=== block 1 ===
**Block 1: the metal 2 layer**

Scale bar: 20 um.
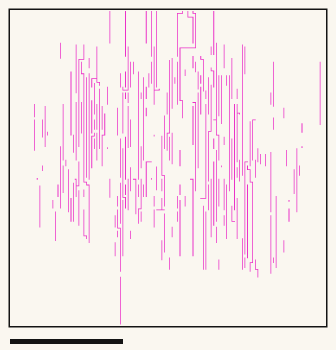
**Block 1: clock nets**

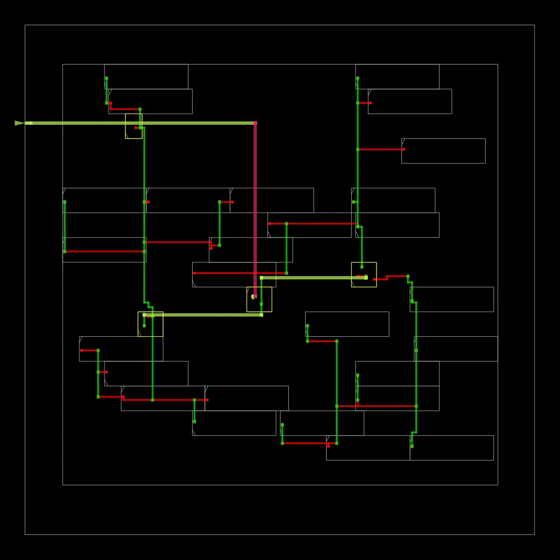
**Block 1: PDN straps and rails**

Scale bar: 20 um. Pins as bars on the die edge.
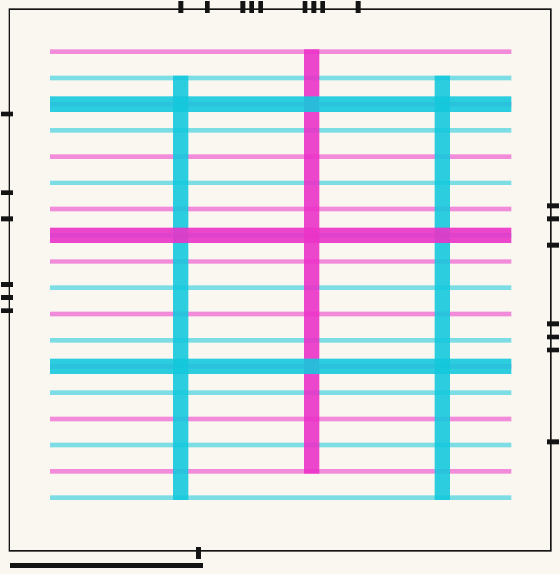
File: config.mk
export PLATFORM = sky130hd
export DESIGN_NAME = crc_serial_engine
export DESIGN_NICKNAME = d
export VERILOG_FILES = /design/src/rtl/crc_serial_engine.sv
export SDC_FILE = /design/constraint.sdc
export NUM_CORES = 1
export LEC_CHECK = 0
export CORE_MARGIN = 4
export CORE_UTILIZATION = 55
export DETAILED_ROUTE_END_ITERATION = 7
export HOLD_SLACK_MARGIN = 0.05
export PLACE_DENSITY = 0.9
export SYNTH_ARGS = -nofsm -noshare
export SYNTH_HDL_FRONTEND = slang
export SYNTH_SLANG_ARGS = --single-unit
File: constraint.sdc
create_clock -name clk -period 2.62 [get_ports clk]
set_input_delay 0.524 -clock clk [delete_from_list [all_inputs] [get_ports clk]]
set_output_delay 0.524 -clock clk [all_outputs]
set_load 0.02 [all_outputs]
File: src/rtl/crc_serial_engine.sv
// Serial CRC generate/check engine.
// A captured word is shifted MSB-first through a CRC_W-bit division register.
// In generate mode CRC_W zero bits are appended; in check mode the received CRC is appended.
// Each shifted bit is mirrored on ser_bit/ser_vld for the downstream serial stage.
module crc_serial_engine #(
  parameter int unsigned       DATA_W = 8,
  parameter int unsigned       CRC_W  = 3,
  parameter logic [CRC_W:0]    POLY   = 4'b1011
) (
  input  logic              clk,
  input  logic              rst_n,
  input  logic              start,
  input  logic              mode,
  input  logic [DATA_W-1:0] data_in,
  input  logic [CRC_W-1:0]  crc_in,
  output logic              busy,
  output logic              done,
  output logic [CRC_W-1:0]  crc_out,
  output logic              crc_err,
  output logic              ser_bit,
  output logic              ser_vld
);

  localparam int unsigned N     = DATA_W + CRC_W;
  localparam int unsigned CNT_W = $clog2(N + 1);
  localparam logic [CNT_W-1:0] LastCnt = CNT_W'(N - 1);

  typedef enum logic [1:0] {StIdle, StShift, StDone} state_e;

  state_e             state_q;
  logic [N-1:0]       stream_q;
  logic [CRC_W-1:0]   rem_q;
  logic [CRC_W-1:0]   rem_d;
  logic [CNT_W-1:0]   cnt_q;
  logic               mode_q;
  logic               shift_bit;

  // Next remainder after absorbing the current stream MSB.
  always_comb begin
    shift_bit = stream_q[N-1];
    rem_d     = {rem_q[CRC_W-2:0], shift_bit};
    if (rem_q[CRC_W-1]) begin
      rem_d = rem_d ^ POLY[CRC_W-1:0];
    end
  end

  // The stream register is only non-zero while shifting, but gate anyway so
  // ser_bit is cleanly 0 outside a frame.
  assign ser_bit = busy & shift_bit;
  assign ser_vld = busy;

  // Controller FSM with registered status and result outputs.
  always_ff @(posedge clk or negedge rst_n) begin
    if (!rst_n) begin
      state_q  <= StIdle;
      stream_q <= '0;
      rem_q    <= '0;
      cnt_q    <= '0;
      mode_q   <= 1'b0;
      busy     <= 1'b0;
      done     <= 1'b0;
      crc_out  <= '0;
      crc_err  <= 1'b0;
    end else begin
      unique case (state_q)
        StIdle: begin
          done <= 1'b0;
          if (start) begin
            stream_q <= {data_in, (mode ? crc_in : {CRC_W{1'b0}})};
            rem_q    <= '0;
            cnt_q    <= '0;
            mode_q   <= mode;
            busy     <= 1'b1;
            state_q  <= StShift;
          end
        end
        StShift: begin
          stream_q <= {stream_q[N-2:0], 1'b0};
          rem_q    <= rem_d;
          cnt_q    <= cnt_q + 1'b1;
          if (cnt_q == LastCnt) begin
            busy    <= 1'b0;
            done    <= 1'b1;
            crc_out <= rem_d;
            crc_err <= mode_q & (|rem_d);
            state_q <= StDone;
          end
        end
        StDone: begin
          done    <= 1'b0;
          state_q <= StIdle;
        end
        default: begin
          busy    <= 1'b0;
          done    <= 1'b0;
          state_q <= StIdle;
        end
      endcase
    end
  end

endmodule

==> results.rst <==
Flow metrics
------------

.. list-table::
   :header-rows: 1

   * - Metric
     - Value
   * - Status
     - complete, no violations
   * - Element type at the critical path start
     - flop
   * - Multi-input combinational area share
     - 0.347
   * - Diode count
     - 0
   * - Largest area contributor in the netlist
     - sky130_fd_sc_hd__dfrtp_1
   * - Total Routed Length
     - 2400 um
   * - Worst EP required
     - 2100 ps
   * - Flip-flop and latch area
     - 676 um2
   * - Top flop regs
     - stream_q (11), cnt_q (4)
   * - Timing endpoint of the critical path
     - ser_bit
   * - Clock group total power
     - 175 uW
   * - Power Internal
     - 990 uW
   * - Reg2Reg Setup Slack
     - 800 ps
   * - Placer's final routability congestion estimate
     - 0.812
   * - Number of buffers added to fix hold violations after cts
     - 0
   * - Main power-consuming group
     - registers
   * - Reg-to-Reg Start
     - state_q[1]
   * - Critical path start-end classification
     - reg -> out
   * - Logic pwr share
     - 0.416
   * - Number of max-capacitance violations reported
     - 0
   * - Fill count
     - 170
   * - Most Used Layer, Global Route
     - met2
   * - Logic depth of the worst register-to-register path
     - 3
   * - Critical-path cell list
     - and2_1, clkdlybuf4s50_1
   * - Number of flip-flops and latches
     - 27
   * - Dominant register cell in the synthesized netlist
     - sky130_fd_sc_hd__dfrtp_1
   * - Synth area leaders
     - sky130_fd_sc_hd__dfrtp_1 53%, sky130_fd_sc_hd__a22oi_1 4.1%, sky130_fd_sc_hd__nor2b_1 3.9%
   * - Post-synthesis compound-gate area fraction
     - 0.200
   * - Detail Placement HPWL
     - 1740 um
   * - Worst-path maximum fanout
     - 5
   * - Area reported by Yosys stat
     - 0.00127 mm2
   * - Post-DR wirelength/cell
     - 14.5 um
   * - Total Negative Setup Slacks
     - 0 ps
   * - Well-tap cell count
     - 28
   * - CP Launch Point
     - stream_q[10]
   * - Final core utilization
     - 0.687
   * - Wire length of the first global-routing pass
     - 4190 um
   * - Top cell excl fill/tap
     - sky130_fd_sc_hd__dfrtp_1
   * - Detailed-routing wirelength on met1
     - 997 um
   * - Area overhead of the layout relative to synthesis
     - 19.9%
   * - DRC violations left
     - 0
   * - Relative contribution of the clock network to total power
     - 0.109
   * - Total congestion overflow
     - 0
   * - Ys flops
     - 27
   * - Count leader, synth
     - sky130_fd_sc_hd__dfrtp_1
   * - Top achievable clock speed
     - 490 MHz
   * - Class of the tightest hold or removal check
     - reg -> reg
   * - Share of cell area taken by muxes after synthesis
     - 0.0434
   * - Port bufs
     - 22
   * - Non-clock inverter count in the final layout
     - 5
   * - Multi-input gate area
     - 528 um2
   * - P_comb
     - 665 uW
   * - Hold Crit Start
     - mode_q
   * - Largest net degree at the start of global routing
     - 28
   * - FA/HA/MAJ Cells, Area Fraction
     - 0.0197
   * - Global-route track usage on met3
     - 0.0510
   * - RSZ-0062 raised after global routing
     - false
   * - Number of instances in the synthesized netlist
     - 118
   * - Sequential power
     - 759 uW
   * - TritonCTS clock tree
     - yes
   * - Power after layout
     - 1.60 mW
   * - Critical path's top delay family
     - buffers and inverters
   * - Xor+xnor area frac
     - 0.0138
## Picture notes: 'the metal 2 layer' of block 1
The layer holds 52% of the routed length. The wires run mostly vertical.

## Picture notes: 'clock nets' of block 1
clock latency reported for the late side of the worst-skew pair: 320 ps
tally of clock buffers in the finished layout: 3

## Picture notes: 'PDN straps and rails' of block 1
Key: VDD = magenta; VSS = cyan
The core has 17 rows. 3 straps on met5. 23 signal pins sit on the boundary.
largest vdd supply drop: 0.000720 V
area of the core region: 0.00221 mm2
chip height: 56.0 um
Die X-Extent: 56.0 um


=== block 2 ===
<file path="config.mk">
export PLATFORM = sky130hd
export DESIGN_NAME = csr_counter_wide_flat
export DESIGN_NICKNAME = d
export VERILOG_FILES = /design/src/rtl/csr_counter_wide_if.sv /design/src/rtl/csr_counter_wide.sv /design/src/flat_wrapper.sv
export SDC_FILE = /design/constraint.sdc
export NUM_CORES = 1
export LEC_CHECK = 0
export CORE_ASPECT_RATIO = 1.5
export CORE_MARGIN = 2
export CORE_UTILIZATION = 50
export DETAILED_ROUTE_END_ITERATION = 10
export PLACE_DENSITY = 0.88
export SLEW_MARGIN = 5
export SYNTH_ARGS = -nofsm -noshare
export SYNTH_HDL_FRONTEND = slang
export SYNTH_SLANG_ARGS = --single-unit
export TNS_END_PERCENT = 50
</file>
<file path="constraint.sdc">
create_clock -name clk -period 2.39 [get_ports clk]
set_input_delay 0.239 -clock clk [delete_from_list [all_inputs] [get_ports clk]]
set_output_delay 0.239 -clock clk [all_outputs]
set_load 0.05 [all_outputs]
</file>
<file path="src/rtl/csr_counter_wide_if.sv">
`default_nettype none
// ============================================================================
// Module      : csr_counter_wide_if
// Description : CSR-side bus of the split wide hardware counter. The master
//               (CSR file) drives increment/write controls; the slave
//               (counter) returns both read halves, overflow and tick.
// Revision    : 1.0 - initial release
// ============================================================================
interface csr_counter_wide_if #(
    parameter int XLEN = 32
) ();
    logic            inc;
    logic            inhibit;
    logic            wr_en;
    logic            half_sel;
    logic [1:0]      rw_mode;
    logic [XLEN-1:0] wdata;
    logic            ovf_clr;
    logic [XLEN-1:0] rdata_lo;
    logic [XLEN-1:0] rdata_hi;
    logic            ovf;
    logic            tick;

    modport master (
        output inc, inhibit, wr_en, half_sel, rw_mode, wdata, ovf_clr,
        input  rdata_lo, rdata_hi, ovf, tick
    );

    modport slave (
        input  inc, inhibit, wr_en, half_sel, rw_mode, wdata, ovf_clr,
        output rdata_lo, rdata_hi, ovf, tick
    );
endinterface
`default_nettype wire

</file>
<file path="src/rtl/csr_counter_wide.sv">
`default_nettype none
// ============================================================================
// Module      : csr_counter_wide
// Description : WIDTH-bit hardware counter exposed as two XLEN-bit CSR halves
//               with CSRRW/CSRRS/CSRRC writes, increment inhibit, sticky
//               overflow and a registered tick pulse.
//               Optional feature macro: CSR_COUNTER_PRESCALE_EN (adds a
//               PRESCALE-event prescaler in front of the counter).
// Revision    : 1.0 - initial release
// ============================================================================
module csr_counter_wide #(
    parameter int               XLEN      = 32,
    parameter int               WIDTH     = 64,
    parameter logic [WIDTH-1:0] RESET_VAL = '0,
    parameter int               PRESCALE  = 1
) (
    input  wire logic           clk,
    input  wire logic           reset,
    csr_counter_wide_if.slave   bus
);

    localparam int               c_hw  = WIDTH - XLEN;
    localparam logic [WIDTH-1:0] c_one = {{(WIDTH-1){1'b0}}, 1'b1};

    logic [WIDTH-1:0] r_cnt;
    logic             r_ovf;
    logic             r_tick;
    logic [WIDTH-1:0] w_cnt_next;
    logic             w_eff_wr;
    logic             w_qual;
    logic             w_step;
    logic             w_wrap;
    logic [XLEN-1:0]  w_hi_ext;
    logic [XLEN-1:0]  w_old;
    logic [XLEN-1:0]  w_new;

    generate
        if (WIDTH <= XLEN || WIDTH > 2*XLEN || PRESCALE < 1) begin : g_param_check
            $error("csr_counter_wide: illegal WIDTH/XLEN/PRESCALE combination");
        end
    endgenerate

    // rw_mode 00 is a non-write even with wr_en high, letting the increment through
    assign w_eff_wr = bus.wr_en & (bus.rw_mode != 2'b00);
    assign w_qual   = bus.inc & ~bus.inhibit;

`ifdef CSR_COUNTER_PRESCALE_EN
    generate
        if (PRESCALE > 1) begin : g_prescale
            localparam int              c_pw      = $clog2(PRESCALE);
            localparam logic [c_pw-1:0] c_pre_max = c_pw'(PRESCALE - 1);
            logic [c_pw-1:0] r_pre;

            // Count qualified events; a write restarts the count from zero
            always_ff @(posedge clk or posedge reset) begin
                if (reset)
                    r_pre <= '0;
                else if (w_eff_wr)
                    r_pre <= '0;
                else if (w_qual)
                    r_pre <= (r_pre == c_pre_max) ? '0 : r_pre + c_pw'(1);
            end

            assign w_step = w_qual & (r_pre == c_pre_max);
        end else begin : g_no_prescale
            assign w_step = w_qual;
        end
    endgenerate
`else
    assign w_step = w_qual;
`endif

    // High half zero-extended so both halves share one XLEN-wide write path
    always_comb begin
        w_hi_ext           = '0;
        w_hi_ext[c_hw-1:0] = r_cnt[WIDTH-1:XLEN];
    end

    assign w_old = bus.half_sel ? w_hi_ext : r_cnt[XLEN-1:0];

    // CSR read-modify-write operand for the selected half
    always_comb begin
        case (bus.rw_mode)
            2'b01:   w_new = bus.wdata;
            2'b10:   w_new = w_old | bus.wdata;
            2'b11:   w_new = w_old & ~bus.wdata;
            default: w_new = w_old;
        endcase
    end

    // Next count: a write wins and drops that cycle's increment entirely
    always_comb begin
        w_cnt_next = r_cnt;
        w_wrap     = 1'b0;
        if (w_eff_wr) begin
            if (bus.half_sel)
                w_cnt_next[WIDTH-1:XLEN] = w_new[c_hw-1:0];
            else
                w_cnt_next[XLEN-1:0] = w_new;
        end else if (w_step) begin
            w_cnt_next = r_cnt + c_one;
            w_wrap     = &r_cnt;
        end
    end

    // Counter register
    always_ff @(posedge clk or posedge reset) begin
        if (reset)
            r_cnt <= RESET_VAL;
        else
            r_cnt <= w_cnt_next;
    end

    // Sticky overflow: a wrap beats a simultaneous clear
    always_ff @(posedge clk or posedge reset) begin
        if (reset)
            r_ovf <= 1'b0;
        else if (w_wrap)
            r_ovf <= 1'b1;
        else if (bus.ovf_clr || (w_eff_wr && bus.half_sel))
            r_ovf <= 1'b0;
    end

    // One-cycle pulse marking an applied increment
    always_ff @(posedge clk or posedge reset) begin
        if (reset)
            r_tick <= 1'b0;
        else
            r_tick <= w_step & ~w_eff_wr;
    end

    assign bus.rdata_lo = r_cnt[XLEN-1:0];
    assign bus.rdata_hi = w_hi_ext;
    assign bus.ovf      = r_ovf;
    assign bus.tick     = r_tick;

endmodule
`default_nettype wire
</file>
<file path="src/flat_wrapper.sv">
// flat-port wrapper written by rule: the top's interface ports become plain ports
module csr_counter_wide_flat 
#(
    parameter int               XLEN      = 32,
    parameter int               WIDTH     = 64,
    parameter logic [WIDTH-1:0] RESET_VAL = '0,
    parameter int               PRESCALE  = 1
)
  (clk, reset, bus_inc, bus_inhibit, bus_wr_en, bus_half_sel, bus_rw_mode, bus_wdata, bus_ovf_clr, bus_rdata_lo, bus_rdata_hi, bus_ovf, bus_tick);
  csr_counter_wide_if #(.XLEN(XLEN)) bus_i ();
  input  wire logic clk;
  input  wire logic reset;
  input wire logic [$bits(bus_i.inc)-1:0] bus_inc;
  input wire logic [$bits(bus_i.inhibit)-1:0] bus_inhibit;
  input wire logic [$bits(bus_i.wr_en)-1:0] bus_wr_en;
  input wire logic [$bits(bus_i.half_sel)-1:0] bus_half_sel;
  input wire logic [$bits(bus_i.rw_mode)-1:0] bus_rw_mode;
  input wire logic [$bits(bus_i.wdata)-1:0] bus_wdata;
  input wire logic [$bits(bus_i.ovf_clr)-1:0] bus_ovf_clr;
  output wire logic [$bits(bus_i.rdata_lo)-1:0] bus_rdata_lo;
  output wire logic [$bits(bus_i.rdata_hi)-1:0] bus_rdata_hi;
  output wire logic [$bits(bus_i.ovf)-1:0] bus_ovf;
  output wire logic [$bits(bus_i.tick)-1:0] bus_tick;
  assign bus_i.inc = bus_inc;
  assign bus_i.inhibit = bus_inhibit;
  assign bus_i.wr_en = bus_wr_en;
  assign bus_i.half_sel = bus_half_sel;
  assign bus_i.rw_mode = bus_rw_mode;
  assign bus_i.wdata = bus_wdata;
  assign bus_i.ovf_clr = bus_ovf_clr;
  assign bus_rdata_lo = bus_i.rdata_lo;
  assign bus_rdata_hi = bus_i.rdata_hi;
  assign bus_ovf = bus_i.ovf;
  assign bus_tick = bus_i.tick;
  csr_counter_wide #(.XLEN(XLEN), .WIDTH(WIDTH), .RESET_VAL(RESET_VAL), .PRESCALE(PRESCALE)) u_core (.clk(clk), .reset(reset), .bus(bus_i));
endmodule
</file>
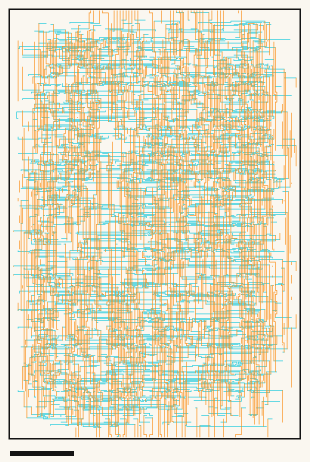
**Above:** block 2 (signal wires by layer).
Scale bar: 20 um. Two of the layers only.
Key: M2 = orange [wire length 12,200 um]; M1 = cyan [wire length 9,070 um]

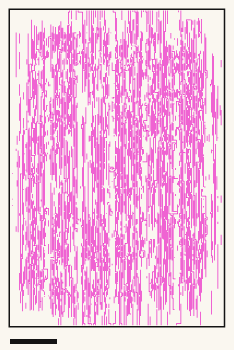
**Above:** block 2 (the metal 2 layer).
Scale bar: 20 um.
The longest straight run is 51.5 um. The wires run mostly vertical. 808 nets have wire on it. The layer carries 12,200 um of wire.
Total Routed Length: 25,000 um
met2 Resource Use GR: 0.695

==> results.rst <==
Flow metrics
------------

.. list-table::
   :header-rows: 1

   * - Metric
     - Value
   * - Status
     - complete, no violations
   * - Sequential power
     - 1.75 mW
   * - Net load switching power
     - 2.84 mW
   * - CTS Root Cell
     - sky130_fd_sc_hd__clkbuf_16
   * - Power after layout
     - 6.16 mW
   * - Pre-CTS setup slack
     - -5.34 ps
   * - Area of all placed cells without fillers
     - 0.00779 mm2
   * - P_comb
     - 3.02 mW
   * - Share of cell area taken by muxes after synthesis
     - 0.0722
   * - CP Launch Point
     - u_core.r_cnt[0]
   * - Critical path's top delay family
     - simple AND/OR/NAND/NOR gates
   * - Main power-consuming group
     - combinational cells
   * - Relative max-transition margin
     - 0.643
   * - Share of the synthesized area in the top cell type
     - 0.297
   * - Antenna violation net count after detailed routing
     - 0
   * - Worst-path maximum fanout
     - 5
   * - Reg2Reg Setup Slack
     - 40 ps
   * - CTS Sinks
     - 66
   * - Metal3 WL
     - 2330 um
   * - Element type at the critical path start
     - flop
   * - Final critical-path share of the clock period
     - 0.984
   * - Global-route usage over all layers
     - 0.412
   * - Number of instances in the synthesized netlist
     - 716
   * - Portion of total power attributed to sequential cells
     - 0.285
   * - Number of max-capacitance violations reported
     - 0
   * - Fraction of the core area occupied by cells at floorplan
     - 0.509
   * - Met1 usage
     - 0.508
   * - Row count
     - 47
   * - TritonCTS Buffers
     - 9
   * - Largest area contributor in the netlist
     - sky130_fd_sc_hd__dfrtp_1
   * - Area of the mapped netlist
     - 0.00556 mm2
   * - Number of flip-flops and latches
     - 66
   * - Post-DR wirelength/cell
     - 24.2 um
   * - Timing endpoint of the critical path
     - u_core.bus.ovf
   * - Final layout net count
     - 923
   * - Critical-path cell list
     - ha_1, and3_1, and4_1, nand4_1, or3_1, o21ai_0
   * - Top achievable clock speed
     - 425 MHz
   * - Post-Synthesis Net Count
     - 758
   * - Top cell excl fill/tap
     - sky130_fd_sc_hd__clkdlybuf4s50_1
   * - Detailed-routing wirelength on met1
     - 9070 um
   * - Ys flops
     - 66
   * - FA/HA/MAJ Cells, Area Fraction
     - 0.00225
   * - Number of buffers between clock root and the deepest sink
     - 2
   * - Logic pwr share
     - 0.490
   * - Reg-to-Reg Start
     - u_core.r_cnt[0]
   * - Global-route track usage on met3
     - 0.0645
   * - Multi-input combinational area share
     - 0.471
   * - Wire length of the first global-routing pass
     - 39,100 um
   * - Full die area
     - 0.0120 mm2
   * - Stage delay of the slowest cell on the critical path
     - 470 ps
   * - Count of flip-flops with a built-in enable after synthesis
     - 0
   * - Multi-input gate area
     - 0.00367 mm2
   * - Filler-free cell count of the finished design
     - 1,033
   * - Share of final-layout standard cells stronger than drive strength 1
     - 0.198
   * - Final critical-path setup slack
     - 39.4 ps
   * - Power Internal
     - 3.32 mW
   * - Total Negative Setup Slacks
     - 0 ps
   * - Number of slew-limit violations in the final report
     - 0
   * - Tally of clock buffers in the finished layout
     - 11
   * - Number of primary I/O pins
     - 107
   * - Endpoint kind of the worst setup timing path
     - flop
   * - Worst EP required
     - 2640 ps
   * - Detail Placement HPWL
     - 18,100 um
   * - Dominant kind of cell by area
     - multi-input combinational cells

=== block 3 ===
**Block 3: clock nets**

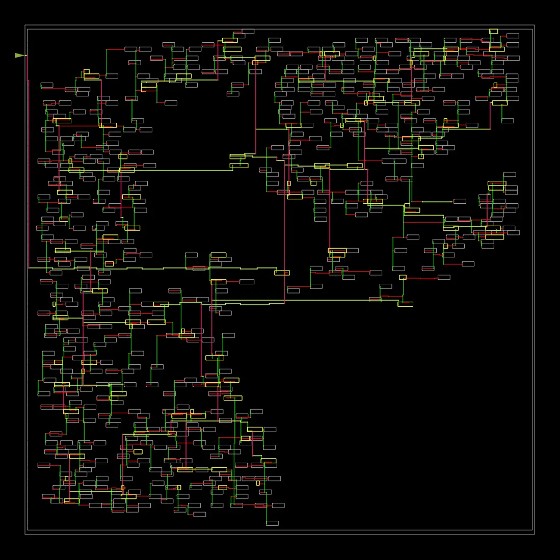
**Block 3: PDN straps and rails**

Scale bar: 100 um. Pins as bars on the die edge.
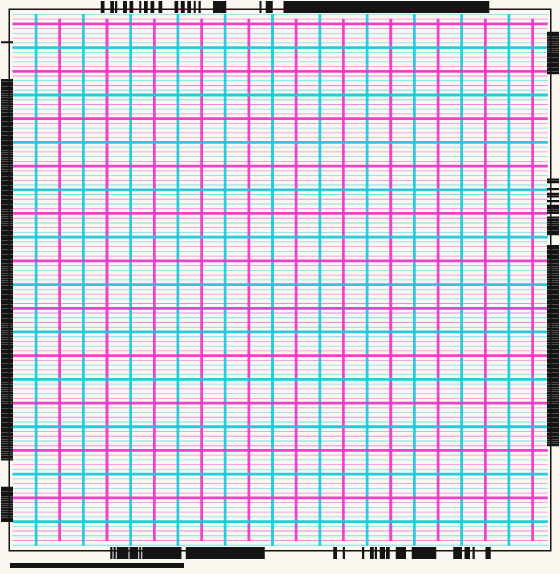
`src/rtl/fc_pkg.sv`:
```
// Shared types, default geometry and score saturation for the sequential FC classifier.
// The derived N/AW here describe the default geometry; fc_seq re-derives them from its own parameters.
package fc_pkg;

    localparam int FC_IC  = 288;
    localparam int FC_OC  = 10;
    localparam int FC_WW  = 16;
    localparam int FC_PAR = 8;

    localparam int N  = FC_OC * FC_IC / FC_PAR;
    localparam int AW = FC_WW + $clog2(FC_IC) + 1;

    typedef enum logic [1:0] {
        IDLE  = 2'd0,
        RUN   = 2'd1,
        DRAIN = 2'd2
    } state_t;

    // Clamp a wide signed sum into the signed range of a ww-bit score.
    function automatic logic signed [63:0] sat_to_ww(input logic signed [63:0] v, input int ww);
        logic signed [63:0] lim;
        lim = 64'sd1 <<< (ww - 1);
        if (v > lim - 64'sd1)
            return lim - 64'sd1;
        else if (v < -lim)
            return -lim;
        else
            return v;
    endfunction

endpackage

```
`src/rtl/fc_lane_sum.sv`:
```
// Combinational sum of PAR weight lanes, each conditionally negated by its activation bit.
// Lanes are sign-extended to AW first, so negating the most-negative weight cannot wrap.
module fc_lane_sum #(
    parameter int PAR = 8,
    parameter int WW  = 16,
    parameter int AW  = 26
) (
    input  logic [PAR*WW-1:0]   w,
    input  logic [PAR-1:0]      act,
    output logic signed [AW-1:0] sum
);

    logic signed [AW-1:0] term;

    always_comb begin
        sum  = '0;
        term = '0;
        for (int j = 0; j < PAR; j++) begin
            term = {{(AW-WW){w[j*WW+WW-1]}}, w[j*WW +: WW]};
            sum  = sum + (act[j] ? term : -term);
        end
    end

endmodule

```
`src/rtl/fc_seq.sv`:
```
// Sequential fully-connected classifier: streams PAR weights per cycle, one class at a time,
// saturates each class score to WW bits and keeps a running strict-greater argmax.
module fc_seq
    import fc_pkg::*;
#(
    parameter int IC  = FC_IC,
    parameter int OC  = FC_OC,
    parameter int WW  = FC_WW,
    parameter int PAR = FC_PAR
) (
    input  logic                           clk,
    input  logic                           rst_n,
    input  logic                           start,
    input  logic [IC-1:0]                  in_vec,
    output logic                           busy,
    output logic                           done,
    output logic                           w_rd_en,
    output logic [$clog2(OC*IC/PAR)-1:0]   w_addr,
    input  logic [PAR*WW-1:0]              w_data,
    output logic [OC*WW-1:0]               scores,
    output logic [$clog2(OC)-1:0]          class_idx,
    output logic                           out_valid
);

    localparam int NW  = OC * IC / PAR;
    localparam int ACW = WW + $clog2(IC) + 1;
    localparam int AB  = $clog2(NW);
    localparam int KW  = IC / PAR;
    localparam int KB  = (KW > 1) ? $clog2(KW) : 1;
    localparam int CB  = $clog2(OC);

    if (IC % PAR != 0) begin : g_bad_geometry
        $error("fc_seq: IC must be a multiple of PAR");
    end

    state_t                state;
    logic [IC-1:0]         act;
    logic                  dvld;
    logic [KB-1:0]         kcnt;
    logic [CB-1:0]         occ;
    logic signed [ACW-1:0] acc;
    logic signed [ACW-1:0] lane_sum;
    logic signed [ACW-1:0] acc_next;
    logic signed [WW-1:0]  best;
    logic signed [WW-1:0]  sat;
    logic [PAR-1:0]        lane_act;

    // kcnt tracks the word currently arriving on w_data, one cycle behind the address.
    assign lane_act = act[int'(kcnt)*PAR +: PAR];
    assign acc_next = acc + lane_sum;
    assign sat      = WW'(sat_to_ww(64'(acc_next), WW));

    fc_lane_sum #(
        .PAR (PAR),
        .WW  (WW),
        .AW  (ACW)
    ) u_lane_sum (
        .w   (w_data),
        .act (lane_act),
        .sum (lane_sum)
    );

    always_ff @(posedge clk) begin
        if (!rst_n) begin
            state     <= IDLE;
            act       <= '0;
            dvld      <= 1'b0;
            kcnt      <= '0;
            occ       <= '0;
            acc       <= '0;
            best      <= '0;
            busy      <= 1'b0;
            done      <= 1'b0;
            w_rd_en   <= 1'b0;
            w_addr    <= '0;
            scores    <= '0;
            class_idx <= '0;
            out_valid <= 1'b0;
        end else begin
            done <= 1'b0;
            dvld <= w_rd_en;
            case (state)
                IDLE: begin
                    if (start) begin
                        act       <= in_vec;
                        acc       <= '0;
                        best      <= '0;
                        kcnt      <= '0;
                        occ       <= '0;
                        out_valid <= 1'b0;
                        busy      <= 1'b1;
                        w_rd_en   <= 1'b1;
                        w_addr    <= '0;
                        state     <= RUN;
                    end
                end
                RUN: begin
                    if (w_addr == AB'(NW - 1)) begin
                        w_rd_en <= 1'b0;
                        state   <= DRAIN;
                    end else begin
                        w_addr <= w_addr + 1'b1;
                    end
                end
                DRAIN: begin
                    busy      <= 1'b0;
                    done      <= 1'b1;
                    out_valid <= 1'b1;
                    state     <= IDLE;
                end
                default: state <= IDLE;
            endcase

            if (dvld) begin
                if (kcnt == KB'(KW - 1)) begin
                    kcnt <= '0;
                    acc  <= '0;
                    occ  <= occ + 1'b1;
                    scores[int'(occ)*WW +: WW] <= sat;
                    // First class seeds the max; later ones must be strictly greater.
                    if (occ == '0 || sat > best) begin
                        best      <= sat;
                        class_idx <= occ;
                    end
                end else begin
                    kcnt <= kcnt + 1'b1;
                    acc  <= acc_next;
                end
            end
        end
    end

endmodule

```
`config.mk`:
```
export PLATFORM = sky130hd
export DESIGN_NAME = fc_seq
export DESIGN_NICKNAME = d
export VERILOG_FILES = /design/src/rtl/fc_pkg.sv /design/src/rtl/fc_lane_sum.sv /design/src/rtl/fc_seq.sv
export SDC_FILE = /design/constraint.sdc
export NUM_CORES = 1
export LEC_CHECK = 0
export CAP_MARGIN = 20
export CORE_UTILIZATION = 32
export DETAILED_ROUTE_END_ITERATION = 10
export GPL_ROUTABILITY_DRIVEN = 0
export HOLD_SLACK_MARGIN = 0.1
export SLEW_MARGIN = 30
export SYNTH_ARGS = -nofsm -noshare
export SYNTH_HDL_FRONTEND = slang
export SYNTH_SLANG_ARGS = --single-unit
```
`constraint.sdc`:
```
create_clock -name clk -period 16.2 [get_ports clk]
set_clock_uncertainty 0.05 [all_clocks]
set_input_delay 3.24 -clock clk [delete_from_list [all_inputs] [get_ports clk]]
set_output_delay 3.24 -clock clk [all_outputs]
set_load 0.02 [all_outputs]
```
==> results.rst <==
Flow metrics
------------

.. list-table::
   :header-rows: 1

   * - Metric
     - Value
   * - Initial DRT Pass Iterations
     - 5
   * - Number of buffers added to fix hold violations after cts
     - 0
   * - Top achievable clock speed
     - 74.0 MHz
   * - Vias in the first global route
     - 25,500
   * - Yosys Warn Count
     - 0
   * - Class of the tightest hold or removal check
     - reg -> reg
   * - CTS Sinks
     - 520
   * - Violation count after the first detailed-routing iteration
     - 1,885
   * - DP Cell Count
     - 4,978
   * - Wire length of the first global-routing pass
     - 159,000 um
   * - Endpoint kind of the worst setup timing path
     - flop
   * - Flip-flop count of the largest register after layout
     - 288
   * - Most numerous logic cells after layout
     - 676 x sky130_fd_sc_hd__nand2_1, 594 x sky130_fd_sc_hd__clkdlybuf4s50_1, 517 x sky130_fd_sc_hd__dfxtp_1
   * - Fraction of area in registers
     - 0.263
   * - Well-tap cell count
     - 1,254
   * - End of the worst register-to-register path
     - best[12]
   * - Port bufs
     - 595
   * - Ys flops
     - 520
   * - Area of all placed cells without fillers
     - 0.0396 mm2
   * - Top flop regs
     - act (288), scores (160), acc (26)
   * - Resized Gates After CTS
     - 0
   * - Number of antenna violations at the first check in global routing
     - 28
   * - Final critical-path share of the clock period
     - 0.834
   * - Flip-flop and latch area
     - 0.0104 mm2
   * - Fraction of the core area occupied by cells at floorplan
     - 0.324
   * - Multi-input combinational cell count
     - 2,311
   * - Sum of met2 wire segment lengths after detailed routing
     - 52,900 um
   * - Number of H-tree levels
     - 2
   * - Number of slew-limit violations in the final report
     - 0
   * - Most frequent cells after synthesis
     - 677 x sky130_fd_sc_hd__nand2_1, 520 x sky130_fd_sc_hd__dfxtp_1, 301 x sky130_fd_sc_hd__a21boi_0, 248 x sky130_fd_sc_hd__inv_1, 186 x sky130_fd_sc_hd__clkbuf_1
   * - Post-DR wirelength/cell
     - 20.8 um
   * - Number of buffers outside the clock class in the layout
     - 646
   * - CP Launch Point
     - w_data[101]
   * - Proportion of synthesized flip-flops having asynchronous set or reset
     - 0
   * - Final core utilization
     - 0.423
   * - Pre-CTS setup slack
     - 1980 ps
   * - Min Clock Period, post-route
     - 13,520 ps
   * - Clock-cell share of area
     - 0.0541
   * - Final layout net count
     - 4,432
   * - Total Negative Setup Slacks
     - 0 ps
   * - Path length in cells of the critical path
     - 38
   * - Final critical-path setup slack
     - 2680 ps
   * - Detail Placement HPWL
     - 79,400 um
   * - Area overhead of the layout relative to synthesis
     - 30.6%
   * - Number of cells in the yosys synthesis report
     - 3,313
   * - Post-Synthesis Net Count
     - 3,958
   * - Multi-input combinational area share
     - 0.458
   * - Timing endpoint of the critical path
     - best[12]
   * - Top cell excl fill/tap
     - sky130_fd_sc_hd__nand2_1
   * - Met1 usage
     - 0.267
   * - Number of max-capacitance violations reported
     - 0
   * - Dominant kind of cell by area
     - multi-input combinational cells
   * - Total Routed Length
     - 106,000 um
   * - Multi-input gate area
     - 0.0182 mm2
   * - Clock-pin transition on the worst setup and hold timing paths
     - 60 ps
   * - Smallest hold slack
     - 410 ps
   * - Worst-path maximum fanout
     - 32
   * - Detailed-routing wirelength on met1
     - 43,200 um
   * - Worst min-delay path endpoint
     - act[273]
   * - Status
     - complete, no violations
   * - Area after DPL
     - 0.0374 mm2
   * - Most Used Layer, Global Route
     - met2
   * - Share of the synthesized area in the top cell type
     - 0.343
   * - Number of instances in the synthesized netlist
     - 3,313
Notes on 'clock nets' of block 3 above:
number of flip-flops and latches: 520
clock latency reported for the late side of the worst-skew pair: 640 ps
TritonCTS Buffers: 60

Notes on 'PDN straps and rails' of block 3 above:
Key: VSS = cyan; VDD = magenta
596 signal pins sit on the boundary. 22 straps on met4.
area of the core region: 0.0936 mm2
Die X-Extent: 310 um
chip height: 310 um


=== block 4 ===
**Block 4: PDN straps and rails**

Scale bar: 20 um. Pins as bars on the die edge.
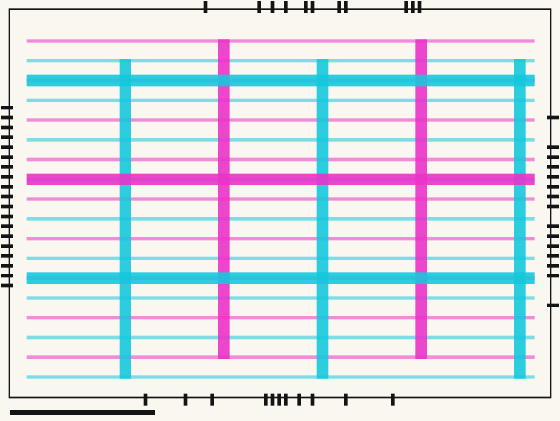
[config.mk]
export PLATFORM = sky130hd
export DESIGN_NAME = rtc_timekeeper
export DESIGN_NICKNAME = d
export VERILOG_FILES = /design/src/rtl/rtc_pkg.sv /design/src/rtl/rtc_wrap_counter.sv /design/src/rtl/rtc_timekeeper.sv
export SDC_FILE = /design/constraint.sdc
export NUM_CORES = 1
export LEC_CHECK = 0
export ABC_AREA = 1
export CAP_MARGIN = 15
export CORE_ASPECT_RATIO = 0.7
export CORE_MARGIN = 2
export CORE_UTILIZATION = 44
export DETAILED_ROUTE_END_ITERATION = 10
export HOLD_SLACK_MARGIN = 0.02
export PLACE_DENSITY = 0.91
export REMOVE_ABC_BUFFERS = 1
export SLEW_MARGIN = 40
export SYNTH_ARGS = -nofsm -noshare
export SYNTH_HDL_FRONTEND = slang
export SYNTH_SLANG_ARGS = --single-unit
[constraint.sdc]
create_clock -name clk -period 1.9 [get_ports clk]
set_input_delay 0.38 -clock clk [delete_from_list [all_inputs] [get_ports clk]]
set_output_delay 0.38 -clock clk [all_outputs]
set_load 0.1 [all_outputs]
[src/rtl/rtc_pkg.sv]
// Shared time-of-day field widths, limits and the packed time record used by
// the timekeeper and the display/bus blocks that read it.
package rtc_pkg;

  localparam int SEC_W   = 6;
  localparam int MIN_W   = 6;
  localparam int HR_W    = 5;
  localparam int SEC_MAX = 59;
  localparam int MIN_MAX = 59;

  typedef struct packed {
    logic [HR_W-1:0]  hr;
    logic [MIN_W-1:0] min;
    logic [SEC_W-1:0] sec;
  } rtc_time_t;

endpackage

[src/rtl/rtc_wrap_counter.sv]
// Modulo-(MAX+1) counter with synchronous load; carry_out marks an increment
// that wraps, so instances chain seconds -> minutes -> hours.
module rtc_wrap_counter #(
  parameter int W   = 6,
  parameter int MAX = 59
) (
  input  logic         clk,
  input  logic         rst,
  input  logic         inc,
  input  logic         load,
  input  logic [W-1:0] load_val,
  output logic [W-1:0] val,
  output logic         carry_out
);

  localparam logic [W-1:0] MAX_V = W'(MAX);

  logic at_max;

  assign at_max    = (val == MAX_V);
  assign carry_out = inc & at_max;

  always_ff @(posedge clk) begin
    if (rst)       val <= '0;
    else if (load) val <= load_val;
    else if (inc)  val <= at_max ? '0 : val + W'(1);
  end

endmodule

[src/rtl/rtc_timekeeper.sv]
// Seconds-tick consumer: hh:mm:ss counters fed by sec_clk rising edges, with a
// range-checked load handshake and an hh:mm alarm that only tick updates fire.
module rtc_timekeeper
  import rtc_pkg::*;
#(
  parameter int HOURS_PER_DAY = 24
) (
  input  logic             clk,
  input  logic             rst,
  input  logic             sec_clk,
  input  logic             en,
  input  logic             set_valid,
  input  logic [HR_W-1:0]  set_hr,
  input  logic [MIN_W-1:0] set_min,
  input  logic [SEC_W-1:0] set_sec,
  output logic             set_ack,
  output logic             set_err,
  input  logic             alarm_en,
  input  logic [HR_W-1:0]  alarm_hr,
  input  logic [MIN_W-1:0] alarm_min,
  output logic [HR_W-1:0]  hr,
  output logic [MIN_W-1:0] min,
  output logic [SEC_W-1:0] sec,
  output logic             day_pulse,
  output logic             alarm_fire,
  output logic             time_valid
);

  logic      sec_clk_q;
  logic      tick;
  logic      set_legal;
  logic      load;
  logic      cnt;
  logic      sec_carry;
  logic      min_carry;
  logic      hr_carry;
  rtc_time_t set_time;
  logic [MIN_W-1:0] min_nxt;
  logic [HR_W-1:0]  hr_nxt;
  logic             alarm_hit;

  // Resetting the edge register high keeps a level-high sec_clk at reset
  // release from looking like a rising edge.
  always_ff @(posedge clk) begin
    if (rst) sec_clk_q <= 1'b1;
    else     sec_clk_q <= sec_clk;
  end

  assign tick = sec_clk & ~sec_clk_q;

  assign set_time  = '{hr: set_hr, min: set_min, sec: set_sec};
  assign set_legal = ({1'b0, set_hr} < 6'(HOURS_PER_DAY)) &&
                     (set_min <= MIN_W'(MIN_MAX)) &&
                     (set_sec <= SEC_W'(SEC_MAX));
  assign load      = set_valid & set_legal;
  // Any set request, legal or not, swallows a coincident tick.
  assign cnt       = tick & en & ~set_valid;

  rtc_wrap_counter #(.W(SEC_W), .MAX(SEC_MAX)) u_sec (
    .clk       (clk),
    .rst       (rst),
    .inc       (cnt),
    .load      (load),
    .load_val  (set_time.sec),
    .val       (sec),
    .carry_out (sec_carry)
  );

  rtc_wrap_counter #(.W(MIN_W), .MAX(MIN_MAX)) u_min (
    .clk       (clk),
    .rst       (rst),
    .inc       (sec_carry),
    .load      (load),
    .load_val  (set_time.min),
    .val       (min),
    .carry_out (min_carry)
  );

  rtc_wrap_counter #(.W(HR_W), .MAX(HOURS_PER_DAY-1)) u_hr (
    .clk       (clk),
    .rst       (rst),
    .inc       (min_carry),
    .load      (load),
    .load_val  (set_time.hr),
    .val       (hr),
    .carry_out (hr_carry)
  );

  // A new ss==00 only arises from a seconds carry, so the alarm compares
  // against the hh:mm that this carry is about to produce.
  always_comb begin
    min_nxt = min_carry ? '0 : min + MIN_W'(1);
    hr_nxt  = hr_carry  ? '0 : (min_carry ? hr + HR_W'(1) : hr);
  end

  assign alarm_hit = sec_carry & alarm_en &
                     (hr_nxt == alarm_hr) & (min_nxt == alarm_min);

  always_ff @(posedge clk) begin
    if (rst) begin
      set_ack    <= 1'b0;
      set_err    <= 1'b0;
      day_pulse  <= 1'b0;
      alarm_fire <= 1'b0;
      time_valid <= 1'b0;
    end else begin
      set_ack    <= load;
      set_err    <= set_valid & ~set_legal;
      day_pulse  <= hr_carry;
      alarm_fire <= alarm_hit;
      if (load) time_valid <= 1'b1;
    end
  end

endmodule

==> results.rst <==
Flow metrics
------------

.. list-table::
   :header-rows: 1

   * - Metric
     - Value
   * - Most Used Layer, Global Route
     - met2
   * - Synth area leaders
     - sky130_fd_sc_hd__dfxtp_1 30%, sky130_fd_sc_hd__nand2_1 18%, sky130_fd_sc_hd__nand3_1 8.2%
   * - Area after DPL
     - 0.00245 mm2
   * - Dominant kind of cell by area
     - multi-input combinational cells
   * - Post-synthesis compound-gate area fraction
     - 0.140
   * - Area reported by Yosys stat
     - 0.00152 mm2
   * - Antenna violation net count after detailed routing
     - 0
   * - Total Routed Length
     - 5160 um
   * - Endpoint kind of the worst setup timing path
     - flop
   * - Class of the tightest hold or removal check
     - reg -> reg
   * - Element type at the critical path start
     - flop
   * - Largest net degree at the start of global routing
     - 13
   * - Area overhead of the layout relative to synthesis
     - 66.5%
   * - TritonCTS Buffers
     - 3
   * - Number of cells in the yosys synthesis report
     - 238
   * - Hold Crit Start
     - time_valid
   * - Chip height
     - 53.2 um
   * - Main power-consuming group
     - combinational cells
   * - Total Negative Setup Slacks
     - 0 ps
   * - Transition time at the pin with the least slew margin
     - 335 ps
   * - Number of slew-limit violations in the final report
     - 0
   * - Final critical-path share of the clock period
     - 0.964
   * - Leakage Power
     - 1.12 nW
   * - Status
     - complete, no violations
   * - Worst EP required
     - 2100 ps
   * - Global-route track usage on met3
     - 0.0533
   * - Vias in the first global route
     - 1,795
   * - Number of H-tree levels
     - 1
   * - Ys flops
     - 23
   * - Critical path's top delay family
     - simple AND/OR/NAND/NOR gates
## Picture notes: 'PDN straps and rails' of block 4
Key: VSS = cyan; VDD = magenta
5 straps on met4. 18 met1 rails follow the rows. The core has 17 rows. 56 signal pins sit on the boundary. 3 straps on met5.


=== block 5 ===
**Block 5: signal wires on met3**

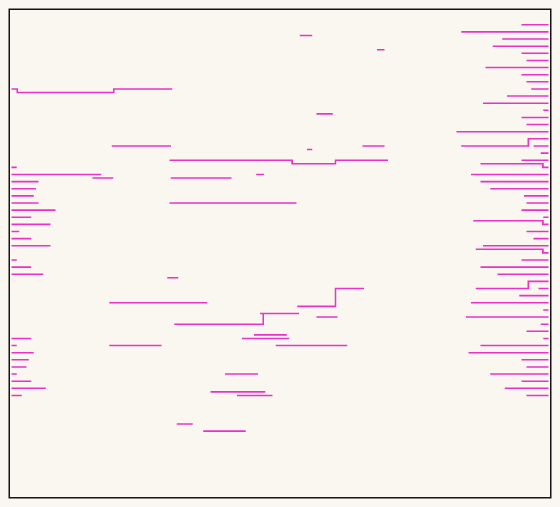
**Block 5: clock nets**

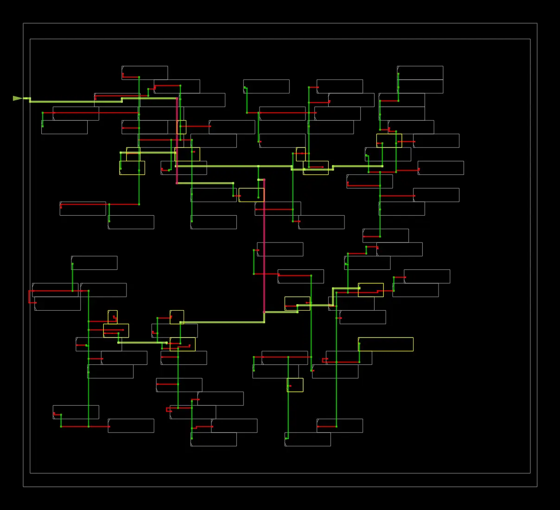
**Block 5: signal wires by layer**

Scale bar: 20 um. Two of the layers only.
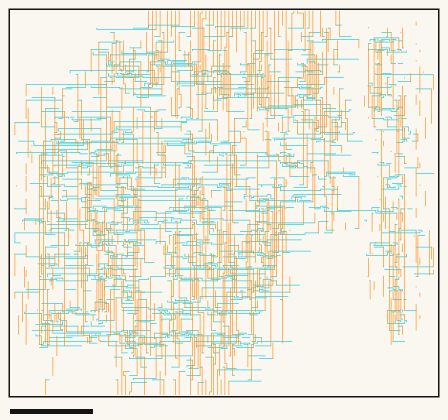
## src/rtl/vram_pkg.sv

```systemverilog
// vram_arbiter shared types: FSM states, bus owner tags
// and default geometry.
package vram_pkg;

  localparam int DEF_ADDR_W     = 16;
  localparam int DEF_DATA_W     = 16;
  localparam int DEF_LINE_WORDS = 60;
  localparam int DEF_CPU_SLOT   = 4;

  typedef enum logic {
    ST_IDLE,
    ST_SCAN
  } state_t;

  typedef enum logic [1:0] {
    OWN_NONE,
    OWN_SCAN,
    OWN_CPU
  } owner_t;

endpackage

```

## src/rtl/vram_slot_sched.sv

```systemverilog
// Slot counter and per-cycle VRAM grant decision
// between scanout and the CPU.
module vram_slot_sched
  import vram_pkg::*;
#(
  parameter int CPU_SLOT = DEF_CPU_SLOT
) (
  input  logic   clk,
  input  logic   rst_n,
  input  state_t state,
  input  logic   line_start,
  input  logic   cpu_pend,
  output logic   gnt_scan,
  output logic   gnt_cpu
);

  localparam int SW = $clog2(CPU_SLOT);
  localparam logic [SW-1:0] LAST = SW'(CPU_SLOT - 1);
  localparam logic [SW-1:0] ONE  = SW'(1);

  logic [SW-1:0] slot_q;
  logic [SW-1:0] slot_d;

  always_comb begin
    gnt_scan = 1'b0;
    gnt_cpu  = 1'b0;
    slot_d   = '0;
    if (line_start) begin
      // the start cycle itself is slot 0 and issues word 0
      gnt_scan = 1'b1;
      slot_d   = ONE;
    end else if (state == ST_SCAN) begin
      gnt_cpu  = cpu_pend && (slot_q == LAST);
      gnt_scan = !gnt_cpu;
      slot_d   = (slot_q == LAST) ? '0 : slot_q + ONE;
    end else begin
      gnt_cpu = cpu_pend;
    end
  end

  always_ff @(posedge clk or negedge rst_n) begin
    if (!rst_n) slot_q <= '0;
    else        slot_q <= slot_d;
  end

endmodule

```

## src/rtl/vram_arbiter.sv

```systemverilog
// Single-port VRAM arbiter: line-burst scanout with
// reserved CPU slots and a two-stage read return.
module vram_arbiter
  import vram_pkg::*;
#(
  parameter int ADDR_W     = DEF_ADDR_W,
  parameter int DATA_W     = DEF_DATA_W,
  parameter int LINE_WORDS = DEF_LINE_WORDS,
  parameter int CPU_SLOT   = DEF_CPU_SLOT
) (
  input  logic              clk,
  input  logic              rst_n,
  input  logic              line_start,
  input  logic [ADDR_W-1:0] line_addr,
  output logic              scan_valid,
  output logic [DATA_W-1:0] scan_data,
  output logic              scan_done,
  output logic              scan_overrun,
  input  logic              cpu_req,
  input  logic              cpu_we,
  input  logic [ADDR_W-1:0] cpu_addr,
  input  logic [DATA_W-1:0] cpu_wdata,
  output logic              cpu_ack,
  output logic [DATA_W-1:0] cpu_rdata,
  output logic              mem_en,
  output logic              mem_we,
  output logic [ADDR_W-1:0] mem_addr,
  output logic [DATA_W-1:0] mem_wdata,
  input  logic [DATA_W-1:0] mem_rdata
);

  localparam int IW = $clog2(LINE_WORDS + 1);
  localparam logic [IW-1:0] LAST_IDX = IW'(LINE_WORDS - 1);
  localparam logic [IW-1:0] ONE_IDX  = IW'(1);

  state_t state_q, state_d;
  owner_t own_q, own_d;
  logic [IW-1:0] idx_q, idx_d;
  logic [ADDR_W-1:0] base_q, base_d;
  logic [ADDR_W-1:0] addr_d;
  logic [DATA_W-1:0] wdata_d;
  logic last_q, last_d;
  logic en_d, we_d;
  logic valid_q, done_q, ack_q, rd_q, ovr_q;
  logic cpu_pend, gnt_scan, gnt_cpu;

  // granted from grant until its ack cycle ends
  assign cpu_pend = cpu_req && (own_q != OWN_CPU) && !ack_q;

  vram_slot_sched #(
    .CPU_SLOT (CPU_SLOT)
  ) u_sched (
    .clk        (clk),
    .rst_n      (rst_n),
    .state      (state_q),
    .line_start (line_start),
    .cpu_pend   (cpu_pend),
    .gnt_scan   (gnt_scan),
    .gnt_cpu    (gnt_cpu)
  );

  always_comb begin
    state_d = state_q;
    idx_d   = idx_q;
    base_d  = base_q;
    own_d   = OWN_NONE;
    last_d  = 1'b0;
    en_d    = 1'b0;
    we_d    = 1'b0;
    addr_d  = mem_addr;
    wdata_d = mem_wdata;
    if (gnt_scan) begin
      en_d  = 1'b1;
      own_d = OWN_SCAN;
      if (line_start) begin
        base_d = line_addr;
        addr_d = line_addr;
        last_d = (LINE_WORDS == 1);
        idx_d  = ONE_IDX;
      end else begin
        addr_d = base_q + ADDR_W'(idx_q);
        last_d = (idx_q == LAST_IDX);
        idx_d  = idx_q + ONE_IDX;
      end
      state_d = last_d ? ST_IDLE : ST_SCAN;
    end else if (gnt_cpu) begin
      en_d    = 1'b1;
      we_d    = cpu_we;
      addr_d  = cpu_addr;
      wdata_d = cpu_wdata;
      own_d   = OWN_CPU;
    end
  end

  always_ff @(posedge clk or negedge rst_n) begin
    if (!rst_n) begin
      state_q   <= ST_IDLE;
      own_q     <= OWN_NONE;
      idx_q     <= '0;
      base_q    <= '0;
      last_q    <= 1'b0;
      mem_en    <= 1'b0;
      mem_we    <= 1'b0;
      mem_addr  <= '0;
      mem_wdata <= '0;
      valid_q   <= 1'b0;
      done_q    <= 1'b0;
      ack_q     <= 1'b0;
      rd_q      <= 1'b0;
      ovr_q     <= 1'b0;
    end else begin
      state_q   <= state_d;
      own_q     <= own_d;
      idx_q     <= idx_d;
      base_q    <= base_d;
      last_q    <= last_d;
      mem_en    <= en_d;
      mem_we    <= we_d;
      mem_addr  <= addr_d;
      mem_wdata <= wdata_d;
      valid_q   <= (own_q == OWN_SCAN);
      done_q    <= (own_q == OWN_SCAN) && last_q;
      ack_q     <= (own_q == OWN_CPU);
      rd_q      <= (own_q == OWN_CPU) && !mem_we;
      ovr_q     <= line_start && (state_q == ST_SCAN);
    end
  end

  // read data returns one cycle after the access
  assign scan_valid   = valid_q;
  assign scan_data    = valid_q ? mem_rdata : '0;
  assign scan_done    = done_q;
  assign scan_overrun = ovr_q;
  assign cpu_ack      = ack_q;
  assign cpu_rdata    = rd_q ? mem_rdata : '0;

endmodule

```

## config.mk

```make
export PLATFORM = sky130hd
export DESIGN_NAME = vram_arbiter
export DESIGN_NICKNAME = d
export VERILOG_FILES = /design/src/rtl/vram_pkg.sv /design/src/rtl/vram_slot_sched.sv /design/src/rtl/vram_arbiter.sv
export SDC_FILE = /design/constraint.sdc
export NUM_CORES = 1
export LEC_CHECK = 0
export ABC_AREA = 1
export CORE_ASPECT_RATIO = 0.9
export CORE_UTILIZATION = 39
export CTS_CLUSTER_SIZE = 25
export DETAILED_ROUTE_END_ITERATION = 7
export GPL_TIMING_DRIVEN = 1
export PLACE_DENSITY = 0.73
export SLEW_MARGIN = 10
export SYNTH_ARGS = -nofsm -noshare
export SYNTH_HDL_FRONTEND = slang
export SYNTH_HIERARCHICAL = 1
export SYNTH_SLANG_ARGS = --single-unit
export TNS_END_PERCENT = 100
```

## constraint.sdc

```tcl
create_clock -name clk -period 5.1 [get_ports clk]
set_input_delay 0.51 -clock clk [delete_from_list [all_inputs] [get_ports clk]]
set_output_delay 0.51 -clock clk [all_outputs]
set_load 0.005 [all_outputs]
```

==> results.rst <==
Flow metrics
------------

.. list-table::
   :header-rows: 1

   * - Metric
     - Value
   * - Status
     - complete, no violations
   * - Fill count
     - 794
   * - Dominant kind of cell by area
     - registers
   * - Total of endpoints with negative setup slack in the final report
     - 0
   * - Mapped Avg Cell Area
     - 7.64 um2
   * - Net load switching power
     - 434 uW
   * - Detail Placement HPWL
     - 7160 um
   * - Timing endpoint of the critical path
     - mem_wdata[14]
   * - Reg-to-Reg Start
     - own_q[1]
   * - Post-synthesis compound-gate area fraction
     - 0.0943
   * - Area reported by Yosys stat
     - 0.00358 mm2
   * - Full die area
     - 0.00957 mm2
   * - Avg Vias per Cell
     - 4.80
   * - Final non-clock buffer share
     - 0.266
   * - Resized Gates After CTS
     - 0
   * - Min Clock Period, post-route
     - 2690 ps
   * - Area after DPL
     - 0.00500 mm2
   * - Number of instances in the synthesized netlist
     - 469
   * - Sequential cell area fraction in the yosys report
     - 0.468
   * - Logic pwr share
     - 0.259
   * - Class of the tightest hold or removal check
     - in -> async
   * - Worst EP required
     - 5380 ps
   * - TritonCTS Buffers
     - 9
   * - Ys flops
     - 67
   * - Port bufs
     - 138
   * - Share of synthesized cell area in and, or, nand and nor gates
     - 0.293
   * - Number of antenna violations at the first check in global routing
     - 0
   * - Final layout net count
     - 681
   * - Sum of met2 wire segment lengths after detailed routing
     - 4800 um
   * - Share of the synthesized area in the top cell type
     - 0.468
   * - Biggest combinational cell group after synthesis
     - simple AND/OR/NAND/NOR gates
   * - Well-tap cell count
     - 119
   * - Number of primary I/O pins
     - 139
   * - RSZ-0062 raised after global routing
     - false
   * - Fraction of the core area occupied by cells at floorplan
     - 0.410
   * - Transition time at the pin with the least slew margin
     - 846 ps
   * - Number of warnings in the stage logs
     - 26
   * - CTS Sinks
     - 67
   * - Violation count after the first detailed-routing iteration
     - 159
   * - Critical path's top delay family
     - buffers and inverters
   * - Worst-path maximum fanout
     - 20
   * - Largest area contributor in the netlist
     - sky130_fd_sc_hd__dfrtp_1
   * - Number of setup buffers added after CTS
     - 0
   * - Xor+xnor area frac
     - 0.00733
   * - Uppermost layer routed
     - met4
   * - Final critical-path share of the clock period
     - 0.527
   * - Area of the mapped netlist
     - 0.00358 mm2
   * - CP Launch Point
     - cpu_req
   * - Top flop regs
     - base_q (16), mem_addr (16), mem_wdata (16)
   * - Largest vdd supply drop
     - 0.000141 V
   * - Reg2Reg Setup Slack
     - 2500 ps
   * - Yosys Warn Count
     - 6
   * - CP Buf/Inv Count
     - 3
   * - Antenna violation net count after detailed routing
     - 0
   * - Number of buffers added to fix hold violations after cts
     - 0
   * - Power Internal
     - 1.03 mW
   * - Switching power share of the total
     - 0.296
   * - TritonCTS clock tree
     - yes
About 'signal wires on met3' of block 5:
The longest straight run is 23.9 um. The wires run mostly horizontal. The layer carries 780 um of wire. The layer holds 8.2% of the routed length.

About 'clock nets' of block 5:
clock group total power: 429 uW
tally of clock buffers in the finished layout: 9
Fin Clk Skew: 3.54 ps
number of flip-flops and latches: 67
clock latency reported for the late side of the worst-skew pair: 340 ps

About 'signal wires by layer' of block 5:
Key: M2 = orange [wire length 4,800 um]; M1 = cyan [wire length 3,800 um]
via count: 3,487
post-DR wirelength/cell: 13.0 um


=== block 6 ===
**Block 6: clock nets**

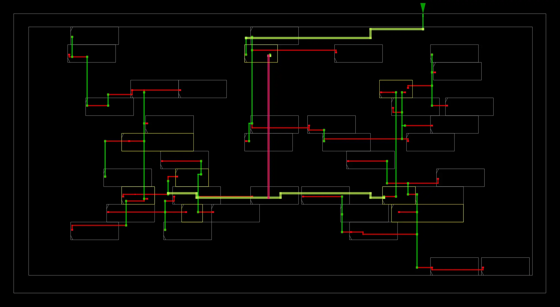
**Block 6: the metal 2 layer**

Scale bar: 20 um.
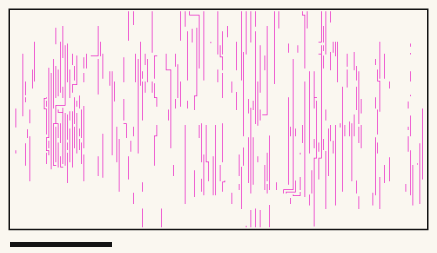
`config.mk`:
```
export PLATFORM = sky130hd
export DESIGN_NAME = ncl_sync_bridge
export DESIGN_NICKNAME = d
export VERILOG_FILES = /design/src/rtl/ncl_sync_bridge.sv
export SDC_FILE = /design/constraint.sdc
export NUM_CORES = 1
export LEC_CHECK = 0
export ABC_AREA = 0
export CORE_ASPECT_RATIO = 0.5
export CORE_MARGIN = 2
export CORE_UTILIZATION = 41
export DETAILED_ROUTE_END_ITERATION = 16
export HOLD_SLACK_MARGIN = 0.05
export PLACE_DENSITY = 0.76
export SYNTH_ARGS = -nofsm -noshare
export SYNTH_HDL_FRONTEND = slang
export SYNTH_SLANG_ARGS = --single-unit
```
`constraint.sdc`:
```
create_clock -name clk -period 1.7 [get_ports clk]
set_input_delay 0.34 -clock clk [delete_from_list [all_inputs] [get_ports clk]]
set_output_delay 0.34 -clock clk [all_outputs]
set_load 0.1 [all_outputs]
```
`src/rtl/ncl_sync_bridge.sv`:
```
// rtl/ncl_sync_bridge.sv - clocked valid/ready bridge to a dual-rail NCL ripple adder
//
// Drives binary operands into an NCL adder as DATA/NULL wavefronts and returns
// the dual-rail sum as a binary result on a valid/ready port.
//
// Ports:
//   clk, init                      clock, synchronous active-high reset
//   in_valid/in_ready/in_a/in_b/in_cin   operand handshake
//   ncl_a, ncl_b, ncl_cin          dual-rail operands to adder ({rail1,rail0} per bit)
//   ncl_in_comp                    adder input completion (asynchronous)
//   ncl_sum, ncl_cout              dual-rail result from adder (asynchronous)
//   ncl_out_comp                   completion back to adder (1 = DATA captured)
//   out_valid/out_ready/out_sum/out_cout   result handshake
//   out_err                        sticky illegal-code flag
module ncl_sync_bridge #(
    parameter int W           = 4,
    parameter int SYNC_STAGES = 2
) (
    input  logic           clk,
    input  logic           init,
    input  logic           in_valid,
    output logic           in_ready,
    input  logic [W-1:0]   in_a,
    input  logic [W-1:0]   in_b,
    input  logic           in_cin,
    output logic [2*W-1:0] ncl_a,
    output logic [2*W-1:0] ncl_b,
    output logic [1:0]     ncl_cin,
    input  logic           ncl_in_comp,
    input  logic [2*W-1:0] ncl_sum,
    input  logic [1:0]     ncl_cout,
    output logic           ncl_out_comp,
    output logic           out_valid,
    input  logic           out_ready,
    output logic [W-1:0]   out_sum,
    output logic           out_cout,
    output logic           out_err
);

    typedef enum logic [1:0] {TX_NULL, TX_IDLE, TX_DATA} tx_state_t;
    typedef enum logic       {RX_WAIT_DATA, RX_WAIT_NULL} rx_state_t;

    tx_state_t tx_state, tx_next;
    rx_state_t rx_state, rx_next;
    logic      tx_load, tx_clear, rx_capture;

    // Synchronizers for the asynchronous completion indications.
    logic [SYNC_STAGES-1:0] comp_sync, dc_sync, null_sync;
    logic comp_s, dc_s, null_s;
    logic data_complete, all_null, illegal;
    logic [W-1:0]   sum_bin;
    logic [2*W-1:0] enc_a, enc_b;

    always_comb begin
        data_complete = (ncl_cout != 2'b00);
        illegal       = (ncl_cout == 2'b11);
        sum_bin       = '0;
        enc_a         = '0;
        enc_b         = '0;
        for (int i = 0; i < W; i++) begin
            if (ncl_sum[2*i +: 2] == 2'b00) data_complete = 1'b0;
            if (ncl_sum[2*i +: 2] == 2'b11) illegal = 1'b1;
            sum_bin[i]      = ncl_sum[2*i+1];
            enc_a[2*i +: 2] = in_a[i] ? 2'b10 : 2'b01;
            enc_b[2*i +: 2] = in_b[i] ? 2'b10 : 2'b01;
        end
    end

    assign all_null = ~|{ncl_sum, ncl_cout};

    always_ff @(posedge clk) begin
        if (init) begin
            comp_sync <= '1;
            dc_sync   <= '0;
            null_sync <= '0;
        end else begin
            comp_sync <= {comp_sync[SYNC_STAGES-2:0], ncl_in_comp};
            dc_sync   <= {dc_sync[SYNC_STAGES-2:0], data_complete};
            null_sync <= {null_sync[SYNC_STAGES-2:0], all_null};
        end
    end

    assign comp_s = comp_sync[SYNC_STAGES-1];
    assign dc_s   = dc_sync[SYNC_STAGES-1];
    assign null_s = null_sync[SYNC_STAGES-1];

    // Transmit side: rails come only from registers so the adder never sees glitches.
    always_ff @(posedge clk) begin
        if (init) begin
            tx_state <= TX_NULL;
            ncl_a    <= '0;
            ncl_b    <= '0;
            ncl_cin  <= 2'b00;
        end else begin
            tx_state <= tx_next;
            if (tx_load) begin
                ncl_a   <= enc_a;
                ncl_b   <= enc_b;
                ncl_cin <= in_cin ? 2'b10 : 2'b01;
            end else if (tx_clear) begin
                ncl_a   <= '0;
                ncl_b   <= '0;
                ncl_cin <= 2'b00;
            end
        end
    end

    always_comb begin
        tx_next  = tx_state;
        tx_load  = 1'b0;
        tx_clear = 1'b0;
        case (tx_state)
            TX_NULL: if (!comp_s) tx_next = TX_IDLE;
            TX_IDLE: if (in_valid) begin
                tx_load = 1'b1;
                tx_next = TX_DATA;
            end
            TX_DATA: if (comp_s) begin
                tx_clear = 1'b1;
                tx_next  = TX_NULL;
            end
            default: tx_next = TX_NULL;
        endcase
    end

    assign in_ready = (tx_state == TX_IDLE);

    // Receive side: the sum is sampled directly because the adder holds it
    // stable until ncl_out_comp acknowledges; only the completeness flags are
    // synchronized. A pending result blocks capture unless it is taken this cycle.
    always_ff @(posedge clk) begin
        if (init) begin
            rx_state  <= RX_WAIT_DATA;
            out_valid <= 1'b0;
            out_sum   <= '0;
            out_cout  <= 1'b0;
            out_err   <= 1'b0;
        end else begin
            rx_state <= rx_next;
            if (rx_capture) begin
                out_valid <= 1'b1;
                out_sum   <= sum_bin;
                out_cout  <= ncl_cout[1];
                if (illegal) out_err <= 1'b1;
            end else if (out_valid && out_ready) begin
                out_valid <= 1'b0;
            end
        end
    end

    always_comb begin
        rx_next    = rx_state;
        rx_capture = 1'b0;
        case (rx_state)
            RX_WAIT_DATA: if (dc_s && (!out_valid || out_ready)) begin
                rx_capture = 1'b1;
                rx_next    = RX_WAIT_NULL;
            end
            RX_WAIT_NULL: if (null_s) rx_next = RX_WAIT_DATA;
            default:      rx_next = RX_WAIT_DATA;
        endcase
    end

    assign ncl_out_comp = (rx_state == RX_WAIT_NULL);

endmodule
```
==> results.rst <==
Flow metrics
------------

.. list-table::
   :header-rows: 1

   * - Metric
     - Value
   * - Uppermost layer routed
     - met4
   * - Number of max-capacitance violations reported
     - 0
   * - Portion of total power attributed to sequential cells
     - 0.408
   * - TritonCTS clock tree
     - yes
   * - Most Used Layer, Global Route
     - met2
   * - PD cells
     - 935 mW/mm2
   * - Global-route usage over all layers
     - 0.169
   * - Violation count after the first detailed-routing iteration
     - 55
   * - Hold Violations, Final
     - 0
   * - Worst min-delay path endpoint
     - comp_sync[1]
   * - Path length in cells of the critical path
     - 4
   * - Total congestion overflow
     - 0
   * - CP Launch Point
     - in_valid
   * - CTS Sinks
     - 34
   * - Mapped Avg Cell Area
     - 11.7 um2
   * - CP Buf/Inv Count
     - 1
   * - Number of buffers between clock root and the deepest sink
     - 2
   * - Area after DPL
     - 0.00206 mm2
   * - RSZ-0062 raised after global routing
     - false
   * - Fraction of the core area occupied by cells at floorplan
     - 0.420
   * - Biggest combinational cell group after synthesis
     - AND-OR/OR-AND gates
   * - Area reported by Yosys stat
     - 0.00124 mm2
   * - Stage delay of the slowest cell on the critical path
     - 530 ps
   * - Antenna violation net count after detailed routing
     - 0
   * - Placer's final routability congestion estimate
     - 0.770
   * - Well-tap cell count
     - 40
   * - DRC violations left
     - 0
   * - Power Internal
     - 1.55 mW
   * - Dominant register cell in the synthesized netlist
     - sky130_fd_sc_hd__dfxtp_1
   * - Area of all placed cells without fillers
     - 0.00220 mm2
   * - Share of cell area taken by muxes after synthesis
     - 0
   * - Number of warnings in the stage logs
     - 26
   * - Status
     - complete, no violations
   * - Cell with the biggest individual delay on the critical path
     - sky130_fd_sc_hd__nor2_1
   * - Clock-pin transition on the worst setup and hold timing paths
     - 70 ps
   * - Area overhead of the layout relative to synthesis
     - 77.8%
   * - Net load switching power
     - 506 uW
   * - Unique masters post-synth
     - 28
   * - Final layout net count
     - 184
   * - Fin Clk Skew
     - 11.1 ps
   * - Number of buffers added to fix hold violations after cts
     - 0
   * - Area of the core region
     - 0.00294 mm2
   * - Metal3 WL
     - 141 um
   * - Min Clock Period, post-route
     - 1480 ps
   * - Number of antenna violations at the first check in global routing
     - 0
   * - Share of synthesized cell area in and, or, nand and nor gates
     - 0.140
   * - Met1 usage
     - 0.198
   * - Reg-to-Reg Start
     - tx_state[1]
   * - Number of H-tree levels
     - 2
   * - Fraction of area in registers
     - 0.310
   * - Largest net degree at the start of global routing
     - 19
   * - Leakage Power
     - 0.816 nW
   * - Row count
     - 14
   * - Final critical-path setup slack
     - 220 ps
   * - Full die area
     - 0.00350 mm2
   * - Area of the mapped netlist
     - 0.00124 mm2
   * - Worst-path maximum fanout
     - 9
   * - Top flop regs
     - ncl_a (8), ncl_b (8), out_sum (4)
## Picture notes: 'clock nets' of block 6
clock group total power: 889 uW
number of flip-flops and latches: 34

## Picture notes: 'the metal 2 layer' of block 6
The layer carries 1,420 um of wire. 170 nets have wire on it. The wires run mostly vertical. The layer holds 50% of the routed length. The longest straight run is 25.5 um.
met2 Resource Use GR: 0.290
Total Routed Length: 2850 um
via count: 1,061


=== block 7 ===
===== src/rtl/pipe_skid_stage.sv =====
// Two-entry skid register stage with flush and a saturating count of flushed entries.
// Latency: one cycle from in_fire to out_* when the stage is empty; one entry per cycle streaming.
// Backpressure: in_ready is a function of state only (low when both registers are full).
module pipe_skid_stage #(
    parameter int DATA_W             = 32,
    parameter int CTRL_W             = 3,
    parameter bit ZERO_DATA_ON_FLUSH = 1'b1,
    parameter int CNT_W              = 16
) (
    input  logic              clk,
    input  logic              rst_n,
    input  logic              flush,
    input  logic              in_valid,
    output logic              in_ready,
    input  logic [CTRL_W-1:0] in_ctrl,
    input  logic [DATA_W-1:0] in_data,
    output logic              out_valid,
    input  logic              out_ready,
    output logic [CTRL_W-1:0] out_ctrl,
    output logic [DATA_W-1:0] out_data,
    output logic [1:0]        occupancy,
    output logic [CNT_W-1:0]  drop_cnt
);

    typedef enum logic [1:0] {
        EMPTY = 2'd0,
        ONE   = 2'd1,
        TWO   = 2'd2
    } state_t;

    typedef enum logic [1:0] {
        M_HOLD = 2'd0,
        M_IN   = 2'd1,
        M_SKID = 2'd2,
        M_CLR  = 2'd3
    } main_sel_t;

    typedef struct packed {
        logic [CTRL_W-1:0] ctrl;
        logic [DATA_W-1:0] data;
    } ent_t;

    state_t     state_q;
    state_t     state_d;
    main_sel_t  main_sel;
    logic       skid_ld;
    ent_t       main_q;
    ent_t       skid_q;
    ent_t       in_ent;
    logic       in_fire;
    logic       out_fire;
    logic [1:0] drop_add;
    logic [CNT_W:0] drop_sum;
    logic [CNT_W-1:0] drop_q;

    assign in_ent   = '{ctrl: in_ctrl, data: in_data};
    assign in_fire  = in_valid & in_ready;
    assign out_fire = out_valid & out_ready;

    // State register
    always_ff @(posedge clk or negedge rst_n) begin
        if (!rst_n) begin
            state_q <= EMPTY;
        end else if (flush) begin
            state_q <= EMPTY;
        end else begin
            state_q <= state_d;
        end
    end

    // Next-state and register-load selection
    always_comb begin
        state_d  = state_q;
        main_sel = M_HOLD;
        skid_ld  = 1'b0;
        case (state_q)
            EMPTY: begin
                if (in_fire) begin
                    state_d  = ONE;
                    main_sel = M_IN;
                end
            end
            ONE: begin
                if (in_fire && out_fire) begin
                    main_sel = M_IN;
                end else if (in_fire) begin
                    state_d = TWO;
                    skid_ld = 1'b1;
                end else if (out_fire) begin
                    // Clearing ctrl on drain keeps the bubble from writing the register file
                    state_d  = EMPTY;
                    main_sel = M_CLR;
                end
            end
            TWO: begin
                if (out_fire) begin
                    state_d  = ONE;
                    main_sel = M_SKID;
                end
            end
            default: begin
                state_d = EMPTY;
            end
        endcase
    end

    // Outputs
    always_comb begin
        in_ready  = (state_q != TWO);
        out_valid = (state_q != EMPTY);
        occupancy = state_q;
        out_ctrl  = main_q.ctrl;
        out_data  = main_q.data;
        drop_cnt  = drop_q;
    end

    always_ff @(posedge clk or negedge rst_n) begin
        if (!rst_n) begin
            main_q <= '0;
            skid_q <= '0;
        end else if (flush) begin
            main_q.ctrl <= '0;
            skid_q.ctrl <= '0;
            if (ZERO_DATA_ON_FLUSH) begin
                main_q.data <= '0;
                skid_q.data <= '0;
            end
        end else begin
            case (main_sel)
                M_IN:    main_q      <= in_ent;
                M_SKID:  main_q      <= skid_q;
                M_CLR:   main_q.ctrl <= '0;
                default: main_q      <= main_q;
            endcase
            if (skid_ld) begin
                skid_q <= in_ent;
            end
        end
    end

    // Held entries minus the one delivered in the flush cycle; the incoming entry is never counted
    assign drop_add = occupancy - {1'b0, out_fire};
    assign drop_sum = {1'b0, drop_q} + {{(CNT_W - 1){1'b0}}, drop_add};

    always_ff @(posedge clk or negedge rst_n) begin
        if (!rst_n) begin
            drop_q <= '0;
        end else if (flush) begin
            drop_q <= drop_sum[CNT_W] ? {CNT_W{1'b1}} : drop_sum[CNT_W-1:0];
        end
    end

endmodule


===== config.mk =====
export PLATFORM = sky130hd
export DESIGN_NAME = pipe_skid_stage
export DESIGN_NICKNAME = d
export VERILOG_FILES = /design/src/rtl/pipe_skid_stage.sv
export SDC_FILE = /design/constraint.sdc
export NUM_CORES = 1
export LEC_CHECK = 0
export CORE_MARGIN = 2
export CORE_UTILIZATION = 46
export DETAILED_ROUTE_END_ITERATION = 8
export PLACE_DENSITY_LB_ADDON = 0.25
export SLEW_MARGIN = 25
export SYNTH_ARGS = -nofsm -noshare
export SYNTH_HDL_FRONTEND = slang
export SYNTH_SLANG_ARGS = --single-unit

===== constraint.sdc =====
create_clock -name clk -period 2.45 [get_ports clk]
set_input_delay 0.49 -clock clk [delete_from_list [all_inputs] [get_ports clk]]
set_output_delay 0.49 -clock clk [all_outputs]
set_load 0.1 [all_outputs]

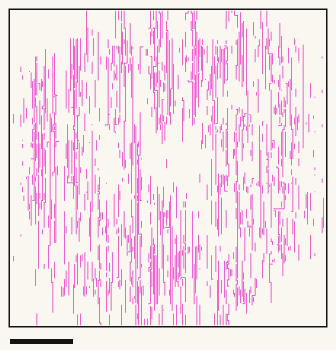
**Above:** block 7 (the metal 2 layer).
Scale bar: 20 um.
The layer holds 48% of the routed length. The longest straight run is 55.8 um.

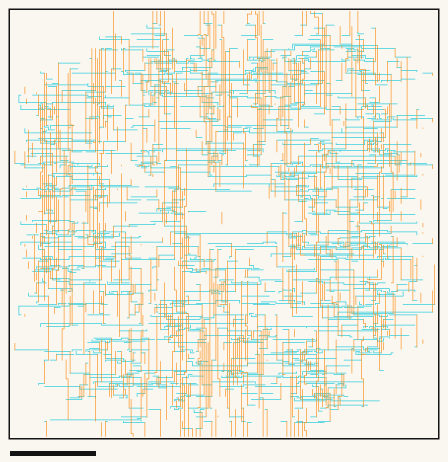
**Above:** block 7 (signal wires by layer).
Scale bar: 20 um. Two of the layers only.
Key: M2 = orange [wire length 4,820 um]; M1 = cyan [wire length 4,510 um]
via count: 3,543
global-route usage over all layers: 0.203
post-DR wirelength/cell: 14.9 um

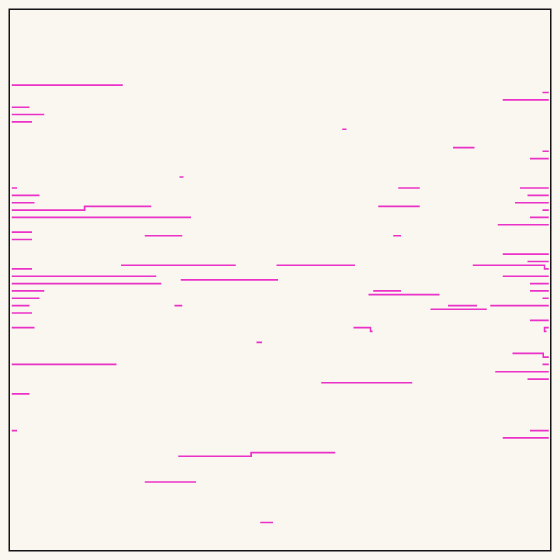
**Above:** block 7 (signal wires on met3).
58 nets have wire on it. The longest straight run is 32.9 um. The layer holds 5.1% of the routed length. The wires run mostly horizontal. The layer carries 511 um of wire.

==> results.rst <==
Flow metrics
------------

.. list-table::
   :header-rows: 1

   * - Metric
     - Value
   * - Flip-flop count of the largest register after layout
     - 35
   * - Area reported by Yosys stat
     - 0.00423 mm2
   * - Final layout net count
     - 601
   * - Number of buffers added to fix hold violations after cts
     - 0
   * - PD cells
     - 759 mW/mm2
   * - Dominant register cell in the synthesized netlist
     - sky130_fd_sc_hd__dfrtp_1
   * - Leakage Power
     - 2.66 nW
   * - Multi-input gate area
     - 0.00195 mm2
   * - Worst EP required
     - 2680 ps
   * - Full die area
     - 0.00999 mm2
   * - Number of setup buffers added after CTS
     - 0
   * - Chip height
     - 99.9 um
   * - Tally of clock buffers in the finished layout
     - 10
   * - FA/HA/MAJ Cells, Area Fraction
     - 0.0225
   * - Critical-path cell list
     - or2_4, and2_4, ha_4, inv_2, ha_4, fa_2, nand4_1, nor4_4, buf_4, a31oi_4, a41oi_2
   * - Number of cells in the yosys synthesis report
     - 456
   * - RSZ-0062 raised after global routing
     - true
   * - Fill count
     - 761
   * - Status
     - complete, no violations
   * - Power after layout
     - 4.21 mW
   * - Sequential power
     - 1.68 mW
   * - Uppermost layer routed
     - met4
   * - Total Negative Setup Slacks
     - 0 ps
   * - Transition time at the pin with the least slew margin
     - 759 ps
   * - Number of flip-flops and latches
     - 88
   * - Reg-to-Reg Start
     - occupancy[0]
   * - Share of final-layout standard cells stronger than drive strength 1
     - 0.215
   * - Fraction of area in registers
     - 0.398
   * - Worst-path maximum fanout
     - 3
   * - CTS Root Cell
     - sky130_fd_sc_hd__clkbuf_8
   * - Clock latency reported for the late side of the worst-skew pair
     - 360 ps
   * - Smallest hold slack
     - 130 ps
   * - Endpoint kind of the worst setup timing path
     - flop
   * - Fin Clk Skew
     - 12.0 ps
   * - Logic depth of the worst register-to-register path
     - 11
   * - Violation count after the first detailed-routing iteration
     - 195
   * - Wire length of the first global-routing pass
     - 16,300 um
   * - Proportion of synthesized flip-flops having asynchronous set or reset
     - 1.00
   * - Pre-CTS setup slack
     - -211 ps
   * - Metal3 WL
     - 510 um
   * - Share of cell area taken by muxes after synthesis
     - 0.0851
   * - Xor+xnor area frac
     - 0.0228
   * - Timing endpoint of the critical path
     - drop_cnt[14]
   * - Most frequent cells after synthesis
     - 93 x sky130_fd_sc_hd__nand2_1, 88 x sky130_fd_sc_hd__dfrtp_1, 73 x sky130_fd_sc_hd__a21oi_1, 68 x sky130_fd_sc_hd__nor2_1, 36 x sky130_fd_sc_hd__mux2i_1
   * - Number of instances in the synthesized netlist
     - 456
   * - Count leader, synth
     - sky130_fd_sc_hd__nand2_1
   * - CP Buf/Inv Count
     - 2
   * - Power Internal
     - 2.48 mW
   * - Reg2Reg Setup Slack
     - 20 ps

=== block 8 ===
**Block 8: clock nets**

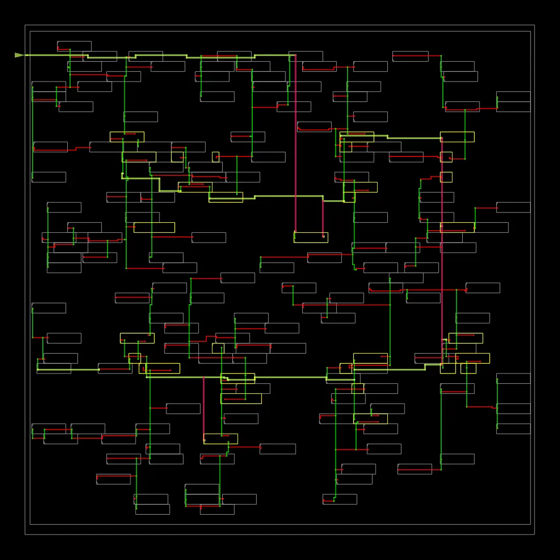
**Block 8: the metal 2 layer**

Scale bar: 50 um.
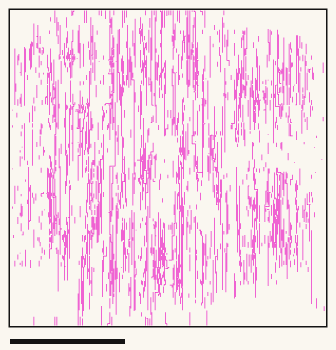
**Block 8: signal wires on met3**

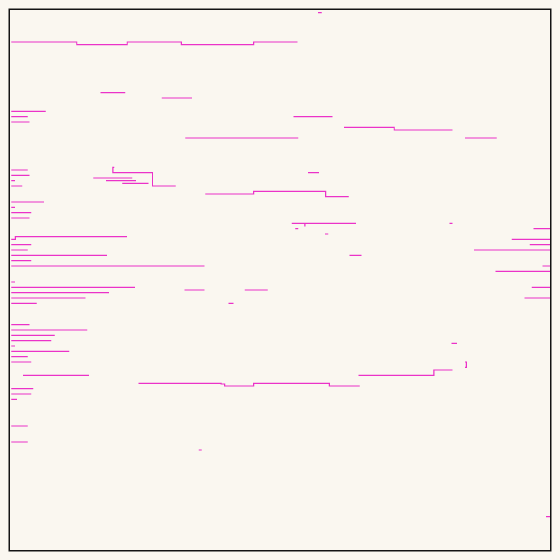
===== src/rtl/keys_leds_pio.sv =====
// Avalon-MM key/LED peripheral: debounced keys with rising-edge capture and maskable IRQ,
// LED data register with atomic set/clear. Define KEYS_LEDS_BLINK_EN for per-LED hardware blink.
module keys_leds_pio #(
    parameter int unsigned NUM_KEYS        = 3,
    parameter int unsigned NUM_LEDS        = 26,
    parameter bit          KEY_ACTIVE_LOW  = 1'b1,
    parameter int unsigned DEBOUNCE_CYCLES = 50000,
    parameter int unsigned BLINK_DIV_W     = 24
) (
    input  logic                clk_clk,
    input  logic                reset_reset_n,
    input  logic [2:0]          avs_address,
    input  logic                avs_read,
    input  logic                avs_write,
    input  logic [31:0]         avs_writedata,
    output logic [31:0]         avs_readdata,
    input  logic [NUM_KEYS-1:0] keys_in,
    output logic [NUM_LEDS-1:0] leds_export,
    output logic                irq
);

    localparam int unsigned         CNT_W     = $clog2(DEBOUNCE_CYCLES);
    localparam logic [CNT_W-1:0]    CNT_MAX   = CNT_W'(DEBOUNCE_CYCLES - 1);
    localparam logic [NUM_KEYS-1:0] SYNC_IDLE = {NUM_KEYS{KEY_ACTIVE_LOW}};

    logic [NUM_KEYS-1:0] sync1, sync2, pressed;
    logic [NUM_KEYS-1:0] key_state, key_next, rise;
    logic [NUM_KEYS-1:0] edge_cap, irq_mask, w1c;
    logic [CNT_W-1:0]    db_cnt [NUM_KEYS];
    logic [NUM_LEDS-1:0] led_data, led_view;
    logic [NUM_KEYS-1:0] wd_key;
    logic [NUM_LEDS-1:0] wd_led;
    logic [31:0]         rd_mux;
    logic                unused_wd;

    assign wd_key    = avs_writedata[NUM_KEYS-1:0];
    assign wd_led    = avs_writedata[NUM_LEDS-1:0];
    assign unused_wd = ^avs_writedata;

    // Sync flops idle at the released pin level so reset release never looks like a press.
    always_ff @(posedge clk_clk or negedge reset_reset_n) begin
        if (!reset_reset_n) begin
            sync1 <= SYNC_IDLE;
            sync2 <= SYNC_IDLE;
        end else begin
            sync1 <= keys_in;
            sync2 <= sync1;
        end
    end

    assign pressed = KEY_ACTIVE_LOW ? ~sync2 : sync2;

    always_comb begin
        key_next = key_state;
        for (int unsigned i = 0; i < NUM_KEYS; i++) begin
            if ((pressed[i] != key_state[i]) && (db_cnt[i] == CNT_MAX)) begin
                key_next[i] = pressed[i];
            end
        end
    end

    assign rise = key_next & ~key_state;

    always_ff @(posedge clk_clk or negedge reset_reset_n) begin
        if (!reset_reset_n) begin
            key_state <= '0;
            for (int unsigned i = 0; i < NUM_KEYS; i++) begin
                db_cnt[i] <= '0;
            end
        end else begin
            key_state <= key_next;
            for (int unsigned i = 0; i < NUM_KEYS; i++) begin
                if ((pressed[i] == key_state[i]) || (db_cnt[i] == CNT_MAX)) begin
                    db_cnt[i] <= '0;
                end else begin
                    db_cnt[i] <= db_cnt[i] + 1'b1;
                end
            end
        end
    end

    assign w1c = (avs_write && (avs_address == 3'd1)) ? wd_key : '0;

    // A new edge in the same cycle as its W1C clear keeps the bit set.
    always_ff @(posedge clk_clk or negedge reset_reset_n) begin
        if (!reset_reset_n) begin
            edge_cap <= '0;
            irq_mask <= '0;
            led_data <= '0;
        end else begin
            edge_cap <= (edge_cap & ~w1c) | rise;
            if (avs_write) begin
                case (avs_address)
                    3'd2:    irq_mask <= wd_key;
                    3'd3:    led_data <= wd_led;
                    3'd4:    led_data <= led_data | wd_led;
                    3'd5:    led_data <= led_data & ~wd_led;
                    default: ;
                endcase
            end
        end
    end

`ifdef KEYS_LEDS_BLINK_EN
    logic [NUM_LEDS-1:0]    blink_mask;
    logic [BLINK_DIV_W-1:0] blink_period, blink_cnt;
    logic                   phase;

    always_ff @(posedge clk_clk or negedge reset_reset_n) begin
        if (!reset_reset_n) begin
            blink_mask   <= '0;
            blink_period <= '0;
            blink_cnt    <= '0;
            phase        <= 1'b0;
        end else begin
            if (avs_write && (avs_address == 3'd6)) begin
                blink_mask <= wd_led;
            end
            if (avs_write && (avs_address == 3'd7)) begin
                blink_period <= avs_writedata[BLINK_DIV_W-1:0];
                blink_cnt    <= '0;
                phase        <= 1'b1;
            end else if (blink_period == '0) begin
                blink_cnt <= '0;
                phase     <= 1'b1;
            end else if (blink_cnt == blink_period) begin
                blink_cnt <= '0;
                phase     <= ~phase;
            end else begin
                blink_cnt <= blink_cnt + 1'b1;
            end
        end
    end

    assign led_view = led_data & (~blink_mask | {NUM_LEDS{phase}});
`else
    assign led_view = led_data;
`endif

    always_comb begin
        rd_mux = '0;
        case (avs_address)
            3'd0: rd_mux[NUM_KEYS-1:0] = key_state;
            3'd1: rd_mux[NUM_KEYS-1:0] = edge_cap;
            3'd2: rd_mux[NUM_KEYS-1:0] = irq_mask;
            3'd3: rd_mux[NUM_LEDS-1:0] = led_data;
`ifdef KEYS_LEDS_BLINK_EN
            3'd6: rd_mux[NUM_LEDS-1:0]    = blink_mask;
            3'd7: rd_mux[BLINK_DIV_W-1:0] = blink_period;
`endif
            default: ;
        endcase
    end

    always_ff @(posedge clk_clk or negedge reset_reset_n) begin
        if (!reset_reset_n) begin
            avs_readdata <= '0;
            leds_export  <= '0;
            irq          <= 1'b0;
        end else begin
            avs_readdata <= avs_read ? rd_mux : '0;
            leds_export  <= led_view;
            irq          <= |(edge_cap & irq_mask);
        end
    end

endmodule

===== config.mk =====
export PLATFORM = sky130hd
export DESIGN_NAME = keys_leds_pio
export DESIGN_NICKNAME = d
export VERILOG_FILES = /design/src/rtl/keys_leds_pio.sv
export SDC_FILE = /design/constraint.sdc
export NUM_CORES = 1
export LEC_CHECK = 0
export ABC_AREA = 1
export CELL_PAD_IN_SITES_DETAIL_PLACEMENT = 0
export CELL_PAD_IN_SITES_GLOBAL_PLACEMENT = 1
export CORE_UTILIZATION = 36
export DETAILED_ROUTE_END_ITERATION = 6
export HOLD_SLACK_MARGIN = 0.02
export PLACE_DENSITY_LB_ADDON = 0.15
export SYNTH_ARGS = -nofsm -noshare
export SYNTH_HDL_FRONTEND = slang
export SYNTH_SLANG_ARGS = --single-unit

===== constraint.sdc =====
create_clock -name clk_clk -period 1.52 [get_ports clk_clk]
set_clock_uncertainty 0.2 [all_clocks]
set_input_delay 0.152 -clock clk_clk [delete_from_list [all_inputs] [get_ports clk_clk]]
set_output_delay 0.152 -clock clk_clk [all_outputs]
set_load 0.02 [all_outputs]

==> results.rst <==
Flow metrics
------------

.. list-table::
   :header-rows: 1

   * - Metric
     - Value
   * - Number of setup buffers added after CTS
     - 2
   * - Final critical-path setup slack
     - -73.7 ps
   * - Total congestion overflow
     - 0
   * - Violations in the final reports
     - setup timing
   * - Flip-flop count of the largest register after layout
     - 48
   * - Number of instances in the synthesized netlist
     - 834
   * - Leakage Power
     - 4.72 nW
   * - Count leader, synth
     - sky130_fd_sc_hd__nand2_1
   * - Count of flip-flops with a built-in enable after synthesis
     - 0
   * - Fraction of area in registers
     - 0.373
   * - Stage delay of the slowest cell on the critical path
     - 400 ps
   * - Resized Gates After CTS
     - 67
   * - Area of the mapped netlist
     - 0.00663 mm2
   * - Area of all placed cells without fillers
     - 0.00955 mm2
   * - CTS Sinks
     - 142
   * - Number of buffers outside the clock class in the layout
     - 190
   * - Most Used Layer, Global Route
     - met2
   * - Power Internal
     - 7.25 mW
   * - Switching power share of the total
     - 0.286
   * - DP Cell Count
     - 1,218
   * - Mapped Avg Cell Area
     - 7.95 um2
   * - Total of endpoints with negative setup slack in the final report
     - 20
   * - Full die area
     - 0.0190 mm2
   * - Uppermost layer routed
     - met5
   * - Critical path start-end classification
     - reg -> reg
   * - Critical-path cell list
     - ha_4, nand2_4, nor2_4, inv_2, nor2_4, nand2_2, nand2_4, clkbuf_16, nor2_1
   * - Flip-flop and latch area
     - 0.00356 mm2
   * - Clock-pin transition on the worst setup and hold timing paths
     - 70 ps
   * - Placer's final routability congestion estimate
     - 0.789
   * - Port bufs
     - 88
   * - Chip height
     - 138 um
   * - Portion of total power attributed to sequential cells
     - 0.435
   * - Number of warnings in the stage logs
     - 35
   * - Logic pwr share
     - 0.146
   * - Class of the tightest hold or removal check
     - reg -> reg
   * - Fraction of the core area occupied by cells at floorplan
     - 0.368
   * - Status
     - finished, violations left
   * - Number of buffers between clock root and the deepest sink
     - 2
   * - Row count
     - 49
   * - Share of synthesized cell area in and, or, nand and nor gates
     - 0.336
   * - Worst min-delay path endpoint
     - sync2[1]
Notes on 'clock nets' of block 8 above:
clock latency reported for the late side of the worst-skew pair: 430 ps
TritonCTS Buffers: 17

Notes on 'the metal 2 layer' of block 8 above:
The layer carries 8,240 um of wire. 828 nets have wire on it. The layer holds 48% of the routed length.
via count: 5,875
met2 Resource Use GR: 0.307
Total Routed Length: 17,300 um

Notes on 'signal wires on met3' of block 8 above:
The wires run mostly horizontal. The layer carries 778 um of wire. The longest straight run is 49.0 um.


=== block 9 ===
**Block 9: clock nets**

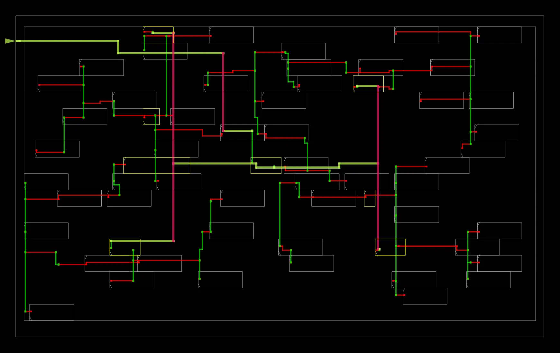
**Block 9: signal wires by layer**

Scale bar: 20 um. Two of the layers only.
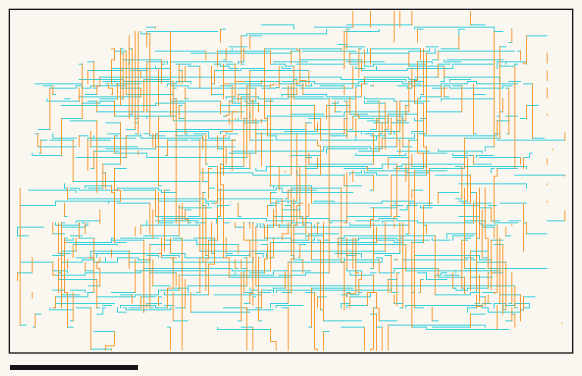
`config.mk`:
```
export PLATFORM = sky130hd
export DESIGN_NAME = bin_to_bcd_stream
export DESIGN_NICKNAME = d
export VERILOG_FILES = /design/src/rtl/bin_to_bcd_stream.sv
export SDC_FILE = /design/constraint.sdc
export NUM_CORES = 1
export LEC_CHECK = 0
export CAP_MARGIN = 25
export CORE_ASPECT_RATIO = 0.6
export CORE_UTILIZATION = 55
export DETAILED_ROUTE_END_ITERATION = 16
export PLACE_DENSITY_LB_ADDON = 0.08
export SLEW_MARGIN = 20
export SYNTH_ARGS = -nofsm -noshare
export SYNTH_HDL_FRONTEND = slang
export SYNTH_SLANG_ARGS = --single-unit
```
`constraint.sdc`:
```
create_clock -name clk -period 2.7 [get_ports clk]
set_input_delay 0.405 -clock clk [delete_from_list [all_inputs] [get_ports clk]]
set_output_delay 0.405 -clock clk [all_outputs]
set_load 0.02 [all_outputs]
```
`src/rtl/bin_to_bcd_stream.sv`:
```
// bin_to_bcd_stream: serial double-dabble binary to BCD converter with valid/ready on both sides; define BIN_TO_BCD_SIGNED_EN for two's-complement input
module bin_to_bcd_stream #(
  parameter int BIN_W  = 12,
  parameter int DIGITS = 4
) (
  input  logic                clk,
  input  logic                rst_n,
  input  logic                in_valid,
  output logic                in_ready,
  input  logic [BIN_W-1:0]    in_data,
  output logic                out_valid,
  input  logic                out_ready,
  output logic [4*DIGITS-1:0] out_bcd,
  output logic                out_ovf,
  output logic                out_neg,
  output logic                busy
);
  localparam int BW = 4 * DIGITS;
  localparam int CW = $clog2(BIN_W + 1);
  if (BIN_W < 1 || BIN_W > 32 || DIGITS < 1 || DIGITS > 10) begin : g_bad_param
    $error("bin_to_bcd_stream: BIN_W must be 1..32 and DIGITS 1..10");
  end
  typedef enum logic [1:0] {IDLE, CONV, HOLD} state_t;
  state_t            state_q, state_d;
  logic [BIN_W-1:0]  bin_q, bin_d;
  logic [BW-1:0]     acc_q, acc_d;
  logic [CW-1:0]     cnt_q, cnt_d;
  logic              ovf_q, ovf_d;
  logic              sign_q, sign_d;
  logic [BW-1:0]     out_bcd_q, out_bcd_d;
  logic              out_ovf_q, out_ovf_d;
  logic              out_neg_q, out_neg_d;
  logic              in_sign;
  logic [BIN_W-1:0]  in_mag;
  logic [BW-1:0]     acc_adj;
  logic [BW-1:0]     acc_sh;
  logic [BIN_W-1:0]  bin_sh;
  logic              carry;
`ifdef BIN_TO_BCD_SIGNED_EN
  assign in_sign = in_data[BIN_W-1];
`else
  assign in_sign = 1'b0;
`endif
  assign in_mag = in_sign ? -in_data : in_data;
  // add-3 correction on every accumulator digit that is 5 or more
  always_comb begin
    acc_adj = acc_q;
    for (int i = 0; i < DIGITS; i++)
      acc_adj[4*i+:4] = acc_q[4*i+:4] >= 4'd5 ? acc_q[4*i+:4] + 4'd3 : acc_q[4*i+:4];
  end
  assign {carry, acc_sh, bin_sh} = {acc_adj, bin_q, 1'b0};
  // next-state: load in IDLE, shift in CONV, publish result on the extra CONV cycle, wait in HOLD
  always_comb begin
    state_d   = state_q;
    bin_d     = bin_q;
    acc_d     = acc_q;
    cnt_d     = cnt_q;
    ovf_d     = ovf_q;
    sign_d    = sign_q;
    out_bcd_d = out_bcd_q;
    out_ovf_d = out_ovf_q;
    out_neg_d = out_neg_q;
    case (state_q)
      IDLE: if (in_valid) begin
        state_d = CONV;
        bin_d   = in_mag;
        acc_d   = '0;
        ovf_d   = 1'b0;
        sign_d  = in_sign;
        cnt_d   = CW'(BIN_W);
      end
      CONV: if (cnt_q != '0) begin
        acc_d = acc_sh;
        bin_d = bin_sh;
        ovf_d = ovf_q | carry;
        cnt_d = cnt_q - CW'(1);
      end else begin
        state_d   = HOLD;
        out_bcd_d = ovf_q ? {DIGITS{4'h9}} : acc_q;
        out_ovf_d = ovf_q;
        out_neg_d = sign_q;
      end
      HOLD: state_d = out_ready ? IDLE : HOLD;
      default: state_d = IDLE;
    endcase
  end
  // state and datapath registers with synchronous active-low reset
  always_ff @(posedge clk) begin
    if (!rst_n) begin
      state_q   <= IDLE;
      bin_q     <= '0;
      acc_q     <= '0;
      cnt_q     <= '0;
      ovf_q     <= 1'b0;
      sign_q    <= 1'b0;
      out_bcd_q <= '0;
      out_ovf_q <= 1'b0;
      out_neg_q <= 1'b0;
    end else begin
      state_q   <= state_d;
      bin_q     <= bin_d;
      acc_q     <= acc_d;
      cnt_q     <= cnt_d;
      ovf_q     <= ovf_d;
      sign_q    <= sign_d;
      out_bcd_q <= out_bcd_d;
      out_ovf_q <= out_ovf_d;
      out_neg_q <= out_neg_d;
    end
  end
  assign in_ready  = state_q == IDLE;
  assign busy      = state_q == CONV;
  assign out_valid = state_q == HOLD;
  assign out_bcd   = out_bcd_q;
  assign out_ovf   = out_ovf_q;
  assign out_neg   = out_neg_q;
endmodule

```
==> results.rst <==
Flow metrics
------------

.. list-table::
   :header-rows: 1

   * - Metric
     - Value
   * - Area of the mapped netlist
     - 0.00243 mm2
   * - Detail Placement HPWL
     - 3720 um
   * - Dominant kind of cell by area
     - multi-input combinational cells
   * - Net load switching power
     - 513 uW
   * - TritonCTS clock tree
     - yes
   * - Vias in the first global route
     - 1,747
   * - Multi-input combinational cell count
     - 194
   * - Largest vdd supply drop
     - 0.000426 V
   * - Total of endpoints with negative setup slack in the final report
     - 0
   * - Final critical-path share of the clock period
     - 0.861
   * - Area after DPL
     - 0.00281 mm2
   * - Well-tap cell count
     - 60
   * - Status
     - complete, no violations
   * - Post-DR wirelength/cell
     - 14.2 um
   * - Global-route usage over all layers
     - 0.245
   * - Met1 usage
     - 0.372
   * - Avg Vias per Cell
     - 5.52
   * - Number of slew-limit violations in the final report
     - 0
   * - Count leader, synth
     - sky130_fd_sc_hd__dfxtp_1
   * - Multi-input gate area
     - 0.00127 mm2
About 'clock nets' of block 9:
number of flip-flops and latches: 52
CTS Sinks: 52
tally of clock buffers in the finished layout: 5
clock group total power: 541 uW

About 'signal wires by layer' of block 9:
Key: M2 = orange [wire length 1,950 um]; M1 = cyan [wire length 2,830 um]
Total Routed Length: 5170 um
via count: 2,009


=== block 10 ===
**Block 10: signal wires by layer**

Scale bar: 20 um. Two of the layers only.
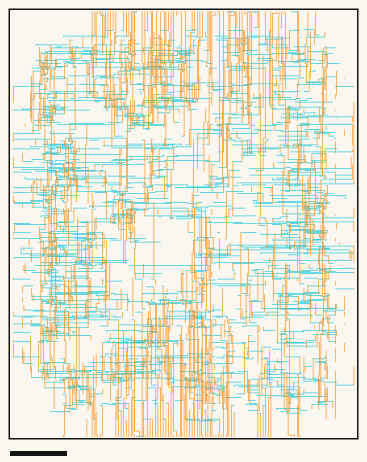
$ cat src/rtl/mem_port_arbiter_pkg.sv
// Shared definitions for the memory-port arbiter: FSM encoding, mux select values,
// default widths and a counter-width helper.
package arb_pkg;

  typedef enum logic [1:0] {
    ST_IDLE = 2'd0,
    ST_BUSY = 2'd1,
    ST_DONE = 2'd2
  } state_t;

  localparam logic SEL_IF = 1'b0;
  localparam logic SEL_DM = 1'b1;

  localparam int DEF_DW          = 32;
  localparam int DEF_AW          = 32;
  localparam int DEF_MAX_DM_RUN  = 4;
  localparam int DEF_TIMEOUT_CYC = 255;

  // Bits needed to hold values 0..max_val.
  function automatic int cnt_width(input int max_val);
    return (max_val < 1) ? 1 : $clog2(max_val + 1);
  endfunction

endpackage

$ cat src/rtl/mem_port_arbiter_pick.sv
// Combinational winner selection between fetch and data requests, with a
// run limit that lets a waiting fetch through after MAX_DM_RUN data grants.
module arb_pick
  import arb_pkg::*;
#(
  parameter int MAX_DM_RUN = DEF_MAX_DM_RUN,
  parameter int CNT_W      = cnt_width(MAX_DM_RUN)
) (
  input  logic             if_req,
  input  logic             dm_req,
  input  logic [CNT_W-1:0] run_cnt,
  output logic             grant,
  output logic             sel
);

  always_comb begin
    grant = if_req | dm_req;
    sel   = SEL_IF;
    if (dm_req && !(if_req && (run_cnt == CNT_W'(MAX_DM_RUN))))
      sel = SEL_DM;
  end

endmodule

$ cat src/rtl/mem_port_arbiter.sv
// Arbitrates the single memory port between instruction fetch and data access.
// Optional watchdog on stalled memory transactions: define ARB_TIMEOUT_EN.
module mem_port_arbiter
  import arb_pkg::*;
#(
  parameter int DW          = DEF_DW,
  parameter int AW          = DEF_AW,
  parameter int MAX_DM_RUN  = DEF_MAX_DM_RUN,
  parameter int TIMEOUT_CYC = DEF_TIMEOUT_CYC
) (
  input  logic          clk,
  input  logic          rst,
  input  logic          if_req,
  input  logic [AW-1:0] if_addr,
  output logic          if_done,
  output logic [DW-1:0] if_rdata,
  input  logic          dm_req,
  input  logic          dm_we,
  input  logic [AW-1:0] dm_addr,
  input  logic [DW-1:0] dm_wdata,
  output logic          dm_done,
  output logic [DW-1:0] dm_rdata,
  output logic          mem_req,
  output logic          mem_we,
  output logic [AW-1:0] mem_addr,
  output logic [DW-1:0] mem_wdata,
  input  logic [DW-1:0] mem_rdata,
  input  logic          mem_ready,
  output logic          sel,
`ifdef ARB_TIMEOUT_EN
  output logic          err,
`endif
  output logic          busy
);

  localparam int CNT_W = cnt_width(MAX_DM_RUN);

  if (MAX_DM_RUN < 1 || TIMEOUT_CYC < 1) begin : g_param_chk
    $error("mem_port_arbiter: MAX_DM_RUN and TIMEOUT_CYC must be at least 1");
  end

  state_t           state_q, state_d;
  logic             load;
  logic             pick_grant, pick_sel;
  logic             sel_q, we_q;
  logic [AW-1:0]    addr_q;
  logic [DW-1:0]    wdata_q, if_rdata_q, dm_rdata_q;
  logic [CNT_W-1:0] run_cnt_q;

  arb_pick #(
    .MAX_DM_RUN (MAX_DM_RUN),
    .CNT_W      (CNT_W)
  ) u_pick (
    .if_req  (if_req),
    .dm_req  (dm_req),
    .run_cnt (run_cnt_q),
    .grant   (pick_grant),
    .sel     (pick_sel)
  );

`ifdef ARB_TIMEOUT_EN
  localparam int WD_W = (cnt_width(TIMEOUT_CYC) > 8) ? cnt_width(TIMEOUT_CYC) : 8;
  logic [WD_W-1:0] wd_q;
  logic            timeout;
  logic            err_q;
`endif

  always_comb begin
    state_d = state_q;
    load    = 1'b0;
`ifdef ARB_TIMEOUT_EN
    timeout = 1'b0;
`endif
    case (state_q)
      ST_IDLE: begin
        if (pick_grant) begin
          state_d = ST_BUSY;
          load    = 1'b1;
        end
      end
      ST_BUSY: begin
        if (mem_ready) begin
          state_d = ST_DONE;
        end
`ifdef ARB_TIMEOUT_EN
        // Last permitted BUSY cycle without a response: give up and report.
        else if (wd_q == WD_W'(TIMEOUT_CYC - 1)) begin
          state_d = ST_DONE;
          timeout = 1'b1;
        end
`endif
      end
      ST_DONE: state_d = ST_IDLE;
      default: state_d = ST_IDLE;
    endcase
  end

  always_ff @(posedge clk or posedge rst) begin
    if (rst) begin
      state_q <= ST_IDLE;
    end else begin
      state_q <= state_d;
    end
  end

  always_ff @(posedge clk or posedge rst) begin
    if (rst) begin
      sel_q      <= SEL_IF;
      we_q       <= 1'b0;
      addr_q     <= '0;
      wdata_q    <= '0;
      run_cnt_q  <= '0;
      if_rdata_q <= '0;
      dm_rdata_q <= '0;
    end else begin
      if (load) begin
        sel_q   <= pick_sel;
        addr_q  <= (pick_sel == SEL_DM) ? dm_addr : if_addr;
        we_q    <= (pick_sel == SEL_DM) & dm_we;
        wdata_q <= (pick_sel == SEL_DM) ? dm_wdata : '0;
        // Only consecutive data grants that kept a fetch waiting count toward the limit.
        if (pick_sel == SEL_IF)
          run_cnt_q <= '0;
        else if (if_req && (run_cnt_q != CNT_W'(MAX_DM_RUN)))
          run_cnt_q <= run_cnt_q + 1'b1;
      end else if (state_q == ST_DONE) begin
        sel_q <= SEL_IF;
      end

      if ((state_q == ST_BUSY) && mem_ready) begin
        if (sel_q == SEL_DM)
          dm_rdata_q <= mem_rdata;
        else
          if_rdata_q <= mem_rdata;
      end
    end
  end

`ifdef ARB_TIMEOUT_EN
  always_ff @(posedge clk or posedge rst) begin
    if (rst) begin
      wd_q  <= '0;
      err_q <= 1'b0;
    end else begin
      if (load)
        wd_q <= '0;
      else if (state_q == ST_BUSY)
        wd_q <= wd_q + 1'b1;
      err_q <= timeout;
    end
  end

  assign err = err_q;
`endif

  assign mem_req   = (state_q == ST_BUSY);
  assign mem_we    = mem_req & we_q;
  assign mem_addr  = addr_q;
  assign mem_wdata = wdata_q;
  assign if_done   = (state_q == ST_DONE) && (sel_q == SEL_IF);
  assign dm_done   = (state_q == ST_DONE) && (sel_q == SEL_DM);
  assign if_rdata  = if_rdata_q;
  assign dm_rdata  = dm_rdata_q;
  assign sel       = sel_q;
  assign busy      = (state_q != ST_IDLE);

endmodule

$ cat config.mk
export PLATFORM = sky130hd
export DESIGN_NAME = mem_port_arbiter
export DESIGN_NICKNAME = d
export VERILOG_FILES = /design/src/rtl/mem_port_arbiter_pkg.sv /design/src/rtl/mem_port_arbiter_pick.sv /design/src/rtl/mem_port_arbiter.sv
export SDC_FILE = /design/constraint.sdc
export NUM_CORES = 1
export LEC_CHECK = 0
export ABC_CLOCK_PERIOD_IN_PS = 4450
export CORE_ASPECT_RATIO = 1.25
export CORE_MARGIN = 4
export CORE_UTILIZATION = 38
export DETAILED_ROUTE_END_ITERATION = 12
export PLACE_DENSITY_LB_ADDON = 0.08
export SKIP_LAST_GASP = 1
export SLEW_MARGIN = 20
export SYNTH_ARGS = -nofsm -noshare
export SYNTH_HDL_FRONTEND = slang
export SYNTH_SLANG_ARGS = --single-unit
$ cat constraint.sdc
create_clock -name clk -period 4.45 [get_ports clk]
set_clock_uncertainty 0.2 [all_clocks]
set_input_delay 0.445 -clock clk [delete_from_list [all_inputs] [get_ports clk]]
set_output_delay 0.445 -clock clk [all_outputs]
set_load 0.1 [all_outputs]
==> results.rst <==
Flow metrics
------------

.. list-table::
   :header-rows: 1

   * - Metric
     - Value
   * - Post-Synthesis Net Count
     - 614
   * - Most frequent cells after synthesis
     - 135 x sky130_fd_sc_hd__dfrtp_1, 67 x sky130_fd_sc_hd__nand3_1, 38 x sky130_fd_sc_hd__inv_1, 34 x sky130_fd_sc_hd__o2bb2ai_1, 33 x sky130_fd_sc_hd__nand4_1
   * - Unique masters post-synth
     - 28
   * - Total congestion overflow
     - 0
   * - Largest net degree at the start of global routing
     - 103
   * - Global-route usage over all layers
     - 0.200
   * - CP Buf/Inv Count
     - 1
   * - Detailed-routing wirelength on met1
     - 7130 um
   * - Area of the core region
     - 0.0157 mm2
   * - Critical path's top delay family
     - buffers and inverters
   * - DP Cell Count
     - 915
   * - Antenna violation net count after detailed routing
     - 0
   * - Hold Crit Start
     - mem_wdata[4]
   * - Largest area contributor in the netlist
     - sky130_fd_sc_hd__dfrtp_1
   * - Final critical-path share of the clock period
     - 0.684
   * - Chip height
     - 150 um
   * - Reg-to-Reg Start
     - run_cnt_q[0]
   * - Critical-path cell list
     - nor2b_4, and2_1, clkdlybuf4s50_1
   * - Area after DPL
     - 0.00883 mm2
   * - Multi-input gate area
     - 0.00234 mm2
   * - Clock-pin transition on the worst setup and hold timing paths
     - 60 ps
   * - RSZ-0062 raised after global routing
     - false
   * - CP Launch Point
     - state_q[1]
   * - Total Routed Length
     - 17,900 um
   * - Number of instances in the synthesized netlist
     - 478
   * - Status
     - complete, no violations
   * - Final critical-path setup slack
     - 1410 ps
   * - Tally of clock buffers in the finished layout
     - 20
   * - Detail Placement HPWL
     - 12,300 um
   * - Relative max-transition margin
     - 0.297
   * - Timing endpoint of the critical path
     - mem_we
   * - Final core utilization
     - 0.600
   * - Top achievable clock speed
     - 329 MHz
   * - Fill count
     - 1,330
   * - Vias in the first global route
     - 5,260
   * - Share of the synthesized area in the top cell type
     - 0.553
   * - CP arrival
     - 2400 ps
   * - Number of cells in the yosys synthesis report
     - 478
   * - Multi-input combinational area share
     - 0.248
   * - Most numerous logic cells after layout
     - 267 x sky130_fd_sc_hd__clkdlybuf4s50_1, 135 x sky130_fd_sc_hd__dfrtp_1, 67 x sky130_fd_sc_hd__nand3_1
   * - Number of warnings in the stage logs
     - 30
   * - DRC violations left
     - 0
About 'signal wires by layer' of block 10:
Key: M1 = cyan [wire length 7,130 um]; M2 = orange [wire length 8,780 um]


=== block 11 ===
**Block 11: PDN straps and rails**

Scale bar: 20 um. Pins as bars on the die edge.
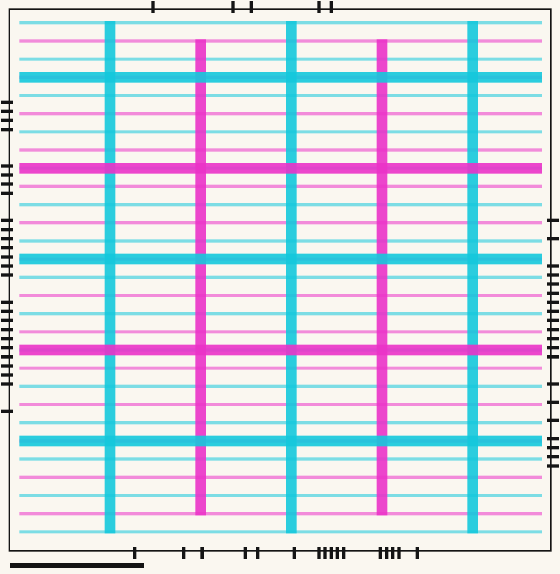
**Block 11: the metal 2 layer**

Scale bar: 20 um.
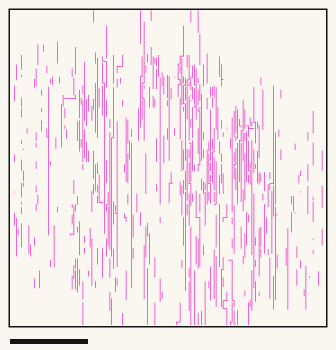
==> src/rtl/sys_ctrl_pkg.sv <==
// Shared widths, command codes, operand addresses and FSM state encoding
// for the UART command controller.
package sys_ctrl_pkg;

    localparam int DATA_W = 8;
    localparam int ADDR_W = 4;
    localparam int ALU_W  = 16;
    localparam int FUN_W  = 4;

    localparam logic [DATA_W-1:0] CMD_WR      = 8'hAA;
    localparam logic [DATA_W-1:0] CMD_RD      = 8'hBB;
    localparam logic [DATA_W-1:0] CMD_ALU_OP  = 8'hCC;
    localparam logic [DATA_W-1:0] CMD_ALU_NOP = 8'hDD;

    localparam logic [ADDR_W-1:0] REG_OP_A = 4'd0;
    localparam logic [ADDR_W-1:0] REG_OP_B = 4'd1;

    typedef enum logic [3:0] {
        ST_IDLE      = 4'd0,
        ST_WR_ADDR   = 4'd1,
        ST_WR_DATA   = 4'd2,
        ST_RD_ADDR   = 4'd3,
        ST_RD_WAIT   = 4'd4,
        ST_OP_A      = 4'd5,
        ST_OP_B      = 4'd6,
        ST_ALU_FUN_S = 4'd7,
        ST_ALU_WAIT  = 4'd8,
        ST_TX_B0     = 4'd9,
        ST_TX_B1     = 4'd10
    } state_e;

    // First-byte decode; unknown bytes leave the controller idle.
    function automatic state_e decode_cmd(input logic [DATA_W-1:0] b);
        state_e s;
        case (b)
            CMD_WR:      s = ST_WR_ADDR;
            CMD_RD:      s = ST_RD_ADDR;
            CMD_ALU_OP:  s = ST_OP_A;
            CMD_ALU_NOP: s = ST_ALU_FUN_S;
            default:     s = ST_IDLE;
        endcase
        return s;
    endfunction

endpackage

==> src/rtl/sys_ctrl_tx_stage.sv <==
// Reply holding register: stores one or two bytes and pushes them to the
// TX FIFO one per cycle whenever the FIFO is not full, LSB first.
module sys_ctrl_tx_stage
    import sys_ctrl_pkg::*;
(
    input  logic              clk_i,
    input  logic              rst_ni,
    input  logic              load_i,
    input  logic              two_i,
    input  logic [DATA_W-1:0] byte0_i,
    input  logic [DATA_W-1:0] byte1_i,
    input  logic              fifo_full_i,
    output logic [DATA_W-1:0] tx_data_o,
    output logic              tx_vld_o,
    output logic              sent_o,
    output logic              done_o
);

    logic              active_q;
    logic              idx_q;
    logic              two_q;
    logic [DATA_W-1:0] byte0_q;
    logic [DATA_W-1:0] byte1_q;
    logic [DATA_W-1:0] tx_data_q;
    logic              tx_vld_q;

    // sent_o marks the edge that issues a byte; done_o marks the final one.
    assign sent_o    = active_q & ~fifo_full_i;
    assign done_o    = sent_o & (idx_q | ~two_q);
    assign tx_data_o = tx_data_q;
    assign tx_vld_o  = tx_vld_q;

    // Load reply bytes and sequence the FIFO pushes.
    always_ff @(posedge clk_i or negedge rst_ni) begin
        if (!rst_ni) begin
            active_q  <= 1'b0;
            idx_q     <= 1'b0;
            two_q     <= 1'b0;
            byte0_q   <= {DATA_W{1'b0}};
            byte1_q   <= {DATA_W{1'b0}};
            tx_data_q <= {DATA_W{1'b0}};
            tx_vld_q  <= 1'b0;
        end else begin
            tx_vld_q <= 1'b0;
            if (load_i) begin
                active_q <= 1'b1;
                idx_q    <= 1'b0;
                two_q    <= two_i;
                byte0_q  <= byte0_i;
                byte1_q  <= byte1_i;
            end else if (sent_o) begin
                tx_data_q <= idx_q ? byte1_q : byte0_q;
                tx_vld_q  <= 1'b1;
                idx_q     <= 1'b1;
                if (done_o) begin
                    active_q <= 1'b0;
                end
            end
        end
    end

endmodule

==> src/rtl/sys_ctrl.sv <==
// Command controller: parses framed UART command bytes, drives register-file
// and ALU strobes, and hands reply bytes to the TX stage.
module sys_ctrl
    import sys_ctrl_pkg::*;
(
    input  logic              CLK,
    input  logic              RST,
    input  logic [DATA_W-1:0] RX_P_DATA,
    input  logic              RX_D_VLD,
    input  logic [DATA_W-1:0] RdData,
    input  logic              RdData_Valid,
    input  logic [ALU_W-1:0]  ALU_OUT,
    input  logic              ALU_OUT_VALID,
    input  logic              FIFO_FULL,
    output logic [ADDR_W-1:0] Address,
    output logic              WrEn,
    output logic              RdEn,
    output logic [DATA_W-1:0] WrData,
    output logic              ALU_EN,
    output logic [FUN_W-1:0]  ALU_FUN,
    output logic              CLK_EN,
    output logic [DATA_W-1:0] TX_P_DATA,
    output logic              TX_D_VLD
);

    state_e            state_q;
    logic              tx_load_s;
    logic              tx_two_s;
    logic [DATA_W-1:0] tx_b0_s;
    logic              tx_sent_s;
    logic              tx_done_s;

    // Reply capture happens on the same edge that moves the FSM into TX_B0.
    always_comb begin
        tx_load_s = 1'b0;
        tx_two_s  = 1'b0;
        tx_b0_s   = ALU_OUT[DATA_W-1:0];
        if (state_q == ST_RD_WAIT) begin
            tx_load_s = RdData_Valid;
            tx_b0_s   = RdData;
        end else if (state_q == ST_ALU_WAIT) begin
            tx_load_s = ALU_OUT_VALID;
            tx_two_s  = 1'b1;
        end else begin
            tx_load_s = 1'b0;
        end
    end

    sys_ctrl_tx_stage u_tx (
        .clk_i       (CLK),
        .rst_ni      (RST),
        .load_i      (tx_load_s),
        .two_i       (tx_two_s),
        .byte0_i     (tx_b0_s),
        .byte1_i     (ALU_OUT[ALU_W-1:DATA_W]),
        .fifo_full_i (FIFO_FULL),
        .tx_data_o   (TX_P_DATA),
        .tx_vld_o    (TX_D_VLD),
        .sent_o      (tx_sent_s),
        .done_o      (tx_done_s)
    );

    // Command FSM with registered register-file / ALU outputs.
    always_ff @(posedge CLK or negedge RST) begin
        if (!RST) begin
            state_q <= ST_IDLE;
            Address <= {ADDR_W{1'b0}};
            WrEn    <= 1'b0;
            RdEn    <= 1'b0;
            WrData  <= {DATA_W{1'b0}};
            ALU_EN  <= 1'b0;
            ALU_FUN <= {FUN_W{1'b0}};
            CLK_EN  <= 1'b0;
        end else begin
            WrEn   <= 1'b0;
            RdEn   <= 1'b0;
            ALU_EN <= 1'b0;
            case (state_q)
                ST_IDLE: if (RX_D_VLD) state_q <= decode_cmd(RX_P_DATA);
                ST_WR_ADDR: if (RX_D_VLD) begin
                    Address <= RX_P_DATA[ADDR_W-1:0];
                    state_q <= ST_WR_DATA;
                end
                ST_WR_DATA: if (RX_D_VLD) begin
                    WrEn    <= 1'b1;
                    WrData  <= RX_P_DATA;
                    state_q <= ST_IDLE;
                end
                ST_RD_ADDR: if (RX_D_VLD) begin
                    RdEn    <= 1'b1;
                    Address <= RX_P_DATA[ADDR_W-1:0];
                    state_q <= ST_RD_WAIT;
                end
                ST_RD_WAIT: if (RdData_Valid) state_q <= ST_TX_B0;
                ST_OP_A: if (RX_D_VLD) begin
                    WrEn    <= 1'b1;
                    Address <= REG_OP_A;
                    WrData  <= RX_P_DATA;
                    state_q <= ST_OP_B;
                end
                ST_OP_B: if (RX_D_VLD) begin
                    WrEn    <= 1'b1;
                    Address <= REG_OP_B;
                    WrData  <= RX_P_DATA;
                    state_q <= ST_ALU_FUN_S;
                end
                ST_ALU_FUN_S: if (RX_D_VLD) begin
                    ALU_FUN <= RX_P_DATA[FUN_W-1:0];
                    ALU_EN  <= 1'b1;
                    CLK_EN  <= 1'b1;
                    state_q <= ST_ALU_WAIT;
                end
                ST_ALU_WAIT: if (ALU_OUT_VALID) begin
                    CLK_EN  <= 1'b0;
                    state_q <= ST_TX_B0;
                end
                ST_TX_B0: begin
                    if (tx_done_s)      state_q <= ST_IDLE;
                    else if (tx_sent_s) state_q <= ST_TX_B1;
                end
                ST_TX_B1: if (tx_done_s) state_q <= ST_IDLE;
                default: state_q <= ST_IDLE;
            endcase
        end
    end

endmodule

==> config.mk <==
export PLATFORM = sky130hd
export DESIGN_NAME = sys_ctrl
export DESIGN_NICKNAME = d
export VERILOG_FILES = /design/src/rtl/sys_ctrl_pkg.sv /design/src/rtl/sys_ctrl_tx_stage.sv /design/src/rtl/sys_ctrl.sv
export SDC_FILE = /design/constraint.sdc
export NUM_CORES = 1
export LEC_CHECK = 0
export CORE_MARGIN = 1
export CORE_UTILIZATION = 39
export DETAILED_ROUTE_END_ITERATION = 12
export PLACE_DENSITY_LB_ADDON = 0.25
export SLEW_MARGIN = 25
export SYNTH_ARGS = -nofsm -noshare
export SYNTH_HDL_FRONTEND = slang
export SYNTH_SLANG_ARGS = --single-unit
==> constraint.sdc <==
create_clock -name CLK -period 1.7 [get_ports CLK]
set_input_delay 0.17 -clock CLK [delete_from_list [all_inputs] [get_ports CLK]]
set_output_delay 0.17 -clock CLK [all_outputs]
set_load 0.05 [all_outputs]
==> results.rst <==
Flow metrics
------------

.. list-table::
   :header-rows: 1

   * - Metric
     - Value
   * - Multi-input combinational cell count
     - 143
   * - Clock group total power
     - 744 uW
   * - Element type at the critical path start
     - flop
   * - Placer's final routability congestion estimate
     - 0.835
   * - Final critical-path setup slack
     - 51.3 ps
   * - CTS Sinks
     - 52
   * - Power after layout
     - 6.05 mW
   * - Clock-pin transition on the worst setup and hold timing paths
     - 100 ps
   * - Row count
     - 28
   * - Top cell excl fill/tap
     - sky130_fd_sc_hd__clkdlybuf4s50_1
   * - Reg-to-Reg Start
     - state_q[3]
   * - Ys flops
     - 52
   * - Metal3 WL
     - 282 um
   * - Area of the core region
     - 0.00596 mm2
   * - TritonCTS clock tree
     - yes
   * - Number of warnings in the stage logs
     - 27
   * - Clock latency reported for the late side of the worst-skew pair
     - 300 ps
   * - Worst EP required
     - 1890 ps
   * - Relative contribution of the clock network to total power
     - 0.123
   * - Number of instances in the synthesized netlist
     - 207
   * - Resized Gates After CTS
     - 3
   * - Cell with the biggest individual delay on the critical path
     - sky130_fd_sc_hd__dfrtp_1
   * - Worst-path maximum fanout
     - 12
   * - Area of all placed cells without fillers
     - 0.00354 mm2
   * - Portion of total power attributed to sequential cells
     - 0.334
   * - Largest area contributor in the netlist
     - sky130_fd_sc_hd__dfrtp_1
   * - Main power-consuming group
     - combinational cells
   * - CP arrival
     - 1840 ps
   * - Most frequent cells after synthesis
     - 52 x sky130_fd_sc_hd__dfrtp_1, 24 x sky130_fd_sc_hd__nor2_1, 19 x sky130_fd_sc_hd__a21oi_1, 16 x sky130_fd_sc_hd__mux2i_1, 13 x sky130_fd_sc_hd__nand2_1
   * - Uppermost layer routed
     - met4
   * - Top achievable clock speed
     - 607 MHz
   * - Sequential cell area fraction in the yosys report
     - 0.537
   * - Final critical-path share of the clock period
     - 0.970
   * - Global-route track usage on met3
     - 0.0427
   * - Transition time at the pin with the least slew margin
     - 512 ps
   * - Area of the mapped netlist
     - 0.00242 mm2
   * - Area reported by Yosys stat
     - 0.00242 mm2
   * - Die X-Extent
     - 80.8 um
   * - Number of antenna violations at the first check in global routing
     - 0
   * - Status
     - complete, no violations
   * - Filler-free cell count of the finished design
     - 378
   * - Stage delay of the slowest cell on the critical path
     - 390 ps
   * - Post-Synthesis Net Count
     - 245
   * - Endpoint kind of the worst setup timing path
     - flop
   * - Post-synthesis compound-gate area fraction
     - 0.0956
   * - Unique masters post-synth
     - 44
   * - Via count
     - 1,901
   * - Total of endpoints with negative setup slack in the final report
     - 0
   * - TritonCTS Buffers
     - 5
   * - Number of max-capacitance violations reported
     - 0
   * - Post-DR wirelength/cell
     - 13.7 um
   * - Count of flip-flops with a built-in enable after synthesis
     - 0
   * - Avg Vias per Cell
     - 5.03
   * - Global-route usage over all layers
     - 0.171
   * - DRC violations left
     - 0
   * - Dominant kind of cell by area
     - registers
About 'PDN straps and rails' of block 11:
Key: VDD = magenta; VSS = cyan
The core has 28 rows. 5 straps on met5. 67 signal pins sit on the boundary.

About 'the metal 2 layer' of block 11:
295 nets have wire on it. The layer carries 2,540 um of wire. The wires run mostly vertical. The layer holds 49% of the routed length.


=== block 12 ===
**Block 12: signal wires on met3**

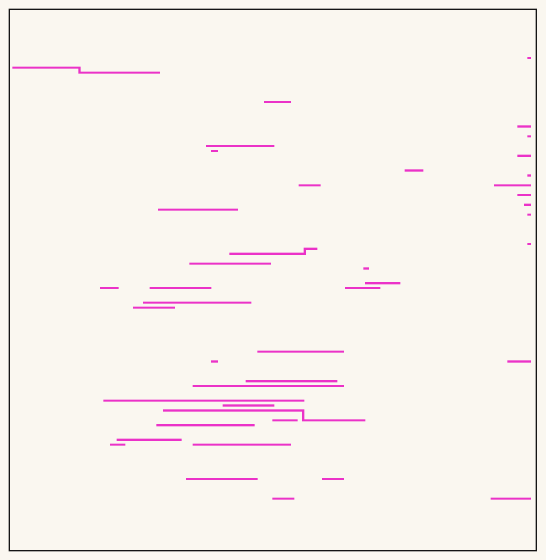
**Block 12: signal wires by layer**

Scale bar: 20 um. Two of the layers only.
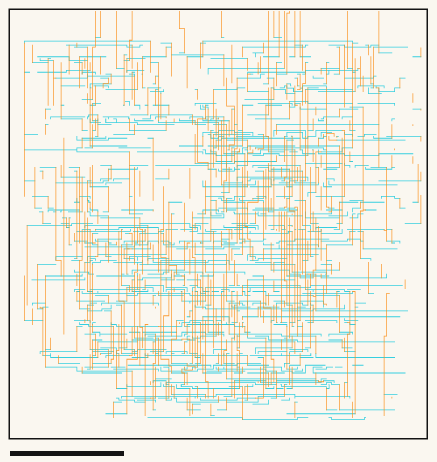
`src/rtl/lcd_text_driver.sv`:
```
// HD44780 16x2 text driver: power-on init, then continuous two-line refresh
// from a 32-entry character source addressed by index.
module lcd_text_driver #(
  parameter int POWERON_WAIT = 1_000_000,
  parameter int SETUP        = 4,
  parameter int E_HIGH       = 25,
  parameter int CMD_WAIT     = 2_500,
  parameter int CLEAR_WAIT   = 100_000
) (
  input  logic       clk,
  input  logic       rst,
  input  logic [7:0] char_in,
  output logic [4:0] index,
  output logic       lcd_e,
  output logic       lcd_rs,
  output logic       lcd_rw,
  output logic [7:0] lcd_data,
  output logic       init_done,
  output logic       frame_done
);

  typedef enum logic [2:0] {
    S_PWR,
    S_FETCH,
    S_SETUP,
    S_EHI,
    S_WAIT
  } state_t;

  localparam logic [20:0] PW_L  = 21'(POWERON_WAIT - 1);
  localparam logic [20:0] SU_L  = 21'(SETUP - 1);
  localparam logic [20:0] EH_L  = 21'(E_HIGH - 1);
  localparam logic [20:0] CW_L  = 21'(CMD_WAIT - 1);
  localparam logic [20:0] CLR_L = 21'(CLEAR_WAIT - 1);

  state_t      state, state_n;
  logic [20:0] cnt, cnt_n;
  logic [4:0]  index_n;
  logic        e_n, rs_n, init_n, frame_n;
  logic [7:0]  data_n;
  logic [1:0]  ptr, ptr_n;
  logic        is_char, is_char_n;
  logic [20:0] wait_last;
  logic [1:0]  ptr_inc;

  function automatic logic [7:0] init_cmd(input logic [1:0] p);
    logic [7:0] c;
    c = 8'h01;
    unique case (p)
      2'd0: c = 8'h38;
      2'd1: c = 8'h0C;
      2'd2: c = 8'h06;
      2'd3: c = 8'h01;
    endcase
    return c;
  endfunction

  assign lcd_rw    = 1'b0;
  assign ptr_inc   = ptr + 2'd1;
  // Only the last init command (clear) needs the long settle time
  assign wait_last = (!init_done && ptr == 2'd3) ? CLR_L : CW_L;

  always_comb begin
    state_n   = state;
    cnt_n     = cnt + 21'd1;
    index_n   = index;
    e_n       = lcd_e;
    rs_n      = lcd_rs;
    data_n    = lcd_data;
    init_n    = init_done;
    frame_n   = 1'b0;
    ptr_n     = ptr;
    is_char_n = is_char;
    unique case (state)
      S_PWR: begin
        if (cnt == PW_L) begin
          state_n = S_SETUP;
          data_n  = 8'h38;
          rs_n    = 1'b0;
          ptr_n   = 2'd0;
        end
      end
      S_FETCH: begin
        if (cnt == 21'd1) begin
          state_n = S_SETUP;
          data_n  = char_in;
          rs_n    = 1'b1;
        end
      end
      S_SETUP: begin
        if (cnt == SU_L) begin
          state_n = S_EHI;
          e_n     = 1'b1;
        end
      end
      S_EHI: begin
        if (cnt == EH_L) begin
          state_n = S_WAIT;
          e_n     = 1'b0;
        end
      end
      S_WAIT: begin
        if (cnt == wait_last) begin
          if (!init_done) begin
            state_n = S_SETUP;
            rs_n    = 1'b0;
            if (ptr == 2'd3) begin
              init_n = 1'b1;
              data_n = 8'h80;
            end else begin
              ptr_n  = ptr_inc;
              data_n = init_cmd(ptr_inc);
            end
          end else if (!is_char) begin
            state_n   = S_FETCH;
            is_char_n = 1'b1;
          end else begin
            index_n = index + 5'd1;
            if (index == 5'd15 || index == 5'd31) begin
              state_n   = S_SETUP;
              rs_n      = 1'b0;
              is_char_n = 1'b0;
              data_n    = (index == 5'd15) ? 8'hC0 : 8'h80;
              frame_n   = (index == 5'd31);
            end else begin
              state_n = S_FETCH;
            end
          end
        end
      end
      default: state_n = S_PWR;
    endcase
    if (state_n != state) cnt_n = '0;
  end

  always_ff @(posedge clk or negedge rst) begin
    if (!rst) begin
      state      <= S_PWR;
      cnt        <= '0;
      index      <= '0;
      lcd_e      <= 1'b0;
      lcd_rs     <= 1'b0;
      lcd_data   <= 8'h00;
      init_done  <= 1'b0;
      frame_done <= 1'b0;
      ptr        <= 2'd0;
      is_char    <= 1'b0;
    end else begin
      state      <= state_n;
      cnt        <= cnt_n;
      index      <= index_n;
      lcd_e      <= e_n;
      lcd_rs     <= rs_n;
      lcd_data   <= data_n;
      init_done  <= init_n;
      frame_done <= frame_n;
      ptr        <= ptr_n;
      is_char    <= is_char_n;
    end
  end

endmodule

```
`config.mk`:
```
export PLATFORM = sky130hd
export DESIGN_NAME = lcd_text_driver
export DESIGN_NICKNAME = d
export VERILOG_FILES = /design/src/rtl/lcd_text_driver.sv
export SDC_FILE = /design/constraint.sdc
export NUM_CORES = 1
export LEC_CHECK = 0
export ABC_AREA = 1
export CORE_AREA = 2 2 71 73
export DETAILED_ROUTE_END_ITERATION = 10
export DIE_AREA = 0 0 73 75
export PLACE_DENSITY_LB_ADDON = 0.15
export REMOVE_ABC_BUFFERS = 1
export SETUP_SLACK_MARGIN = 0.5
export SLEW_MARGIN = 10
export SYNTH_ARGS = -nofsm -noshare
export SYNTH_HDL_FRONTEND = slang
export SYNTH_SLANG_ARGS = --single-unit
export TNS_END_PERCENT = 50
```
`constraint.sdc`:
```
create_clock -name clk -period 6.25 [get_ports clk]
set_input_delay 1.25 -clock clk [delete_from_list [all_inputs] [get_ports clk]]
set_output_delay 1.25 -clock clk [all_outputs]
set_load 0.05 [all_outputs]
```
==> results.rst <==
Flow metrics
------------

.. list-table::
   :header-rows: 1

   * - Metric
     - Value
   * - CP Launch Point
     - init_done
   * - Number of setup buffers added after CTS
     - 0
   * - Proportion of synthesized flip-flops having asynchronous set or reset
     - 1.00
   * - Area reported by Yosys stat
     - 0.00283 mm2
   * - Total Routed Length
     - 5940 um
   * - DP Cell Count
     - 434
   * - Dominant kind of cell by area
     - multi-input combinational cells
   * - Area of the core region
     - 0.00466 mm2
   * - Multi-input combinational cell count
     - 265
   * - Antenna violation net count after detailed routing
     - 0
   * - Share of the synthesized area in the top cell type
     - 0.389
   * - Synth area leaders
     - sky130_fd_sc_hd__dfrtp_1 39%, sky130_fd_sc_hd__nand2_1 11%, sky130_fd_sc_hd__nor2_2 5.5%
   * - Worst min-delay path endpoint
     - lcd_data[4]
   * - Count leader, synth
     - sky130_fd_sc_hd__nand2_1
   * - Power after layout
     - 548 uW
   * - Status
     - complete, no violations
   * - Top achievable clock speed
     - 345 MHz
   * - DRC violations left
     - 0
   * - Power Internal
     - 446 uW
   * - Well-tap cell count
     - 54
   * - Path length in cells of the critical path
     - 1
   * - Resized Gates After CTS
     - 0
   * - Post-synthesis compound-gate area fraction
     - 0.0783
   * - Number of primary I/O pins
     - 28
   * - P_comb
     - 12.0 uW
   * - Die X-Extent
     - 73 um
   * - Area of the mapped netlist
     - 0.00283 mm2
   * - Final layout net count
     - 408
   * - End of the worst register-to-register path
     - cnt[20]
   * - Global-route track usage on met3
     - 0.0402
   * - Share of cell area taken by muxes after synthesis
     - 0
   * - Total congestion overflow
     - 0
   * - Number of cells in the yosys synthesis report
     - 360
   * - Dominant register cell in the synthesized netlist
     - sky130_fd_sc_hd__dfrtp_1
   * - Fraction of area in registers
     - 0.341
   * - Element type at the critical path start
     - flop
   * - Largest area contributor in the netlist
     - sky130_fd_sc_hd__dfrtp_1
   * - Number of warnings in the stage logs
     - 32
   * - Number of instances in the synthesized netlist
     - 360
   * - Number of flip-flops and latches
     - 44
   * - Clock-cell share of area
     - 0.0399
   * - Hold Violations, Final
     - 0
   * - Smallest hold slack
     - 473 ps
   * - Area after DPL
     - 0.00310 mm2
   * - Critical path's top delay family
     - buffers and inverters
   * - Class of the tightest hold or removal check
     - reg -> reg
   * - Cell with the biggest individual delay on the critical path
     - sky130_fd_sc_hd__clkdlybuf4s50_1
   * - Top cell excl fill/tap
     - sky130_fd_sc_hd__nand2_1
   * - Share of final-layout standard cells stronger than drive strength 1
     - 0.171
   * - Ys flops
     - 44
   * - Worst EP required
     - 5000 ps
   * - Number of max-capacitance violations reported
     - 0
   * - Number of buffers between clock root and the deepest sink
     - 2
   * - Chip height
     - 75 um
   * - PD cells
     - 170 mW/mm2
   * - Share of synthesized cell area in and, or, nand and nor gates
     - 0.355
   * - Unique masters post-synth
     - 36
   * - Number of buffers outside the clock class in the layout
     - 26
   * - Reg2Reg Setup Slack
     - 3670 ps
   * - Number of slew-limit violations in the final report
     - 0
   * - Number of buffers added to fix hold violations after cts
     - 0
   * - Multi-input combinational area share
     - 0.467
   * - Switching power share of the total
     - 0.186
   * - Timing endpoint of the critical path
     - init_done
   * - Metal3 WL
     - 298 um
   * - CTS Sinks
     - 44
   * - Detailed-routing wirelength on met1
     - 2920 um
Notes on 'signal wires on met3' of block 12 above:
The wires run mostly horizontal. The longest straight run is 27.6 um.

Notes on 'signal wires by layer' of block 12 above:
Key: M2 = orange [wire length 2,610 um]; M1 = cyan [wire length 2,920 um]


=== block 13 ===
**Block 13: PDN straps and rails**

Scale bar: 100 um. Pins as bars on the die edge.
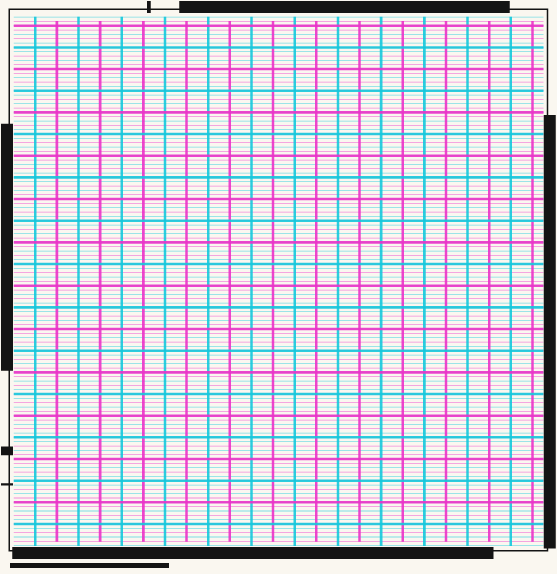
==> src/rtl/bp_gateway_cmd_router.sv <==
// Routes one command stream to N targets by base/mask match and
// returns responses in command order through a tracking FIFO.
module bp_gateway_cmd_router #(
  parameter int num_targets_p     = 2,
  parameter int addr_width_p      = 40,
  parameter int msg_width_p       = 128,
  parameter int max_outstanding_p = 4,
  parameter int err_count_width_p = 16,
  localparam int cnt_w = $clog2(max_outstanding_p + 1)
) (
  input  logic                                  clk_i,
  input  logic                                  reset_i,
  input  logic [num_targets_p*addr_width_p-1:0] target_base_i,
  input  logic [num_targets_p*addr_width_p-1:0] target_mask_i,
  input  logic [msg_width_p-1:0]                cmd_i,
  input  logic [addr_width_p-1:0]               cmd_addr_i,
  input  logic                                  cmd_v_i,
  output logic                                  cmd_ready_o,
  output logic [msg_width_p-1:0]                tgt_cmd_o,
  output logic [num_targets_p-1:0]              tgt_cmd_v_o,
  input  logic [num_targets_p-1:0]              tgt_cmd_ready_i,
  input  logic [num_targets_p*msg_width_p-1:0]  tgt_resp_i,
  input  logic [num_targets_p-1:0]              tgt_resp_v_i,
  output logic [num_targets_p-1:0]              tgt_resp_yumi_o,
  output logic [msg_width_p-1:0]                resp_o,
  output logic                                  resp_err_o,
  output logic                                  resp_v_o,
  input  logic                                  resp_yumi_i,
  output logic [cnt_w-1:0]                      outstanding_o,
  output logic [err_count_width_p-1:0]          err_count_o
);

  localparam int sel_w = (num_targets_p > 1) ? $clog2(num_targets_p) : 1;
  localparam int ptr_w = $clog2(max_outstanding_p);
  localparam logic [ptr_w-1:0] last_ptr = ptr_w'(max_outstanding_p - 1);
  localparam logic [cnt_w-1:0] depth_c = cnt_w'(max_outstanding_p);

  typedef struct packed {
    logic             err;
    logic [sel_w-1:0] tgt_id;
  } entry_t;

  entry_t                       mem [max_outstanding_p];
  logic [ptr_w-1:0]             rd_ptr, wr_ptr;
  logic [cnt_w-1:0]             count;
  logic [err_count_width_p-1:0] err_count;

  logic [num_targets_p-1:0] hit;
  logic [sel_w-1:0]         sel;
  logic                     unmapped;
  logic                     full, empty, accept, pop, head_rv;
  logic [msg_width_p-1:0]   head_data;
  entry_t                   head;

  // Scan high to low so the lowest-index hit is the last one written.
  always_comb begin
    hit      = '0;
    sel      = '0;
    unmapped = 1'b1;
    for (int k = num_targets_p - 1; k >= 0; k--) begin
      hit[k] = ((cmd_addr_i & target_mask_i[k*addr_width_p +: addr_width_p])
             == (target_base_i[k*addr_width_p +: addr_width_p]
               & target_mask_i[k*addr_width_p +: addr_width_p]));
      if (hit[k]) begin
        sel      = sel_w'(k);
        unmapped = 1'b0;
      end
    end
  end

  assign full   = (count == depth_c);
  assign empty  = (count == '0);
  assign head   = mem[rd_ptr];

  assign cmd_ready_o = ~reset_i & ~full
                     & (unmapped | tgt_cmd_ready_i[sel]);
  assign accept      = cmd_v_i & cmd_ready_o;
  assign tgt_cmd_o   = cmd_i;

  always_comb begin
    tgt_cmd_v_o     = '0;
    tgt_resp_yumi_o = '0;
    head_rv         = 1'b0;
    head_data       = '0;
    if (cmd_v_i & ~full & ~unmapped & ~reset_i)
      tgt_cmd_v_o[sel] = 1'b1;
    for (int k = 0; k < num_targets_p; k++) begin
      if (head.tgt_id == sel_w'(k)) begin
        head_rv   = tgt_resp_v_i[k];
        head_data = tgt_resp_i[k*msg_width_p +: msg_width_p];
        tgt_resp_yumi_o[k] = pop & ~head.err;
      end
    end
  end

  assign resp_v_o   = ~empty & (head.err | head_rv);
  assign resp_err_o = ~empty & head.err;
  assign resp_o     = head.err ? '0 : head_data;
  assign pop        = resp_yumi_i & resp_v_o;

  always_ff @(posedge clk_i) begin
    if (accept) mem[wr_ptr] <= '{err: unmapped, tgt_id: sel};
  end

  always_ff @(posedge clk_i) begin
    if (reset_i) begin
      rd_ptr    <= '0;
      wr_ptr    <= '0;
      count     <= '0;
      err_count <= '0;
    end else begin
      if (accept)
        wr_ptr <= (wr_ptr == last_ptr) ? '0 : wr_ptr + 1'b1;
      if (pop)
        rd_ptr <= (rd_ptr == last_ptr) ? '0 : rd_ptr + 1'b1;
      case ({accept, pop})
        2'b10:   count <= count + 1'b1;
        2'b01:   count <= count - 1'b1;
        default: count <= count;
      endcase
      if (accept & unmapped & ~(&err_count))
        err_count <= err_count + 1'b1;
    end
  end

  assign outstanding_o = count;
  assign err_count_o   = err_count;

`ifndef SYNTHESIS
  logic [num_targets_p-1:0] pending;

  // Targets that own at least one live, non-error FIFO entry.
  always_comb begin
    pending = '0;
    for (int i = 0; i < max_outstanding_p; i++) begin
      if (((i - int'(rd_ptr) + max_outstanding_p) % max_outstanding_p)
          < int'(count) && !mem[i].err) begin
        for (int k = 0; k < num_targets_p; k++)
          if (mem[i].tgt_id == sel_w'(k)) pending[k] = 1'b1;
      end
    end
  end

  always @(posedge clk_i) begin
    if (!reset_i) begin
      assert (!(resp_yumi_i && !resp_v_o))
        else $error("resp_yumi_i without resp_v_o");
      if (cmd_v_i && $countones(hit) > 1)
        $warning("overlapping target address windows");
      for (int k = 0; k < num_targets_p; k++)
        if (tgt_resp_v_i[k])
          assert (pending[k])
            else $error("target %0d responded with nothing outstanding", k);
    end
  end
`endif

endmodule

==> config.mk <==
export PLATFORM = sky130hd
export DESIGN_NAME = bp_gateway_cmd_router
export DESIGN_NICKNAME = d
export VERILOG_FILES = /design/src/rtl/bp_gateway_cmd_router.sv
export SDC_FILE = /design/constraint.sdc
export NUM_CORES = 1
export LEC_CHECK = 0
export CORE_AREA = 2 2 335 337
export CTS_CLUSTER_DIAMETER = 150
export CTS_CLUSTER_SIZE = 10
export DETAILED_ROUTE_END_ITERATION = 8
export DIE_AREA = 0 0 337 339
export GPL_TIMING_DRIVEN = 0
export MAX_ROUTING_LAYER = met4
export PLACE_DENSITY = 0.35
export SYNTH_ARGS = -nofsm -noshare
export SYNTH_HDL_FRONTEND = slang
export SYNTH_SLANG_ARGS = --single-unit
==> constraint.sdc <==
create_clock -name clk_i -period 3.7 [get_ports clk_i]
set_input_delay 0.555 -clock clk_i [delete_from_list [all_inputs] [get_ports clk_i]]
set_output_delay 0.555 -clock clk_i [all_outputs]
set_load 0.02 [all_outputs]
==> results.rst <==
Flow metrics
------------

.. list-table::
   :header-rows: 1

   * - Metric
     - Value
   * - Via count
     - 8,579
   * - Worst hold stages
     - 2
   * - Top achievable clock speed
     - 279 MHz
   * - Largest area contributor in the netlist
     - sky130_fd_sc_hd__nand2_1
   * - Status
     - complete, no violations
   * - Top cell excl fill/tap
     - sky130_fd_sc_hd__clkdlybuf4s50_1
   * - Well-tap cell count
     - 1,488
   * - Element type at the critical path start
     - input port
   * - Number of instances in the synthesized netlist
     - 861
   * - PD cells
     - 273 mW/mm2
   * - Area of the mapped netlist
     - 0.00545 mm2
   * - Main power-consuming group
     - combinational cells
   * - Net load switching power
     - 2.06 mW
   * - Detailed-routing wirelength on met1
     - 28,100 um
   * - Biggest combinational cell group after synthesis
     - simple AND/OR/NAND/NOR gates
   * - Timing endpoint of the critical path
     - outstanding_o[2]
   * - Power after layout
     - 4.14 mW
   * - Hold Crit Start
     - rd_ptr[1]
   * - Relative max-transition margin
     - 0.617
   * - Clock-cell share of area
     - 0.00914
   * - Count leader, synth
     - sky130_fd_sc_hd__nand2_1
   * - Class of the tightest hold or removal check
     - reg -> reg
   * - CTS Sinks
     - 33
   * - Port bufs
     - 745
   * - DRC violations left
     - 0
   * - Hold Violations, Final
     - 0
   * - Vias in the first global route
     - 8,986
   * - Synth area leaders
     - sky130_fd_sc_hd__nand2_1 18%, sky130_fd_sc_hd__buf_4 18%, sky130_fd_sc_hd__xor2_1 15%
   * - RSZ-0062 raised after global routing
     - true
   * - Antenna violation net count after detailed routing
     - 0
   * - Count of flip-flops with a built-in enable after synthesis
     - 8
   * - Total Negative Setup Slacks
     - 0 ps
   * - Flip-flop and latch area
     - 741 um2
   * - Total congestion overflow
     - 0
   * - Number of buffers outside the clock class in the layout
     - 927
   * - Final critical-path share of the clock period
     - 0.969
   * - Share of cell area taken by muxes after synthesis
     - 0.0177
   * - FA/HA/MAJ Cells, Area Fraction
     - 0.0197
## Picture notes: 'PDN straps and rails' of block 13
Key: VDD = magenta; VSS = cyan
874 signal pins sit on the boundary. 24 straps on met4. 24 straps on met5.
Die X-Extent: 337 um
chip height: 339 um
area of the core region: 0.110 mm2
largest vdd supply drop: 0.000187 V


=== block 14 ===
<file path="config.mk">
export PLATFORM = sky130hd
export DESIGN_NAME = word_align_ctrl
export DESIGN_NICKNAME = d
export VERILOG_FILES = /design/src/rtl/word_align_ctrl.sv
export SDC_FILE = /design/constraint.sdc
export NUM_CORES = 1
export LEC_CHECK = 0
export CORE_UTILIZATION = 40
export DETAILED_ROUTE_END_ITERATION = 10
export PLACE_DENSITY = 0.66
export RECOVER_POWER = 50
export SLEW_MARGIN = 5
export SYNTH_ARGS = -nofsm -noshare
export SYNTH_HDL_FRONTEND = slang
export SYNTH_SLANG_ARGS = --single-unit
</file>
<file path="constraint.sdc">
create_clock -name par_clock -period 1.9 [get_ports par_clock]
set_input_delay 0.475 -clock par_clock [delete_from_list [all_inputs] [get_ports par_clock]]
set_output_delay 0.475 -clock par_clock [all_outputs]
set_load 0.01 [all_outputs]
</file>
<file path="src/rtl/word_align_ctrl.sv">
// Per-lane word alignment controller: hunts for the training word across all
// eight bit offsets, confirms it, then holds the one-hot demux window select.
module word_align_ctrl #(
  parameter logic [7:0] SYNC_PATTERN = 8'hF0,
  parameter int         LOCK_COUNT   = 4,
  parameter int         TIMEOUT      = 1024,
  parameter int         TIMEOUT_W    = 10
) (
  input  logic        par_clock,
  input  logic        reset_n,
  input  logic        enable,
  input  logic        resync,
  input  logic [14:0] data_ext,
  output logic [7:0]  select,
  output logic [2:0]  offset,
  output logic        locked,
  output logic        align_err
);

  localparam int MW = $clog2(LOCK_COUNT + 1);

  localparam logic [1:0] IDLE    = 2'd0;
  localparam logic [1:0] SEARCH  = 2'd1;
  localparam logic [1:0] CONFIRM = 2'd2;
  localparam logic [1:0] LOCKED  = 2'd3;

  logic [1:0]           state;
  logic [MW-1:0]        match_cnt;
  logic [TIMEOUT_W-1:0] timeout_cnt;
  logic                 hit;
  logic [2:0]           hit_k;
  logic                 win_ok;

  // Ascending scan so the highest matching offset wins.
  always_comb begin
    hit   = 1'b0;
    hit_k = '0;
    for (int k = 0; k < 8; k++) begin
      if (data_ext[k +: 8] == SYNC_PATTERN) begin
        hit   = 1'b1;
        hit_k = 3'(k);
      end
    end
  end

  assign win_ok = (data_ext[offset +: 8] == SYNC_PATTERN);

  always_ff @(posedge par_clock) begin
    if (!reset_n || !enable) begin
      state       <= IDLE;
      select      <= '0;
      offset      <= '0;
      locked      <= 1'b0;
      align_err   <= 1'b0;
      match_cnt   <= '0;
      timeout_cnt <= '0;
    end else if (resync) begin
      state       <= SEARCH;
      select      <= '0;
      offset      <= '0;
      locked      <= 1'b0;
      align_err   <= 1'b0;
      match_cnt   <= '0;
      timeout_cnt <= '0;
    end else begin
      case (state)
        IDLE: state <= SEARCH;
        SEARCH: begin
          if (hit) begin
            offset      <= hit_k;
            select      <= 8'b1 << hit_k;
            match_cnt   <= MW'(1);
            timeout_cnt <= '0;
            if (LOCK_COUNT == 1) begin
              locked <= 1'b1;
              state  <= LOCKED;
            end else begin
              state  <= CONFIRM;
            end
          end else if (timeout_cnt == TIMEOUT_W'(TIMEOUT - 1)) begin
            align_err   <= 1'b1;
            timeout_cnt <= '0;
          end else begin
            timeout_cnt <= timeout_cnt + 1'b1;
          end
        end
        CONFIRM: begin
          if (win_ok) begin
            if (match_cnt == MW'(LOCK_COUNT - 1)) begin
              locked <= 1'b1;
              state  <= LOCKED;
            end else begin
              match_cnt <= match_cnt + 1'b1;
            end
          end else begin
            // Drop the candidate entirely; offset only means something with select.
            select    <= '0;
            offset    <= '0;
            match_cnt <= '0;
            state     <= SEARCH;
          end
        end
        LOCKED:  state <= LOCKED;
        default: state <= IDLE;
      endcase
    end
  end

endmodule

</file>
==> results.rst <==
Flow metrics
------------

.. list-table::
   :header-rows: 1

   * - Metric
     - Value
   * - Resized Gates After CTS
     - 78
   * - Top flop regs
     - timeout_cnt (10), select (8)
   * - Hold Violations, Final
     - 0
   * - Violation count after the first detailed-routing iteration
     - 114
   * - Min Clock Period, post-route
     - 1980 ps
   * - Share of synthesized cell area in and, or, nand and nor gates
     - 0.326
   * - Final critical-path setup slack
     - -77.3 ps
   * - Relative contribution of the clock network to total power
     - 0.364
   * - Top cell excl fill/tap
     - sky130_fd_sc_hd__buf_4
   * - Switching power share of the total
     - 0.244
   * - Violations in the final reports
     - setup timing
   * - Area of all placed cells without fillers
     - 0.00298 mm2
   * - Number of warnings in the stage logs
     - 29
   * - Worst min-delay path endpoint
     - select[2]
   * - Hold Crit Start
     - select[2]
   * - Logic pwr share
     - 0.189
   * - Clock group total power
     - 479 uW
   * - Main power-consuming group
     - registers
   * - End of the worst register-to-register path
     - match_cnt[0]
   * - Post-Synthesis Net Count
     - 223
   * - Critical path start-end classification
     - in -> reg
   * - Clock-pin transition on the worst setup and hold timing paths
     - 100 ps
   * - Pre-CTS setup slack
     - -816 ps
   * - Sum of met2 wire segment lengths after detailed routing
     - 3010 um
   * - Yosys Warn Count
     - 0
   * - Multi-input combinational area share
     - 0.477
   * - Xor+xnor area frac
     - 0.0103
   * - Largest area contributor in the netlist
     - sky130_fd_sc_hd__dfxtp_1
   * - Cell with the biggest individual delay on the critical path
     - sky130_fd_sc_hd__a2bb2oi_2
   * - Port bufs
     - 31
   * - Wire length of the first global-routing pass
     - 8430 um
   * - Non-clock inverter count in the final layout
     - 5
   * - Area of the mapped netlist
     - 0.00170 mm2
   * - Flip-flop and latch area
     - 566 um2
   * - Status
     - finished, violations left
   * - Ys flops
     - 28
   * - Number of antenna violations at the first check in global routing
     - 0
   * - TritonCTS clock tree
     - yes
   * - Total of endpoints with negative setup slack in the final report
     - 13
   * - Portion of total power attributed to sequential cells
     - 0.447
   * - Met2 Resource Use GR
     - 0.429
   * - Reg-to-Reg Start
     - offset[0]
   * - Worst EP required
     - 2080 ps
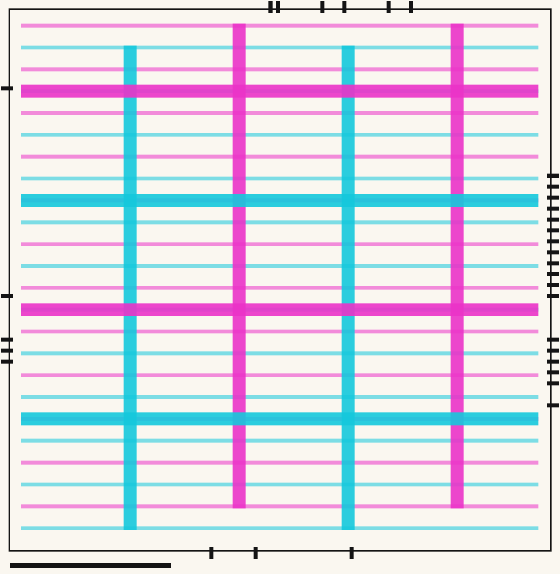
**Above:** block 14 (PDN straps and rails).
Scale bar: 20 um. Pins as bars on the die edge.
Key: VDD = magenta; VSS = cyan
4 straps on met4. The core has 23 rows. 24 met1 rails follow the rows. 32 signal pins sit on the boundary. 4 straps on met5.
area of the core region: 0.00403 mm2
Die X-Extent: 67.2 um
chip height: 67.2 um
largest vdd supply drop: 0.000292 V


=== block 15 ===
--- config.mk ---
export PLATFORM = sky130hd
export DESIGN_NAME = pipe_hazard_ctrl_flat
export DESIGN_NICKNAME = d
export VERILOG_FILES = /design/src/rtl/pipe_hazard_ctrl_pkg.sv /design/src/rtl/pipe_hazard_ctrl_if.sv /design/src/rtl/pipe_hazard_ctrl_hazard_match.sv /design/src/rtl/pipe_hazard_ctrl.sv /design/src/flat_wrapper.sv
export SDC_FILE = /design/constraint.sdc
export NUM_CORES = 1
export LEC_CHECK = 0
export CAP_MARGIN = 10
export CORE_AREA = 4 4 59 66
export CTS_BUF_LIST = sky130_fd_sc_hd__clkbuf_2
export DETAILED_ROUTE_END_ITERATION = 7
export DIE_AREA = 0 0 63 70
export DONT_BUFFER_PORTS = 1
export GPL_ROUTABILITY_DRIVEN = 0
export PLACE_DENSITY = 0.73
export REMOVE_ABC_BUFFERS = 1
export SETUP_SLACK_MARGIN = 0.1
export SKIP_CTS_REPAIR_TIMING = 1
export SLEW_MARGIN = 20
export SYNTH_ARGS = -nofsm -noshare
export SYNTH_HDL_FRONTEND = slang
export SYNTH_HIERARCHICAL = 1
export SYNTH_SLANG_ARGS = --single-unit
--- constraint.sdc ---
create_clock -name clk -period 4.6 [get_ports clk]
set_input_delay 0.46 -clock clk [delete_from_list [all_inputs] [get_ports clk]]
set_output_delay 0.46 -clock clk [all_outputs]
set_load 0.01 [all_outputs]
--- src/rtl/pipe_hazard_ctrl_pkg.sv ---
// Shared pipeline definitions: register index width, the per-stage record
// and the default width of the stall-cycle counter.
package pipe_hazard_ctrl_pkg;

  localparam int REG_IDX_W   = 3;
  localparam int STALL_CNT_W = 16;

  typedef logic [REG_IDX_W-1:0] reg_idx_t;

  // One in-flight instruction as seen by the hazard logic
  typedef struct packed {
    logic     v;
    reg_idx_t dst;
    logic     wr;
  } stage_rec_t;

  localparam stage_rec_t STAGE_BUBBLE = '0;

  // True when the stage holds a live instruction that will write idx
  function automatic logic produces(input stage_rec_t s, input reg_idx_t idx);
    return s.v & s.wr & (s.dst == idx);
  endfunction

endpackage

--- src/rtl/pipe_hazard_ctrl_if.sv ---
// Decode-side request, memory/branch control and the controller's
// stall, kill, load-enable and stage-status outputs.
interface pipe_hazard_ctrl_if
  import pipe_hazard_ctrl_pkg::*;
#(
  parameter int CNT_W = STALL_CNT_W
);

  logic             D_valid;
  reg_idx_t         D_src1_idx;
  logic             D_src1_used;
  reg_idx_t         D_src2_idx;
  logic             D_src2_used;
  reg_idx_t         D_dst_idx;
  logic             D_writes;
  logic             M_busy;
  logic             E_flush;

  logic             D_stall;
  logic             D_kill;
  logic             E_ld;
  logic             E_valid;
  logic             M_valid;
  logic             WB_valid;
  reg_idx_t         WB_dst_idx;
  logic             WB_wr_en;
  logic [CNT_W-1:0] stall_cnt;

  // Pipeline side: presents decode state, consumes stall/kill decisions
  modport master (
    output D_valid, D_src1_idx, D_src1_used, D_src2_idx, D_src2_used,
           D_dst_idx, D_writes, M_busy, E_flush,
    input  D_stall, D_kill, E_ld, E_valid, M_valid, WB_valid,
           WB_dst_idx, WB_wr_en, stall_cnt
  );

  // Controller side
  modport slave (
    input  D_valid, D_src1_idx, D_src1_used, D_src2_idx, D_src2_used,
           D_dst_idx, D_writes, M_busy, E_flush,
    output D_stall, D_kill, E_ld, E_valid, M_valid, WB_valid,
           WB_dst_idx, WB_wr_en, stall_cnt
  );

endinterface

--- src/rtl/pipe_hazard_ctrl_hazard_match.sv ---
// Compares one decode source operand against the E, M and WB stage records.
// There is no bypass network, so a pending write in any stage is a hazard.
module hazard_match
  import pipe_hazard_ctrl_pkg::*;
(
  input  reg_idx_t   src_idx,
  input  logic       src_used,
  input  stage_rec_t e_rec,
  input  stage_rec_t m_rec,
  input  stage_rec_t wb_rec,
  output logic       match
);

  assign match = src_used & (produces(e_rec, src_idx) |
                             produces(m_rec, src_idx) |
                             produces(wb_rec, src_idx));

endmodule

--- src/rtl/pipe_hazard_ctrl.sv ---
// Hazard controller for the D/E/M/WB pipeline: tracks the producers in
// E, M and WB, stalls decode on read-after-write, handles memory
// back-pressure and branch flush, and counts decode stall cycles.
module pipe_hazard_ctrl
  import pipe_hazard_ctrl_pkg::*;
#(
  parameter int CNT_W = STALL_CNT_W
)(
  input logic               clk,
  input logic               rst,
  pipe_hazard_ctrl_if.slave bus
);

  stage_rec_t       e_q, m_q, wb_q;
  stage_rec_t       e_d, m_d, wb_d;
  logic             match1, match2, hazard;
  logic             d_stall, e_ld;
  logic [CNT_W-1:0] cnt_q;

  hazard_match u_match_src1 (
    .src_idx  (bus.D_src1_idx),
    .src_used (bus.D_src1_used),
    .e_rec    (e_q),
    .m_rec    (m_q),
    .wb_rec   (wb_q),
    .match    (match1)
  );

  hazard_match u_match_src2 (
    .src_idx  (bus.D_src2_idx),
    .src_used (bus.D_src2_used),
    .e_rec    (e_q),
    .m_rec    (m_q),
    .wb_rec   (wb_q),
    .match    (match2)
  );

  assign hazard = bus.D_valid & (match1 | match2);

  // Priority mux: memory back-pressure freezes E/M, then flush, then RAW bubble, then normal issue
  always_comb begin
    e_d     = e_q;
    m_d     = m_q;
    wb_d    = wb_q;
    d_stall = 1'b0;
    e_ld    = 1'b1;
    if (rst) begin
      e_d  = STAGE_BUBBLE;
      m_d  = STAGE_BUBBLE;
      wb_d = STAGE_BUBBLE;
    end else if (bus.M_busy) begin
      wb_d    = STAGE_BUBBLE;
      d_stall = 1'b1;
      e_ld    = 1'b0;
    end else if (bus.E_flush) begin
      e_d  = STAGE_BUBBLE;
      m_d  = e_q;
      wb_d = m_q;
    end else if (hazard) begin
      e_d     = STAGE_BUBBLE;
      m_d     = e_q;
      wb_d    = m_q;
      d_stall = 1'b1;
    end else begin
      e_d  = '{v: bus.D_valid, dst: bus.D_dst_idx, wr: bus.D_writes & bus.D_valid};
      m_d  = e_q;
      wb_d = m_q;
    end
  end

  // Stage records advance only through the priority mux
  always_ff @(posedge clk) begin
    if (rst) begin
      e_q  <= STAGE_BUBBLE;
      m_q  <= STAGE_BUBBLE;
      wb_q <= STAGE_BUBBLE;
    end else begin
      e_q  <= e_d;
      m_q  <= m_d;
      wb_q <= wb_d;
    end
  end

  // Saturating count of cycles where a real decode instruction was held
  always_ff @(posedge clk) begin
    if (rst) begin
      cnt_q <= '0;
    end else if (bus.D_valid && d_stall && !(&cnt_q)) begin
      cnt_q <= cnt_q + CNT_W'(1);
    end
  end

  assign bus.D_stall    = d_stall;
  assign bus.D_kill     = bus.E_flush;
  assign bus.E_ld       = e_ld;
  assign bus.E_valid    = e_q.v;
  assign bus.M_valid    = m_q.v;
  assign bus.WB_valid   = wb_q.v;
  assign bus.WB_dst_idx = wb_q.dst;
  assign bus.WB_wr_en   = wb_q.v & wb_q.wr;
  assign bus.stall_cnt  = cnt_q;

endmodule
--- src/flat_wrapper.sv ---
// flat-port wrapper written by rule: the top's interface ports become plain ports
module pipe_hazard_ctrl_flat import pipe_hazard_ctrl_pkg::*;
#(
  parameter int CNT_W = STALL_CNT_W
)
  (clk, rst, bus_D_valid, bus_D_src1_idx, bus_D_src1_used, bus_D_src2_idx, bus_D_src2_used, bus_D_dst_idx, bus_D_writes, bus_M_busy, bus_E_flush, bus_D_stall, bus_D_kill, bus_E_ld, bus_E_valid, bus_M_valid, bus_WB_valid, bus_WB_dst_idx, bus_WB_wr_en, bus_stall_cnt);
  pipe_hazard_ctrl_if #(.CNT_W(CNT_W)) bus_i ();
  input logic clk;
  input logic rst;
  input wire logic [$bits(bus_i.D_valid)-1:0] bus_D_valid;
  input wire logic [$bits(bus_i.D_src1_idx)-1:0] bus_D_src1_idx;
  input wire logic [$bits(bus_i.D_src1_used)-1:0] bus_D_src1_used;
  input wire logic [$bits(bus_i.D_src2_idx)-1:0] bus_D_src2_idx;
  input wire logic [$bits(bus_i.D_src2_used)-1:0] bus_D_src2_used;
  input wire logic [$bits(bus_i.D_dst_idx)-1:0] bus_D_dst_idx;
  input wire logic [$bits(bus_i.D_writes)-1:0] bus_D_writes;
  input wire logic [$bits(bus_i.M_busy)-1:0] bus_M_busy;
  input wire logic [$bits(bus_i.E_flush)-1:0] bus_E_flush;
  output wire logic [$bits(bus_i.D_stall)-1:0] bus_D_stall;
  output wire logic [$bits(bus_i.D_kill)-1:0] bus_D_kill;
  output wire logic [$bits(bus_i.E_ld)-1:0] bus_E_ld;
  output wire logic [$bits(bus_i.E_valid)-1:0] bus_E_valid;
  output wire logic [$bits(bus_i.M_valid)-1:0] bus_M_valid;
  output wire logic [$bits(bus_i.WB_valid)-1:0] bus_WB_valid;
  output wire logic [$bits(bus_i.WB_dst_idx)-1:0] bus_WB_dst_idx;
  output wire logic [$bits(bus_i.WB_wr_en)-1:0] bus_WB_wr_en;
  output wire logic [$bits(bus_i.stall_cnt)-1:0] bus_stall_cnt;
  assign bus_i.D_valid = bus_D_valid;
  assign bus_i.D_src1_idx = bus_D_src1_idx;
  assign bus_i.D_src1_used = bus_D_src1_used;
  assign bus_i.D_src2_idx = bus_D_src2_idx;
  assign bus_i.D_src2_used = bus_D_src2_used;
  assign bus_i.D_dst_idx = bus_D_dst_idx;
  assign bus_i.D_writes = bus_D_writes;
  assign bus_i.M_busy = bus_M_busy;
  assign bus_i.E_flush = bus_E_flush;
  assign bus_D_stall = bus_i.D_stall;
  assign bus_D_kill = bus_i.D_kill;
  assign bus_E_ld = bus_i.E_ld;
  assign bus_E_valid = bus_i.E_valid;
  assign bus_M_valid = bus_i.M_valid;
  assign bus_WB_valid = bus_i.WB_valid;
  assign bus_WB_dst_idx = bus_i.WB_dst_idx;
  assign bus_WB_wr_en = bus_i.WB_wr_en;
  assign bus_stall_cnt = bus_i.stall_cnt;
  pipe_hazard_ctrl #(.CNT_W(CNT_W)) u_core (.clk(clk), .rst(rst), .bus(bus_i));
endmodule
==> results.rst <==
Flow metrics
------------

.. list-table::
   :header-rows: 1

   * - Metric
     - Value
   * - Status
     - complete, no violations
   * - Synth area leaders
     - sky130_fd_sc_hd__dfxtp_1 36%, sky130_fd_sc_hd__xor2_1 9.3%, sky130_fd_sc_hd__nand2_1 3.1%
   * - Row count
     - 22
   * - Number of buffers between clock root and the deepest sink
     - 2
   * - Xor+xnor area frac
     - 0.0925
   * - Hold Crit Start
     - rst
   * - Metal3 WL
     - 259 um
   * - Timing endpoint of the critical path
     - bus_D_stall
   * - Worst-path maximum fanout
     - 3
   * - Area of the mapped netlist
     - 0.00170 mm2
   * - Logic depth of the worst register-to-register path
     - 7
   * - Share of synthesized cell area in and, or, nand and nor gates
     - 0.265
   * - Global-route track usage on met3
     - 0.0643
   * - Number of slew-limit violations in the final report
     - 0
   * - FA/HA/MAJ Cells, Area Fraction
     - 0.00734
   * - Detailed-routing wirelength on met1
     - 1540 um
   * - Multi-input gate area
     - 0.00102 mm2
   * - Tally of clock buffers in the finished layout
     - 5
   * - Antenna violation net count after detailed routing
     - 0
   * - Largest net degree at the start of global routing
     - 24
   * - Number of flip-flops and latches
     - 31
   * - Final non-clock buffer share
     - 0
   * - Multi-input combinational cell count
     - 140
   * - Share of final-layout standard cells stronger than drive strength 1
     - 0.110
   * - Fraction of area in registers
     - 0.358
   * - Most numerous logic cells after layout
     - 31 x sky130_fd_sc_hd__dfxtp_1, 18 x sky130_fd_sc_hd__xor2_1, 14 x sky130_fd_sc_hd__nor2_1, 14 x sky130_fd_sc_hd__nand2_1, 10 x sky130_fd_sc_hd__a21oi_1
   * - Post-synthesis compound-gate area fraction
     - 0.190
   * - Top cell excl fill/tap
     - sky130_fd_sc_hd__dfxtp_1
   * - Portion of total power attributed to sequential cells
     - 0.655
   * - Final critical-path setup slack
     - 2160 ps
   * - Worst min-delay path endpoint
     - u_core/bus.stall_cnt[8]
   * - Proportion of synthesized flip-flops having asynchronous set or reset
     - 0
   * - Dominant register cell in the synthesized netlist
     - sky130_fd_sc_hd__dfxtp_1
   * - Worst hold stages
     - 1
   * - Wire length of the first global-routing pass
     - 6160 um
   * - Die X-Extent
     - 63 um
   * - Violation count after the first detailed-routing iteration
     - 73
   * - Vias in the first global route
     - 1,348
   * - Reg-to-Reg Start
     - u_core/bus.WB_dst_idx[2]
   * - Min Clock Period, post-route
     - 2440 ps
   * - Class of the tightest hold or removal check
     - in -> reg
   * - Transition time at the pin with the least slew margin
     - 586 ps
   * - Count of flip-flops with a built-in enable after synthesis
     - 0
   * - CTS Root Cell
     - sky130_fd_sc_hd__clkbuf_2
   * - Full die area
     - 0.00441 mm2
   * - Switching power share of the total
     - 0.251
   * - CP Buf/Inv Count
     - 0
   * - Avg Vias per Cell
     - 6.34
   * - Share of the synthesized area in the top cell type
     - 0.364
   * - Dominant kind of cell by area
     - multi-input combinational cells
   * - Area overhead of the layout relative to synthesis
     - 1.84%
   * - Area after DPL
     - 0.00170 mm2
   * - Port bufs
     - 0
   * - Number of warnings in the stage logs
     - 25
   * - Initial DRT Pass Iterations
     - 4
   * - Ys flops
     - 31
   * - Number of max-capacitance violations reported
     - 0
   * - Biggest combinational cell group after synthesis
     - simple AND/OR/NAND/NOR gates
   * - DP Cell Count
     - 210
   * - Sequential cell area fraction in the yosys report
     - 0.364
   * - Yosys Warn Count
     - 6
   * - TritonCTS clock tree
     - yes
   * - Path length in cells of the critical path
     - 6
   * - Final critical-path share of the clock period
     - 0.530
   * - CP arrival
     - 1980 ps
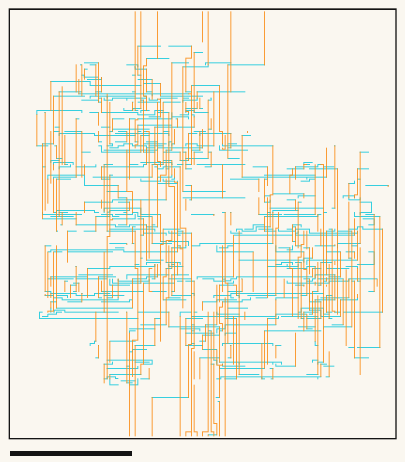
**Above:** block 15 (signal wires by layer).
Scale bar: 20 um. Two of the layers only.
Key: M2 = orange [wire length 1,840 um]; M1 = cyan [wire length 1,540 um]

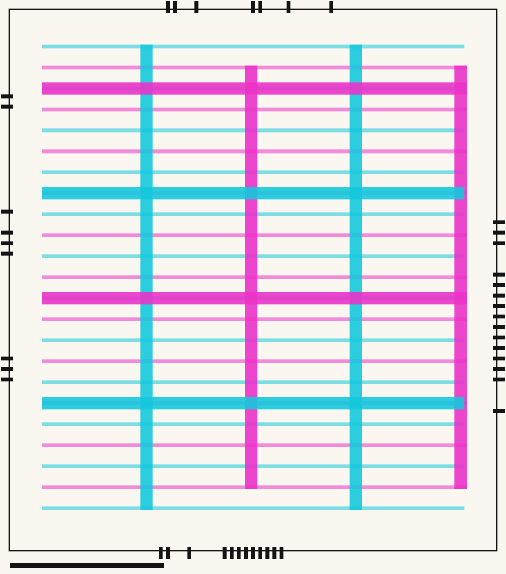
**Above:** block 15 (PDN straps and rails).
Scale bar: 20 um. Pins as bars on the die edge.
Key: VSS = cyan; VDD = magenta
23 met1 rails follow the rows. 4 straps on met5.


=== block 16 ===
**Block 16: PDN straps and rails**

Scale bar: 20 um. Pins as bars on the die edge.
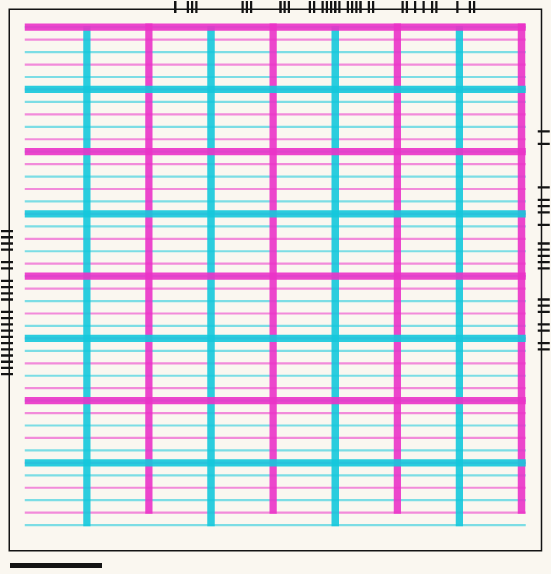
**Block 16: signal wires by layer**

Scale bar: 20 um. Two of the layers only.
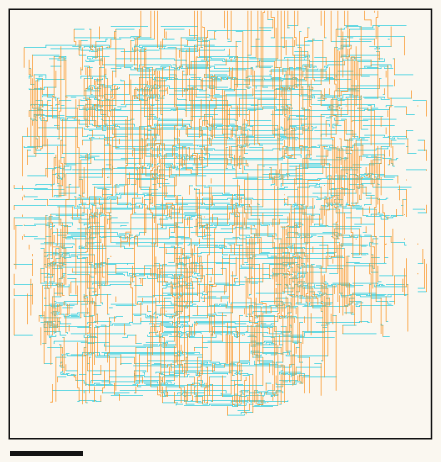
<file path="src/rtl/divide_16bit_if.sv">
// divide_16bit_if
// Groups the divider's request/response signals into one bundle.
//   master modport : drives start, sgn, A, B; observes results and status
//   slave modport  : the divider itself; observes the request, drives
//                    Quot, Rem, busy, done, Ovfl, DivZero
interface divide_16bit_if #(
   parameter int WIDTH = 16
);
   logic             start;
   logic             sgn;
   logic [WIDTH-1:0] A;
   logic [WIDTH-1:0] B;
   logic [WIDTH-1:0] Quot;
   logic [WIDTH-1:0] Rem;
   logic             busy;
   logic             done;
   logic             Ovfl;
   logic             DivZero;

   modport master (
      output start, sgn, A, B,
      input  Quot, Rem, busy, done, Ovfl, DivZero
   );

   modport slave (
      input  start, sgn, A, B,
      output Quot, Rem, busy, done, Ovfl, DivZero
   );
endinterface

</file>
<file path="src/rtl/divide_16bit.sv">
// divide_16bit
// Multi-cycle restoring divider: one conditional subtract per clock,
// signed or unsigned operands, quotient truncated toward zero and
// remainder carrying the sign of the dividend.
//   clk  : rising-edge clock
//   rst  : asynchronous active-high reset, discards any operation in flight
//   bus  : slave side of divide_16bit_if (start/sgn/A/B in,
//          Quot/Rem/busy/done/Ovfl/DivZero out, all outputs registered)
// Timing: accepting edge E0, 16 CALC edges, FIN edge E17 writes results
// and raises done for one cycle.
module divide_16bit #(
   parameter int WIDTH = 16
) (
   input logic          clk,
   input logic          rst,
   divide_16bit_if.slave bus
);

   localparam int CW = $clog2(WIDTH);
   localparam logic [WIDTH-1:0] MIN_NEG = {1'b1, {(WIDTH-1){1'b0}}};

   typedef enum logic [1:0] {IDLE, CALC, FIN} state_t;

   state_t           state_q, state_d;
   logic [CW-1:0]    count_q, count_d;
   logic [WIDTH:0]   prem_q, prem_d;
   logic [WIDTH-1:0] dvd_q, dvd_d;
   logic [WIDTH-1:0] dvs_q, dvs_d;
   logic [WIDTH-1:0] a_raw_q, a_raw_d;
   logic             qneg_q, qneg_d;
   logic             rneg_q, rneg_d;
   logic             dz_q, dz_d;
   logic             ov_q, ov_d;
   logic [WIDTH-1:0] quot_q, quot_d;
   logic [WIDTH-1:0] rem_q, rem_d;
   logic             ovfl_q, ovfl_d;
   logic             divzero_q, divzero_d;
   logic             busy_q, busy_d;
   logic             done_q, done_d;

   logic [WIDTH-1:0] a_mag;
   logic [WIDTH-1:0] b_mag;
   logic [WIDTH:0]   shifted;
   logic [WIDTH+1:0] trial;
   logic [WIDTH-1:0] q_fix;
   logic [WIDTH-1:0] r_fix;

   // Operand magnitudes, the trial subtract and the final sign fixup.
   // The magnitude of the most negative value is still exact as an
   // unsigned WIDTH-bit number, and the partial remainder carries one
   // extra bit so the shifted value never truncates. The trial is one
   // bit wider again so its MSB is a clean borrow flag.
   always_comb begin
      a_mag   = (bus.sgn && bus.A[WIDTH-1]) ? -bus.A : bus.A;
      b_mag   = (bus.sgn && bus.B[WIDTH-1]) ? -bus.B : bus.B;
      shifted = {prem_q[WIDTH-1:0], dvd_q[WIDTH-1]};
      trial   = {1'b0, shifted} - {2'b00, dvs_q};
      q_fix   = qneg_q ? -dvd_q : dvd_q;
      r_fix   = rneg_q ? -prem_q[WIDTH-1:0] : prem_q[WIDTH-1:0];
   end

   // Next-state logic for the IDLE -> CALC -> FIN sequence. The dividend
   // register doubles as the quotient register: each CALC step shifts one
   // dividend bit out of the top and one quotient bit in at the bottom.
   always_comb begin
      state_d   = state_q;
      count_d   = count_q;
      prem_d    = prem_q;
      dvd_d     = dvd_q;
      dvs_d     = dvs_q;
      a_raw_d   = a_raw_q;
      qneg_d    = qneg_q;
      rneg_d    = rneg_q;
      dz_d      = dz_q;
      ov_d      = ov_q;
      quot_d    = quot_q;
      rem_d     = rem_q;
      ovfl_d    = ovfl_q;
      divzero_d = divzero_q;
      busy_d    = busy_q;
      done_d    = 1'b0;
      case (state_q)
         IDLE: begin
            if (bus.start) begin
               dvd_d   = a_mag;
               dvs_d   = b_mag;
               a_raw_d = bus.A;
               qneg_d  = (bus.A[WIDTH-1] ^ bus.B[WIDTH-1]) & bus.sgn;
               rneg_d  = bus.A[WIDTH-1] & bus.sgn;
               dz_d    = (bus.B == '0);
               ov_d    = bus.sgn && (bus.A == MIN_NEG) && (bus.B == '1);
               prem_d  = '0;
               count_d = '0;
               busy_d  = 1'b1;
               state_d = CALC;
            end
         end
         CALC: begin
            dvd_d   = {dvd_q[WIDTH-2:0], ~trial[WIDTH+1]};
            prem_d  = trial[WIDTH+1] ? shifted : trial[WIDTH:0];
            count_d = count_q + CW'(1);
            if (count_q == CW'(WIDTH - 1)) begin
               state_d = FIN;
            end
         end
         FIN: begin
            // A zero divisor overrides whatever the iterations produced.
            if (dz_q) begin
               quot_d = '1;
               rem_d  = a_raw_q;
            end else begin
               quot_d = q_fix;
               rem_d  = r_fix;
            end
            ovfl_d    = ov_q;
            divzero_d = dz_q;
            done_d    = 1'b1;
            busy_d    = 1'b0;
            state_d   = IDLE;
         end
         default: begin
            state_d = IDLE;
            busy_d  = 1'b0;
         end
      endcase
   end

   // All state and registered outputs; reset abandons any operation.
   always_ff @(posedge clk or posedge rst) begin
      if (rst) begin
         state_q   <= IDLE;
         count_q   <= '0;
         prem_q    <= '0;
         dvd_q     <= '0;
         dvs_q     <= '0;
         a_raw_q   <= '0;
         qneg_q    <= 1'b0;
         rneg_q    <= 1'b0;
         dz_q      <= 1'b0;
         ov_q      <= 1'b0;
         quot_q    <= '0;
         rem_q     <= '0;
         ovfl_q    <= 1'b0;
         divzero_q <= 1'b0;
         busy_q    <= 1'b0;
         done_q    <= 1'b0;
      end else begin
         state_q   <= state_d;
         count_q   <= count_d;
         prem_q    <= prem_d;
         dvd_q     <= dvd_d;
         dvs_q     <= dvs_d;
         a_raw_q   <= a_raw_d;
         qneg_q    <= qneg_d;
         rneg_q    <= rneg_d;
         dz_q      <= dz_d;
         ov_q      <= ov_d;
         quot_q    <= quot_d;
         rem_q     <= rem_d;
         ovfl_q    <= ovfl_d;
         divzero_q <= divzero_d;
         busy_q    <= busy_d;
         done_q    <= done_d;
      end
   end

   assign bus.Quot    = quot_q;
   assign bus.Rem     = rem_q;
   assign bus.Ovfl    = ovfl_q;
   assign bus.DivZero = divzero_q;
   assign bus.busy    = busy_q;
   assign bus.done    = done_q;

endmodule

</file>
<file path="src/flat_wrapper.sv">
// flat-port wrapper written by rule: the top's interface ports become plain ports
module divide_16bit_flat 
#(
   parameter int WIDTH = 16
)
  (clk, rst, bus_start, bus_sgn, bus_A, bus_B, bus_Quot, bus_Rem, bus_busy, bus_done, bus_Ovfl, bus_DivZero);
  divide_16bit_if #(.WIDTH(WIDTH)) bus_i ();
  input logic clk;
  input logic rst;
  input wire logic [$bits(bus_i.start)-1:0] bus_start;
  input wire logic [$bits(bus_i.sgn)-1:0] bus_sgn;
  input wire logic [$bits(bus_i.A)-1:0] bus_A;
  input wire logic [$bits(bus_i.B)-1:0] bus_B;
  output wire logic [$bits(bus_i.Quot)-1:0] bus_Quot;
  output wire logic [$bits(bus_i.Rem)-1:0] bus_Rem;
  output wire logic [$bits(bus_i.busy)-1:0] bus_busy;
  output wire logic [$bits(bus_i.done)-1:0] bus_done;
  output wire logic [$bits(bus_i.Ovfl)-1:0] bus_Ovfl;
  output wire logic [$bits(bus_i.DivZero)-1:0] bus_DivZero;
  assign bus_i.start = bus_start;
  assign bus_i.sgn = bus_sgn;
  assign bus_i.A = bus_A;
  assign bus_i.B = bus_B;
  assign bus_Quot = bus_i.Quot;
  assign bus_Rem = bus_i.Rem;
  assign bus_busy = bus_i.busy;
  assign bus_done = bus_i.done;
  assign bus_Ovfl = bus_i.Ovfl;
  assign bus_DivZero = bus_i.DivZero;
  divide_16bit #(.WIDTH(WIDTH)) u_core (.clk(clk), .rst(rst), .bus(bus_i));
endmodule
</file>
<file path="config.mk">
export PLATFORM = sky130hd
export DESIGN_NAME = divide_16bit_flat
export DESIGN_NICKNAME = d
export VERILOG_FILES = /design/src/rtl/divide_16bit_if.sv /design/src/rtl/divide_16bit.sv /design/src/flat_wrapper.sv
export SDC_FILE = /design/constraint.sdc
export NUM_CORES = 1
export LEC_CHECK = 0
export CAP_MARGIN = 10
export CORE_AREA = 3 3 113 115
export DETAILED_ROUTE_END_ITERATION = 12
export DIE_AREA = 0 0 116 118
export PLACE_DENSITY = 0.79
export SYNTH_ARGS = -nofsm -noshare
export SYNTH_HDL_FRONTEND = slang
export SYNTH_SLANG_ARGS = --single-unit
</file>
<file path="constraint.sdc">
create_clock -name clk -period 11.45 [get_ports clk]
set_clock_uncertainty 0.15 [all_clocks]
set_input_delay 2.29 -clock clk [delete_from_list [all_inputs] [get_ports clk]]
set_output_delay 2.29 -clock clk [all_outputs]
set_load 0.005 [all_outputs]
</file>
==> results.rst <==
Flow metrics
------------

.. list-table::
   :header-rows: 1

   * - Metric
     - Value
   * - Number of instances in the synthesized netlist
     - 745
   * - TritonCTS clock tree
     - yes
   * - Main power-consuming group
     - combinational cells
   * - Proportion of synthesized flip-flops having asynchronous set or reset
     - 1.00
   * - Status
     - complete, no violations
   * - Number of buffers between clock root and the deepest sink
     - 2
   * - Path length in cells of the critical path
     - 10
   * - Placer's final routability congestion estimate
     - 0.930
   * - Timing endpoint of the critical path
     - u_core.dvs_q[14]
   * - Uppermost layer routed
     - met4
   * - Area reported by Yosys stat
     - 0.00642 mm2
   * - Vias in the first global route
     - 5,448
   * - Clock-pin transition on the worst setup and hold timing paths
     - 80 ps
   * - Worst-path maximum fanout
     - 4
   * - Sequential cell area fraction in the yosys report
     - 0.428
   * - Avg Vias per Cell
     - 5.90
   * - Number of setup buffers added after CTS
     - 0
   * - Total congestion overflow
     - 0
   * - CTS Sinks
     - 110
   * - Reg2Reg Setup Slack
     - 7910 ps
   * - Fraction of area in registers
     - 0.364
   * - Ys flops
     - 110
   * - Number of H-tree levels
     - 3
   * - Mapped Avg Cell Area
     - 8.62 um2
   * - Hold Violations, Final
     - 0
   * - Total Negative Setup Slacks
     - 0 ps
   * - Endpoint kind of the worst setup timing path
     - flop
   * - RSZ-0062 raised after global routing
     - false
   * - Final critical-path share of the clock period
     - 0.406
   * - Sequential power
     - 746 uW
   * - Top achievable clock speed
     - 215 MHz
   * - DP Cell Count
     - 936
   * - Area overhead of the layout relative to synthesis
     - 17.7%
   * - Detailed-routing wirelength on met1
     - 7750 um
   * - Critical path's top delay family
     - simple AND/OR/NAND/NOR gates
   * - Number of buffers outside the clock class in the layout
     - 79
   * - Worst EP required
     - 11,520 ps
   * - PD cells
     - 292 mW/mm2
   * - Non-clock inverter count in the final layout
     - 30
   * - Worst min-delay path endpoint
     - u_core.bus.Rem[5]
   * - Most numerous logic cells after layout
     - 128 x sky130_fd_sc_hd__nand2_1, 110 x sky130_fd_sc_hd__dfrtp_1, 92 x sky130_fd_sc_hd__o21ai_0
   * - Cell with the biggest individual delay on the critical path
     - sky130_fd_sc_hd__or4_4
   * - Global-route track usage on met3
     - 0.0303
   * - Diode count
     - 0
## Picture notes: 'PDN straps and rails' of block 16
Key: VDD = magenta; VSS = cyan
The core has 40 rows. 8 straps on met5. 72 signal pins sit on the boundary. 41 met1 rails follow the rows.
largest vdd supply drop: 0.000130 V
chip height: 118 um
area of the core region: 0.0119 mm2
Die X-Extent: 116 um

## Picture notes: 'signal wires by layer' of block 16
Key: M2 = orange [wire length 7,860 um]; M1 = cyan [wire length 7,750 um]
Total Routed Length: 16,800 um
global-route usage over all layers: 0.255
post-DR wirelength/cell: 17.7 um
via count: 5,619


=== block 17 ===
--- config.mk ---
export PLATFORM = sky130hd
export DESIGN_NAME = hls_deadlock_monitor_gen_flat
export DESIGN_NICKNAME = d
export VERILOG_FILES = /design/src/rtl/hls_deadlock_monitor_gen_if.sv /design/src/rtl/hls_deadlock_monitor_gen.sv /design/src/flat_wrapper.sv
export SDC_FILE = /design/constraint.sdc
export NUM_CORES = 1
export LEC_CHECK = 0
export CAP_MARGIN = 10
export CORE_MARGIN = 3
export CORE_UTILIZATION = 37
export CTS_CLUSTER_DIAMETER = 120
export DETAILED_ROUTE_END_ITERATION = 16
export GPL_TIMING_DRIVEN = 0
export PLACE_DENSITY = 0.78
export RECOVER_POWER = 25
export SLEW_MARGIN = 0
export SYNTH_ARGS = -nofsm -noshare
export SYNTH_HDL_FRONTEND = slang
export SYNTH_SLANG_ARGS = --single-unit
--- constraint.sdc ---
create_clock -name clock -period 1.45 [get_ports clock]
set_input_delay 0.145 -clock clock [delete_from_list [all_inputs] [get_ports clock]]
set_output_delay 0.145 -clock clock [all_outputs]
set_load 0.005 [all_outputs]
--- src/rtl/hls_deadlock_monitor_gen_if.sv ---
// Stall/idle inputs and deadlock report outputs of one dataflow-region monitor.
interface hls_deadlock_monitor_gen_if #(
    parameter int unsigned NUM_PROC = 2,
    parameter int unsigned NUM_AXIS = 3,
    parameter int unsigned CNT_W    = 8
);
    localparam int unsigned IDX_W = (NUM_AXIS > 1) ? $clog2(NUM_AXIS) : 1;

    logic [NUM_AXIS-1:0]          axis_block_sigs;
    logic [NUM_PROC-1:0]          inst_idle_sigs;
    logic [NUM_PROC-1:0]          inst_block_sigs;
    logic [NUM_PROC-1:0]          sub_block_sigs;
    logic                         clear;
    logic                         block;
    logic                         block_event;
    logic [NUM_AXIS*NUM_AXIS-1:0] axis_block_info;
    logic [IDX_W-1:0]             first_axis_idx;
    logic [CNT_W-1:0]             event_count;

    modport master (
        output axis_block_sigs, inst_idle_sigs, inst_block_sigs, sub_block_sigs, clear,
        input  block, block_event, axis_block_info, first_axis_idx, event_count
    );

    modport slave (
        input  axis_block_sigs, inst_idle_sigs, inst_block_sigs, sub_block_sigs, clear,
        output block, block_event, axis_block_info, first_axis_idx, event_count
    );
endinterface

--- src/rtl/hls_deadlock_monitor_gen.sv ---
// Deadlock monitor for one HLS dataflow region: qualifies an all-stopped-with-AXIS-stall
// condition over HOLD_CYCLES, reports it with a snapshot of the blocking AXIS channels.
module hls_deadlock_monitor_gen #(
    parameter int unsigned                   NUM_PROC      = 2,
    parameter int unsigned                   NUM_AXIS      = 3,
    parameter logic [NUM_PROC*NUM_AXIS-1:0]  PROC_AXIS_MAP = '1,
    parameter int unsigned                   HOLD_CYCLES   = 1,
    parameter int unsigned                   STICKY        = 1,
    parameter int unsigned                   CNT_W         = 8
) (
    input logic                        clock,
    input logic                        reset,
    hls_deadlock_monitor_gen_if.slave  mon
);
    localparam int unsigned IDX_W  = (NUM_AXIS > 1) ? $clog2(NUM_AXIS) : 1;
    localparam int unsigned HOLD_W = (HOLD_CYCLES > 1) ? $clog2(HOLD_CYCLES) : 1;
    localparam int unsigned INFO_W = NUM_AXIS * NUM_AXIS;

    localparam logic [1:0] ST_IDLE    = 2'd0;
    localparam logic [1:0] ST_ARMING  = 2'd1;
    localparam logic [1:0] ST_BLOCKED = 2'd2;

    logic [1:0]          state, state_n;
    logic [HOLD_W-1:0]   hold_cnt, hold_cnt_n;
    logic                block_q, block_n;
    logic                event_q, event_n;
    logic [INFO_W-1:0]   info_q, info_n, info_fresh;
    logic [IDX_W-1:0]    idx_q, idx_n, idx_fresh;
    logic [CNT_W-1:0]    count_q, count_n;
    logic [NUM_PROC-1:0] pab;
    logic                has_axis, stop, cond, entering, frozen;

    // Region-level deadlock condition: every process stopped, at least one on an AXIS stall
    always_comb begin
        stop = 1'b1;
        for (int p = 0; p < int'(NUM_PROC); p++) begin
            pab[p] = mon.sub_block_sigs[p]
                   & (|(mon.axis_block_sigs & PROC_AXIS_MAP[p*NUM_AXIS +: NUM_AXIS]));
            stop   = stop & (mon.inst_idle_sigs[p] | mon.inst_block_sigs[p] | pab[p]);
        end
        has_axis = |pab;
        cond     = has_axis & stop;
    end

    // Fresh per-axis info fields and lowest stalled axis index
    always_comb begin
        info_fresh = '0;
        idx_fresh  = '0;
        for (int a = 0; a < int'(NUM_AXIS); a++) begin
            info_fresh[a*NUM_AXIS +: NUM_AXIS] =
                mon.axis_block_sigs[a] ? ~(NUM_AXIS'(1) << a) : '0;
        end
        for (int a = int'(NUM_AXIS) - 1; a >= 0; a--) begin
            if (mon.axis_block_sigs[a]) idx_fresh = IDX_W'(a);
        end
    end

    // Next-state and next-output logic
    always_comb begin
        state_n    = state;
        hold_cnt_n = hold_cnt;
        case (state)
            ST_IDLE: begin
                if (mon.clear) begin
                    hold_cnt_n = '0;
                end else if (cond) begin
                    if (HOLD_CYCLES == 1) begin
                        state_n = ST_BLOCKED;
                    end else begin
                        state_n    = ST_ARMING;
                        hold_cnt_n = HOLD_W'(1);
                    end
                end
            end
            ST_ARMING: begin
                if (mon.clear) begin
                    hold_cnt_n = '0;
                end else if (!cond) begin
                    state_n    = ST_IDLE;
                    hold_cnt_n = '0;
                end else if (hold_cnt == HOLD_W'(HOLD_CYCLES - 1)) begin
                    state_n    = ST_BLOCKED;
                    hold_cnt_n = '0;
                end else begin
                    hold_cnt_n = hold_cnt + HOLD_W'(1);
                end
            end
            ST_BLOCKED: begin
                if (mon.clear) begin
                    state_n    = ST_IDLE;
                    hold_cnt_n = '0;
                end else if (STICKY == 0 && !cond) begin
                    state_n    = ST_IDLE;
                    hold_cnt_n = '0;
                end
            end
            default: begin
                state_n    = ST_IDLE;
                hold_cnt_n = '0;
            end
        endcase

        entering = (state_n == ST_BLOCKED) && (state != ST_BLOCKED);
        // Snapshot holds while latched; otherwise it tracks the channels every cycle
        frozen   = (state == ST_BLOCKED) && (STICKY != 0);
        block_n  = (state_n == ST_BLOCKED);
        event_n  = entering;
        info_n   = block_n ? (frozen ? info_q : info_fresh) : '0;
        idx_n    = frozen ? idx_q : idx_fresh;

        count_n = count_q;
        if (mon.clear) begin
            count_n = '0;
        end else if (entering && (count_q != {CNT_W{1'b1}})) begin
            count_n = count_q + CNT_W'(1);
        end
    end

    // State and output registers
    always_ff @(posedge clock) begin
        if (reset) begin
            state    <= ST_IDLE;
            hold_cnt <= '0;
            block_q  <= 1'b0;
            event_q  <= 1'b0;
            info_q   <= '0;
            idx_q    <= '0;
            count_q  <= '0;
        end else begin
            state    <= state_n;
            hold_cnt <= hold_cnt_n;
            block_q  <= block_n;
            event_q  <= event_n;
            info_q   <= info_n;
            idx_q    <= idx_n;
            count_q  <= count_n;
        end
    end

    assign mon.block           = block_q;
    assign mon.block_event     = event_q;
    assign mon.axis_block_info = info_q;
    assign mon.first_axis_idx  = idx_q;
    assign mon.event_count     = count_q;
endmodule

--- src/flat_wrapper.sv ---
// flat-port wrapper written by rule: the top's interface ports become plain ports
module hls_deadlock_monitor_gen_flat 
#(
    parameter int unsigned                   NUM_PROC      = 2,
    parameter int unsigned                   NUM_AXIS      = 3,
    parameter logic [NUM_PROC*NUM_AXIS-1:0]  PROC_AXIS_MAP = '1,
    parameter int unsigned                   HOLD_CYCLES   = 1,
    parameter int unsigned                   STICKY        = 1,
    parameter int unsigned                   CNT_W         = 8
)
  (clock, reset, mon_axis_block_sigs, mon_inst_idle_sigs, mon_inst_block_sigs, mon_sub_block_sigs, mon_clear, mon_block, mon_block_event, mon_axis_block_info, mon_first_axis_idx, mon_event_count);
  hls_deadlock_monitor_gen_if #(.NUM_PROC(NUM_PROC), .NUM_AXIS(NUM_AXIS), .CNT_W(CNT_W)) mon_i ();
  input logic clock;
  input logic reset;
  input wire logic [$bits(mon_i.axis_block_sigs)-1:0] mon_axis_block_sigs;
  input wire logic [$bits(mon_i.inst_idle_sigs)-1:0] mon_inst_idle_sigs;
  input wire logic [$bits(mon_i.inst_block_sigs)-1:0] mon_inst_block_sigs;
  input wire logic [$bits(mon_i.sub_block_sigs)-1:0] mon_sub_block_sigs;
  input wire logic [$bits(mon_i.clear)-1:0] mon_clear;
  output wire logic [$bits(mon_i.block)-1:0] mon_block;
  output wire logic [$bits(mon_i.block_event)-1:0] mon_block_event;
  output wire logic [$bits(mon_i.axis_block_info)-1:0] mon_axis_block_info;
  output wire logic [$bits(mon_i.first_axis_idx)-1:0] mon_first_axis_idx;
  output wire logic [$bits(mon_i.event_count)-1:0] mon_event_count;
  assign mon_i.axis_block_sigs = mon_axis_block_sigs;
  assign mon_i.inst_idle_sigs = mon_inst_idle_sigs;
  assign mon_i.inst_block_sigs = mon_inst_block_sigs;
  assign mon_i.sub_block_sigs = mon_sub_block_sigs;
  assign mon_i.clear = mon_clear;
  assign mon_block = mon_i.block;
  assign mon_block_event = mon_i.block_event;
  assign mon_axis_block_info = mon_i.axis_block_info;
  assign mon_first_axis_idx = mon_i.first_axis_idx;
  assign mon_event_count = mon_i.event_count;
  hls_deadlock_monitor_gen #(.NUM_PROC(NUM_PROC), .NUM_AXIS(NUM_AXIS), .PROC_AXIS_MAP(PROC_AXIS_MAP), .HOLD_CYCLES(HOLD_CYCLES), .STICKY(STICKY), .CNT_W(CNT_W)) u_core (.clock(clock), .reset(reset), .mon(mon_i));
endmodule
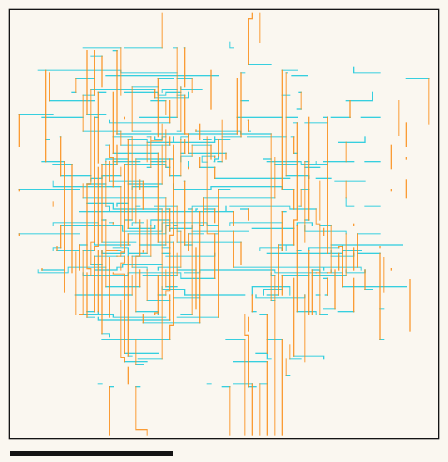
**Above:** block 17 (signal wires by layer).
Scale bar: 20 um. Two of the layers only.
Key: M1 = cyan [wire length 871 um]; M2 = orange [wire length 1,070 um]
post-DR wirelength/cell: 13.2 um
via count: 842
global-route usage over all layers: 0.157

==> results.rst <==
Flow metrics
------------

.. list-table::
   :header-rows: 1

   * - Metric
     - Value
   * - Flip-flop and latch area
     - 357 um2
   * - Share of cell area taken by muxes after synthesis
     - 0.0126
   * - Biggest combinational cell group after synthesis
     - simple AND/OR/NAND/NOR gates
   * - Non-clock inverter count in the final layout
     - 2
   * - Multi-input combinational cell count
     - 66
   * - Sequential power
     - 482 uW
   * - Clock-cell share of area
     - 0.0212
   * - TritonCTS clock tree
     - yes
   * - Switching power share of the total
     - 0.260
   * - Power Internal
     - 666 uW
   * - Portion of total power attributed to sequential cells
     - 0.535
   * - Met1 usage
     - 0.194
   * - Relative contribution of the clock network to total power
     - 0.281
   * - Row count
     - 16
   * - Clock latency reported for the late side of the worst-skew pair
     - 290 ps
   * - Mapped Avg Cell Area
     - 8.66 um2
   * - Final non-clock buffer share
     - 0.310
   * - CP Launch Point
     - u_core.mon.event_count[0]
   * - Final layout net count
     - 148
   * - Area of the mapped netlist
     - 797 um2
   * - Uppermost layer routed
     - met3
   * - Fraction of area in registers
     - 0.275
   * - Die X-Extent
     - 52.4 um
   * - Number of buffers between clock root and the deepest sink
     - 2
   * - FA/HA/MAJ Cells, Area Fraction
     - 0.0157
   * - Global-route track usage on met3
     - 0.0456
   * - Final critical-path setup slack
     - -106 ps
   * - Proportion of synthesized flip-flops having asynchronous set or reset
     - 0
   * - Endpoint kind of the worst setup timing path
     - flop
   * - Stage delay of the slowest cell on the critical path
     - 360 ps
   * - Top achievable clock speed
     - 643 MHz
   * - Most numerous logic cells after layout
     - 17 x sky130_fd_sc_hd__clkdlybuf4s50_1, 12 x sky130_fd_sc_hd__buf_4, 11 x sky130_fd_sc_hd__nand2_1
   * - Total of endpoints with negative setup slack in the final report
     - 5
   * - Area of the core region
     - 0.00200 mm2
   * - Violations in the final reports
     - setup timing
   * - Hold Crit Start
     - mon_axis_block_sigs[2]
   * - Number of flip-flops and latches
     - 17
   * - Number of slew-limit violations in the final report
     - 0
   * - Number of warnings in the stage logs
     - 29
   * - Total Negative Setup Slacks
     - -282 ps
   * - Critical path's top delay family
     - AND-OR/OR-AND gates
   * - Fin Clk Skew
     - 8.01 ps
   * - Total congestion overflow
     - 0
   * - Sum of met2 wire segment lengths after detailed routing
     - 1070 um
   * - Status
     - finished, violations left
   * - Clock group total power
     - 253 uW
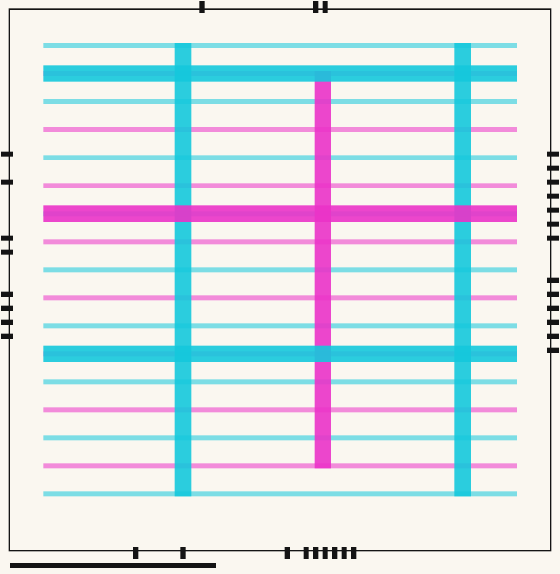
**Above:** block 17 (PDN straps and rails).
Scale bar: 20 um. Pins as bars on the die edge.
Key: VSS = cyan; VDD = magenta
3 straps on met4. 3 straps on met5. 33 signal pins sit on the boundary. 17 met1 rails follow the rows. The core has 16 rows.


=== block 18 ===
**Block 18: signal wires on met3**

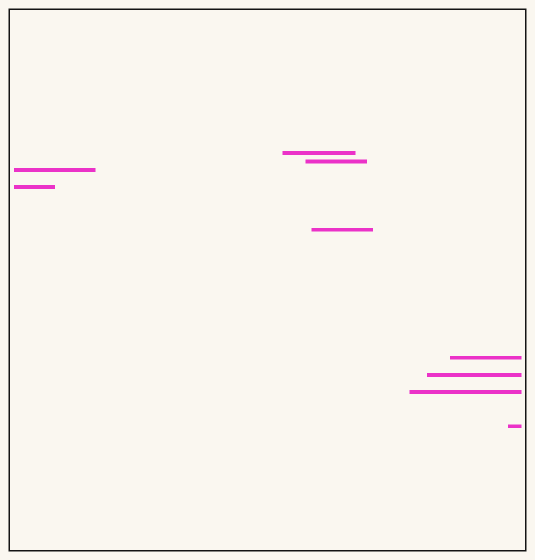
**Block 18: the metal 2 layer**

Scale bar: 10 um.
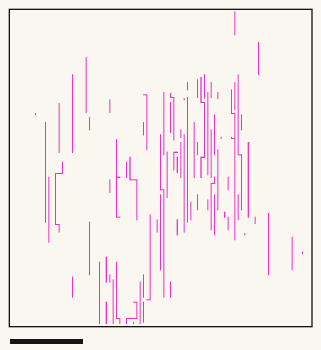
## src/rtl/rr_arbiter4.sv

```systemverilog
// rr_arbiter4: four-way round-robin arbiter with registered owner index.
// Optional forced rotation on long tenures when GRANT_TIMEOUT_EN is defined.
module decoder2to4 (
  input  logic       en,
  input  logic [1:0] idx,
  output logic [3:0] y
);
  always_comb begin
    y = '0;
    if (en) y[idx] = 1'b1;
  end
endmodule

module rr_arbiter4 #(
  parameter int TIMEOUT_CYCLES = 16,
  parameter int CNT_W          = 8
) (
  input  logic       clk,
  input  logic       reset_n,
  input  logic [3:0] req,
  output logic [3:0] grant,
  output logic [1:0] grant_idx,
  output logic       grant_valid,
  output logic       timeout_pulse
);

  typedef enum logic {IDLE, GRANT} state_t;

  state_t     state_q, state_d;
  logic [1:0] idx_q, idx_d;
  logic [1:0] ptr_q, ptr_d;
  logic [1:0] pick_idx;
  logic       any_req;
  logic       own_req;
  logic       force_rot;

  generate
    if (TIMEOUT_CYCLES < 2 || TIMEOUT_CYCLES > 255 ||
        (2 ** CNT_W) <= TIMEOUT_CYCLES) begin : g_bad_cfg
      $error("rr_arbiter4: illegal TIMEOUT_CYCLES/CNT_W");
    end
  endgenerate

  // First requester at or after p, wrapping modulo 4.
  function automatic logic [1:0] pick(
    input logic [3:0] r,
    input logic [1:0] p
  );
    logic [1:0] k;
    pick = p;
    for (int i = 3; i >= 0; i--) begin
      k = p + 2'(i);
      if (r[k]) pick = k;
    end
  endfunction

  assign any_req  = |req;
  assign own_req  = req[idx_q];
  assign pick_idx = pick(req, ptr_q);

  always_ff @(posedge clk or negedge reset_n) begin
    if (!reset_n) begin
      state_q <= IDLE;
      idx_q   <= '0;
      ptr_q   <= '0;
    end else begin
      state_q <= state_d;
      idx_q   <= idx_d;
      ptr_q   <= ptr_d;
    end
  end

  // In GRANT, ptr_q is always owner+1, so pick never
  // returns the owner while anyone else is asking.
  always_comb begin
    state_d = state_q;
    idx_d   = idx_q;
    ptr_d   = ptr_q;
    unique case (state_q)
      IDLE: begin
        if (any_req) begin
          state_d = GRANT;
          idx_d   = pick_idx;
          ptr_d   = pick_idx + 2'd1;
        end
      end
      GRANT: begin
        if (!own_req || force_rot) begin
          if (any_req) begin
            idx_d = pick_idx;
            ptr_d = pick_idx + 2'd1;
          end else begin
            state_d = IDLE;
          end
        end
      end
    endcase
  end

  assign grant_valid = (state_q == GRANT);
  assign grant_idx   = idx_q;

  decoder2to4 u_dec (
    .en  (grant_valid),
    .idx (idx_q),
    .y   (grant)
  );

`ifdef GRANT_TIMEOUT_EN
  localparam logic [CNT_W-1:0] SAT = CNT_W'(TIMEOUT_CYCLES - 1);

  logic [CNT_W-1:0] cnt_q;
  logic             pulse_q;
  logic             others;
  logic             load;

  assign others    = |(req & ~grant);
  assign force_rot = (state_q == GRANT) && own_req &&
                     others && (cnt_q == SAT);
  assign load      = (state_q == IDLE) ? any_req
                                       : (!own_req || force_rot);

  always_ff @(posedge clk or negedge reset_n) begin
    if (!reset_n) begin
      cnt_q   <= '0;
      pulse_q <= 1'b0;
    end else begin
      pulse_q <= force_rot;
      if (load)
        cnt_q <= '0;
      else if (state_q == GRANT && cnt_q != SAT)
        cnt_q <= cnt_q + 1'b1;
    end
  end

  assign timeout_pulse = pulse_q;
`else
  assign force_rot     = 1'b0;
  assign timeout_pulse = 1'b0;
`endif

endmodule

```

## config.mk

```make
export PLATFORM = sky130hd
export DESIGN_NAME = rr_arbiter4
export DESIGN_NICKNAME = d
export VERILOG_FILES = /design/src/rtl/rr_arbiter4.sv
export SDC_FILE = /design/constraint.sdc
export NUM_CORES = 1
export LEC_CHECK = 0
export CAP_MARGIN = 20
export CORE_AREA = 2 2 39 41
export DETAILED_ROUTE_END_ITERATION = 7
export DIE_AREA = 0 0 41 43
export PLACE_DENSITY_LB_ADDON = 0.1
export SLEW_MARGIN = 40
export SYNTH_ARGS = -nofsm -noshare
export SYNTH_HDL_FRONTEND = slang
export SYNTH_SLANG_ARGS = --single-unit
```

## constraint.sdc

```tcl
create_clock -name clk -period 5.2 [get_ports clk]
set_clock_uncertainty 0.15 [all_clocks]
set_input_delay 0.78 -clock clk [delete_from_list [all_inputs] [get_ports clk]]
set_output_delay 0.78 -clock clk [all_outputs]
set_load 0.02 [all_outputs]
```

==> results.rst <==
Flow metrics
------------

.. list-table::
   :header-rows: 1

   * - Metric
     - Value
   * - Status
     - complete, no violations
   * - Worst hold stages
     - 1
   * - Area overhead of the layout relative to synthesis
     - 33.0%
   * - Sum of met2 wire segment lengths after detailed routing
     - 438 um
   * - Leakage Power
     - 0.226 nW
   * - Port bufs
     - 12
   * - Timing endpoint of the critical path
     - grant[0]
   * - Largest net degree at the start of global routing
     - 10
   * - Count leader, synth
     - sky130_fd_sc_hd__a21oi_1
   * - Final critical-path setup slack
     - 2720 ps
   * - Share of cell area taken by muxes after synthesis
     - 0.104
   * - Met1 usage
     - 0.173
   * - TritonCTS Buffers
     - 3
   * - Die X-Extent
     - 41 um
   * - Clock group total power
     - 43.1 uW
   * - Number of H-tree levels
     - 1
   * - Number of buffers between clock root and the deepest sink
     - 2
   * - Filler-free cell count of the finished design
     - 79
   * - Reg-to-Reg Start
     - grant_idx[0]
   * - Top achievable clock speed
     - 403 MHz
   * - Number of buffers added to fix hold violations after cts
     - 0
   * - Detail Placement HPWL
     - 706 um
   * - Violation count after the first detailed-routing iteration
     - 16
   * - Diode count
     - 0
   * - Most Used Layer, Global Route
     - met2
   * - Dominant kind of cell by area
     - multi-input combinational cells
   * - Flip-flop and latch area
     - 125 um2
   * - Largest area contributor in the netlist
     - sky130_fd_sc_hd__dfrtp_1
   * - Largest vdd supply drop
     - 0.000261 V
   * - Number of max-capacitance violations reported
     - 0
   * - RSZ-0062 raised after global routing
     - false
   * - Proportion of synthesized flip-flops having asynchronous set or reset
     - 1.00
   * - Portion of total power attributed to sequential cells
     - 0.275
   * - CP arrival
     - 1550 ps
   * - Number of primary I/O pins
     - 14
   * - Share of the synthesized area in the top cell type
     - 0.290
   * - Tally of clock buffers in the finished layout
     - 4
   * - Final core utilization
     - 0.415
   * - Post-Synthesis Net Count
     - 56
   * - Power after layout
     - 322 uW
   * - Area after DPL
     - 548 um2
   * - Hold Violations, Final
     - 0
   * - Row count
     - 14
   * - Hold Crit Start
     - ptr_q[0]
   * - Critical-path cell list
     - nor3b_1, clkdlybuf4s50_1
   * - End of the worst register-to-register path
     - grant_idx[0]
   * - Multi-input gate area
     - 268 um2
   * - Ys flops
     - 5
   * - P_comb
     - 190 uW
   * - Well-tap cell count
     - 16
   * - CP Buf/Inv Count
     - 1
   * - Final non-clock buffer share
     - 0.209
   * - Xor+xnor area frac
     - 0.0406
   * - Placer's final routability congestion estimate
     - 0.651
   * - Area of the mapped netlist
     - 432 um2
   * - Number of warnings in the stage logs
     - 26
   * - Via count
     - 392
   * - Switching power share of the total
     - 0.419
About 'signal wires on met3' of block 18:
9 nets have wire on it. The wires run mostly horizontal. The layer holds 5.0% of the routed length.

About 'the metal 2 layer' of block 18:
The wires run mostly vertical. The longest straight run is 17.2 um. 55 nets have wire on it. The layer carries 438 um of wire.


=== block 19 ===
--- src/rtl/ifetch_if.sv ---
// rtl/ifetch_if.sv - Fetch unit bus bundle: imem request/response, decoder stream, redirect
interface ifetch_if;
    logic        imem_req_valid;
    logic        imem_req_ready;
    logic [63:0] imem_req_addr;
    logic        imem_resp_valid;
    logic [31:0] imem_resp_data;
    logic        instr_valid;
    logic        instr_ready;
    logic [31:0] instr;
    logic [63:0] instr_pc;
    logic        redirect_valid;
    logic [63:0] redirect_pc;
    logic        fetch_misaligned;

    modport master (
        output imem_req_valid, imem_req_addr, instr_valid, instr, instr_pc, fetch_misaligned,
        input  imem_req_ready, imem_resp_valid, imem_resp_data, instr_ready, redirect_valid, redirect_pc
    );

    modport slave (
        input  imem_req_valid, imem_req_addr, instr_valid, instr, instr_pc, fetch_misaligned,
        output imem_req_ready, imem_resp_valid, imem_resp_data, instr_ready, redirect_valid, redirect_pc
    );
endinterface

--- src/rtl/ifetch.sv ---
// rtl/ifetch.sv - Instruction fetch: in-order request tracking, drop counter, FIFO buffer
// Optional misaligned-redirect halt enabled by defining IFETCH_ALIGN_CHECK_EN.
module ifetch #(
    parameter logic [63:0] RESET_PC = 64'h0,
    parameter int          DEPTH    = 2
) (
    input  logic     clk,
    input  logic     rst_n,
    ifetch_if.master bus
);
    localparam int AW = (DEPTH > 1) ? $clog2(DEPTH) : 1;
    localparam int CW = AW + 1;
    localparam int DW = 8;
    localparam logic [CW:0] DEPTH_C = (CW+1)'(DEPTH);

    logic [31:0]   buf_data [DEPTH];
    logic [63:0]   buf_pc   [DEPTH];
    logic [AW-1:0] rd_ptr, wr_ptr;
    logic [CW-1:0] count, live_cnt;
    logic [DW-1:0] drop_cnt;
    logic [63:0]   fetch_pc, resp_pc;
    logic          misaligned;

    logic          req_fire, resp_take, resp_live, push, pop;
    logic [CW:0]   committed;
    logic [CW-1:0] live_next;
    logic [DW-1:0] drop_next;
    logic [63:0]   redir_tgt;
    logic          redir_bad;

    always_comb begin
        committed = {1'b0, live_cnt} + {1'b0, count};
        // Dropped requests do not hold buffer slots; the MSB guard keeps the drop counter from overflowing.
        bus.imem_req_valid   = rst_n && (committed < DEPTH_C) && !bus.redirect_valid
                               && !misaligned && !drop_cnt[DW-1];
        bus.imem_req_addr    = fetch_pc;
        bus.instr_valid      = (count != '0);
        bus.instr            = buf_data[rd_ptr];
        bus.instr_pc         = buf_pc[rd_ptr];
        bus.fetch_misaligned = misaligned;

        req_fire  = bus.imem_req_valid && bus.imem_req_ready;
        resp_take = bus.imem_resp_valid && ((live_cnt != '0) || (drop_cnt != '0));
        // Dropped requests are always older than live ones, so they drain first.
        resp_live = resp_take && (drop_cnt == '0);
        push      = resp_live && !bus.redirect_valid;
        pop       = bus.instr_valid && bus.instr_ready;
        live_next = live_cnt + CW'(req_fire) - CW'(resp_live);
        drop_next = drop_cnt - DW'(resp_take && !resp_live);
`ifdef IFETCH_ALIGN_CHECK_EN
        redir_tgt = bus.redirect_pc;
        redir_bad = (bus.redirect_pc[1:0] != 2'b00);
`else
        redir_tgt = bus.redirect_pc & ~64'h3;
        redir_bad = 1'b0;
`endif
    end

    always_ff @(posedge clk or negedge rst_n) begin
        if (!rst_n) begin
            fetch_pc   <= RESET_PC;
            resp_pc    <= RESET_PC;
            rd_ptr     <= '0;
            wr_ptr     <= '0;
            count      <= '0;
            live_cnt   <= '0;
            drop_cnt   <= '0;
            misaligned <= 1'b0;
        end else if (bus.redirect_valid) begin
            fetch_pc   <= redir_tgt;
            resp_pc    <= redir_tgt;
            rd_ptr     <= '0;
            wr_ptr     <= '0;
            count      <= '0;
            live_cnt   <= '0;
            drop_cnt   <= drop_next + DW'(live_next);
            misaligned <= redir_bad;
        end else begin
            if (req_fire) fetch_pc <= fetch_pc + 64'd4;
            if (push) begin
                wr_ptr  <= wr_ptr + AW'(1);
                resp_pc <= resp_pc + 64'd4;
            end
            if (pop) rd_ptr <= rd_ptr + AW'(1);
            count    <= count + CW'(push) - CW'(pop);
            live_cnt <= live_next;
            drop_cnt <= drop_next;
        end
    end

    always_ff @(posedge clk) begin
        if (push) begin
            buf_data[wr_ptr] <= bus.imem_resp_data;
            buf_pc[wr_ptr]   <= resp_pc;
        end
    end
endmodule
--- src/flat_wrapper.sv ---
// flat-port wrapper written by rule: the top's interface ports become plain ports
module ifetch_flat 
#(
    parameter logic [63:0] RESET_PC = 64'h0,
    parameter int          DEPTH    = 2
)
  (clk, rst_n, bus_imem_req_valid, bus_imem_req_addr, bus_instr_valid, bus_instr, bus_instr_pc, bus_fetch_misaligned, bus_imem_req_ready, bus_imem_resp_valid, bus_imem_resp_data, bus_instr_ready, bus_redirect_valid, bus_redirect_pc);
  ifetch_if bus_i ();
  input  logic clk;
  input  logic rst_n;
  output wire logic [$bits(bus_i.imem_req_valid)-1:0] bus_imem_req_valid;
  output wire logic [$bits(bus_i.imem_req_addr)-1:0] bus_imem_req_addr;
  output wire logic [$bits(bus_i.instr_valid)-1:0] bus_instr_valid;
  output wire logic [$bits(bus_i.instr)-1:0] bus_instr;
  output wire logic [$bits(bus_i.instr_pc)-1:0] bus_instr_pc;
  output wire logic [$bits(bus_i.fetch_misaligned)-1:0] bus_fetch_misaligned;
  input wire logic [$bits(bus_i.imem_req_ready)-1:0] bus_imem_req_ready;
  input wire logic [$bits(bus_i.imem_resp_valid)-1:0] bus_imem_resp_valid;
  input wire logic [$bits(bus_i.imem_resp_data)-1:0] bus_imem_resp_data;
  input wire logic [$bits(bus_i.instr_ready)-1:0] bus_instr_ready;
  input wire logic [$bits(bus_i.redirect_valid)-1:0] bus_redirect_valid;
  input wire logic [$bits(bus_i.redirect_pc)-1:0] bus_redirect_pc;
  assign bus_imem_req_valid = bus_i.imem_req_valid;
  assign bus_imem_req_addr = bus_i.imem_req_addr;
  assign bus_instr_valid = bus_i.instr_valid;
  assign bus_instr = bus_i.instr;
  assign bus_instr_pc = bus_i.instr_pc;
  assign bus_fetch_misaligned = bus_i.fetch_misaligned;
  assign bus_i.imem_req_ready = bus_imem_req_ready;
  assign bus_i.imem_resp_valid = bus_imem_resp_valid;
  assign bus_i.imem_resp_data = bus_imem_resp_data;
  assign bus_i.instr_ready = bus_instr_ready;
  assign bus_i.redirect_valid = bus_redirect_valid;
  assign bus_i.redirect_pc = bus_redirect_pc;
  ifetch #(.RESET_PC(RESET_PC), .DEPTH(DEPTH)) u_core (.clk(clk), .rst_n(rst_n), .bus(bus_i));
endmodule
--- config.mk ---
export PLATFORM = sky130hd
export DESIGN_NAME = ifetch_flat
export DESIGN_NICKNAME = d
export VERILOG_FILES = /design/src/rtl/ifetch_if.sv /design/src/rtl/ifetch.sv /design/src/flat_wrapper.sv
export SDC_FILE = /design/constraint.sdc
export NUM_CORES = 1
export LEC_CHECK = 0
export CORE_MARGIN = 2
export CORE_UTILIZATION = 35
export CTS_CLUSTER_DIAMETER = 40
export CTS_CLUSTER_SIZE = 28
export DETAILED_ROUTE_END_ITERATION = 16
export PLACE_DENSITY_LB_ADDON = 0.2
export SLEW_MARGIN = 10
export SYNTH_ARGS = -nofsm -noshare
export SYNTH_HDL_FRONTEND = slang
export SYNTH_SLANG_ARGS = --single-unit
--- constraint.sdc ---
create_clock -name clk -period 11.9 [get_ports clk]
set_input_delay 2.38 -clock clk [delete_from_list [all_inputs] [get_ports clk]]
set_output_delay 2.38 -clock clk [all_outputs]
set_load 0.02 [all_outputs]
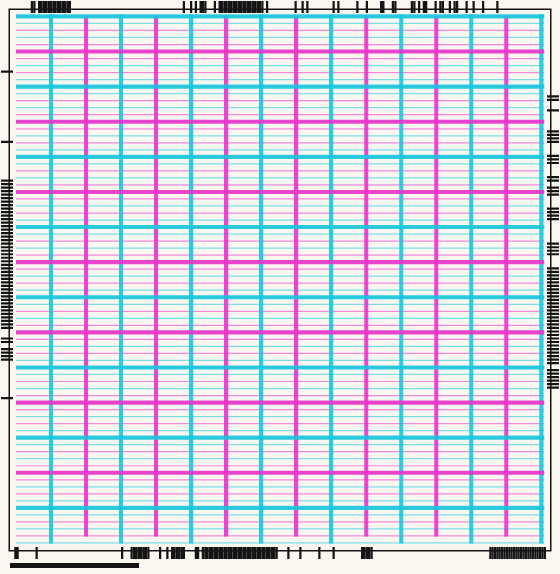
**Above:** block 19 (PDN straps and rails).
Scale bar: 50 um. Pins as bars on the die edge.
Key: VDD = magenta; VSS = cyan
15 straps on met5. The core has 75 rows. 265 signal pins sit on the boundary. 15 straps on met4. 76 met1 rails follow the rows.
largest vdd supply drop: 0.000100 V
area of the core region: 0.0418 mm2

==> results.rst <==
Flow metrics
------------

.. list-table::
   :header-rows: 1

   * - Metric
     - Value
   * - Relative contribution of the clock network to total power
     - 0.450
   * - Die X-Extent
     - 209 um
   * - Dominant kind of cell by area
     - registers
   * - Share of cell area taken by muxes after synthesis
     - 0.0756
   * - Total Routed Length
     - 42,000 um
   * - Worst EP required
     - 9520 ps
   * - Relative max-transition margin
     - 0.315
   * - Most Used Layer, Global Route
     - met2
   * - Largest area contributor in the netlist
     - sky130_fd_sc_hd__edfxtp_1
   * - TritonCTS clock tree
     - yes
   * - Top cell excl fill/tap
     - sky130_fd_sc_hd__clkdlybuf4s50_1
   * - Status
     - complete, no violations
   * - Worst min-delay path endpoint
     - u_core.buf_pc[1][63]
   * - Worst-path maximum fanout
     - 44
   * - DRC violations left
     - 0
   * - Met2 Resource Use GR
     - 0.285
   * - CP Launch Point
     - bus_redirect_valid
   * - Mapped Avg Cell Area
     - 12.3 um2
   * - Leakage Power
     - 7.02 nW
   * - Xor+xnor area frac
     - 0.0481
   * - Detailed-routing wirelength on met1
     - 19,700 um
   * - Yosys Warn Count
     - 0
   * - Synth area leaders
     - sky130_fd_sc_hd__edfxtp_1 38%, sky130_fd_sc_hd__dfrtp_1 23%, sky130_fd_sc_hd__mux2_2 7.5%
   * - Fraction of the core area occupied by cells at floorplan
     - 0.353
   * - Number of H-tree levels
     - 2
   * - DP Cell Count
     - 1,948
   * - Switching power share of the total
     - 0.272
   * - Filler-free cell count of the finished design
     - 2,052
   * - Uppermost layer routed
     - met4
   * - Antenna violation net count after detailed routing
     - 0
   * - End of the worst register-to-register path
     - u_core.drop_cnt[7]
   * - Area overhead of the layout relative to synthesis
     - 33.7%
   * - Endpoint kind of the worst setup timing path
     - output pin
   * - Path length in cells of the critical path
     - 4
   * - Resized Gates After CTS
     - 0
   * - Number of buffers between clock root and the deepest sink
     - 3
   * - Worst hold stages
     - 0
   * - RSZ-0062 raised after global routing
     - false
   * - Critical path's top delay family
     - buffers and inverters
   * - Clock-pin transition on the worst setup and hold timing paths
     - 50 ps
   * - Number of max-capacitance violations reported
     - 0
   * - Power Internal
     - 2.50 mW
   * - Class of the tightest hold or removal check
     - reg -> reg
   * - Multi-input gate area
     - 0.00533 mm2
   * - Critical path start-end classification
     - in -> out
   * - Dominant register cell in the synthesized netlist
     - sky130_fd_sc_hd__edfxtp_1
   * - Share of synthesized cell area in and, or, nand and nor gates
     - 0.144
   * - Top flop regs
     - u_core.buf_pc (124), u_core.buf_data (64)
   * - Post-synthesis compound-gate area fraction
     - 0.0798
   * - Logic depth of the worst register-to-register path
     - 17
   * - Pre-CTS setup slack
     - 5690 ps
   * - Flip-flop and latch area
     - 0.00910 mm2
   * - Diode count
     - 3
   * - Number of cells in the yosys synthesis report
     - 1,195
   * - Transition time at the pin with the least slew margin
     - 1020 ps
   * - Hold Crit Start
     - u_core.resp_pc[63]
   * - Port bufs
     - 257
   * - Number of buffers added to fix hold violations after cts
     - 0
   * - Met1 usage
     - 0.272
   * - Sum of met2 wire segment lengths after detailed routing
     - 18,700 um
   * - Most numerous logic cells after layout
     - 255 x sky130_fd_sc_hd__clkdlybuf4s50_1, 188 x sky130_fd_sc_hd__edfxtp_1, 137 x sky130_fd_sc_hd__dfrtp_1
   * - Final core utilization
     - 0.472
   * - Element type at the critical path start
     - input port
   * - Logic pwr share
     - 0.150
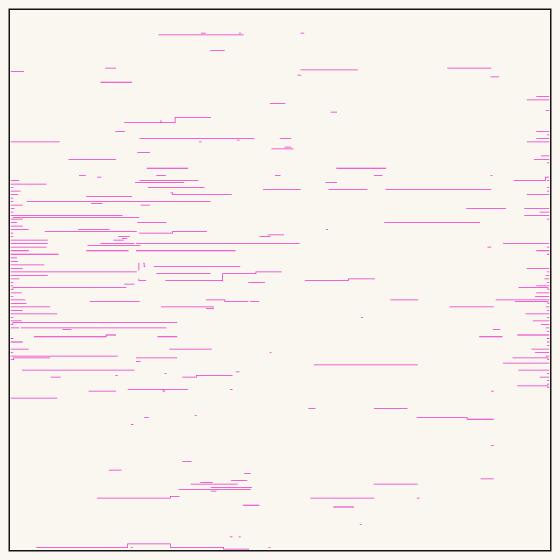
**Above:** block 19 (signal wires on met3).
174 nets have wire on it. The layer carries 2,560 um of wire. The layer holds 6.1% of the routed length.


=== block 20 ===
`src/rtl/timer_pkg.sv`:
```
// Shared types for the interval timer.
//   state_t        : controller state (IDLE / RUN / PAUSE)
//   MODE_PERIODIC  : reload on expiry and keep running
//   MODE_ONESHOT   : return to IDLE on expiry
package timer_pkg;

   typedef enum logic [1:0] {
      IDLE  = 2'd0,
      RUN   = 2'd1,
      PAUSE = 2'd2
   } state_t;

   localparam logic MODE_PERIODIC = 1'b0;
   localparam logic MODE_ONESHOT  = 1'b1;

endpackage

```
`src/rtl/interval_timer_if.sv`:
```
// Control/status bundle between the game FSM (master) and the timer (slave).
//   start, stop     : single-cycle requests from the master
//   enable          : level, low pauses counting
//   mode, period    : configuration, sampled together with start
//   timeout_pulse   : one-cycle expiry pulse from the timer
//   busy, remaining : timer status
interface interval_timer_if #(
   parameter int CNT_W = 8
);
   logic             start;
   logic             stop;
   logic             enable;
   logic             mode;
   logic [CNT_W-1:0] period;
   logic             timeout_pulse;
   logic             busy;
   logic [CNT_W-1:0] remaining;

   modport master (
      output start, stop, enable, mode, period,
      input  timeout_pulse, busy, remaining
   );

   modport slave (
      input  start, stop, enable, mode, period,
      output timeout_pulse, busy, remaining
   );
endinterface

```
`src/rtl/interval_timer_tick_prescaler.sv`:
```
// Base-tick prescaler: divides clk by TICK_DIV while run is high.
//   clk, rst : clock, asynchronous active-high reset
//   clear    : return the count to 0 (has priority over run)
//   run      : count this cycle; low holds the count
//   tick     : combinational, high in the last cycle of each tick period
module tick_prescaler #(
   parameter int TICK_DIV = 5_000_000
) (
   input  logic clk,
   input  logic rst,
   input  logic clear,
   input  logic run,
   output logic tick
);

   localparam int            CW   = $clog2(TICK_DIV);
   localparam logic [CW-1:0] LAST = CW'(TICK_DIV - 1);

   logic [CW-1:0] cnt_q;
   logic [CW-1:0] cnt_d;

   always_comb begin
      tick  = run && (cnt_q == LAST);
      cnt_d = cnt_q;
      if (clear || tick) begin
         cnt_d = '0;
      end else if (run) begin
         cnt_d = cnt_q + 1'b1;
      end
   end

   always_ff @(posedge clk or posedge rst) begin
      if (rst) begin
         cnt_q <= '0;
      end else begin
         cnt_q <= cnt_d;
      end
   end

endmodule

```
`src/rtl/interval_timer.sv`:
```
// Programmable interval timer with periodic / one-shot modes, pause via
// enable, stop and restart, and a readable remaining tick count.
//   clk, rst : clock, asynchronous active-high reset
//   bus      : interval_timer_if slave port (start/stop/enable/mode/period in,
//              timeout_pulse/busy/remaining out, all outputs registered)
module interval_timer
   import timer_pkg::*;
#(
   parameter int TICK_DIV = 5_000_000,
   parameter int CNT_W    = 8
) (
   input  logic             clk,
   input  logic             rst,
   interval_timer_if.slave  bus
);

   state_t           state_q, state_d;
   logic [CNT_W-1:0] remaining_q, remaining_d;
   logic [CNT_W-1:0] period_q, period_d;
   logic             mode_q, mode_d;
   logic             pulse_q, pulse_d;
   logic             busy_q, busy_d;
   logic             tick;
   logic             presc_run;
   logic             presc_clear;

   // The prescaler counts in every busy cycle with enable high, including the
   // cycle that leaves PAUSE, so a pause costs exactly its own length.
   assign presc_run   = (state_q != IDLE) && bus.enable;
   assign presc_clear = bus.start || bus.stop;

   tick_prescaler #(
      .TICK_DIV (TICK_DIV)
   ) u_presc (
      .clk   (clk),
      .rst   (rst),
      .clear (presc_clear),
      .run   (presc_run),
      .tick  (tick)
   );

   always_comb begin
      state_d     = state_q;
      remaining_d = remaining_q;
      period_d    = period_q;
      mode_d      = mode_q;
      pulse_d     = 1'b0;

      if (bus.stop) begin
         state_d     = IDLE;
         remaining_d = '0;
      end else if (bus.start) begin
         if (bus.period == '0) begin
            // Zero period: ignored from IDLE, acts as stop while busy.
            state_d     = IDLE;
            remaining_d = '0;
         end else begin
            period_d    = bus.period;
            mode_d      = bus.mode;
            remaining_d = bus.period;
            state_d     = bus.enable ? RUN : PAUSE;
         end
      end else if (state_q != IDLE) begin
         if (tick) begin
            if (remaining_q <= CNT_W'(1)) begin
               pulse_d = 1'b1;
               if (mode_q == MODE_ONESHOT) begin
                  remaining_d = '0;
                  state_d     = IDLE;
               end else begin
                  remaining_d = period_q;
               end
            end else begin
               remaining_d = remaining_q - 1'b1;
            end
         end
         if (state_d != IDLE) begin
            state_d = bus.enable ? RUN : PAUSE;
         end
      end

      busy_d = (state_d != IDLE);
   end

   always_ff @(posedge clk or posedge rst) begin
      if (rst) begin
         state_q     <= IDLE;
         remaining_q <= '0;
         period_q    <= '0;
         mode_q      <= MODE_PERIODIC;
         pulse_q     <= 1'b0;
         busy_q      <= 1'b0;
      end else begin
         state_q     <= state_d;
         remaining_q <= remaining_d;
         period_q    <= period_d;
         mode_q      <= mode_d;
         pulse_q     <= pulse_d;
         busy_q      <= busy_d;
      end
   end

   assign bus.timeout_pulse = pulse_q;
   assign bus.busy          = busy_q;
   assign bus.remaining     = remaining_q;

endmodule

```
`src/flat_wrapper.sv`:
```
// flat-port wrapper written by rule: the top's interface ports become plain ports
module interval_timer_flat import timer_pkg::*;
#(
   parameter int TICK_DIV = 5_000_000,
   parameter int CNT_W    = 8
)
  (clk, rst, bus_start, bus_stop, bus_enable, bus_mode, bus_period, bus_timeout_pulse, bus_busy, bus_remaining);
  interval_timer_if #(.CNT_W(CNT_W)) bus_i ();
  input  logic clk;
  input  logic rst;
  input wire logic [$bits(bus_i.start)-1:0] bus_start;
  input wire logic [$bits(bus_i.stop)-1:0] bus_stop;
  input wire logic [$bits(bus_i.enable)-1:0] bus_enable;
  input wire logic [$bits(bus_i.mode)-1:0] bus_mode;
  input wire logic [$bits(bus_i.period)-1:0] bus_period;
  output wire logic [$bits(bus_i.timeout_pulse)-1:0] bus_timeout_pulse;
  output wire logic [$bits(bus_i.busy)-1:0] bus_busy;
  output wire logic [$bits(bus_i.remaining)-1:0] bus_remaining;
  assign bus_i.start = bus_start;
  assign bus_i.stop = bus_stop;
  assign bus_i.enable = bus_enable;
  assign bus_i.mode = bus_mode;
  assign bus_i.period = bus_period;
  assign bus_timeout_pulse = bus_i.timeout_pulse;
  assign bus_busy = bus_i.busy;
  assign bus_remaining = bus_i.remaining;
  interval_timer #(.TICK_DIV(TICK_DIV), .CNT_W(CNT_W)) u_core (.clk(clk), .rst(rst), .bus(bus_i));
endmodule
```
`config.mk`:
```
export PLATFORM = sky130hd
export DESIGN_NAME = interval_timer_flat
export DESIGN_NICKNAME = d
export VERILOG_FILES = /design/src/rtl/timer_pkg.sv /design/src/rtl/interval_timer_if.sv /design/src/rtl/interval_timer_tick_prescaler.sv /design/src/rtl/interval_timer.sv /design/src/flat_wrapper.sv
export SDC_FILE = /design/constraint.sdc
export NUM_CORES = 1
export LEC_CHECK = 0
export CELL_PAD_IN_SITES_DETAIL_PLACEMENT = 0
export CELL_PAD_IN_SITES_GLOBAL_PLACEMENT = 2
export CORE_ASPECT_RATIO = 1.5
export CORE_MARGIN = 3
export CORE_UTILIZATION = 38
export CTS_CLUSTER_DIAMETER = 60
export DETAILED_ROUTE_END_ITERATION = 7
export PLACE_DENSITY_LB_ADDON = 0.1
export SYNTH_ARGS = -nofsm -noshare
export SYNTH_HDL_FRONTEND = slang
export SYNTH_SLANG_ARGS = --single-unit
export TNS_END_PERCENT = 100
```
`constraint.sdc`:
```
create_clock -name clk -period 5.1 [get_ports clk]
set_input_delay 1.02 -clock clk [delete_from_list [all_inputs] [get_ports clk]]
set_output_delay 1.02 -clock clk [all_outputs]
set_load 0.02 [all_outputs]
```
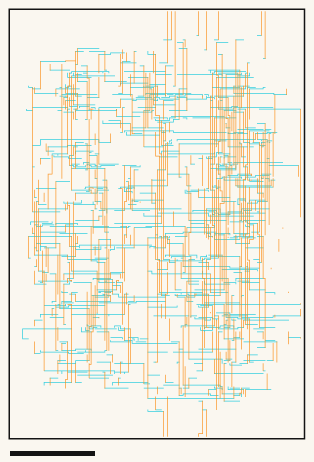
**Above:** block 20 (signal wires by layer).
Scale bar: 20 um. Two of the layers only.
Key: M2 = orange [wire length 2,900 um]; M1 = cyan [wire length 2,280 um]
global-route usage over all layers: 0.171
via count: 1,850
post-DR wirelength/cell: 16.0 um

==> results.rst <==
Flow metrics
------------

.. list-table::
   :header-rows: 1

   * - Metric
     - Value
   * - Status
     - complete, no violations
   * - Total Routed Length
     - 5420 um
   * - Hold Crit Start
     - u_core.period_q[1]
   * - CTS Root Cell
     - sky130_fd_sc_hd__clkbuf_8
   * - Final core utilization
     - 0.485
   * - Resized Gates After CTS
     - 0
   * - Uppermost layer routed
     - met4
   * - Dominant register cell in the synthesized netlist
     - sky130_fd_sc_hd__dfrtp_1
   * - Ys flops
     - 44
   * - Hold Violations, Final
     - 0
   * - Area reported by Yosys stat
     - 0.00227 mm2
   * - Fin Clk Skew
     - 11.7 ps
   * - Critical path start-end classification
     - in -> reg
   * - Main power-consuming group
     - registers
   * - Pre-CTS setup slack
     - 1610 ps
   * - Top achievable clock speed
     - 319 MHz
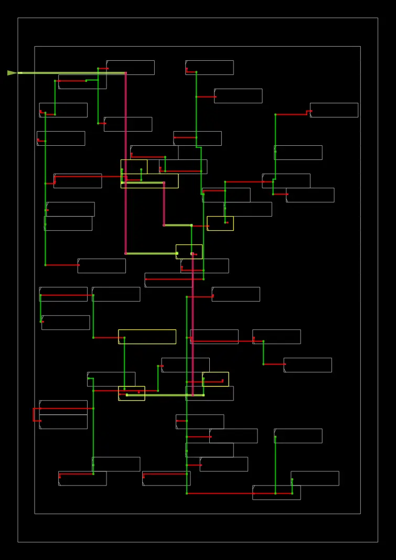
**Above:** block 20 (clock nets).
clock latency reported for the late side of the worst-skew pair: 300 ps
tally of clock buffers in the finished layout: 5
CTS Sinks: 44
clock group total power: 312 uW


=== block 21 ===
[src/rtl/sync_pulse_gen.sv]
// Sync-strobe and 1 Hz mark generator, phase-locked to an external pps_in mark with holdover.
// Optional macro SYNC_PPS_PERIOD_EN adds capture of the accepted pps_in interval on pps_period.
module sync_pulse_gen #(
  parameter int unsigned FREQ_CLK = 125_000_000,
  parameter int unsigned DELTA    = 5000,
  parameter int unsigned PPS_W    = 16,
  parameter int unsigned P0_DEF   = 125_000,
  parameter int unsigned P1_DEF   = 1_250_000,
  parameter int unsigned P2_DEF   = 125_000_000,
  parameter int unsigned W_DEF    = 8
) (
  input  logic        clk125,
  input  logic        rst,
  input  logic        en,
  input  logic        pps_in,
  input  logic        cfg_we,
  input  logic [1:0]  cfg_sel,
  input  logic [31:0] cfg_data,
  output logic        sync0,
  output logic        sync1,
  output logic        sync2,
  output logic        pps_out,
  output logic        locked,
  output logic [1:0]  state,
  output logic [15:0] pps_err,
  output logic [31:0] pps_period
);

  typedef enum logic [1:0] {IDLE = 2'd0, ARM = 2'd1, RUN = 2'd2, HOLD = 2'd3} state_t;

  localparam logic [31:0] GAP_LO   = 32'(FREQ_CLK - DELTA);
  localparam logic [31:0] GAP_HI   = 32'(FREQ_CLK + DELTA);
  localparam logic [31:0] SEC_LAST = 32'(FREQ_CLK - 1);
  localparam logic [31:0] PPS_WL   = 32'(PPS_W);

  state_t      st, st_nx;
  logic        pps_p0, pps_p1, pps_p2;
  logic        edge_det, in_win, timeout, accept, reject;
  logic        realign, running, wrap, boundary;
  logic [31:0] gap;
  logic [31:0] sec_cnt;
  logic [31:0] ch_cnt  [3];
  logic [31:0] per_sh  [3];
  logic [31:0] per_act [3];
  logic [15:0] wid_sh, wid_act;
  logic        sync_q  [3];

  assign state    = st;
  assign edge_det = pps_p1 & ~pps_p2;
  assign in_win   = (gap >= GAP_LO) && (gap <= GAP_HI);
  assign timeout  = gap > GAP_HI;
  assign accept   = en && (st == RUN) && edge_det && in_win;
  assign reject   = en && (st == RUN) && edge_det && !in_win;
  assign running  = (st == RUN) || (st == HOLD);
  assign wrap     = running && (sec_cnt == SEC_LAST);
  // A realign coinciding with a wrap is still a single boundary.
  assign boundary = realign || wrap;

  assign sync0 = sync_q[0];
  assign sync1 = sync_q[1];
  assign sync2 = sync_q[2];

  always_comb begin
    st_nx   = st;
    realign = 1'b0;
    case (st)
      IDLE: if (en) st_nx = ARM;
      ARM: begin
        if (edge_det) begin
          st_nx   = RUN;
          realign = 1'b1;
        end else if (timeout) begin
          st_nx   = HOLD;
          realign = 1'b1;
        end
      end
      RUN: begin
        realign = accept;
        if (timeout) st_nx = HOLD;
      end
      HOLD: begin
        if (edge_det) begin
          st_nx   = RUN;
          realign = 1'b1;
        end
      end
      default: st_nx = IDLE;
    endcase
    if (!en) begin
      st_nx   = IDLE;
      realign = 1'b0;
    end
  end

  always_ff @(posedge clk125) begin
    if (rst) begin
      st      <= IDLE;
      locked  <= 1'b0;
      pps_p0  <= 1'b0;
      pps_p1  <= 1'b0;
      pps_p2  <= 1'b0;
      gap     <= '0;
      pps_err <= '0;
      sec_cnt <= '0;
      pps_out <= 1'b0;
      per_sh[0]  <= 32'(P0_DEF);
      per_sh[1]  <= 32'(P1_DEF);
      per_sh[2]  <= 32'(P2_DEF);
      per_act[0] <= 32'(P0_DEF);
      per_act[1] <= 32'(P1_DEF);
      per_act[2] <= 32'(P2_DEF);
      wid_sh  <= 16'(W_DEF);
      wid_act <= 16'(W_DEF);
      for (int n = 0; n < 3; n++) begin
        ch_cnt[n] <= '0;
        sync_q[n] <= 1'b0;
      end
    end else begin
      st     <= st_nx;
      locked <= (st_nx == RUN);
      // pps_in synchronizer stages
      pps_p0 <= pps_in;
      pps_p1 <= pps_p0;
      pps_p2 <= pps_p1;

      if ((st == IDLE) || edge_det) gap <= '0;
      else if (gap != '1)           gap <= gap + 32'd1;

      if (reject && (pps_err != '1)) pps_err <= pps_err + 16'd1;

      if (cfg_we) begin
        case (cfg_sel)
          2'd0:    per_sh[0] <= cfg_data;
          2'd1:    per_sh[1] <= cfg_data;
          2'd2:    per_sh[2] <= cfg_data;
          default: wid_sh    <= cfg_data[15:0];
        endcase
      end
      if (boundary) begin
        per_act <= per_sh;
        wid_act <= wid_sh;
      end

      // Channels restart on every second boundary so a new period starts cleanly.
      if (!running || boundary) begin
        sec_cnt <= '0;
        for (int n = 0; n < 3; n++) ch_cnt[n] <= '0;
      end else begin
        sec_cnt <= sec_cnt + 32'd1;
        for (int n = 0; n < 3; n++) begin
          if (ch_cnt[n] + 32'd1 >= per_act[n]) ch_cnt[n] <= '0;
          else                                 ch_cnt[n] <= ch_cnt[n] + 32'd1;
        end
      end

      // Output register stage
      pps_out <= running && (sec_cnt < PPS_WL);
      for (int n = 0; n < 3; n++) begin
        sync_q[n] <= running && (per_act[n] > {16'd0, wid_act}) &&
                     (ch_cnt[n] < {16'd0, wid_act});
      end
    end
  end

`ifdef SYNC_PPS_PERIOD_EN
  logic [31:0] period_q;

  always_ff @(posedge clk125) begin
    if (rst)         period_q <= '0;
    else if (accept) period_q <= gap + 32'd1;
  end

  assign pps_period = period_q;
`else
  assign pps_period = '0;
`endif

endmodule

[config.mk]
export PLATFORM = sky130hd
export DESIGN_NAME = sync_pulse_gen
export DESIGN_NICKNAME = d
export VERILOG_FILES = /design/src/rtl/sync_pulse_gen.sv
export SDC_FILE = /design/constraint.sdc
export NUM_CORES = 1
export LEC_CHECK = 0
export ABC_AREA = 0
export CAP_MARGIN = 20
export CORE_ASPECT_RATIO = 0.5
export CORE_MARGIN = 4
export CORE_UTILIZATION = 57
export CTS_BUF_LIST = sky130_fd_sc_hd__clkbuf_4
export DETAILED_ROUTE_END_ITERATION = 12
export PLACE_DENSITY = 0.78
export SLEW_MARGIN = 25
export SYNTH_ARGS = -nofsm -noshare
export SYNTH_HDL_FRONTEND = slang
export SYNTH_SLANG_ARGS = --single-unit
[constraint.sdc]
create_clock -name clk125 -period 3.3 [get_ports clk125]
set_input_delay 0.825 -clock clk125 [delete_from_list [all_inputs] [get_ports clk125]]
set_output_delay 0.825 -clock clk125 [all_outputs]
set_load 0.005 [all_outputs]
==> results.rst <==
Flow metrics
------------

.. list-table::
   :header-rows: 1

   * - Metric
     - Value
   * - Fraction of the core area occupied by cells at floorplan
     - 0.584
   * - Critical path start-end classification
     - reg -> reg
   * - Number of primary I/O pins
     - 94
   * - Well-tap cell count
     - 530
   * - Metal3 WL
     - 4400 um
   * - Sum of met2 wire segment lengths after detailed routing
     - 27,500 um
   * - Largest area contributor in the netlist
     - sky130_fd_sc_hd__dfxtp_1
   * - DP Cell Count
     - 3,261
   * - Transition time at the pin with the least slew margin
     - 974 ps
   * - Top achievable clock speed
     - 282 MHz
   * - CTS Sinks
     - 410
   * - Detail Placement HPWL
     - 41,900 um
   * - Die X-Extent
     - 292 um
   * - Post-synthesis compound-gate area fraction
     - 0.0790
   * - Met2 Resource Use GR
     - 0.424
   * - Xor+xnor area frac
     - 0.0560
   * - Status
     - finished, violations left
   * - Violations in the final reports
     - setup timing
   * - Tally of clock buffers in the finished layout
     - 133
   * - Total congestion overflow
     - 0
   * - Multi-input combinational area share
     - 0.514
   * - Biggest combinational cell group after synthesis
     - simple AND/OR/NAND/NOR gates
   * - Clock-pin transition on the worst setup and hold timing paths
     - 80 ps
   * - Net load switching power
     - 2.63 mW
   * - Vias in the first global route
     - 18,100
   * - Number of buffers between clock root and the deepest sink
     - 3
   * - DRC violations left
     - 0
   * - Detailed-routing wirelength on met1
     - 27,400 um
   * - Diode count
     - 1
   * - Via count
     - 19,300
   * - Met1 usage
     - 0.361
   * - Number of instances in the synthesized netlist
     - 2,572
   * - Multi-input gate area
     - 0.0142 mm2
   * - Dominant kind of cell by area
     - multi-input combinational cells
   * - P_comb
     - 766 uW
   * - Antenna violation net count after detailed routing
     - 0
   * - Power Internal
     - 7.51 mW
   * - Stage delay of the slowest cell on the critical path
     - 430 ps
   * - CTS Root Cell
     - sky130_fd_sc_hd__clkbuf_4
   * - Synth area leaders
     - sky130_fd_sc_hd__dfxtp_1 27%, sky130_fd_sc_hd__edfxtp_1 13%, sky130_fd_sc_hd__ha_1 11%
   * - Chip height
     - 150 um
   * - Number of buffers added to fix hold violations after cts
     - 0
   * - Critical-path cell list
     - nand2_1, nor2_2, and3_4, buf_6, buf_4, nand4_1, xnor2_2, ha_1, a21o_1, a21o_1, a221oi_2, o21ai_4, buf_12, nor3b_2
   * - Share of cell area taken by muxes after synthesis
     - 0.0496
   * - Flip-flop and latch area
     - 0.00917 mm2
   * - FA/HA/MAJ Cells, Area Fraction
     - 0.107
   * - TritonCTS Buffers
     - 95
   * - Dominant register cell in the synthesized netlist
     - sky130_fd_sc_hd__dfxtp_1
   * - Fraction of area in registers
     - 0.333
   * - Initial DRT Pass Iterations
     - 6
   * - Logic pwr share
     - 0.075
   * - Wire length of the first global-routing pass
     - 93,200 um
   * - Area overhead of the layout relative to synthesis
     - 19.6%
   * - End of the worst register-to-register path
     - ch_cnt[1][11]
   * - Top flop regs
     - ch_cnt (96), per_act (96), per_sh (96)
   * - Count leader, synth
     - sky130_fd_sc_hd__nand2_1
   * - Final critical-path setup slack
     - -240 ps
   * - Sequential cell area fraction in the yosys report
     - 0.398
   * - Final non-clock buffer share
     - 0.0682
   * - Total of endpoints with negative setup slack in the final report
     - 87
   * - RSZ-0062 raised after global routing
     - true
   * - Avg Vias per Cell
     - 5.59
   * - Relative contribution of the clock network to total power
     - 0.402
   * - Placer's final routability congestion estimate
     - 0.859
   * - Clock group total power
     - 4.08 mW
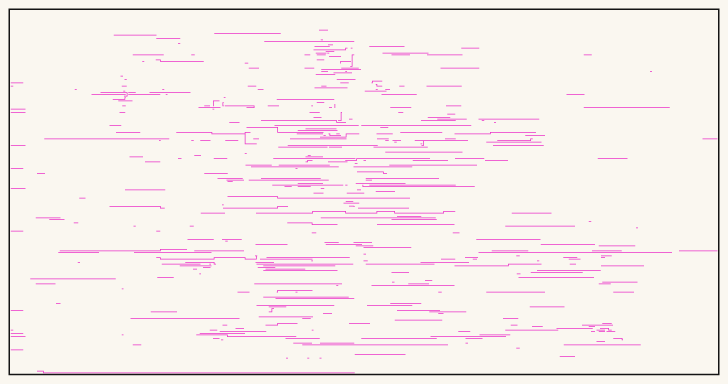
**Above:** block 21 (signal wires on met3).
The wires run mostly horizontal. The layer holds 7.2% of the routed length. The longest straight run is 128 um.

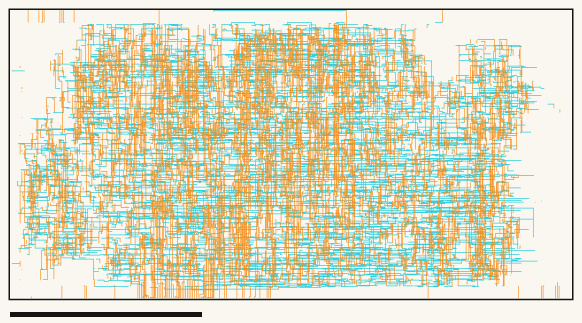
**Above:** block 21 (signal wires by layer).
Scale bar: 100 um. Two of the layers only.
Key: M1 = cyan [wire length 27.4 mm]; M2 = orange [wire length 27.5 mm]


=== block 22 ===
### src/rtl/uart_receiver.sv
// UART receive path: 2-flop synchroniser, mid-bit sampling FSM, per-frame status strobes.
// Define UART_RX_PARITY_EN to add an even-parity bit after the data bits.
module uart_receiver #(
    parameter int unsigned CLKS_PER_BIT = 16,
    parameter int unsigned DATA_BITS    = 8
) (
    input  logic                 clk,
    input  logic                 rst,
    input  logic                 rxIn,
    output logic [DATA_BITS-1:0] dataOut,
    output logic                 dataValid,
    output logic                 frameError,
    output logic                 parityError,
    output logic                 busy
);

    localparam int unsigned CW = (CLKS_PER_BIT > 1) ? $clog2(CLKS_PER_BIT) : 1;
    localparam int unsigned BW = (DATA_BITS > 1) ? $clog2(DATA_BITS) : 1;

    localparam logic [CW-1:0] HalfLast = CW'(CLKS_PER_BIT / 2 - 1);
    localparam logic [CW-1:0] BitLast  = CW'(CLKS_PER_BIT - 1);
    localparam logic [BW-1:0] LastBit  = BW'(DATA_BITS - 1);

    typedef enum logic [2:0] {
        StIdle,
        StStart,
        StData,
        StParity,
        StStop,
        StBreak
    } state_e;

    state_e                 state_q, state_d;
    logic [1:0]             sync_q;
    logic                   rx_s;
    logic [CW-1:0]          clk_cnt_q, clk_cnt_d;
    logic [BW-1:0]          bit_cnt_q, bit_cnt_d;
    logic [DATA_BITS-1:0]   shreg_q, shreg_d;
    logic [DATA_BITS-1:0]   data_q, data_d;
    logic                   valid_q, valid_d;
    logic                   ferr_q, ferr_d;
`ifdef UART_RX_PARITY_EN
    logic                   par_q, par_d;
    logic                   perr_q, perr_d;
`endif

    assign rx_s = sync_q[1];

    always_ff @(posedge clk or negedge rst) begin
        if (!rst) begin
            sync_q    <= 2'b11;
            state_q   <= StIdle;
            clk_cnt_q <= '0;
            bit_cnt_q <= '0;
            shreg_q   <= '0;
            data_q    <= '0;
            valid_q   <= 1'b0;
            ferr_q    <= 1'b0;
`ifdef UART_RX_PARITY_EN
            par_q     <= 1'b0;
            perr_q    <= 1'b0;
`endif
        end else begin
            sync_q    <= {sync_q[0], rxIn};
            state_q   <= state_d;
            clk_cnt_q <= clk_cnt_d;
            bit_cnt_q <= bit_cnt_d;
            shreg_q   <= shreg_d;
            data_q    <= data_d;
            valid_q   <= valid_d;
            ferr_q    <= ferr_d;
`ifdef UART_RX_PARITY_EN
            par_q     <= par_d;
            perr_q    <= perr_d;
`endif
        end
    end

    always_comb begin
        state_d   = state_q;
        clk_cnt_d = clk_cnt_q;
        bit_cnt_d = bit_cnt_q;
        shreg_d   = shreg_q;
        data_d    = data_q;
        valid_d   = 1'b0;
        ferr_d    = 1'b0;
`ifdef UART_RX_PARITY_EN
        par_d     = par_q;
        perr_d    = 1'b0;
`endif
        case (state_q)
            StIdle: begin
                clk_cnt_d = '0;
                if (!rx_s) state_d = StStart;
            end
            StStart: begin
                if (clk_cnt_q == HalfLast) begin
                    clk_cnt_d = '0;
                    bit_cnt_d = '0;
                    // A start bit that is gone by mid-bit is line noise.
                    state_d   = rx_s ? StIdle : StData;
                end else begin
                    clk_cnt_d = clk_cnt_q + 1'b1;
                end
            end
            StData: begin
                if (clk_cnt_q == BitLast) begin
                    clk_cnt_d          = '0;
                    shreg_d[bit_cnt_q] = rx_s;
                    if (bit_cnt_q == LastBit) begin
`ifdef UART_RX_PARITY_EN
                        state_d = StParity;
`else
                        state_d = StStop;
`endif
                    end else begin
                        bit_cnt_d = bit_cnt_q + 1'b1;
                    end
                end else begin
                    clk_cnt_d = clk_cnt_q + 1'b1;
                end
            end
`ifdef UART_RX_PARITY_EN
            StParity: begin
                if (clk_cnt_q == BitLast) begin
                    clk_cnt_d = '0;
                    par_d     = rx_s;
                    state_d   = StStop;
                end else begin
                    clk_cnt_d = clk_cnt_q + 1'b1;
                end
            end
`endif
            StStop: begin
                if (clk_cnt_q == BitLast) begin
                    clk_cnt_d = '0;
                    if (rx_s) begin
                        data_d  = shreg_q;
                        valid_d = 1'b1;
`ifdef UART_RX_PARITY_EN
                        perr_d  = ^{shreg_q, par_q};
`endif
                        state_d = StIdle;
                    end else begin
                        ferr_d  = 1'b1;
                        state_d = StBreak;
                    end
                end else begin
                    clk_cnt_d = clk_cnt_q + 1'b1;
                end
            end
            StBreak: begin
                // Hold off until the line goes high so a break does not retrigger.
                clk_cnt_d = '0;
                if (rx_s) state_d = StIdle;
            end
            default: begin
                clk_cnt_d = '0;
                state_d   = StIdle;
            end
        endcase
    end

    assign dataOut    = data_q;
    assign dataValid  = valid_q;
    assign frameError = ferr_q;
    assign busy       = (state_q != StIdle);
`ifdef UART_RX_PARITY_EN
    assign parityError = perr_q;
`else
    assign parityError = 1'b0;
`endif

endmodule

### config.mk
export PLATFORM = sky130hd
export DESIGN_NAME = uart_receiver
export DESIGN_NICKNAME = d
export VERILOG_FILES = /design/src/rtl/uart_receiver.sv
export SDC_FILE = /design/constraint.sdc
export NUM_CORES = 1
export LEC_CHECK = 0
export CAP_MARGIN = 20
export CORE_UTILIZATION = 55
export CTS_CLUSTER_DIAMETER = 60
export CTS_CLUSTER_SIZE = 14
export DETAILED_ROUTE_END_ITERATION = 12
export GPL_TIMING_DRIVEN = 0
export PLACE_DENSITY = 0.78
export SKIP_CTS_REPAIR_TIMING = 1
export SKIP_LAST_GASP = 1
export SYNTH_ARGS = -nofsm -noshare
export SYNTH_HDL_FRONTEND = slang
export SYNTH_SLANG_ARGS = --single-unit
### constraint.sdc
create_clock -name clk -period 5.62 [get_ports clk]
set_clock_uncertainty 0.05 [all_clocks]
set_input_delay 1.124 -clock clk [delete_from_list [all_inputs] [get_ports clk]]
set_output_delay 1.124 -clock clk [all_outputs]
set_load 0.05 [all_outputs]
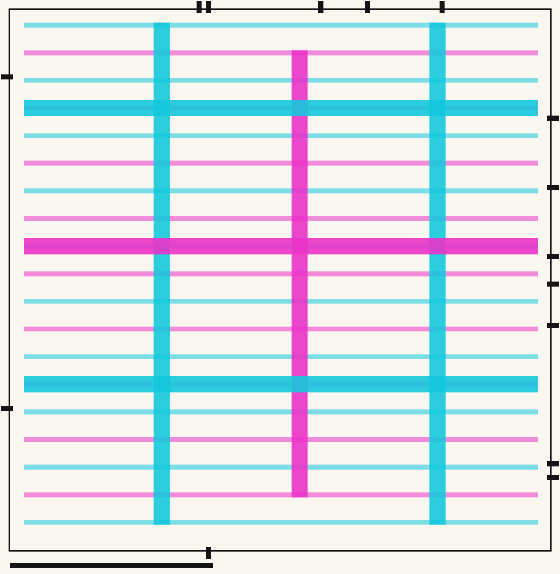
**Above:** block 22 (PDN straps and rails).
Scale bar: 20 um. Pins as bars on the die edge.
Key: VDD = magenta; VSS = cyan
The core has 18 rows. 3 straps on met4. 3 straps on met5.

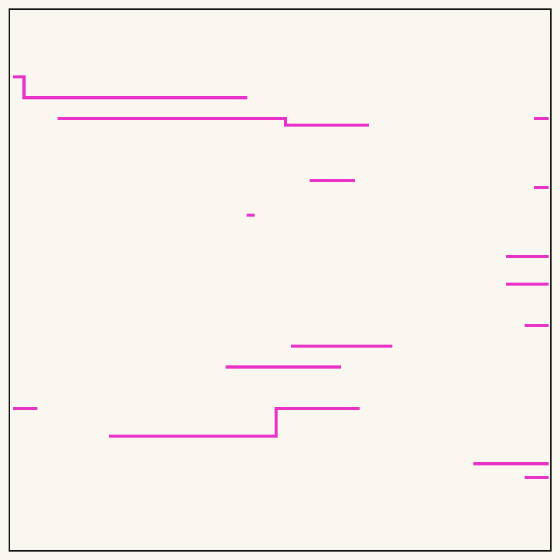
**Above:** block 22 (signal wires on met3).
The longest straight run is 22.3 um. The layer carries 132 um of wire. 13 nets have wire on it. The wires run mostly horizontal. The layer holds 5.3% of the routed length.

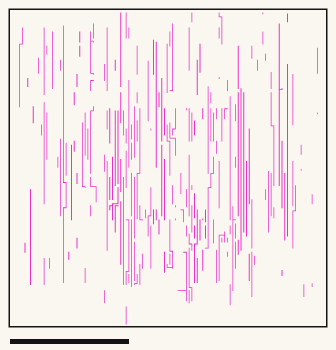
**Above:** block 22 (the metal 2 layer).
Scale bar: 20 um.
134 nets have wire on it. The layer carries 1,240 um of wire. The longest straight run is 28.9 um.

==> results.rst <==
Flow metrics
------------

.. list-table::
   :header-rows: 1

   * - Metric
     - Value
   * - Pre-CTS setup slack
     - 3050 ps
   * - Worst min-delay path endpoint
     - sync_q[1]
   * - Number of max-capacitance violations reported
     - 0
   * - Hold Violations, Final
     - 0
   * - Leakage Power
     - 0.816 nW
   * - Area of all placed cells without fillers
     - 0.00170 mm2
   * - Critical path start-end classification
     - reg -> out
   * - Main power-consuming group
     - registers
   * - Sequential cell area fraction in the yosys report
     - 0.523
   * - Number of instances in the synthesized netlist
     - 123
   * - Number of buffers between clock root and the deepest sink
     - 2
   * - Final core utilization
     - 0.684
   * - Global-route usage over all layers
     - 0.215
   * - Status
     - complete, no violations
   * - Logic pwr share
     - 0.254
   * - Final critical-path setup slack
     - 2700 ps
   * - Mapped Avg Cell Area
     - 11.7 um2
   * - Cell with the biggest individual delay on the critical path
     - sky130_fd_sc_hd__clkdlybuf4s50_1
   * - Tally of clock buffers in the finished layout
     - 7
   * - Number of primary I/O pins
     - 15
   * - Number of buffers outside the clock class in the layout
     - 20
   * - Avg Vias per Cell
     - 5.60
   * - Final layout net count
     - 150
   * - Total Negative Setup Slacks
     - 0 ps
   * - Antenna violation net count after detailed routing
     - 0
   * - Total Routed Length
     - 2480 um

=== block 23 ===
**Block 23: signal wires by layer**

Scale bar: 20 um. Two of the layers only.
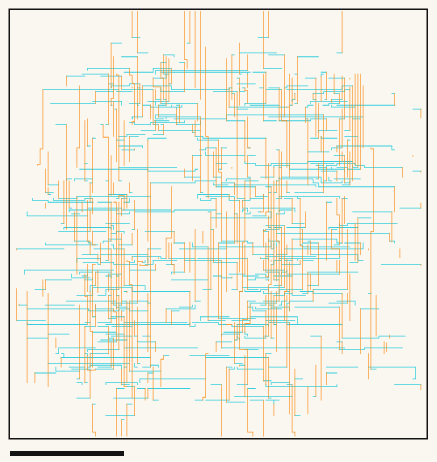
**Block 23: PDN straps and rails**

Scale bar: 20 um. Pins as bars on the die edge.
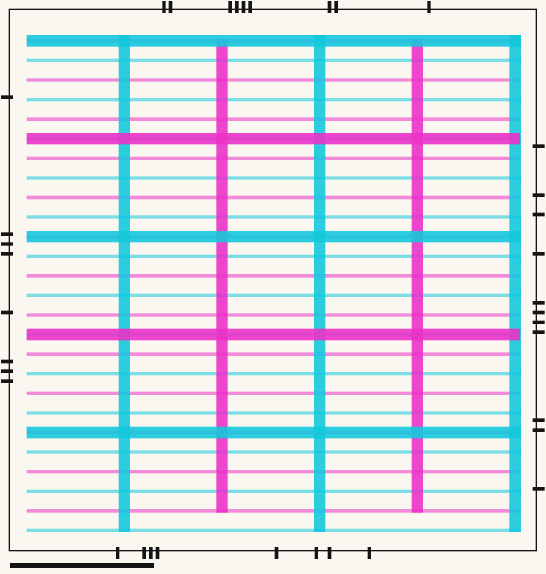
**Block 23: the metal 2 layer**

Scale bar: 20 um.
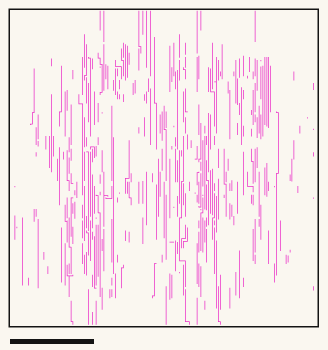
<file path="config.mk">
export PLATFORM = sky130hd
export DESIGN_NAME = game_turn_ctrl
export DESIGN_NICKNAME = d
export VERILOG_FILES = /design/src/rtl/game_turn_ctrl.sv
export SDC_FILE = /design/constraint.sdc
export NUM_CORES = 1
export LEC_CHECK = 0
export ABC_AREA = 0
export CAP_MARGIN = 20
export CELL_PAD_IN_SITES_DETAIL_PLACEMENT = 0
export CELL_PAD_IN_SITES_GLOBAL_PLACEMENT = 1
export CORE_AREA = 2 2 71 73
export DETAILED_ROUTE_END_ITERATION = 6
export DIE_AREA = 0 0 73 75
export GPL_TIMING_DRIVEN = 0
export PLACE_DENSITY_LB_ADDON = 0.1
export SYNTH_ARGS = -nofsm -noshare
export SYNTH_HDL_FRONTEND = slang
export SYNTH_SLANG_ARGS = --single-unit
</file>
<file path="constraint.sdc">
create_clock -name Clk -period 2.37 [get_ports Clk]
set_clock_uncertainty 0.2 [all_clocks]
set_input_delay 0.237 -clock Clk [delete_from_list [all_inputs] [get_ports Clk]]
set_output_delay 0.237 -clock Clk [all_outputs]
set_load 0.01 [all_outputs]
</file>
<file path="src/rtl/game_turn_ctrl.sv">
// game_turn_ctrl: next-state logic, frame timer, key edges, HP and winner
// for the two-player artillery game.
//
// Ports:
//   Clk, Reset_n          game clock, async active-low reset
//   state[3:0]            current registered game state
//   frame_tick            one-cycle pulse per video frame
//   start_key, fire_key   key levels, synchronous to Clk
//   hit_p1, hit_p2        one-cycle projectile hit pulses
//   next_state[3:0]       combinational next state for the state register
//   frame_cnt[9:0]        frames elapsed in the current state
//   p1_hp, p2_hp[3:0]     remaining hit points
//   last_player           shooter of the most recent turn (0=P1, 1=P2)
//   winner[1:0]           0 none, 1 P1, 2 P2, 3 draw
module game_turn_ctrl #(
  parameter int TURN_FRAMES  = 600,
  parameter int SLEEP_FRAMES = 120,
  parameter int DOWN_FRAMES  = 60,
  parameter int MAX_HP       = 3
) (
  input  logic       Clk,
  input  logic       Reset_n,
  input  logic [3:0] state,
  input  logic       frame_tick,
  input  logic       start_key,
  input  logic       fire_key,
  input  logic       hit_p1,
  input  logic       hit_p2,
  output logic [3:0] next_state,
  output logic [9:0] frame_cnt,
  output logic [3:0] p1_hp,
  output logic [3:0] p2_hp,
  output logic       last_player,
  output logic [1:0] winner
);

  typedef enum logic [3:0] {
    S_IDLE    = 4'h0,
    S_P1TURN  = 4'h1,
    S_P2TURN  = 4'h2,
    S_SLEEP   = 4'h3,
    S_P1DOWN  = 4'h4,
    S_P2DOWN  = 4'h5,
    S_ENDGAME = 4'h6,
    S_MENU    = 4'hF
  } gstate_e;

  logic       r_start_q;
  logic       r_fire_q;
  logic [3:0] r_state_q;
  logic [9:0] r_cnt;
  logic [3:0] r_p1_hp;
  logic [3:0] r_p2_hp;
  logic       r_last;
  logic [1:0] r_winner;
  logic       r_pend1;
  logic       r_pend2;

  logic    w_start_rise;
  logic    w_fire_rise;
  logic    w_chg;
  logic    w_tick;
  logic    w_exp_turn;
  logic    w_exp_sleep;
  logic    w_exp_down;
  logic    w_in_turn;
  logic    w_hp_zero;
  logic    w_hit_ok;
  logic    w_go_game;
  logic    w_go_shot;
  logic    w_go_end;
  gstate_e w_other;

  assign w_start_rise = start_key & ~r_start_q;
  assign w_fire_rise  = fire_key  & ~r_fire_q;

  // A tick landing on a state change is dropped, so it cannot
  // expire a timer that still holds the previous state's count.
  assign w_chg  = (state != r_state_q);
  assign w_tick = frame_tick & ~w_chg;

  assign w_exp_turn  = w_tick & (r_cnt == 10'(TURN_FRAMES - 1));
  assign w_exp_sleep = w_tick & (r_cnt == 10'(SLEEP_FRAMES - 1));
  assign w_exp_down  = w_tick & (r_cnt == 10'(DOWN_FRAMES - 1));

  assign w_in_turn = (state == S_P1TURN) | (state == S_P2TURN);
  assign w_hp_zero = (r_p1_hp == 4'd0) | (r_p2_hp == 4'd0);
  assign w_hit_ok  = (state == S_SLEEP) & ~w_exp_sleep;
  assign w_other   = r_last ? S_P1TURN : S_P2TURN;

  assign w_go_game = (state == S_MENU) & w_start_rise;
  assign w_go_shot = w_in_turn & (w_fire_rise | w_exp_turn);
  assign w_go_end  = (state == S_SLEEP) & w_exp_sleep & w_hp_zero;

  always_comb begin
    next_state = state;
    unique case (state)
      S_IDLE:
        if (w_start_rise) next_state = S_MENU;
      S_MENU:
        if (w_start_rise) next_state = S_P1TURN;
      S_P1TURN,
      S_P2TURN:
        if (w_fire_rise | w_exp_turn) next_state = S_SLEEP;
      S_SLEEP:
        if (w_exp_sleep) begin
          if (w_hp_zero)    next_state = S_ENDGAME;
          else if (r_pend1) next_state = S_P1DOWN;
          else if (r_pend2) next_state = S_P2DOWN;
          else              next_state = w_other;
        end
      S_P1DOWN,
      S_P2DOWN:
        if (w_exp_down) next_state = w_other;
      S_ENDGAME:
        if (w_start_rise) next_state = S_IDLE;
      default:
        next_state = S_IDLE;
    endcase
  end

  // Key history resets high so a key held through reset is not an edge.
  always_ff @(posedge Clk or negedge Reset_n) begin
    if (!Reset_n) begin
      r_start_q <= 1'b1;
      r_fire_q  <= 1'b1;
      r_state_q <= S_IDLE;
    end else begin
      r_start_q <= start_key;
      r_fire_q  <= fire_key;
      r_state_q <= state;
    end
  end

  always_ff @(posedge Clk or negedge Reset_n) begin
    if (!Reset_n) begin
      r_cnt <= '0;
    end else if (w_chg) begin
      r_cnt <= '0;
    end else if (frame_tick && r_cnt != 10'h3FF) begin
      r_cnt <= r_cnt + 10'd1;
    end
  end

  always_ff @(posedge Clk or negedge Reset_n) begin
    if (!Reset_n) begin
      r_p1_hp <= '0;
      r_p2_hp <= '0;
    end else if (w_go_game) begin
      r_p1_hp <= 4'(MAX_HP);
      r_p2_hp <= 4'(MAX_HP);
    end else if (w_hit_ok) begin
      if (hit_p1 && r_p1_hp != 4'd0)
        r_p1_hp <= r_p1_hp - 4'd1;
      if (hit_p2 && r_p2_hp != 4'd0)
        r_p2_hp <= r_p2_hp - 4'd1;
    end
  end

  // Pending hits survive only within one stay in a state.
  always_ff @(posedge Clk or negedge Reset_n) begin
    if (!Reset_n) begin
      r_pend1 <= 1'b0;
      r_pend2 <= 1'b0;
    end else begin
      r_pend1 <= (r_pend1 & ~w_chg) | (w_hit_ok & hit_p1);
      r_pend2 <= (r_pend2 & ~w_chg) | (w_hit_ok & hit_p2);
    end
  end

  always_ff @(posedge Clk or negedge Reset_n) begin
    if (!Reset_n) begin
      r_last   <= 1'b0;
      r_winner <= 2'd0;
    end else begin
      if (w_go_game) begin
        r_last   <= 1'b0;
        r_winner <= 2'd0;
      end else if (w_go_shot) begin
        r_last <= (state == S_P2TURN);
      end else if (w_go_end) begin
        if (r_p1_hp == 4'd0 && r_p2_hp == 4'd0)
          r_winner <= 2'd3;
        else if (r_p1_hp != 4'd0)
          r_winner <= 2'd1;
        else
          r_winner <= 2'd2;
      end
    end
  end

  assign frame_cnt   = r_cnt;
  assign p1_hp       = r_p1_hp;
  assign p2_hp       = r_p2_hp;
  assign last_player = r_last;
  assign winner      = r_winner;

endmodule

</file>
==> results.rst <==
Flow metrics
------------

.. list-table::
   :header-rows: 1

   * - Metric
     - Value
   * - Status
     - finished, violations left
   * - Violations in the final reports
     - setup timing
   * - Most frequent cells after synthesis
     - 27 x sky130_fd_sc_hd__dfrtp_1, 16 x sky130_fd_sc_hd__nand2_1, 15 x sky130_fd_sc_hd__nor2_1, 9 x sky130_fd_sc_hd__a21oi_1, 9 x sky130_fd_sc_hd__inv_1
   * - Final critical-path share of the clock period
     - 1.07
   * - Count of flip-flops with a built-in enable after synthesis
     - 0
   * - Stage delay of the slowest cell on the critical path
     - 440 ps
   * - Resized Gates After CTS
     - 41
   * - Endpoint kind of the worst setup timing path
     - output pin
   * - RSZ-0062 raised after global routing
     - true
   * - Number of H-tree levels
     - 2
   * - Multi-input combinational cell count
     - 135
   * - Timing endpoint of the critical path
     - next_state[1]
   * - Final critical-path setup slack
     - -164 ps
   * - Total of endpoints with negative setup slack in the final report
     - 3
   * - Largest area contributor in the netlist
     - sky130_fd_sc_hd__dfrtp_1
   * - Global-route usage over all layers
     - 0.179
   * - Dominant register cell in the synthesized netlist
     - sky130_fd_sc_hd__dfrtp_1
   * - Smallest hold slack
     - 21.2 ps
   * - Dominant kind of cell by area
     - multi-input combinational cells
   * - Logic depth of the worst register-to-register path
     - 9
   * - Largest net degree at the start of global routing
     - 20
   * - Detailed-routing wirelength on met1
     - 1980 um
   * - Reg2Reg Setup Slack
     - 110 ps
   * - Top achievable clock speed
     - 395 MHz
   * - Filler-free cell count of the finished design
     - 303
   * - Port bufs
     - 35
   * - Element type at the critical path start
     - flop
   * - Wire length of the first global-routing pass
     - 7430 um
   * - Sequential cell area fraction in the yosys report
     - 0.415
   * - Clock latency reported for the late side of the worst-skew pair
     - 280 ps
   * - Row count
     - 25
   * - Post-synthesis compound-gate area fraction
     - 0.145
   * - Antenna violation net count after detailed routing
     - 0
   * - Most Used Layer, Global Route
     - met2
   * - Detail Placement HPWL
     - 3030 um
   * - Number of cells in the yosys synthesis report
     - 181
   * - Vias in the first global route
     - 1,624
   * - Logic pwr share
     - 0.376
   * - Tally of clock buffers in the finished layout
     - 8
   * - Violation count after the first detailed-routing iteration
     - 87
   * - Area overhead of the layout relative to synthesis
     - 48.1%
   * - Number of antenna violations at the first check in global routing
     - 0
   * - Uppermost layer routed
     - met4
   * - Share of synthesized cell area in and, or, nand and nor gates
     - 0.268
   * - Avg Vias per Cell
     - 5.35
   * - Share of final-layout standard cells stronger than drive strength 1
     - 0.265
   * - TritonCTS Buffers
     - 5
   * - TritonCTS clock tree
     - yes
   * - Net load switching power
     - 553 uW
   * - Number of max-capacitance violations reported
     - 0
   * - Ys flops
     - 29
   * - Fill count
     - 417
   * - Mapped Avg Cell Area
     - 9.68 um2
   * - CP arrival
     - 2100 ps
   * - Yosys Warn Count
     - 0
   * - Path length in cells of the critical path
     - 6
   * - Total Negative Setup Slacks
     - -293 ps
   * - Sum of met2 wire segment lengths after detailed routing
     - 2190 um
   * - Worst-path maximum fanout
     - 3
   * - Number of buffers added to fix hold violations after cts
     - 0
   * - Total congestion overflow
     - 0
   * - Number of flip-flops and latches
     - 29
   * - Placer's final routability congestion estimate
     - 0.839
   * - DP Cell Count
     - 271
   * - Met1 usage
     - 0.216
   * - Area of the mapped netlist
     - 0.00175 mm2
   * - Final non-clock buffer share
     - 0.237
Notes on 'signal wires by layer' of block 23 above:
Key: M2 = orange [wire length 2,190 um]; M1 = cyan [wire length 1,980 um]
Total Routed Length: 4420 um
post-DR wirelength/cell: 14.6 um
via count: 1,622

Notes on 'PDN straps and rails' of block 23 above:
Key: VSS = cyan; VDD = magenta
26 met1 rails follow the rows. 36 signal pins sit on the boundary. The core has 25 rows.
Die X-Extent: 73 um
largest vdd supply drop: 0.000399 V

Notes on 'the metal 2 layer' of block 23 above:
The layer holds 49% of the routed length. The layer carries 2,190 um of wire. 230 nets have wire on it. The longest straight run is 32.3 um. The wires run mostly vertical.



==> layout pictures side by side <==
Clock nets.
image #1
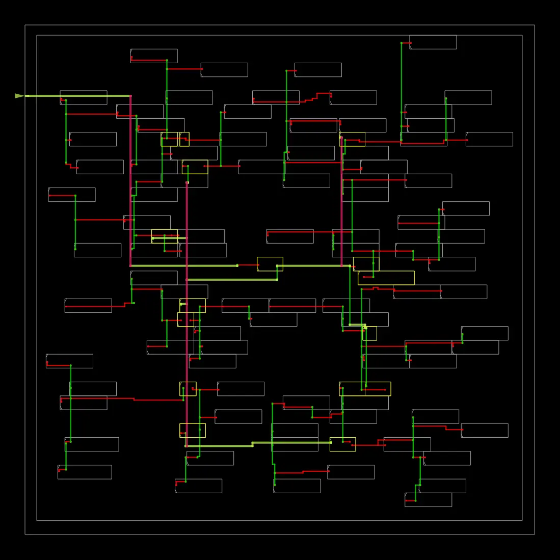
image #2
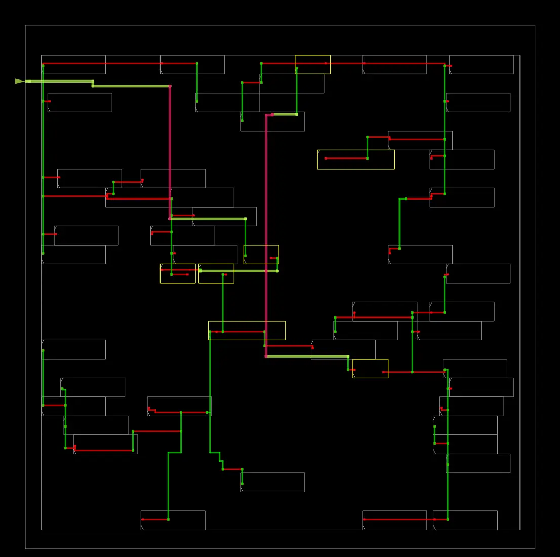
image #3
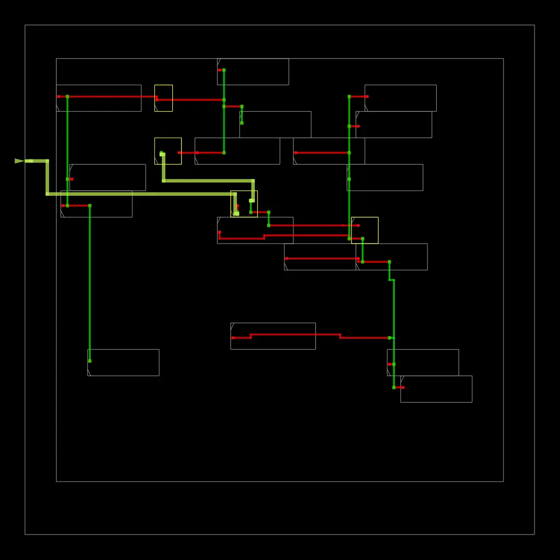
image #4
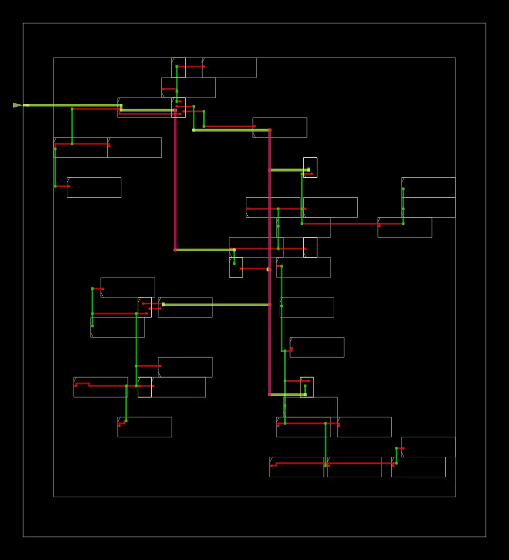
image #5
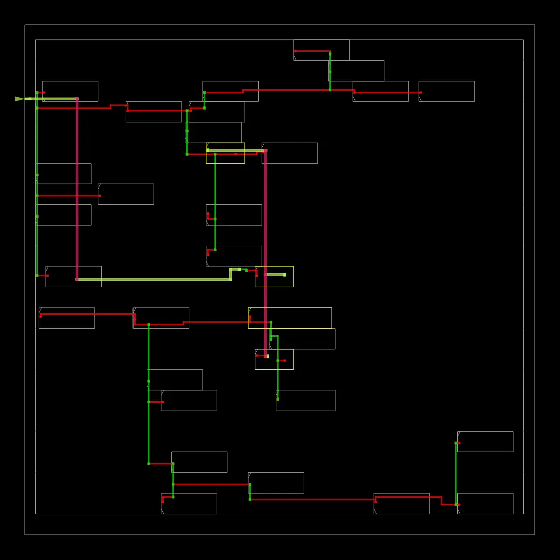
image #6
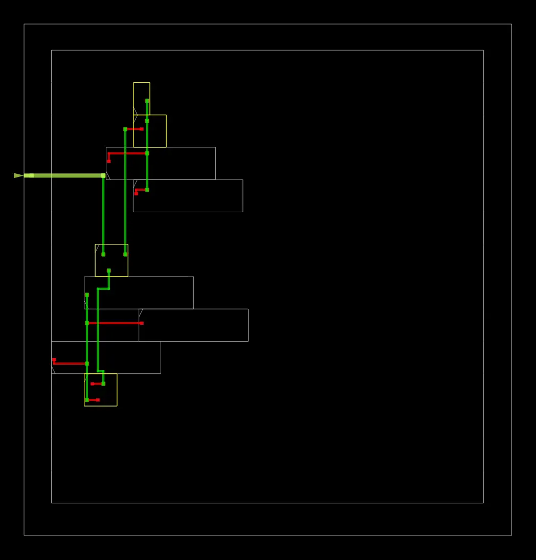
| picture | from |
|---|---|
| image #3 | block 17 |
| image #4 | block 15 |
| image #2 | block 12 |
| image #6 | block 18 |
| image #5 | block 14 |
| image #1 | block 7 |


==> screenshots <==
Clock nets.
Plate I
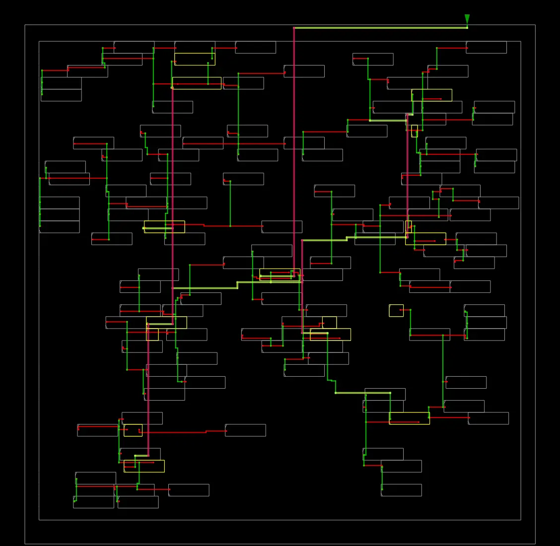
Plate II
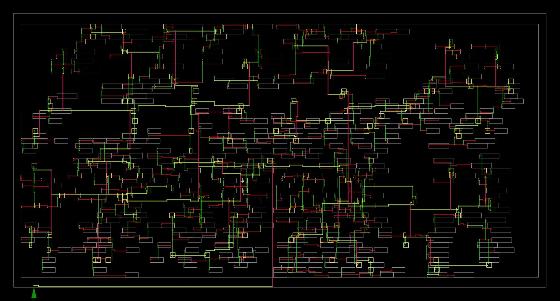
Plate III
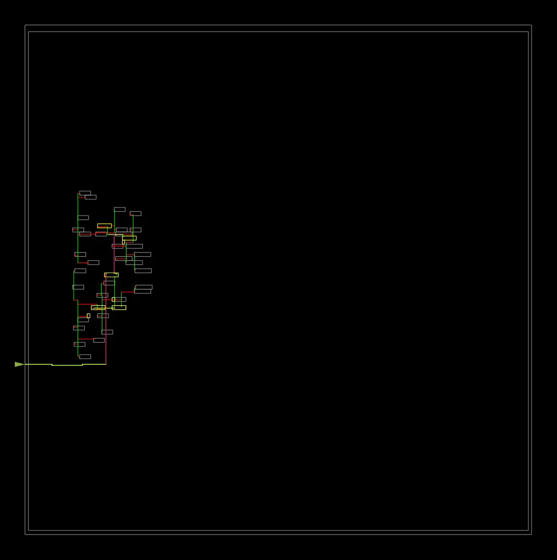
Plate IV
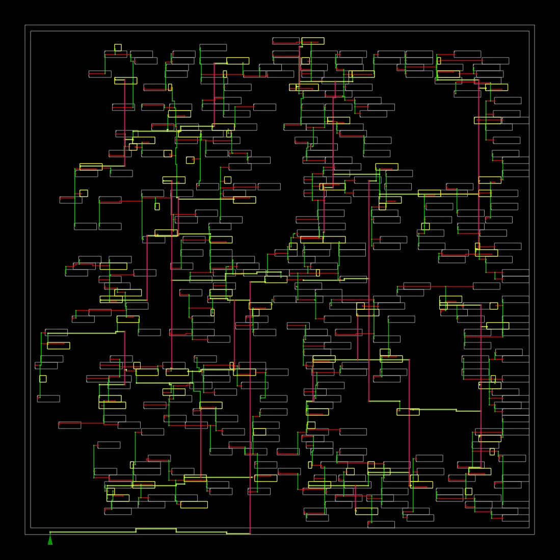
Plate V
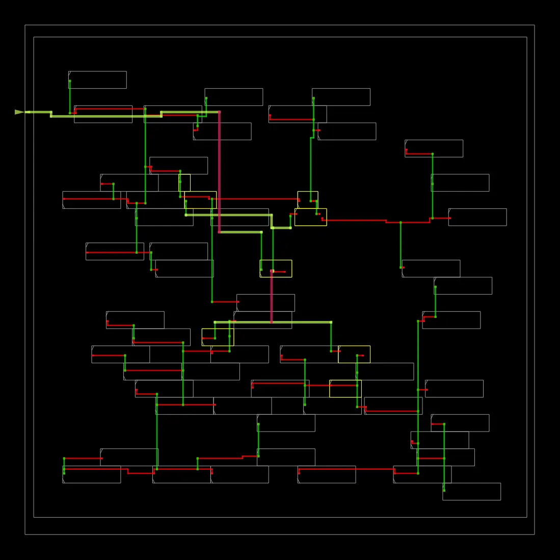
Plate VI
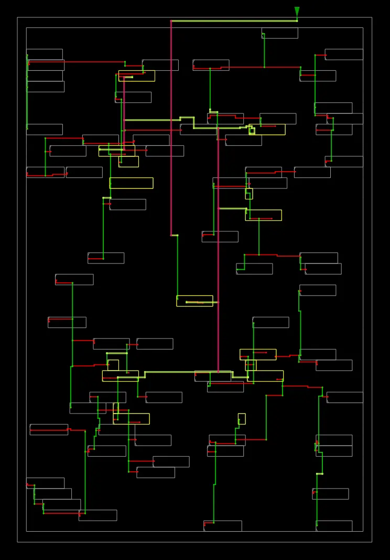
block 19 -> Plate IV
block 11 -> Plate V
block 21 -> Plate II
block 16 -> Plate I
block 13 -> Plate III
block 2 -> Plate VI

Power figures rest on the tool's default switching activity, not on a simulated workload.
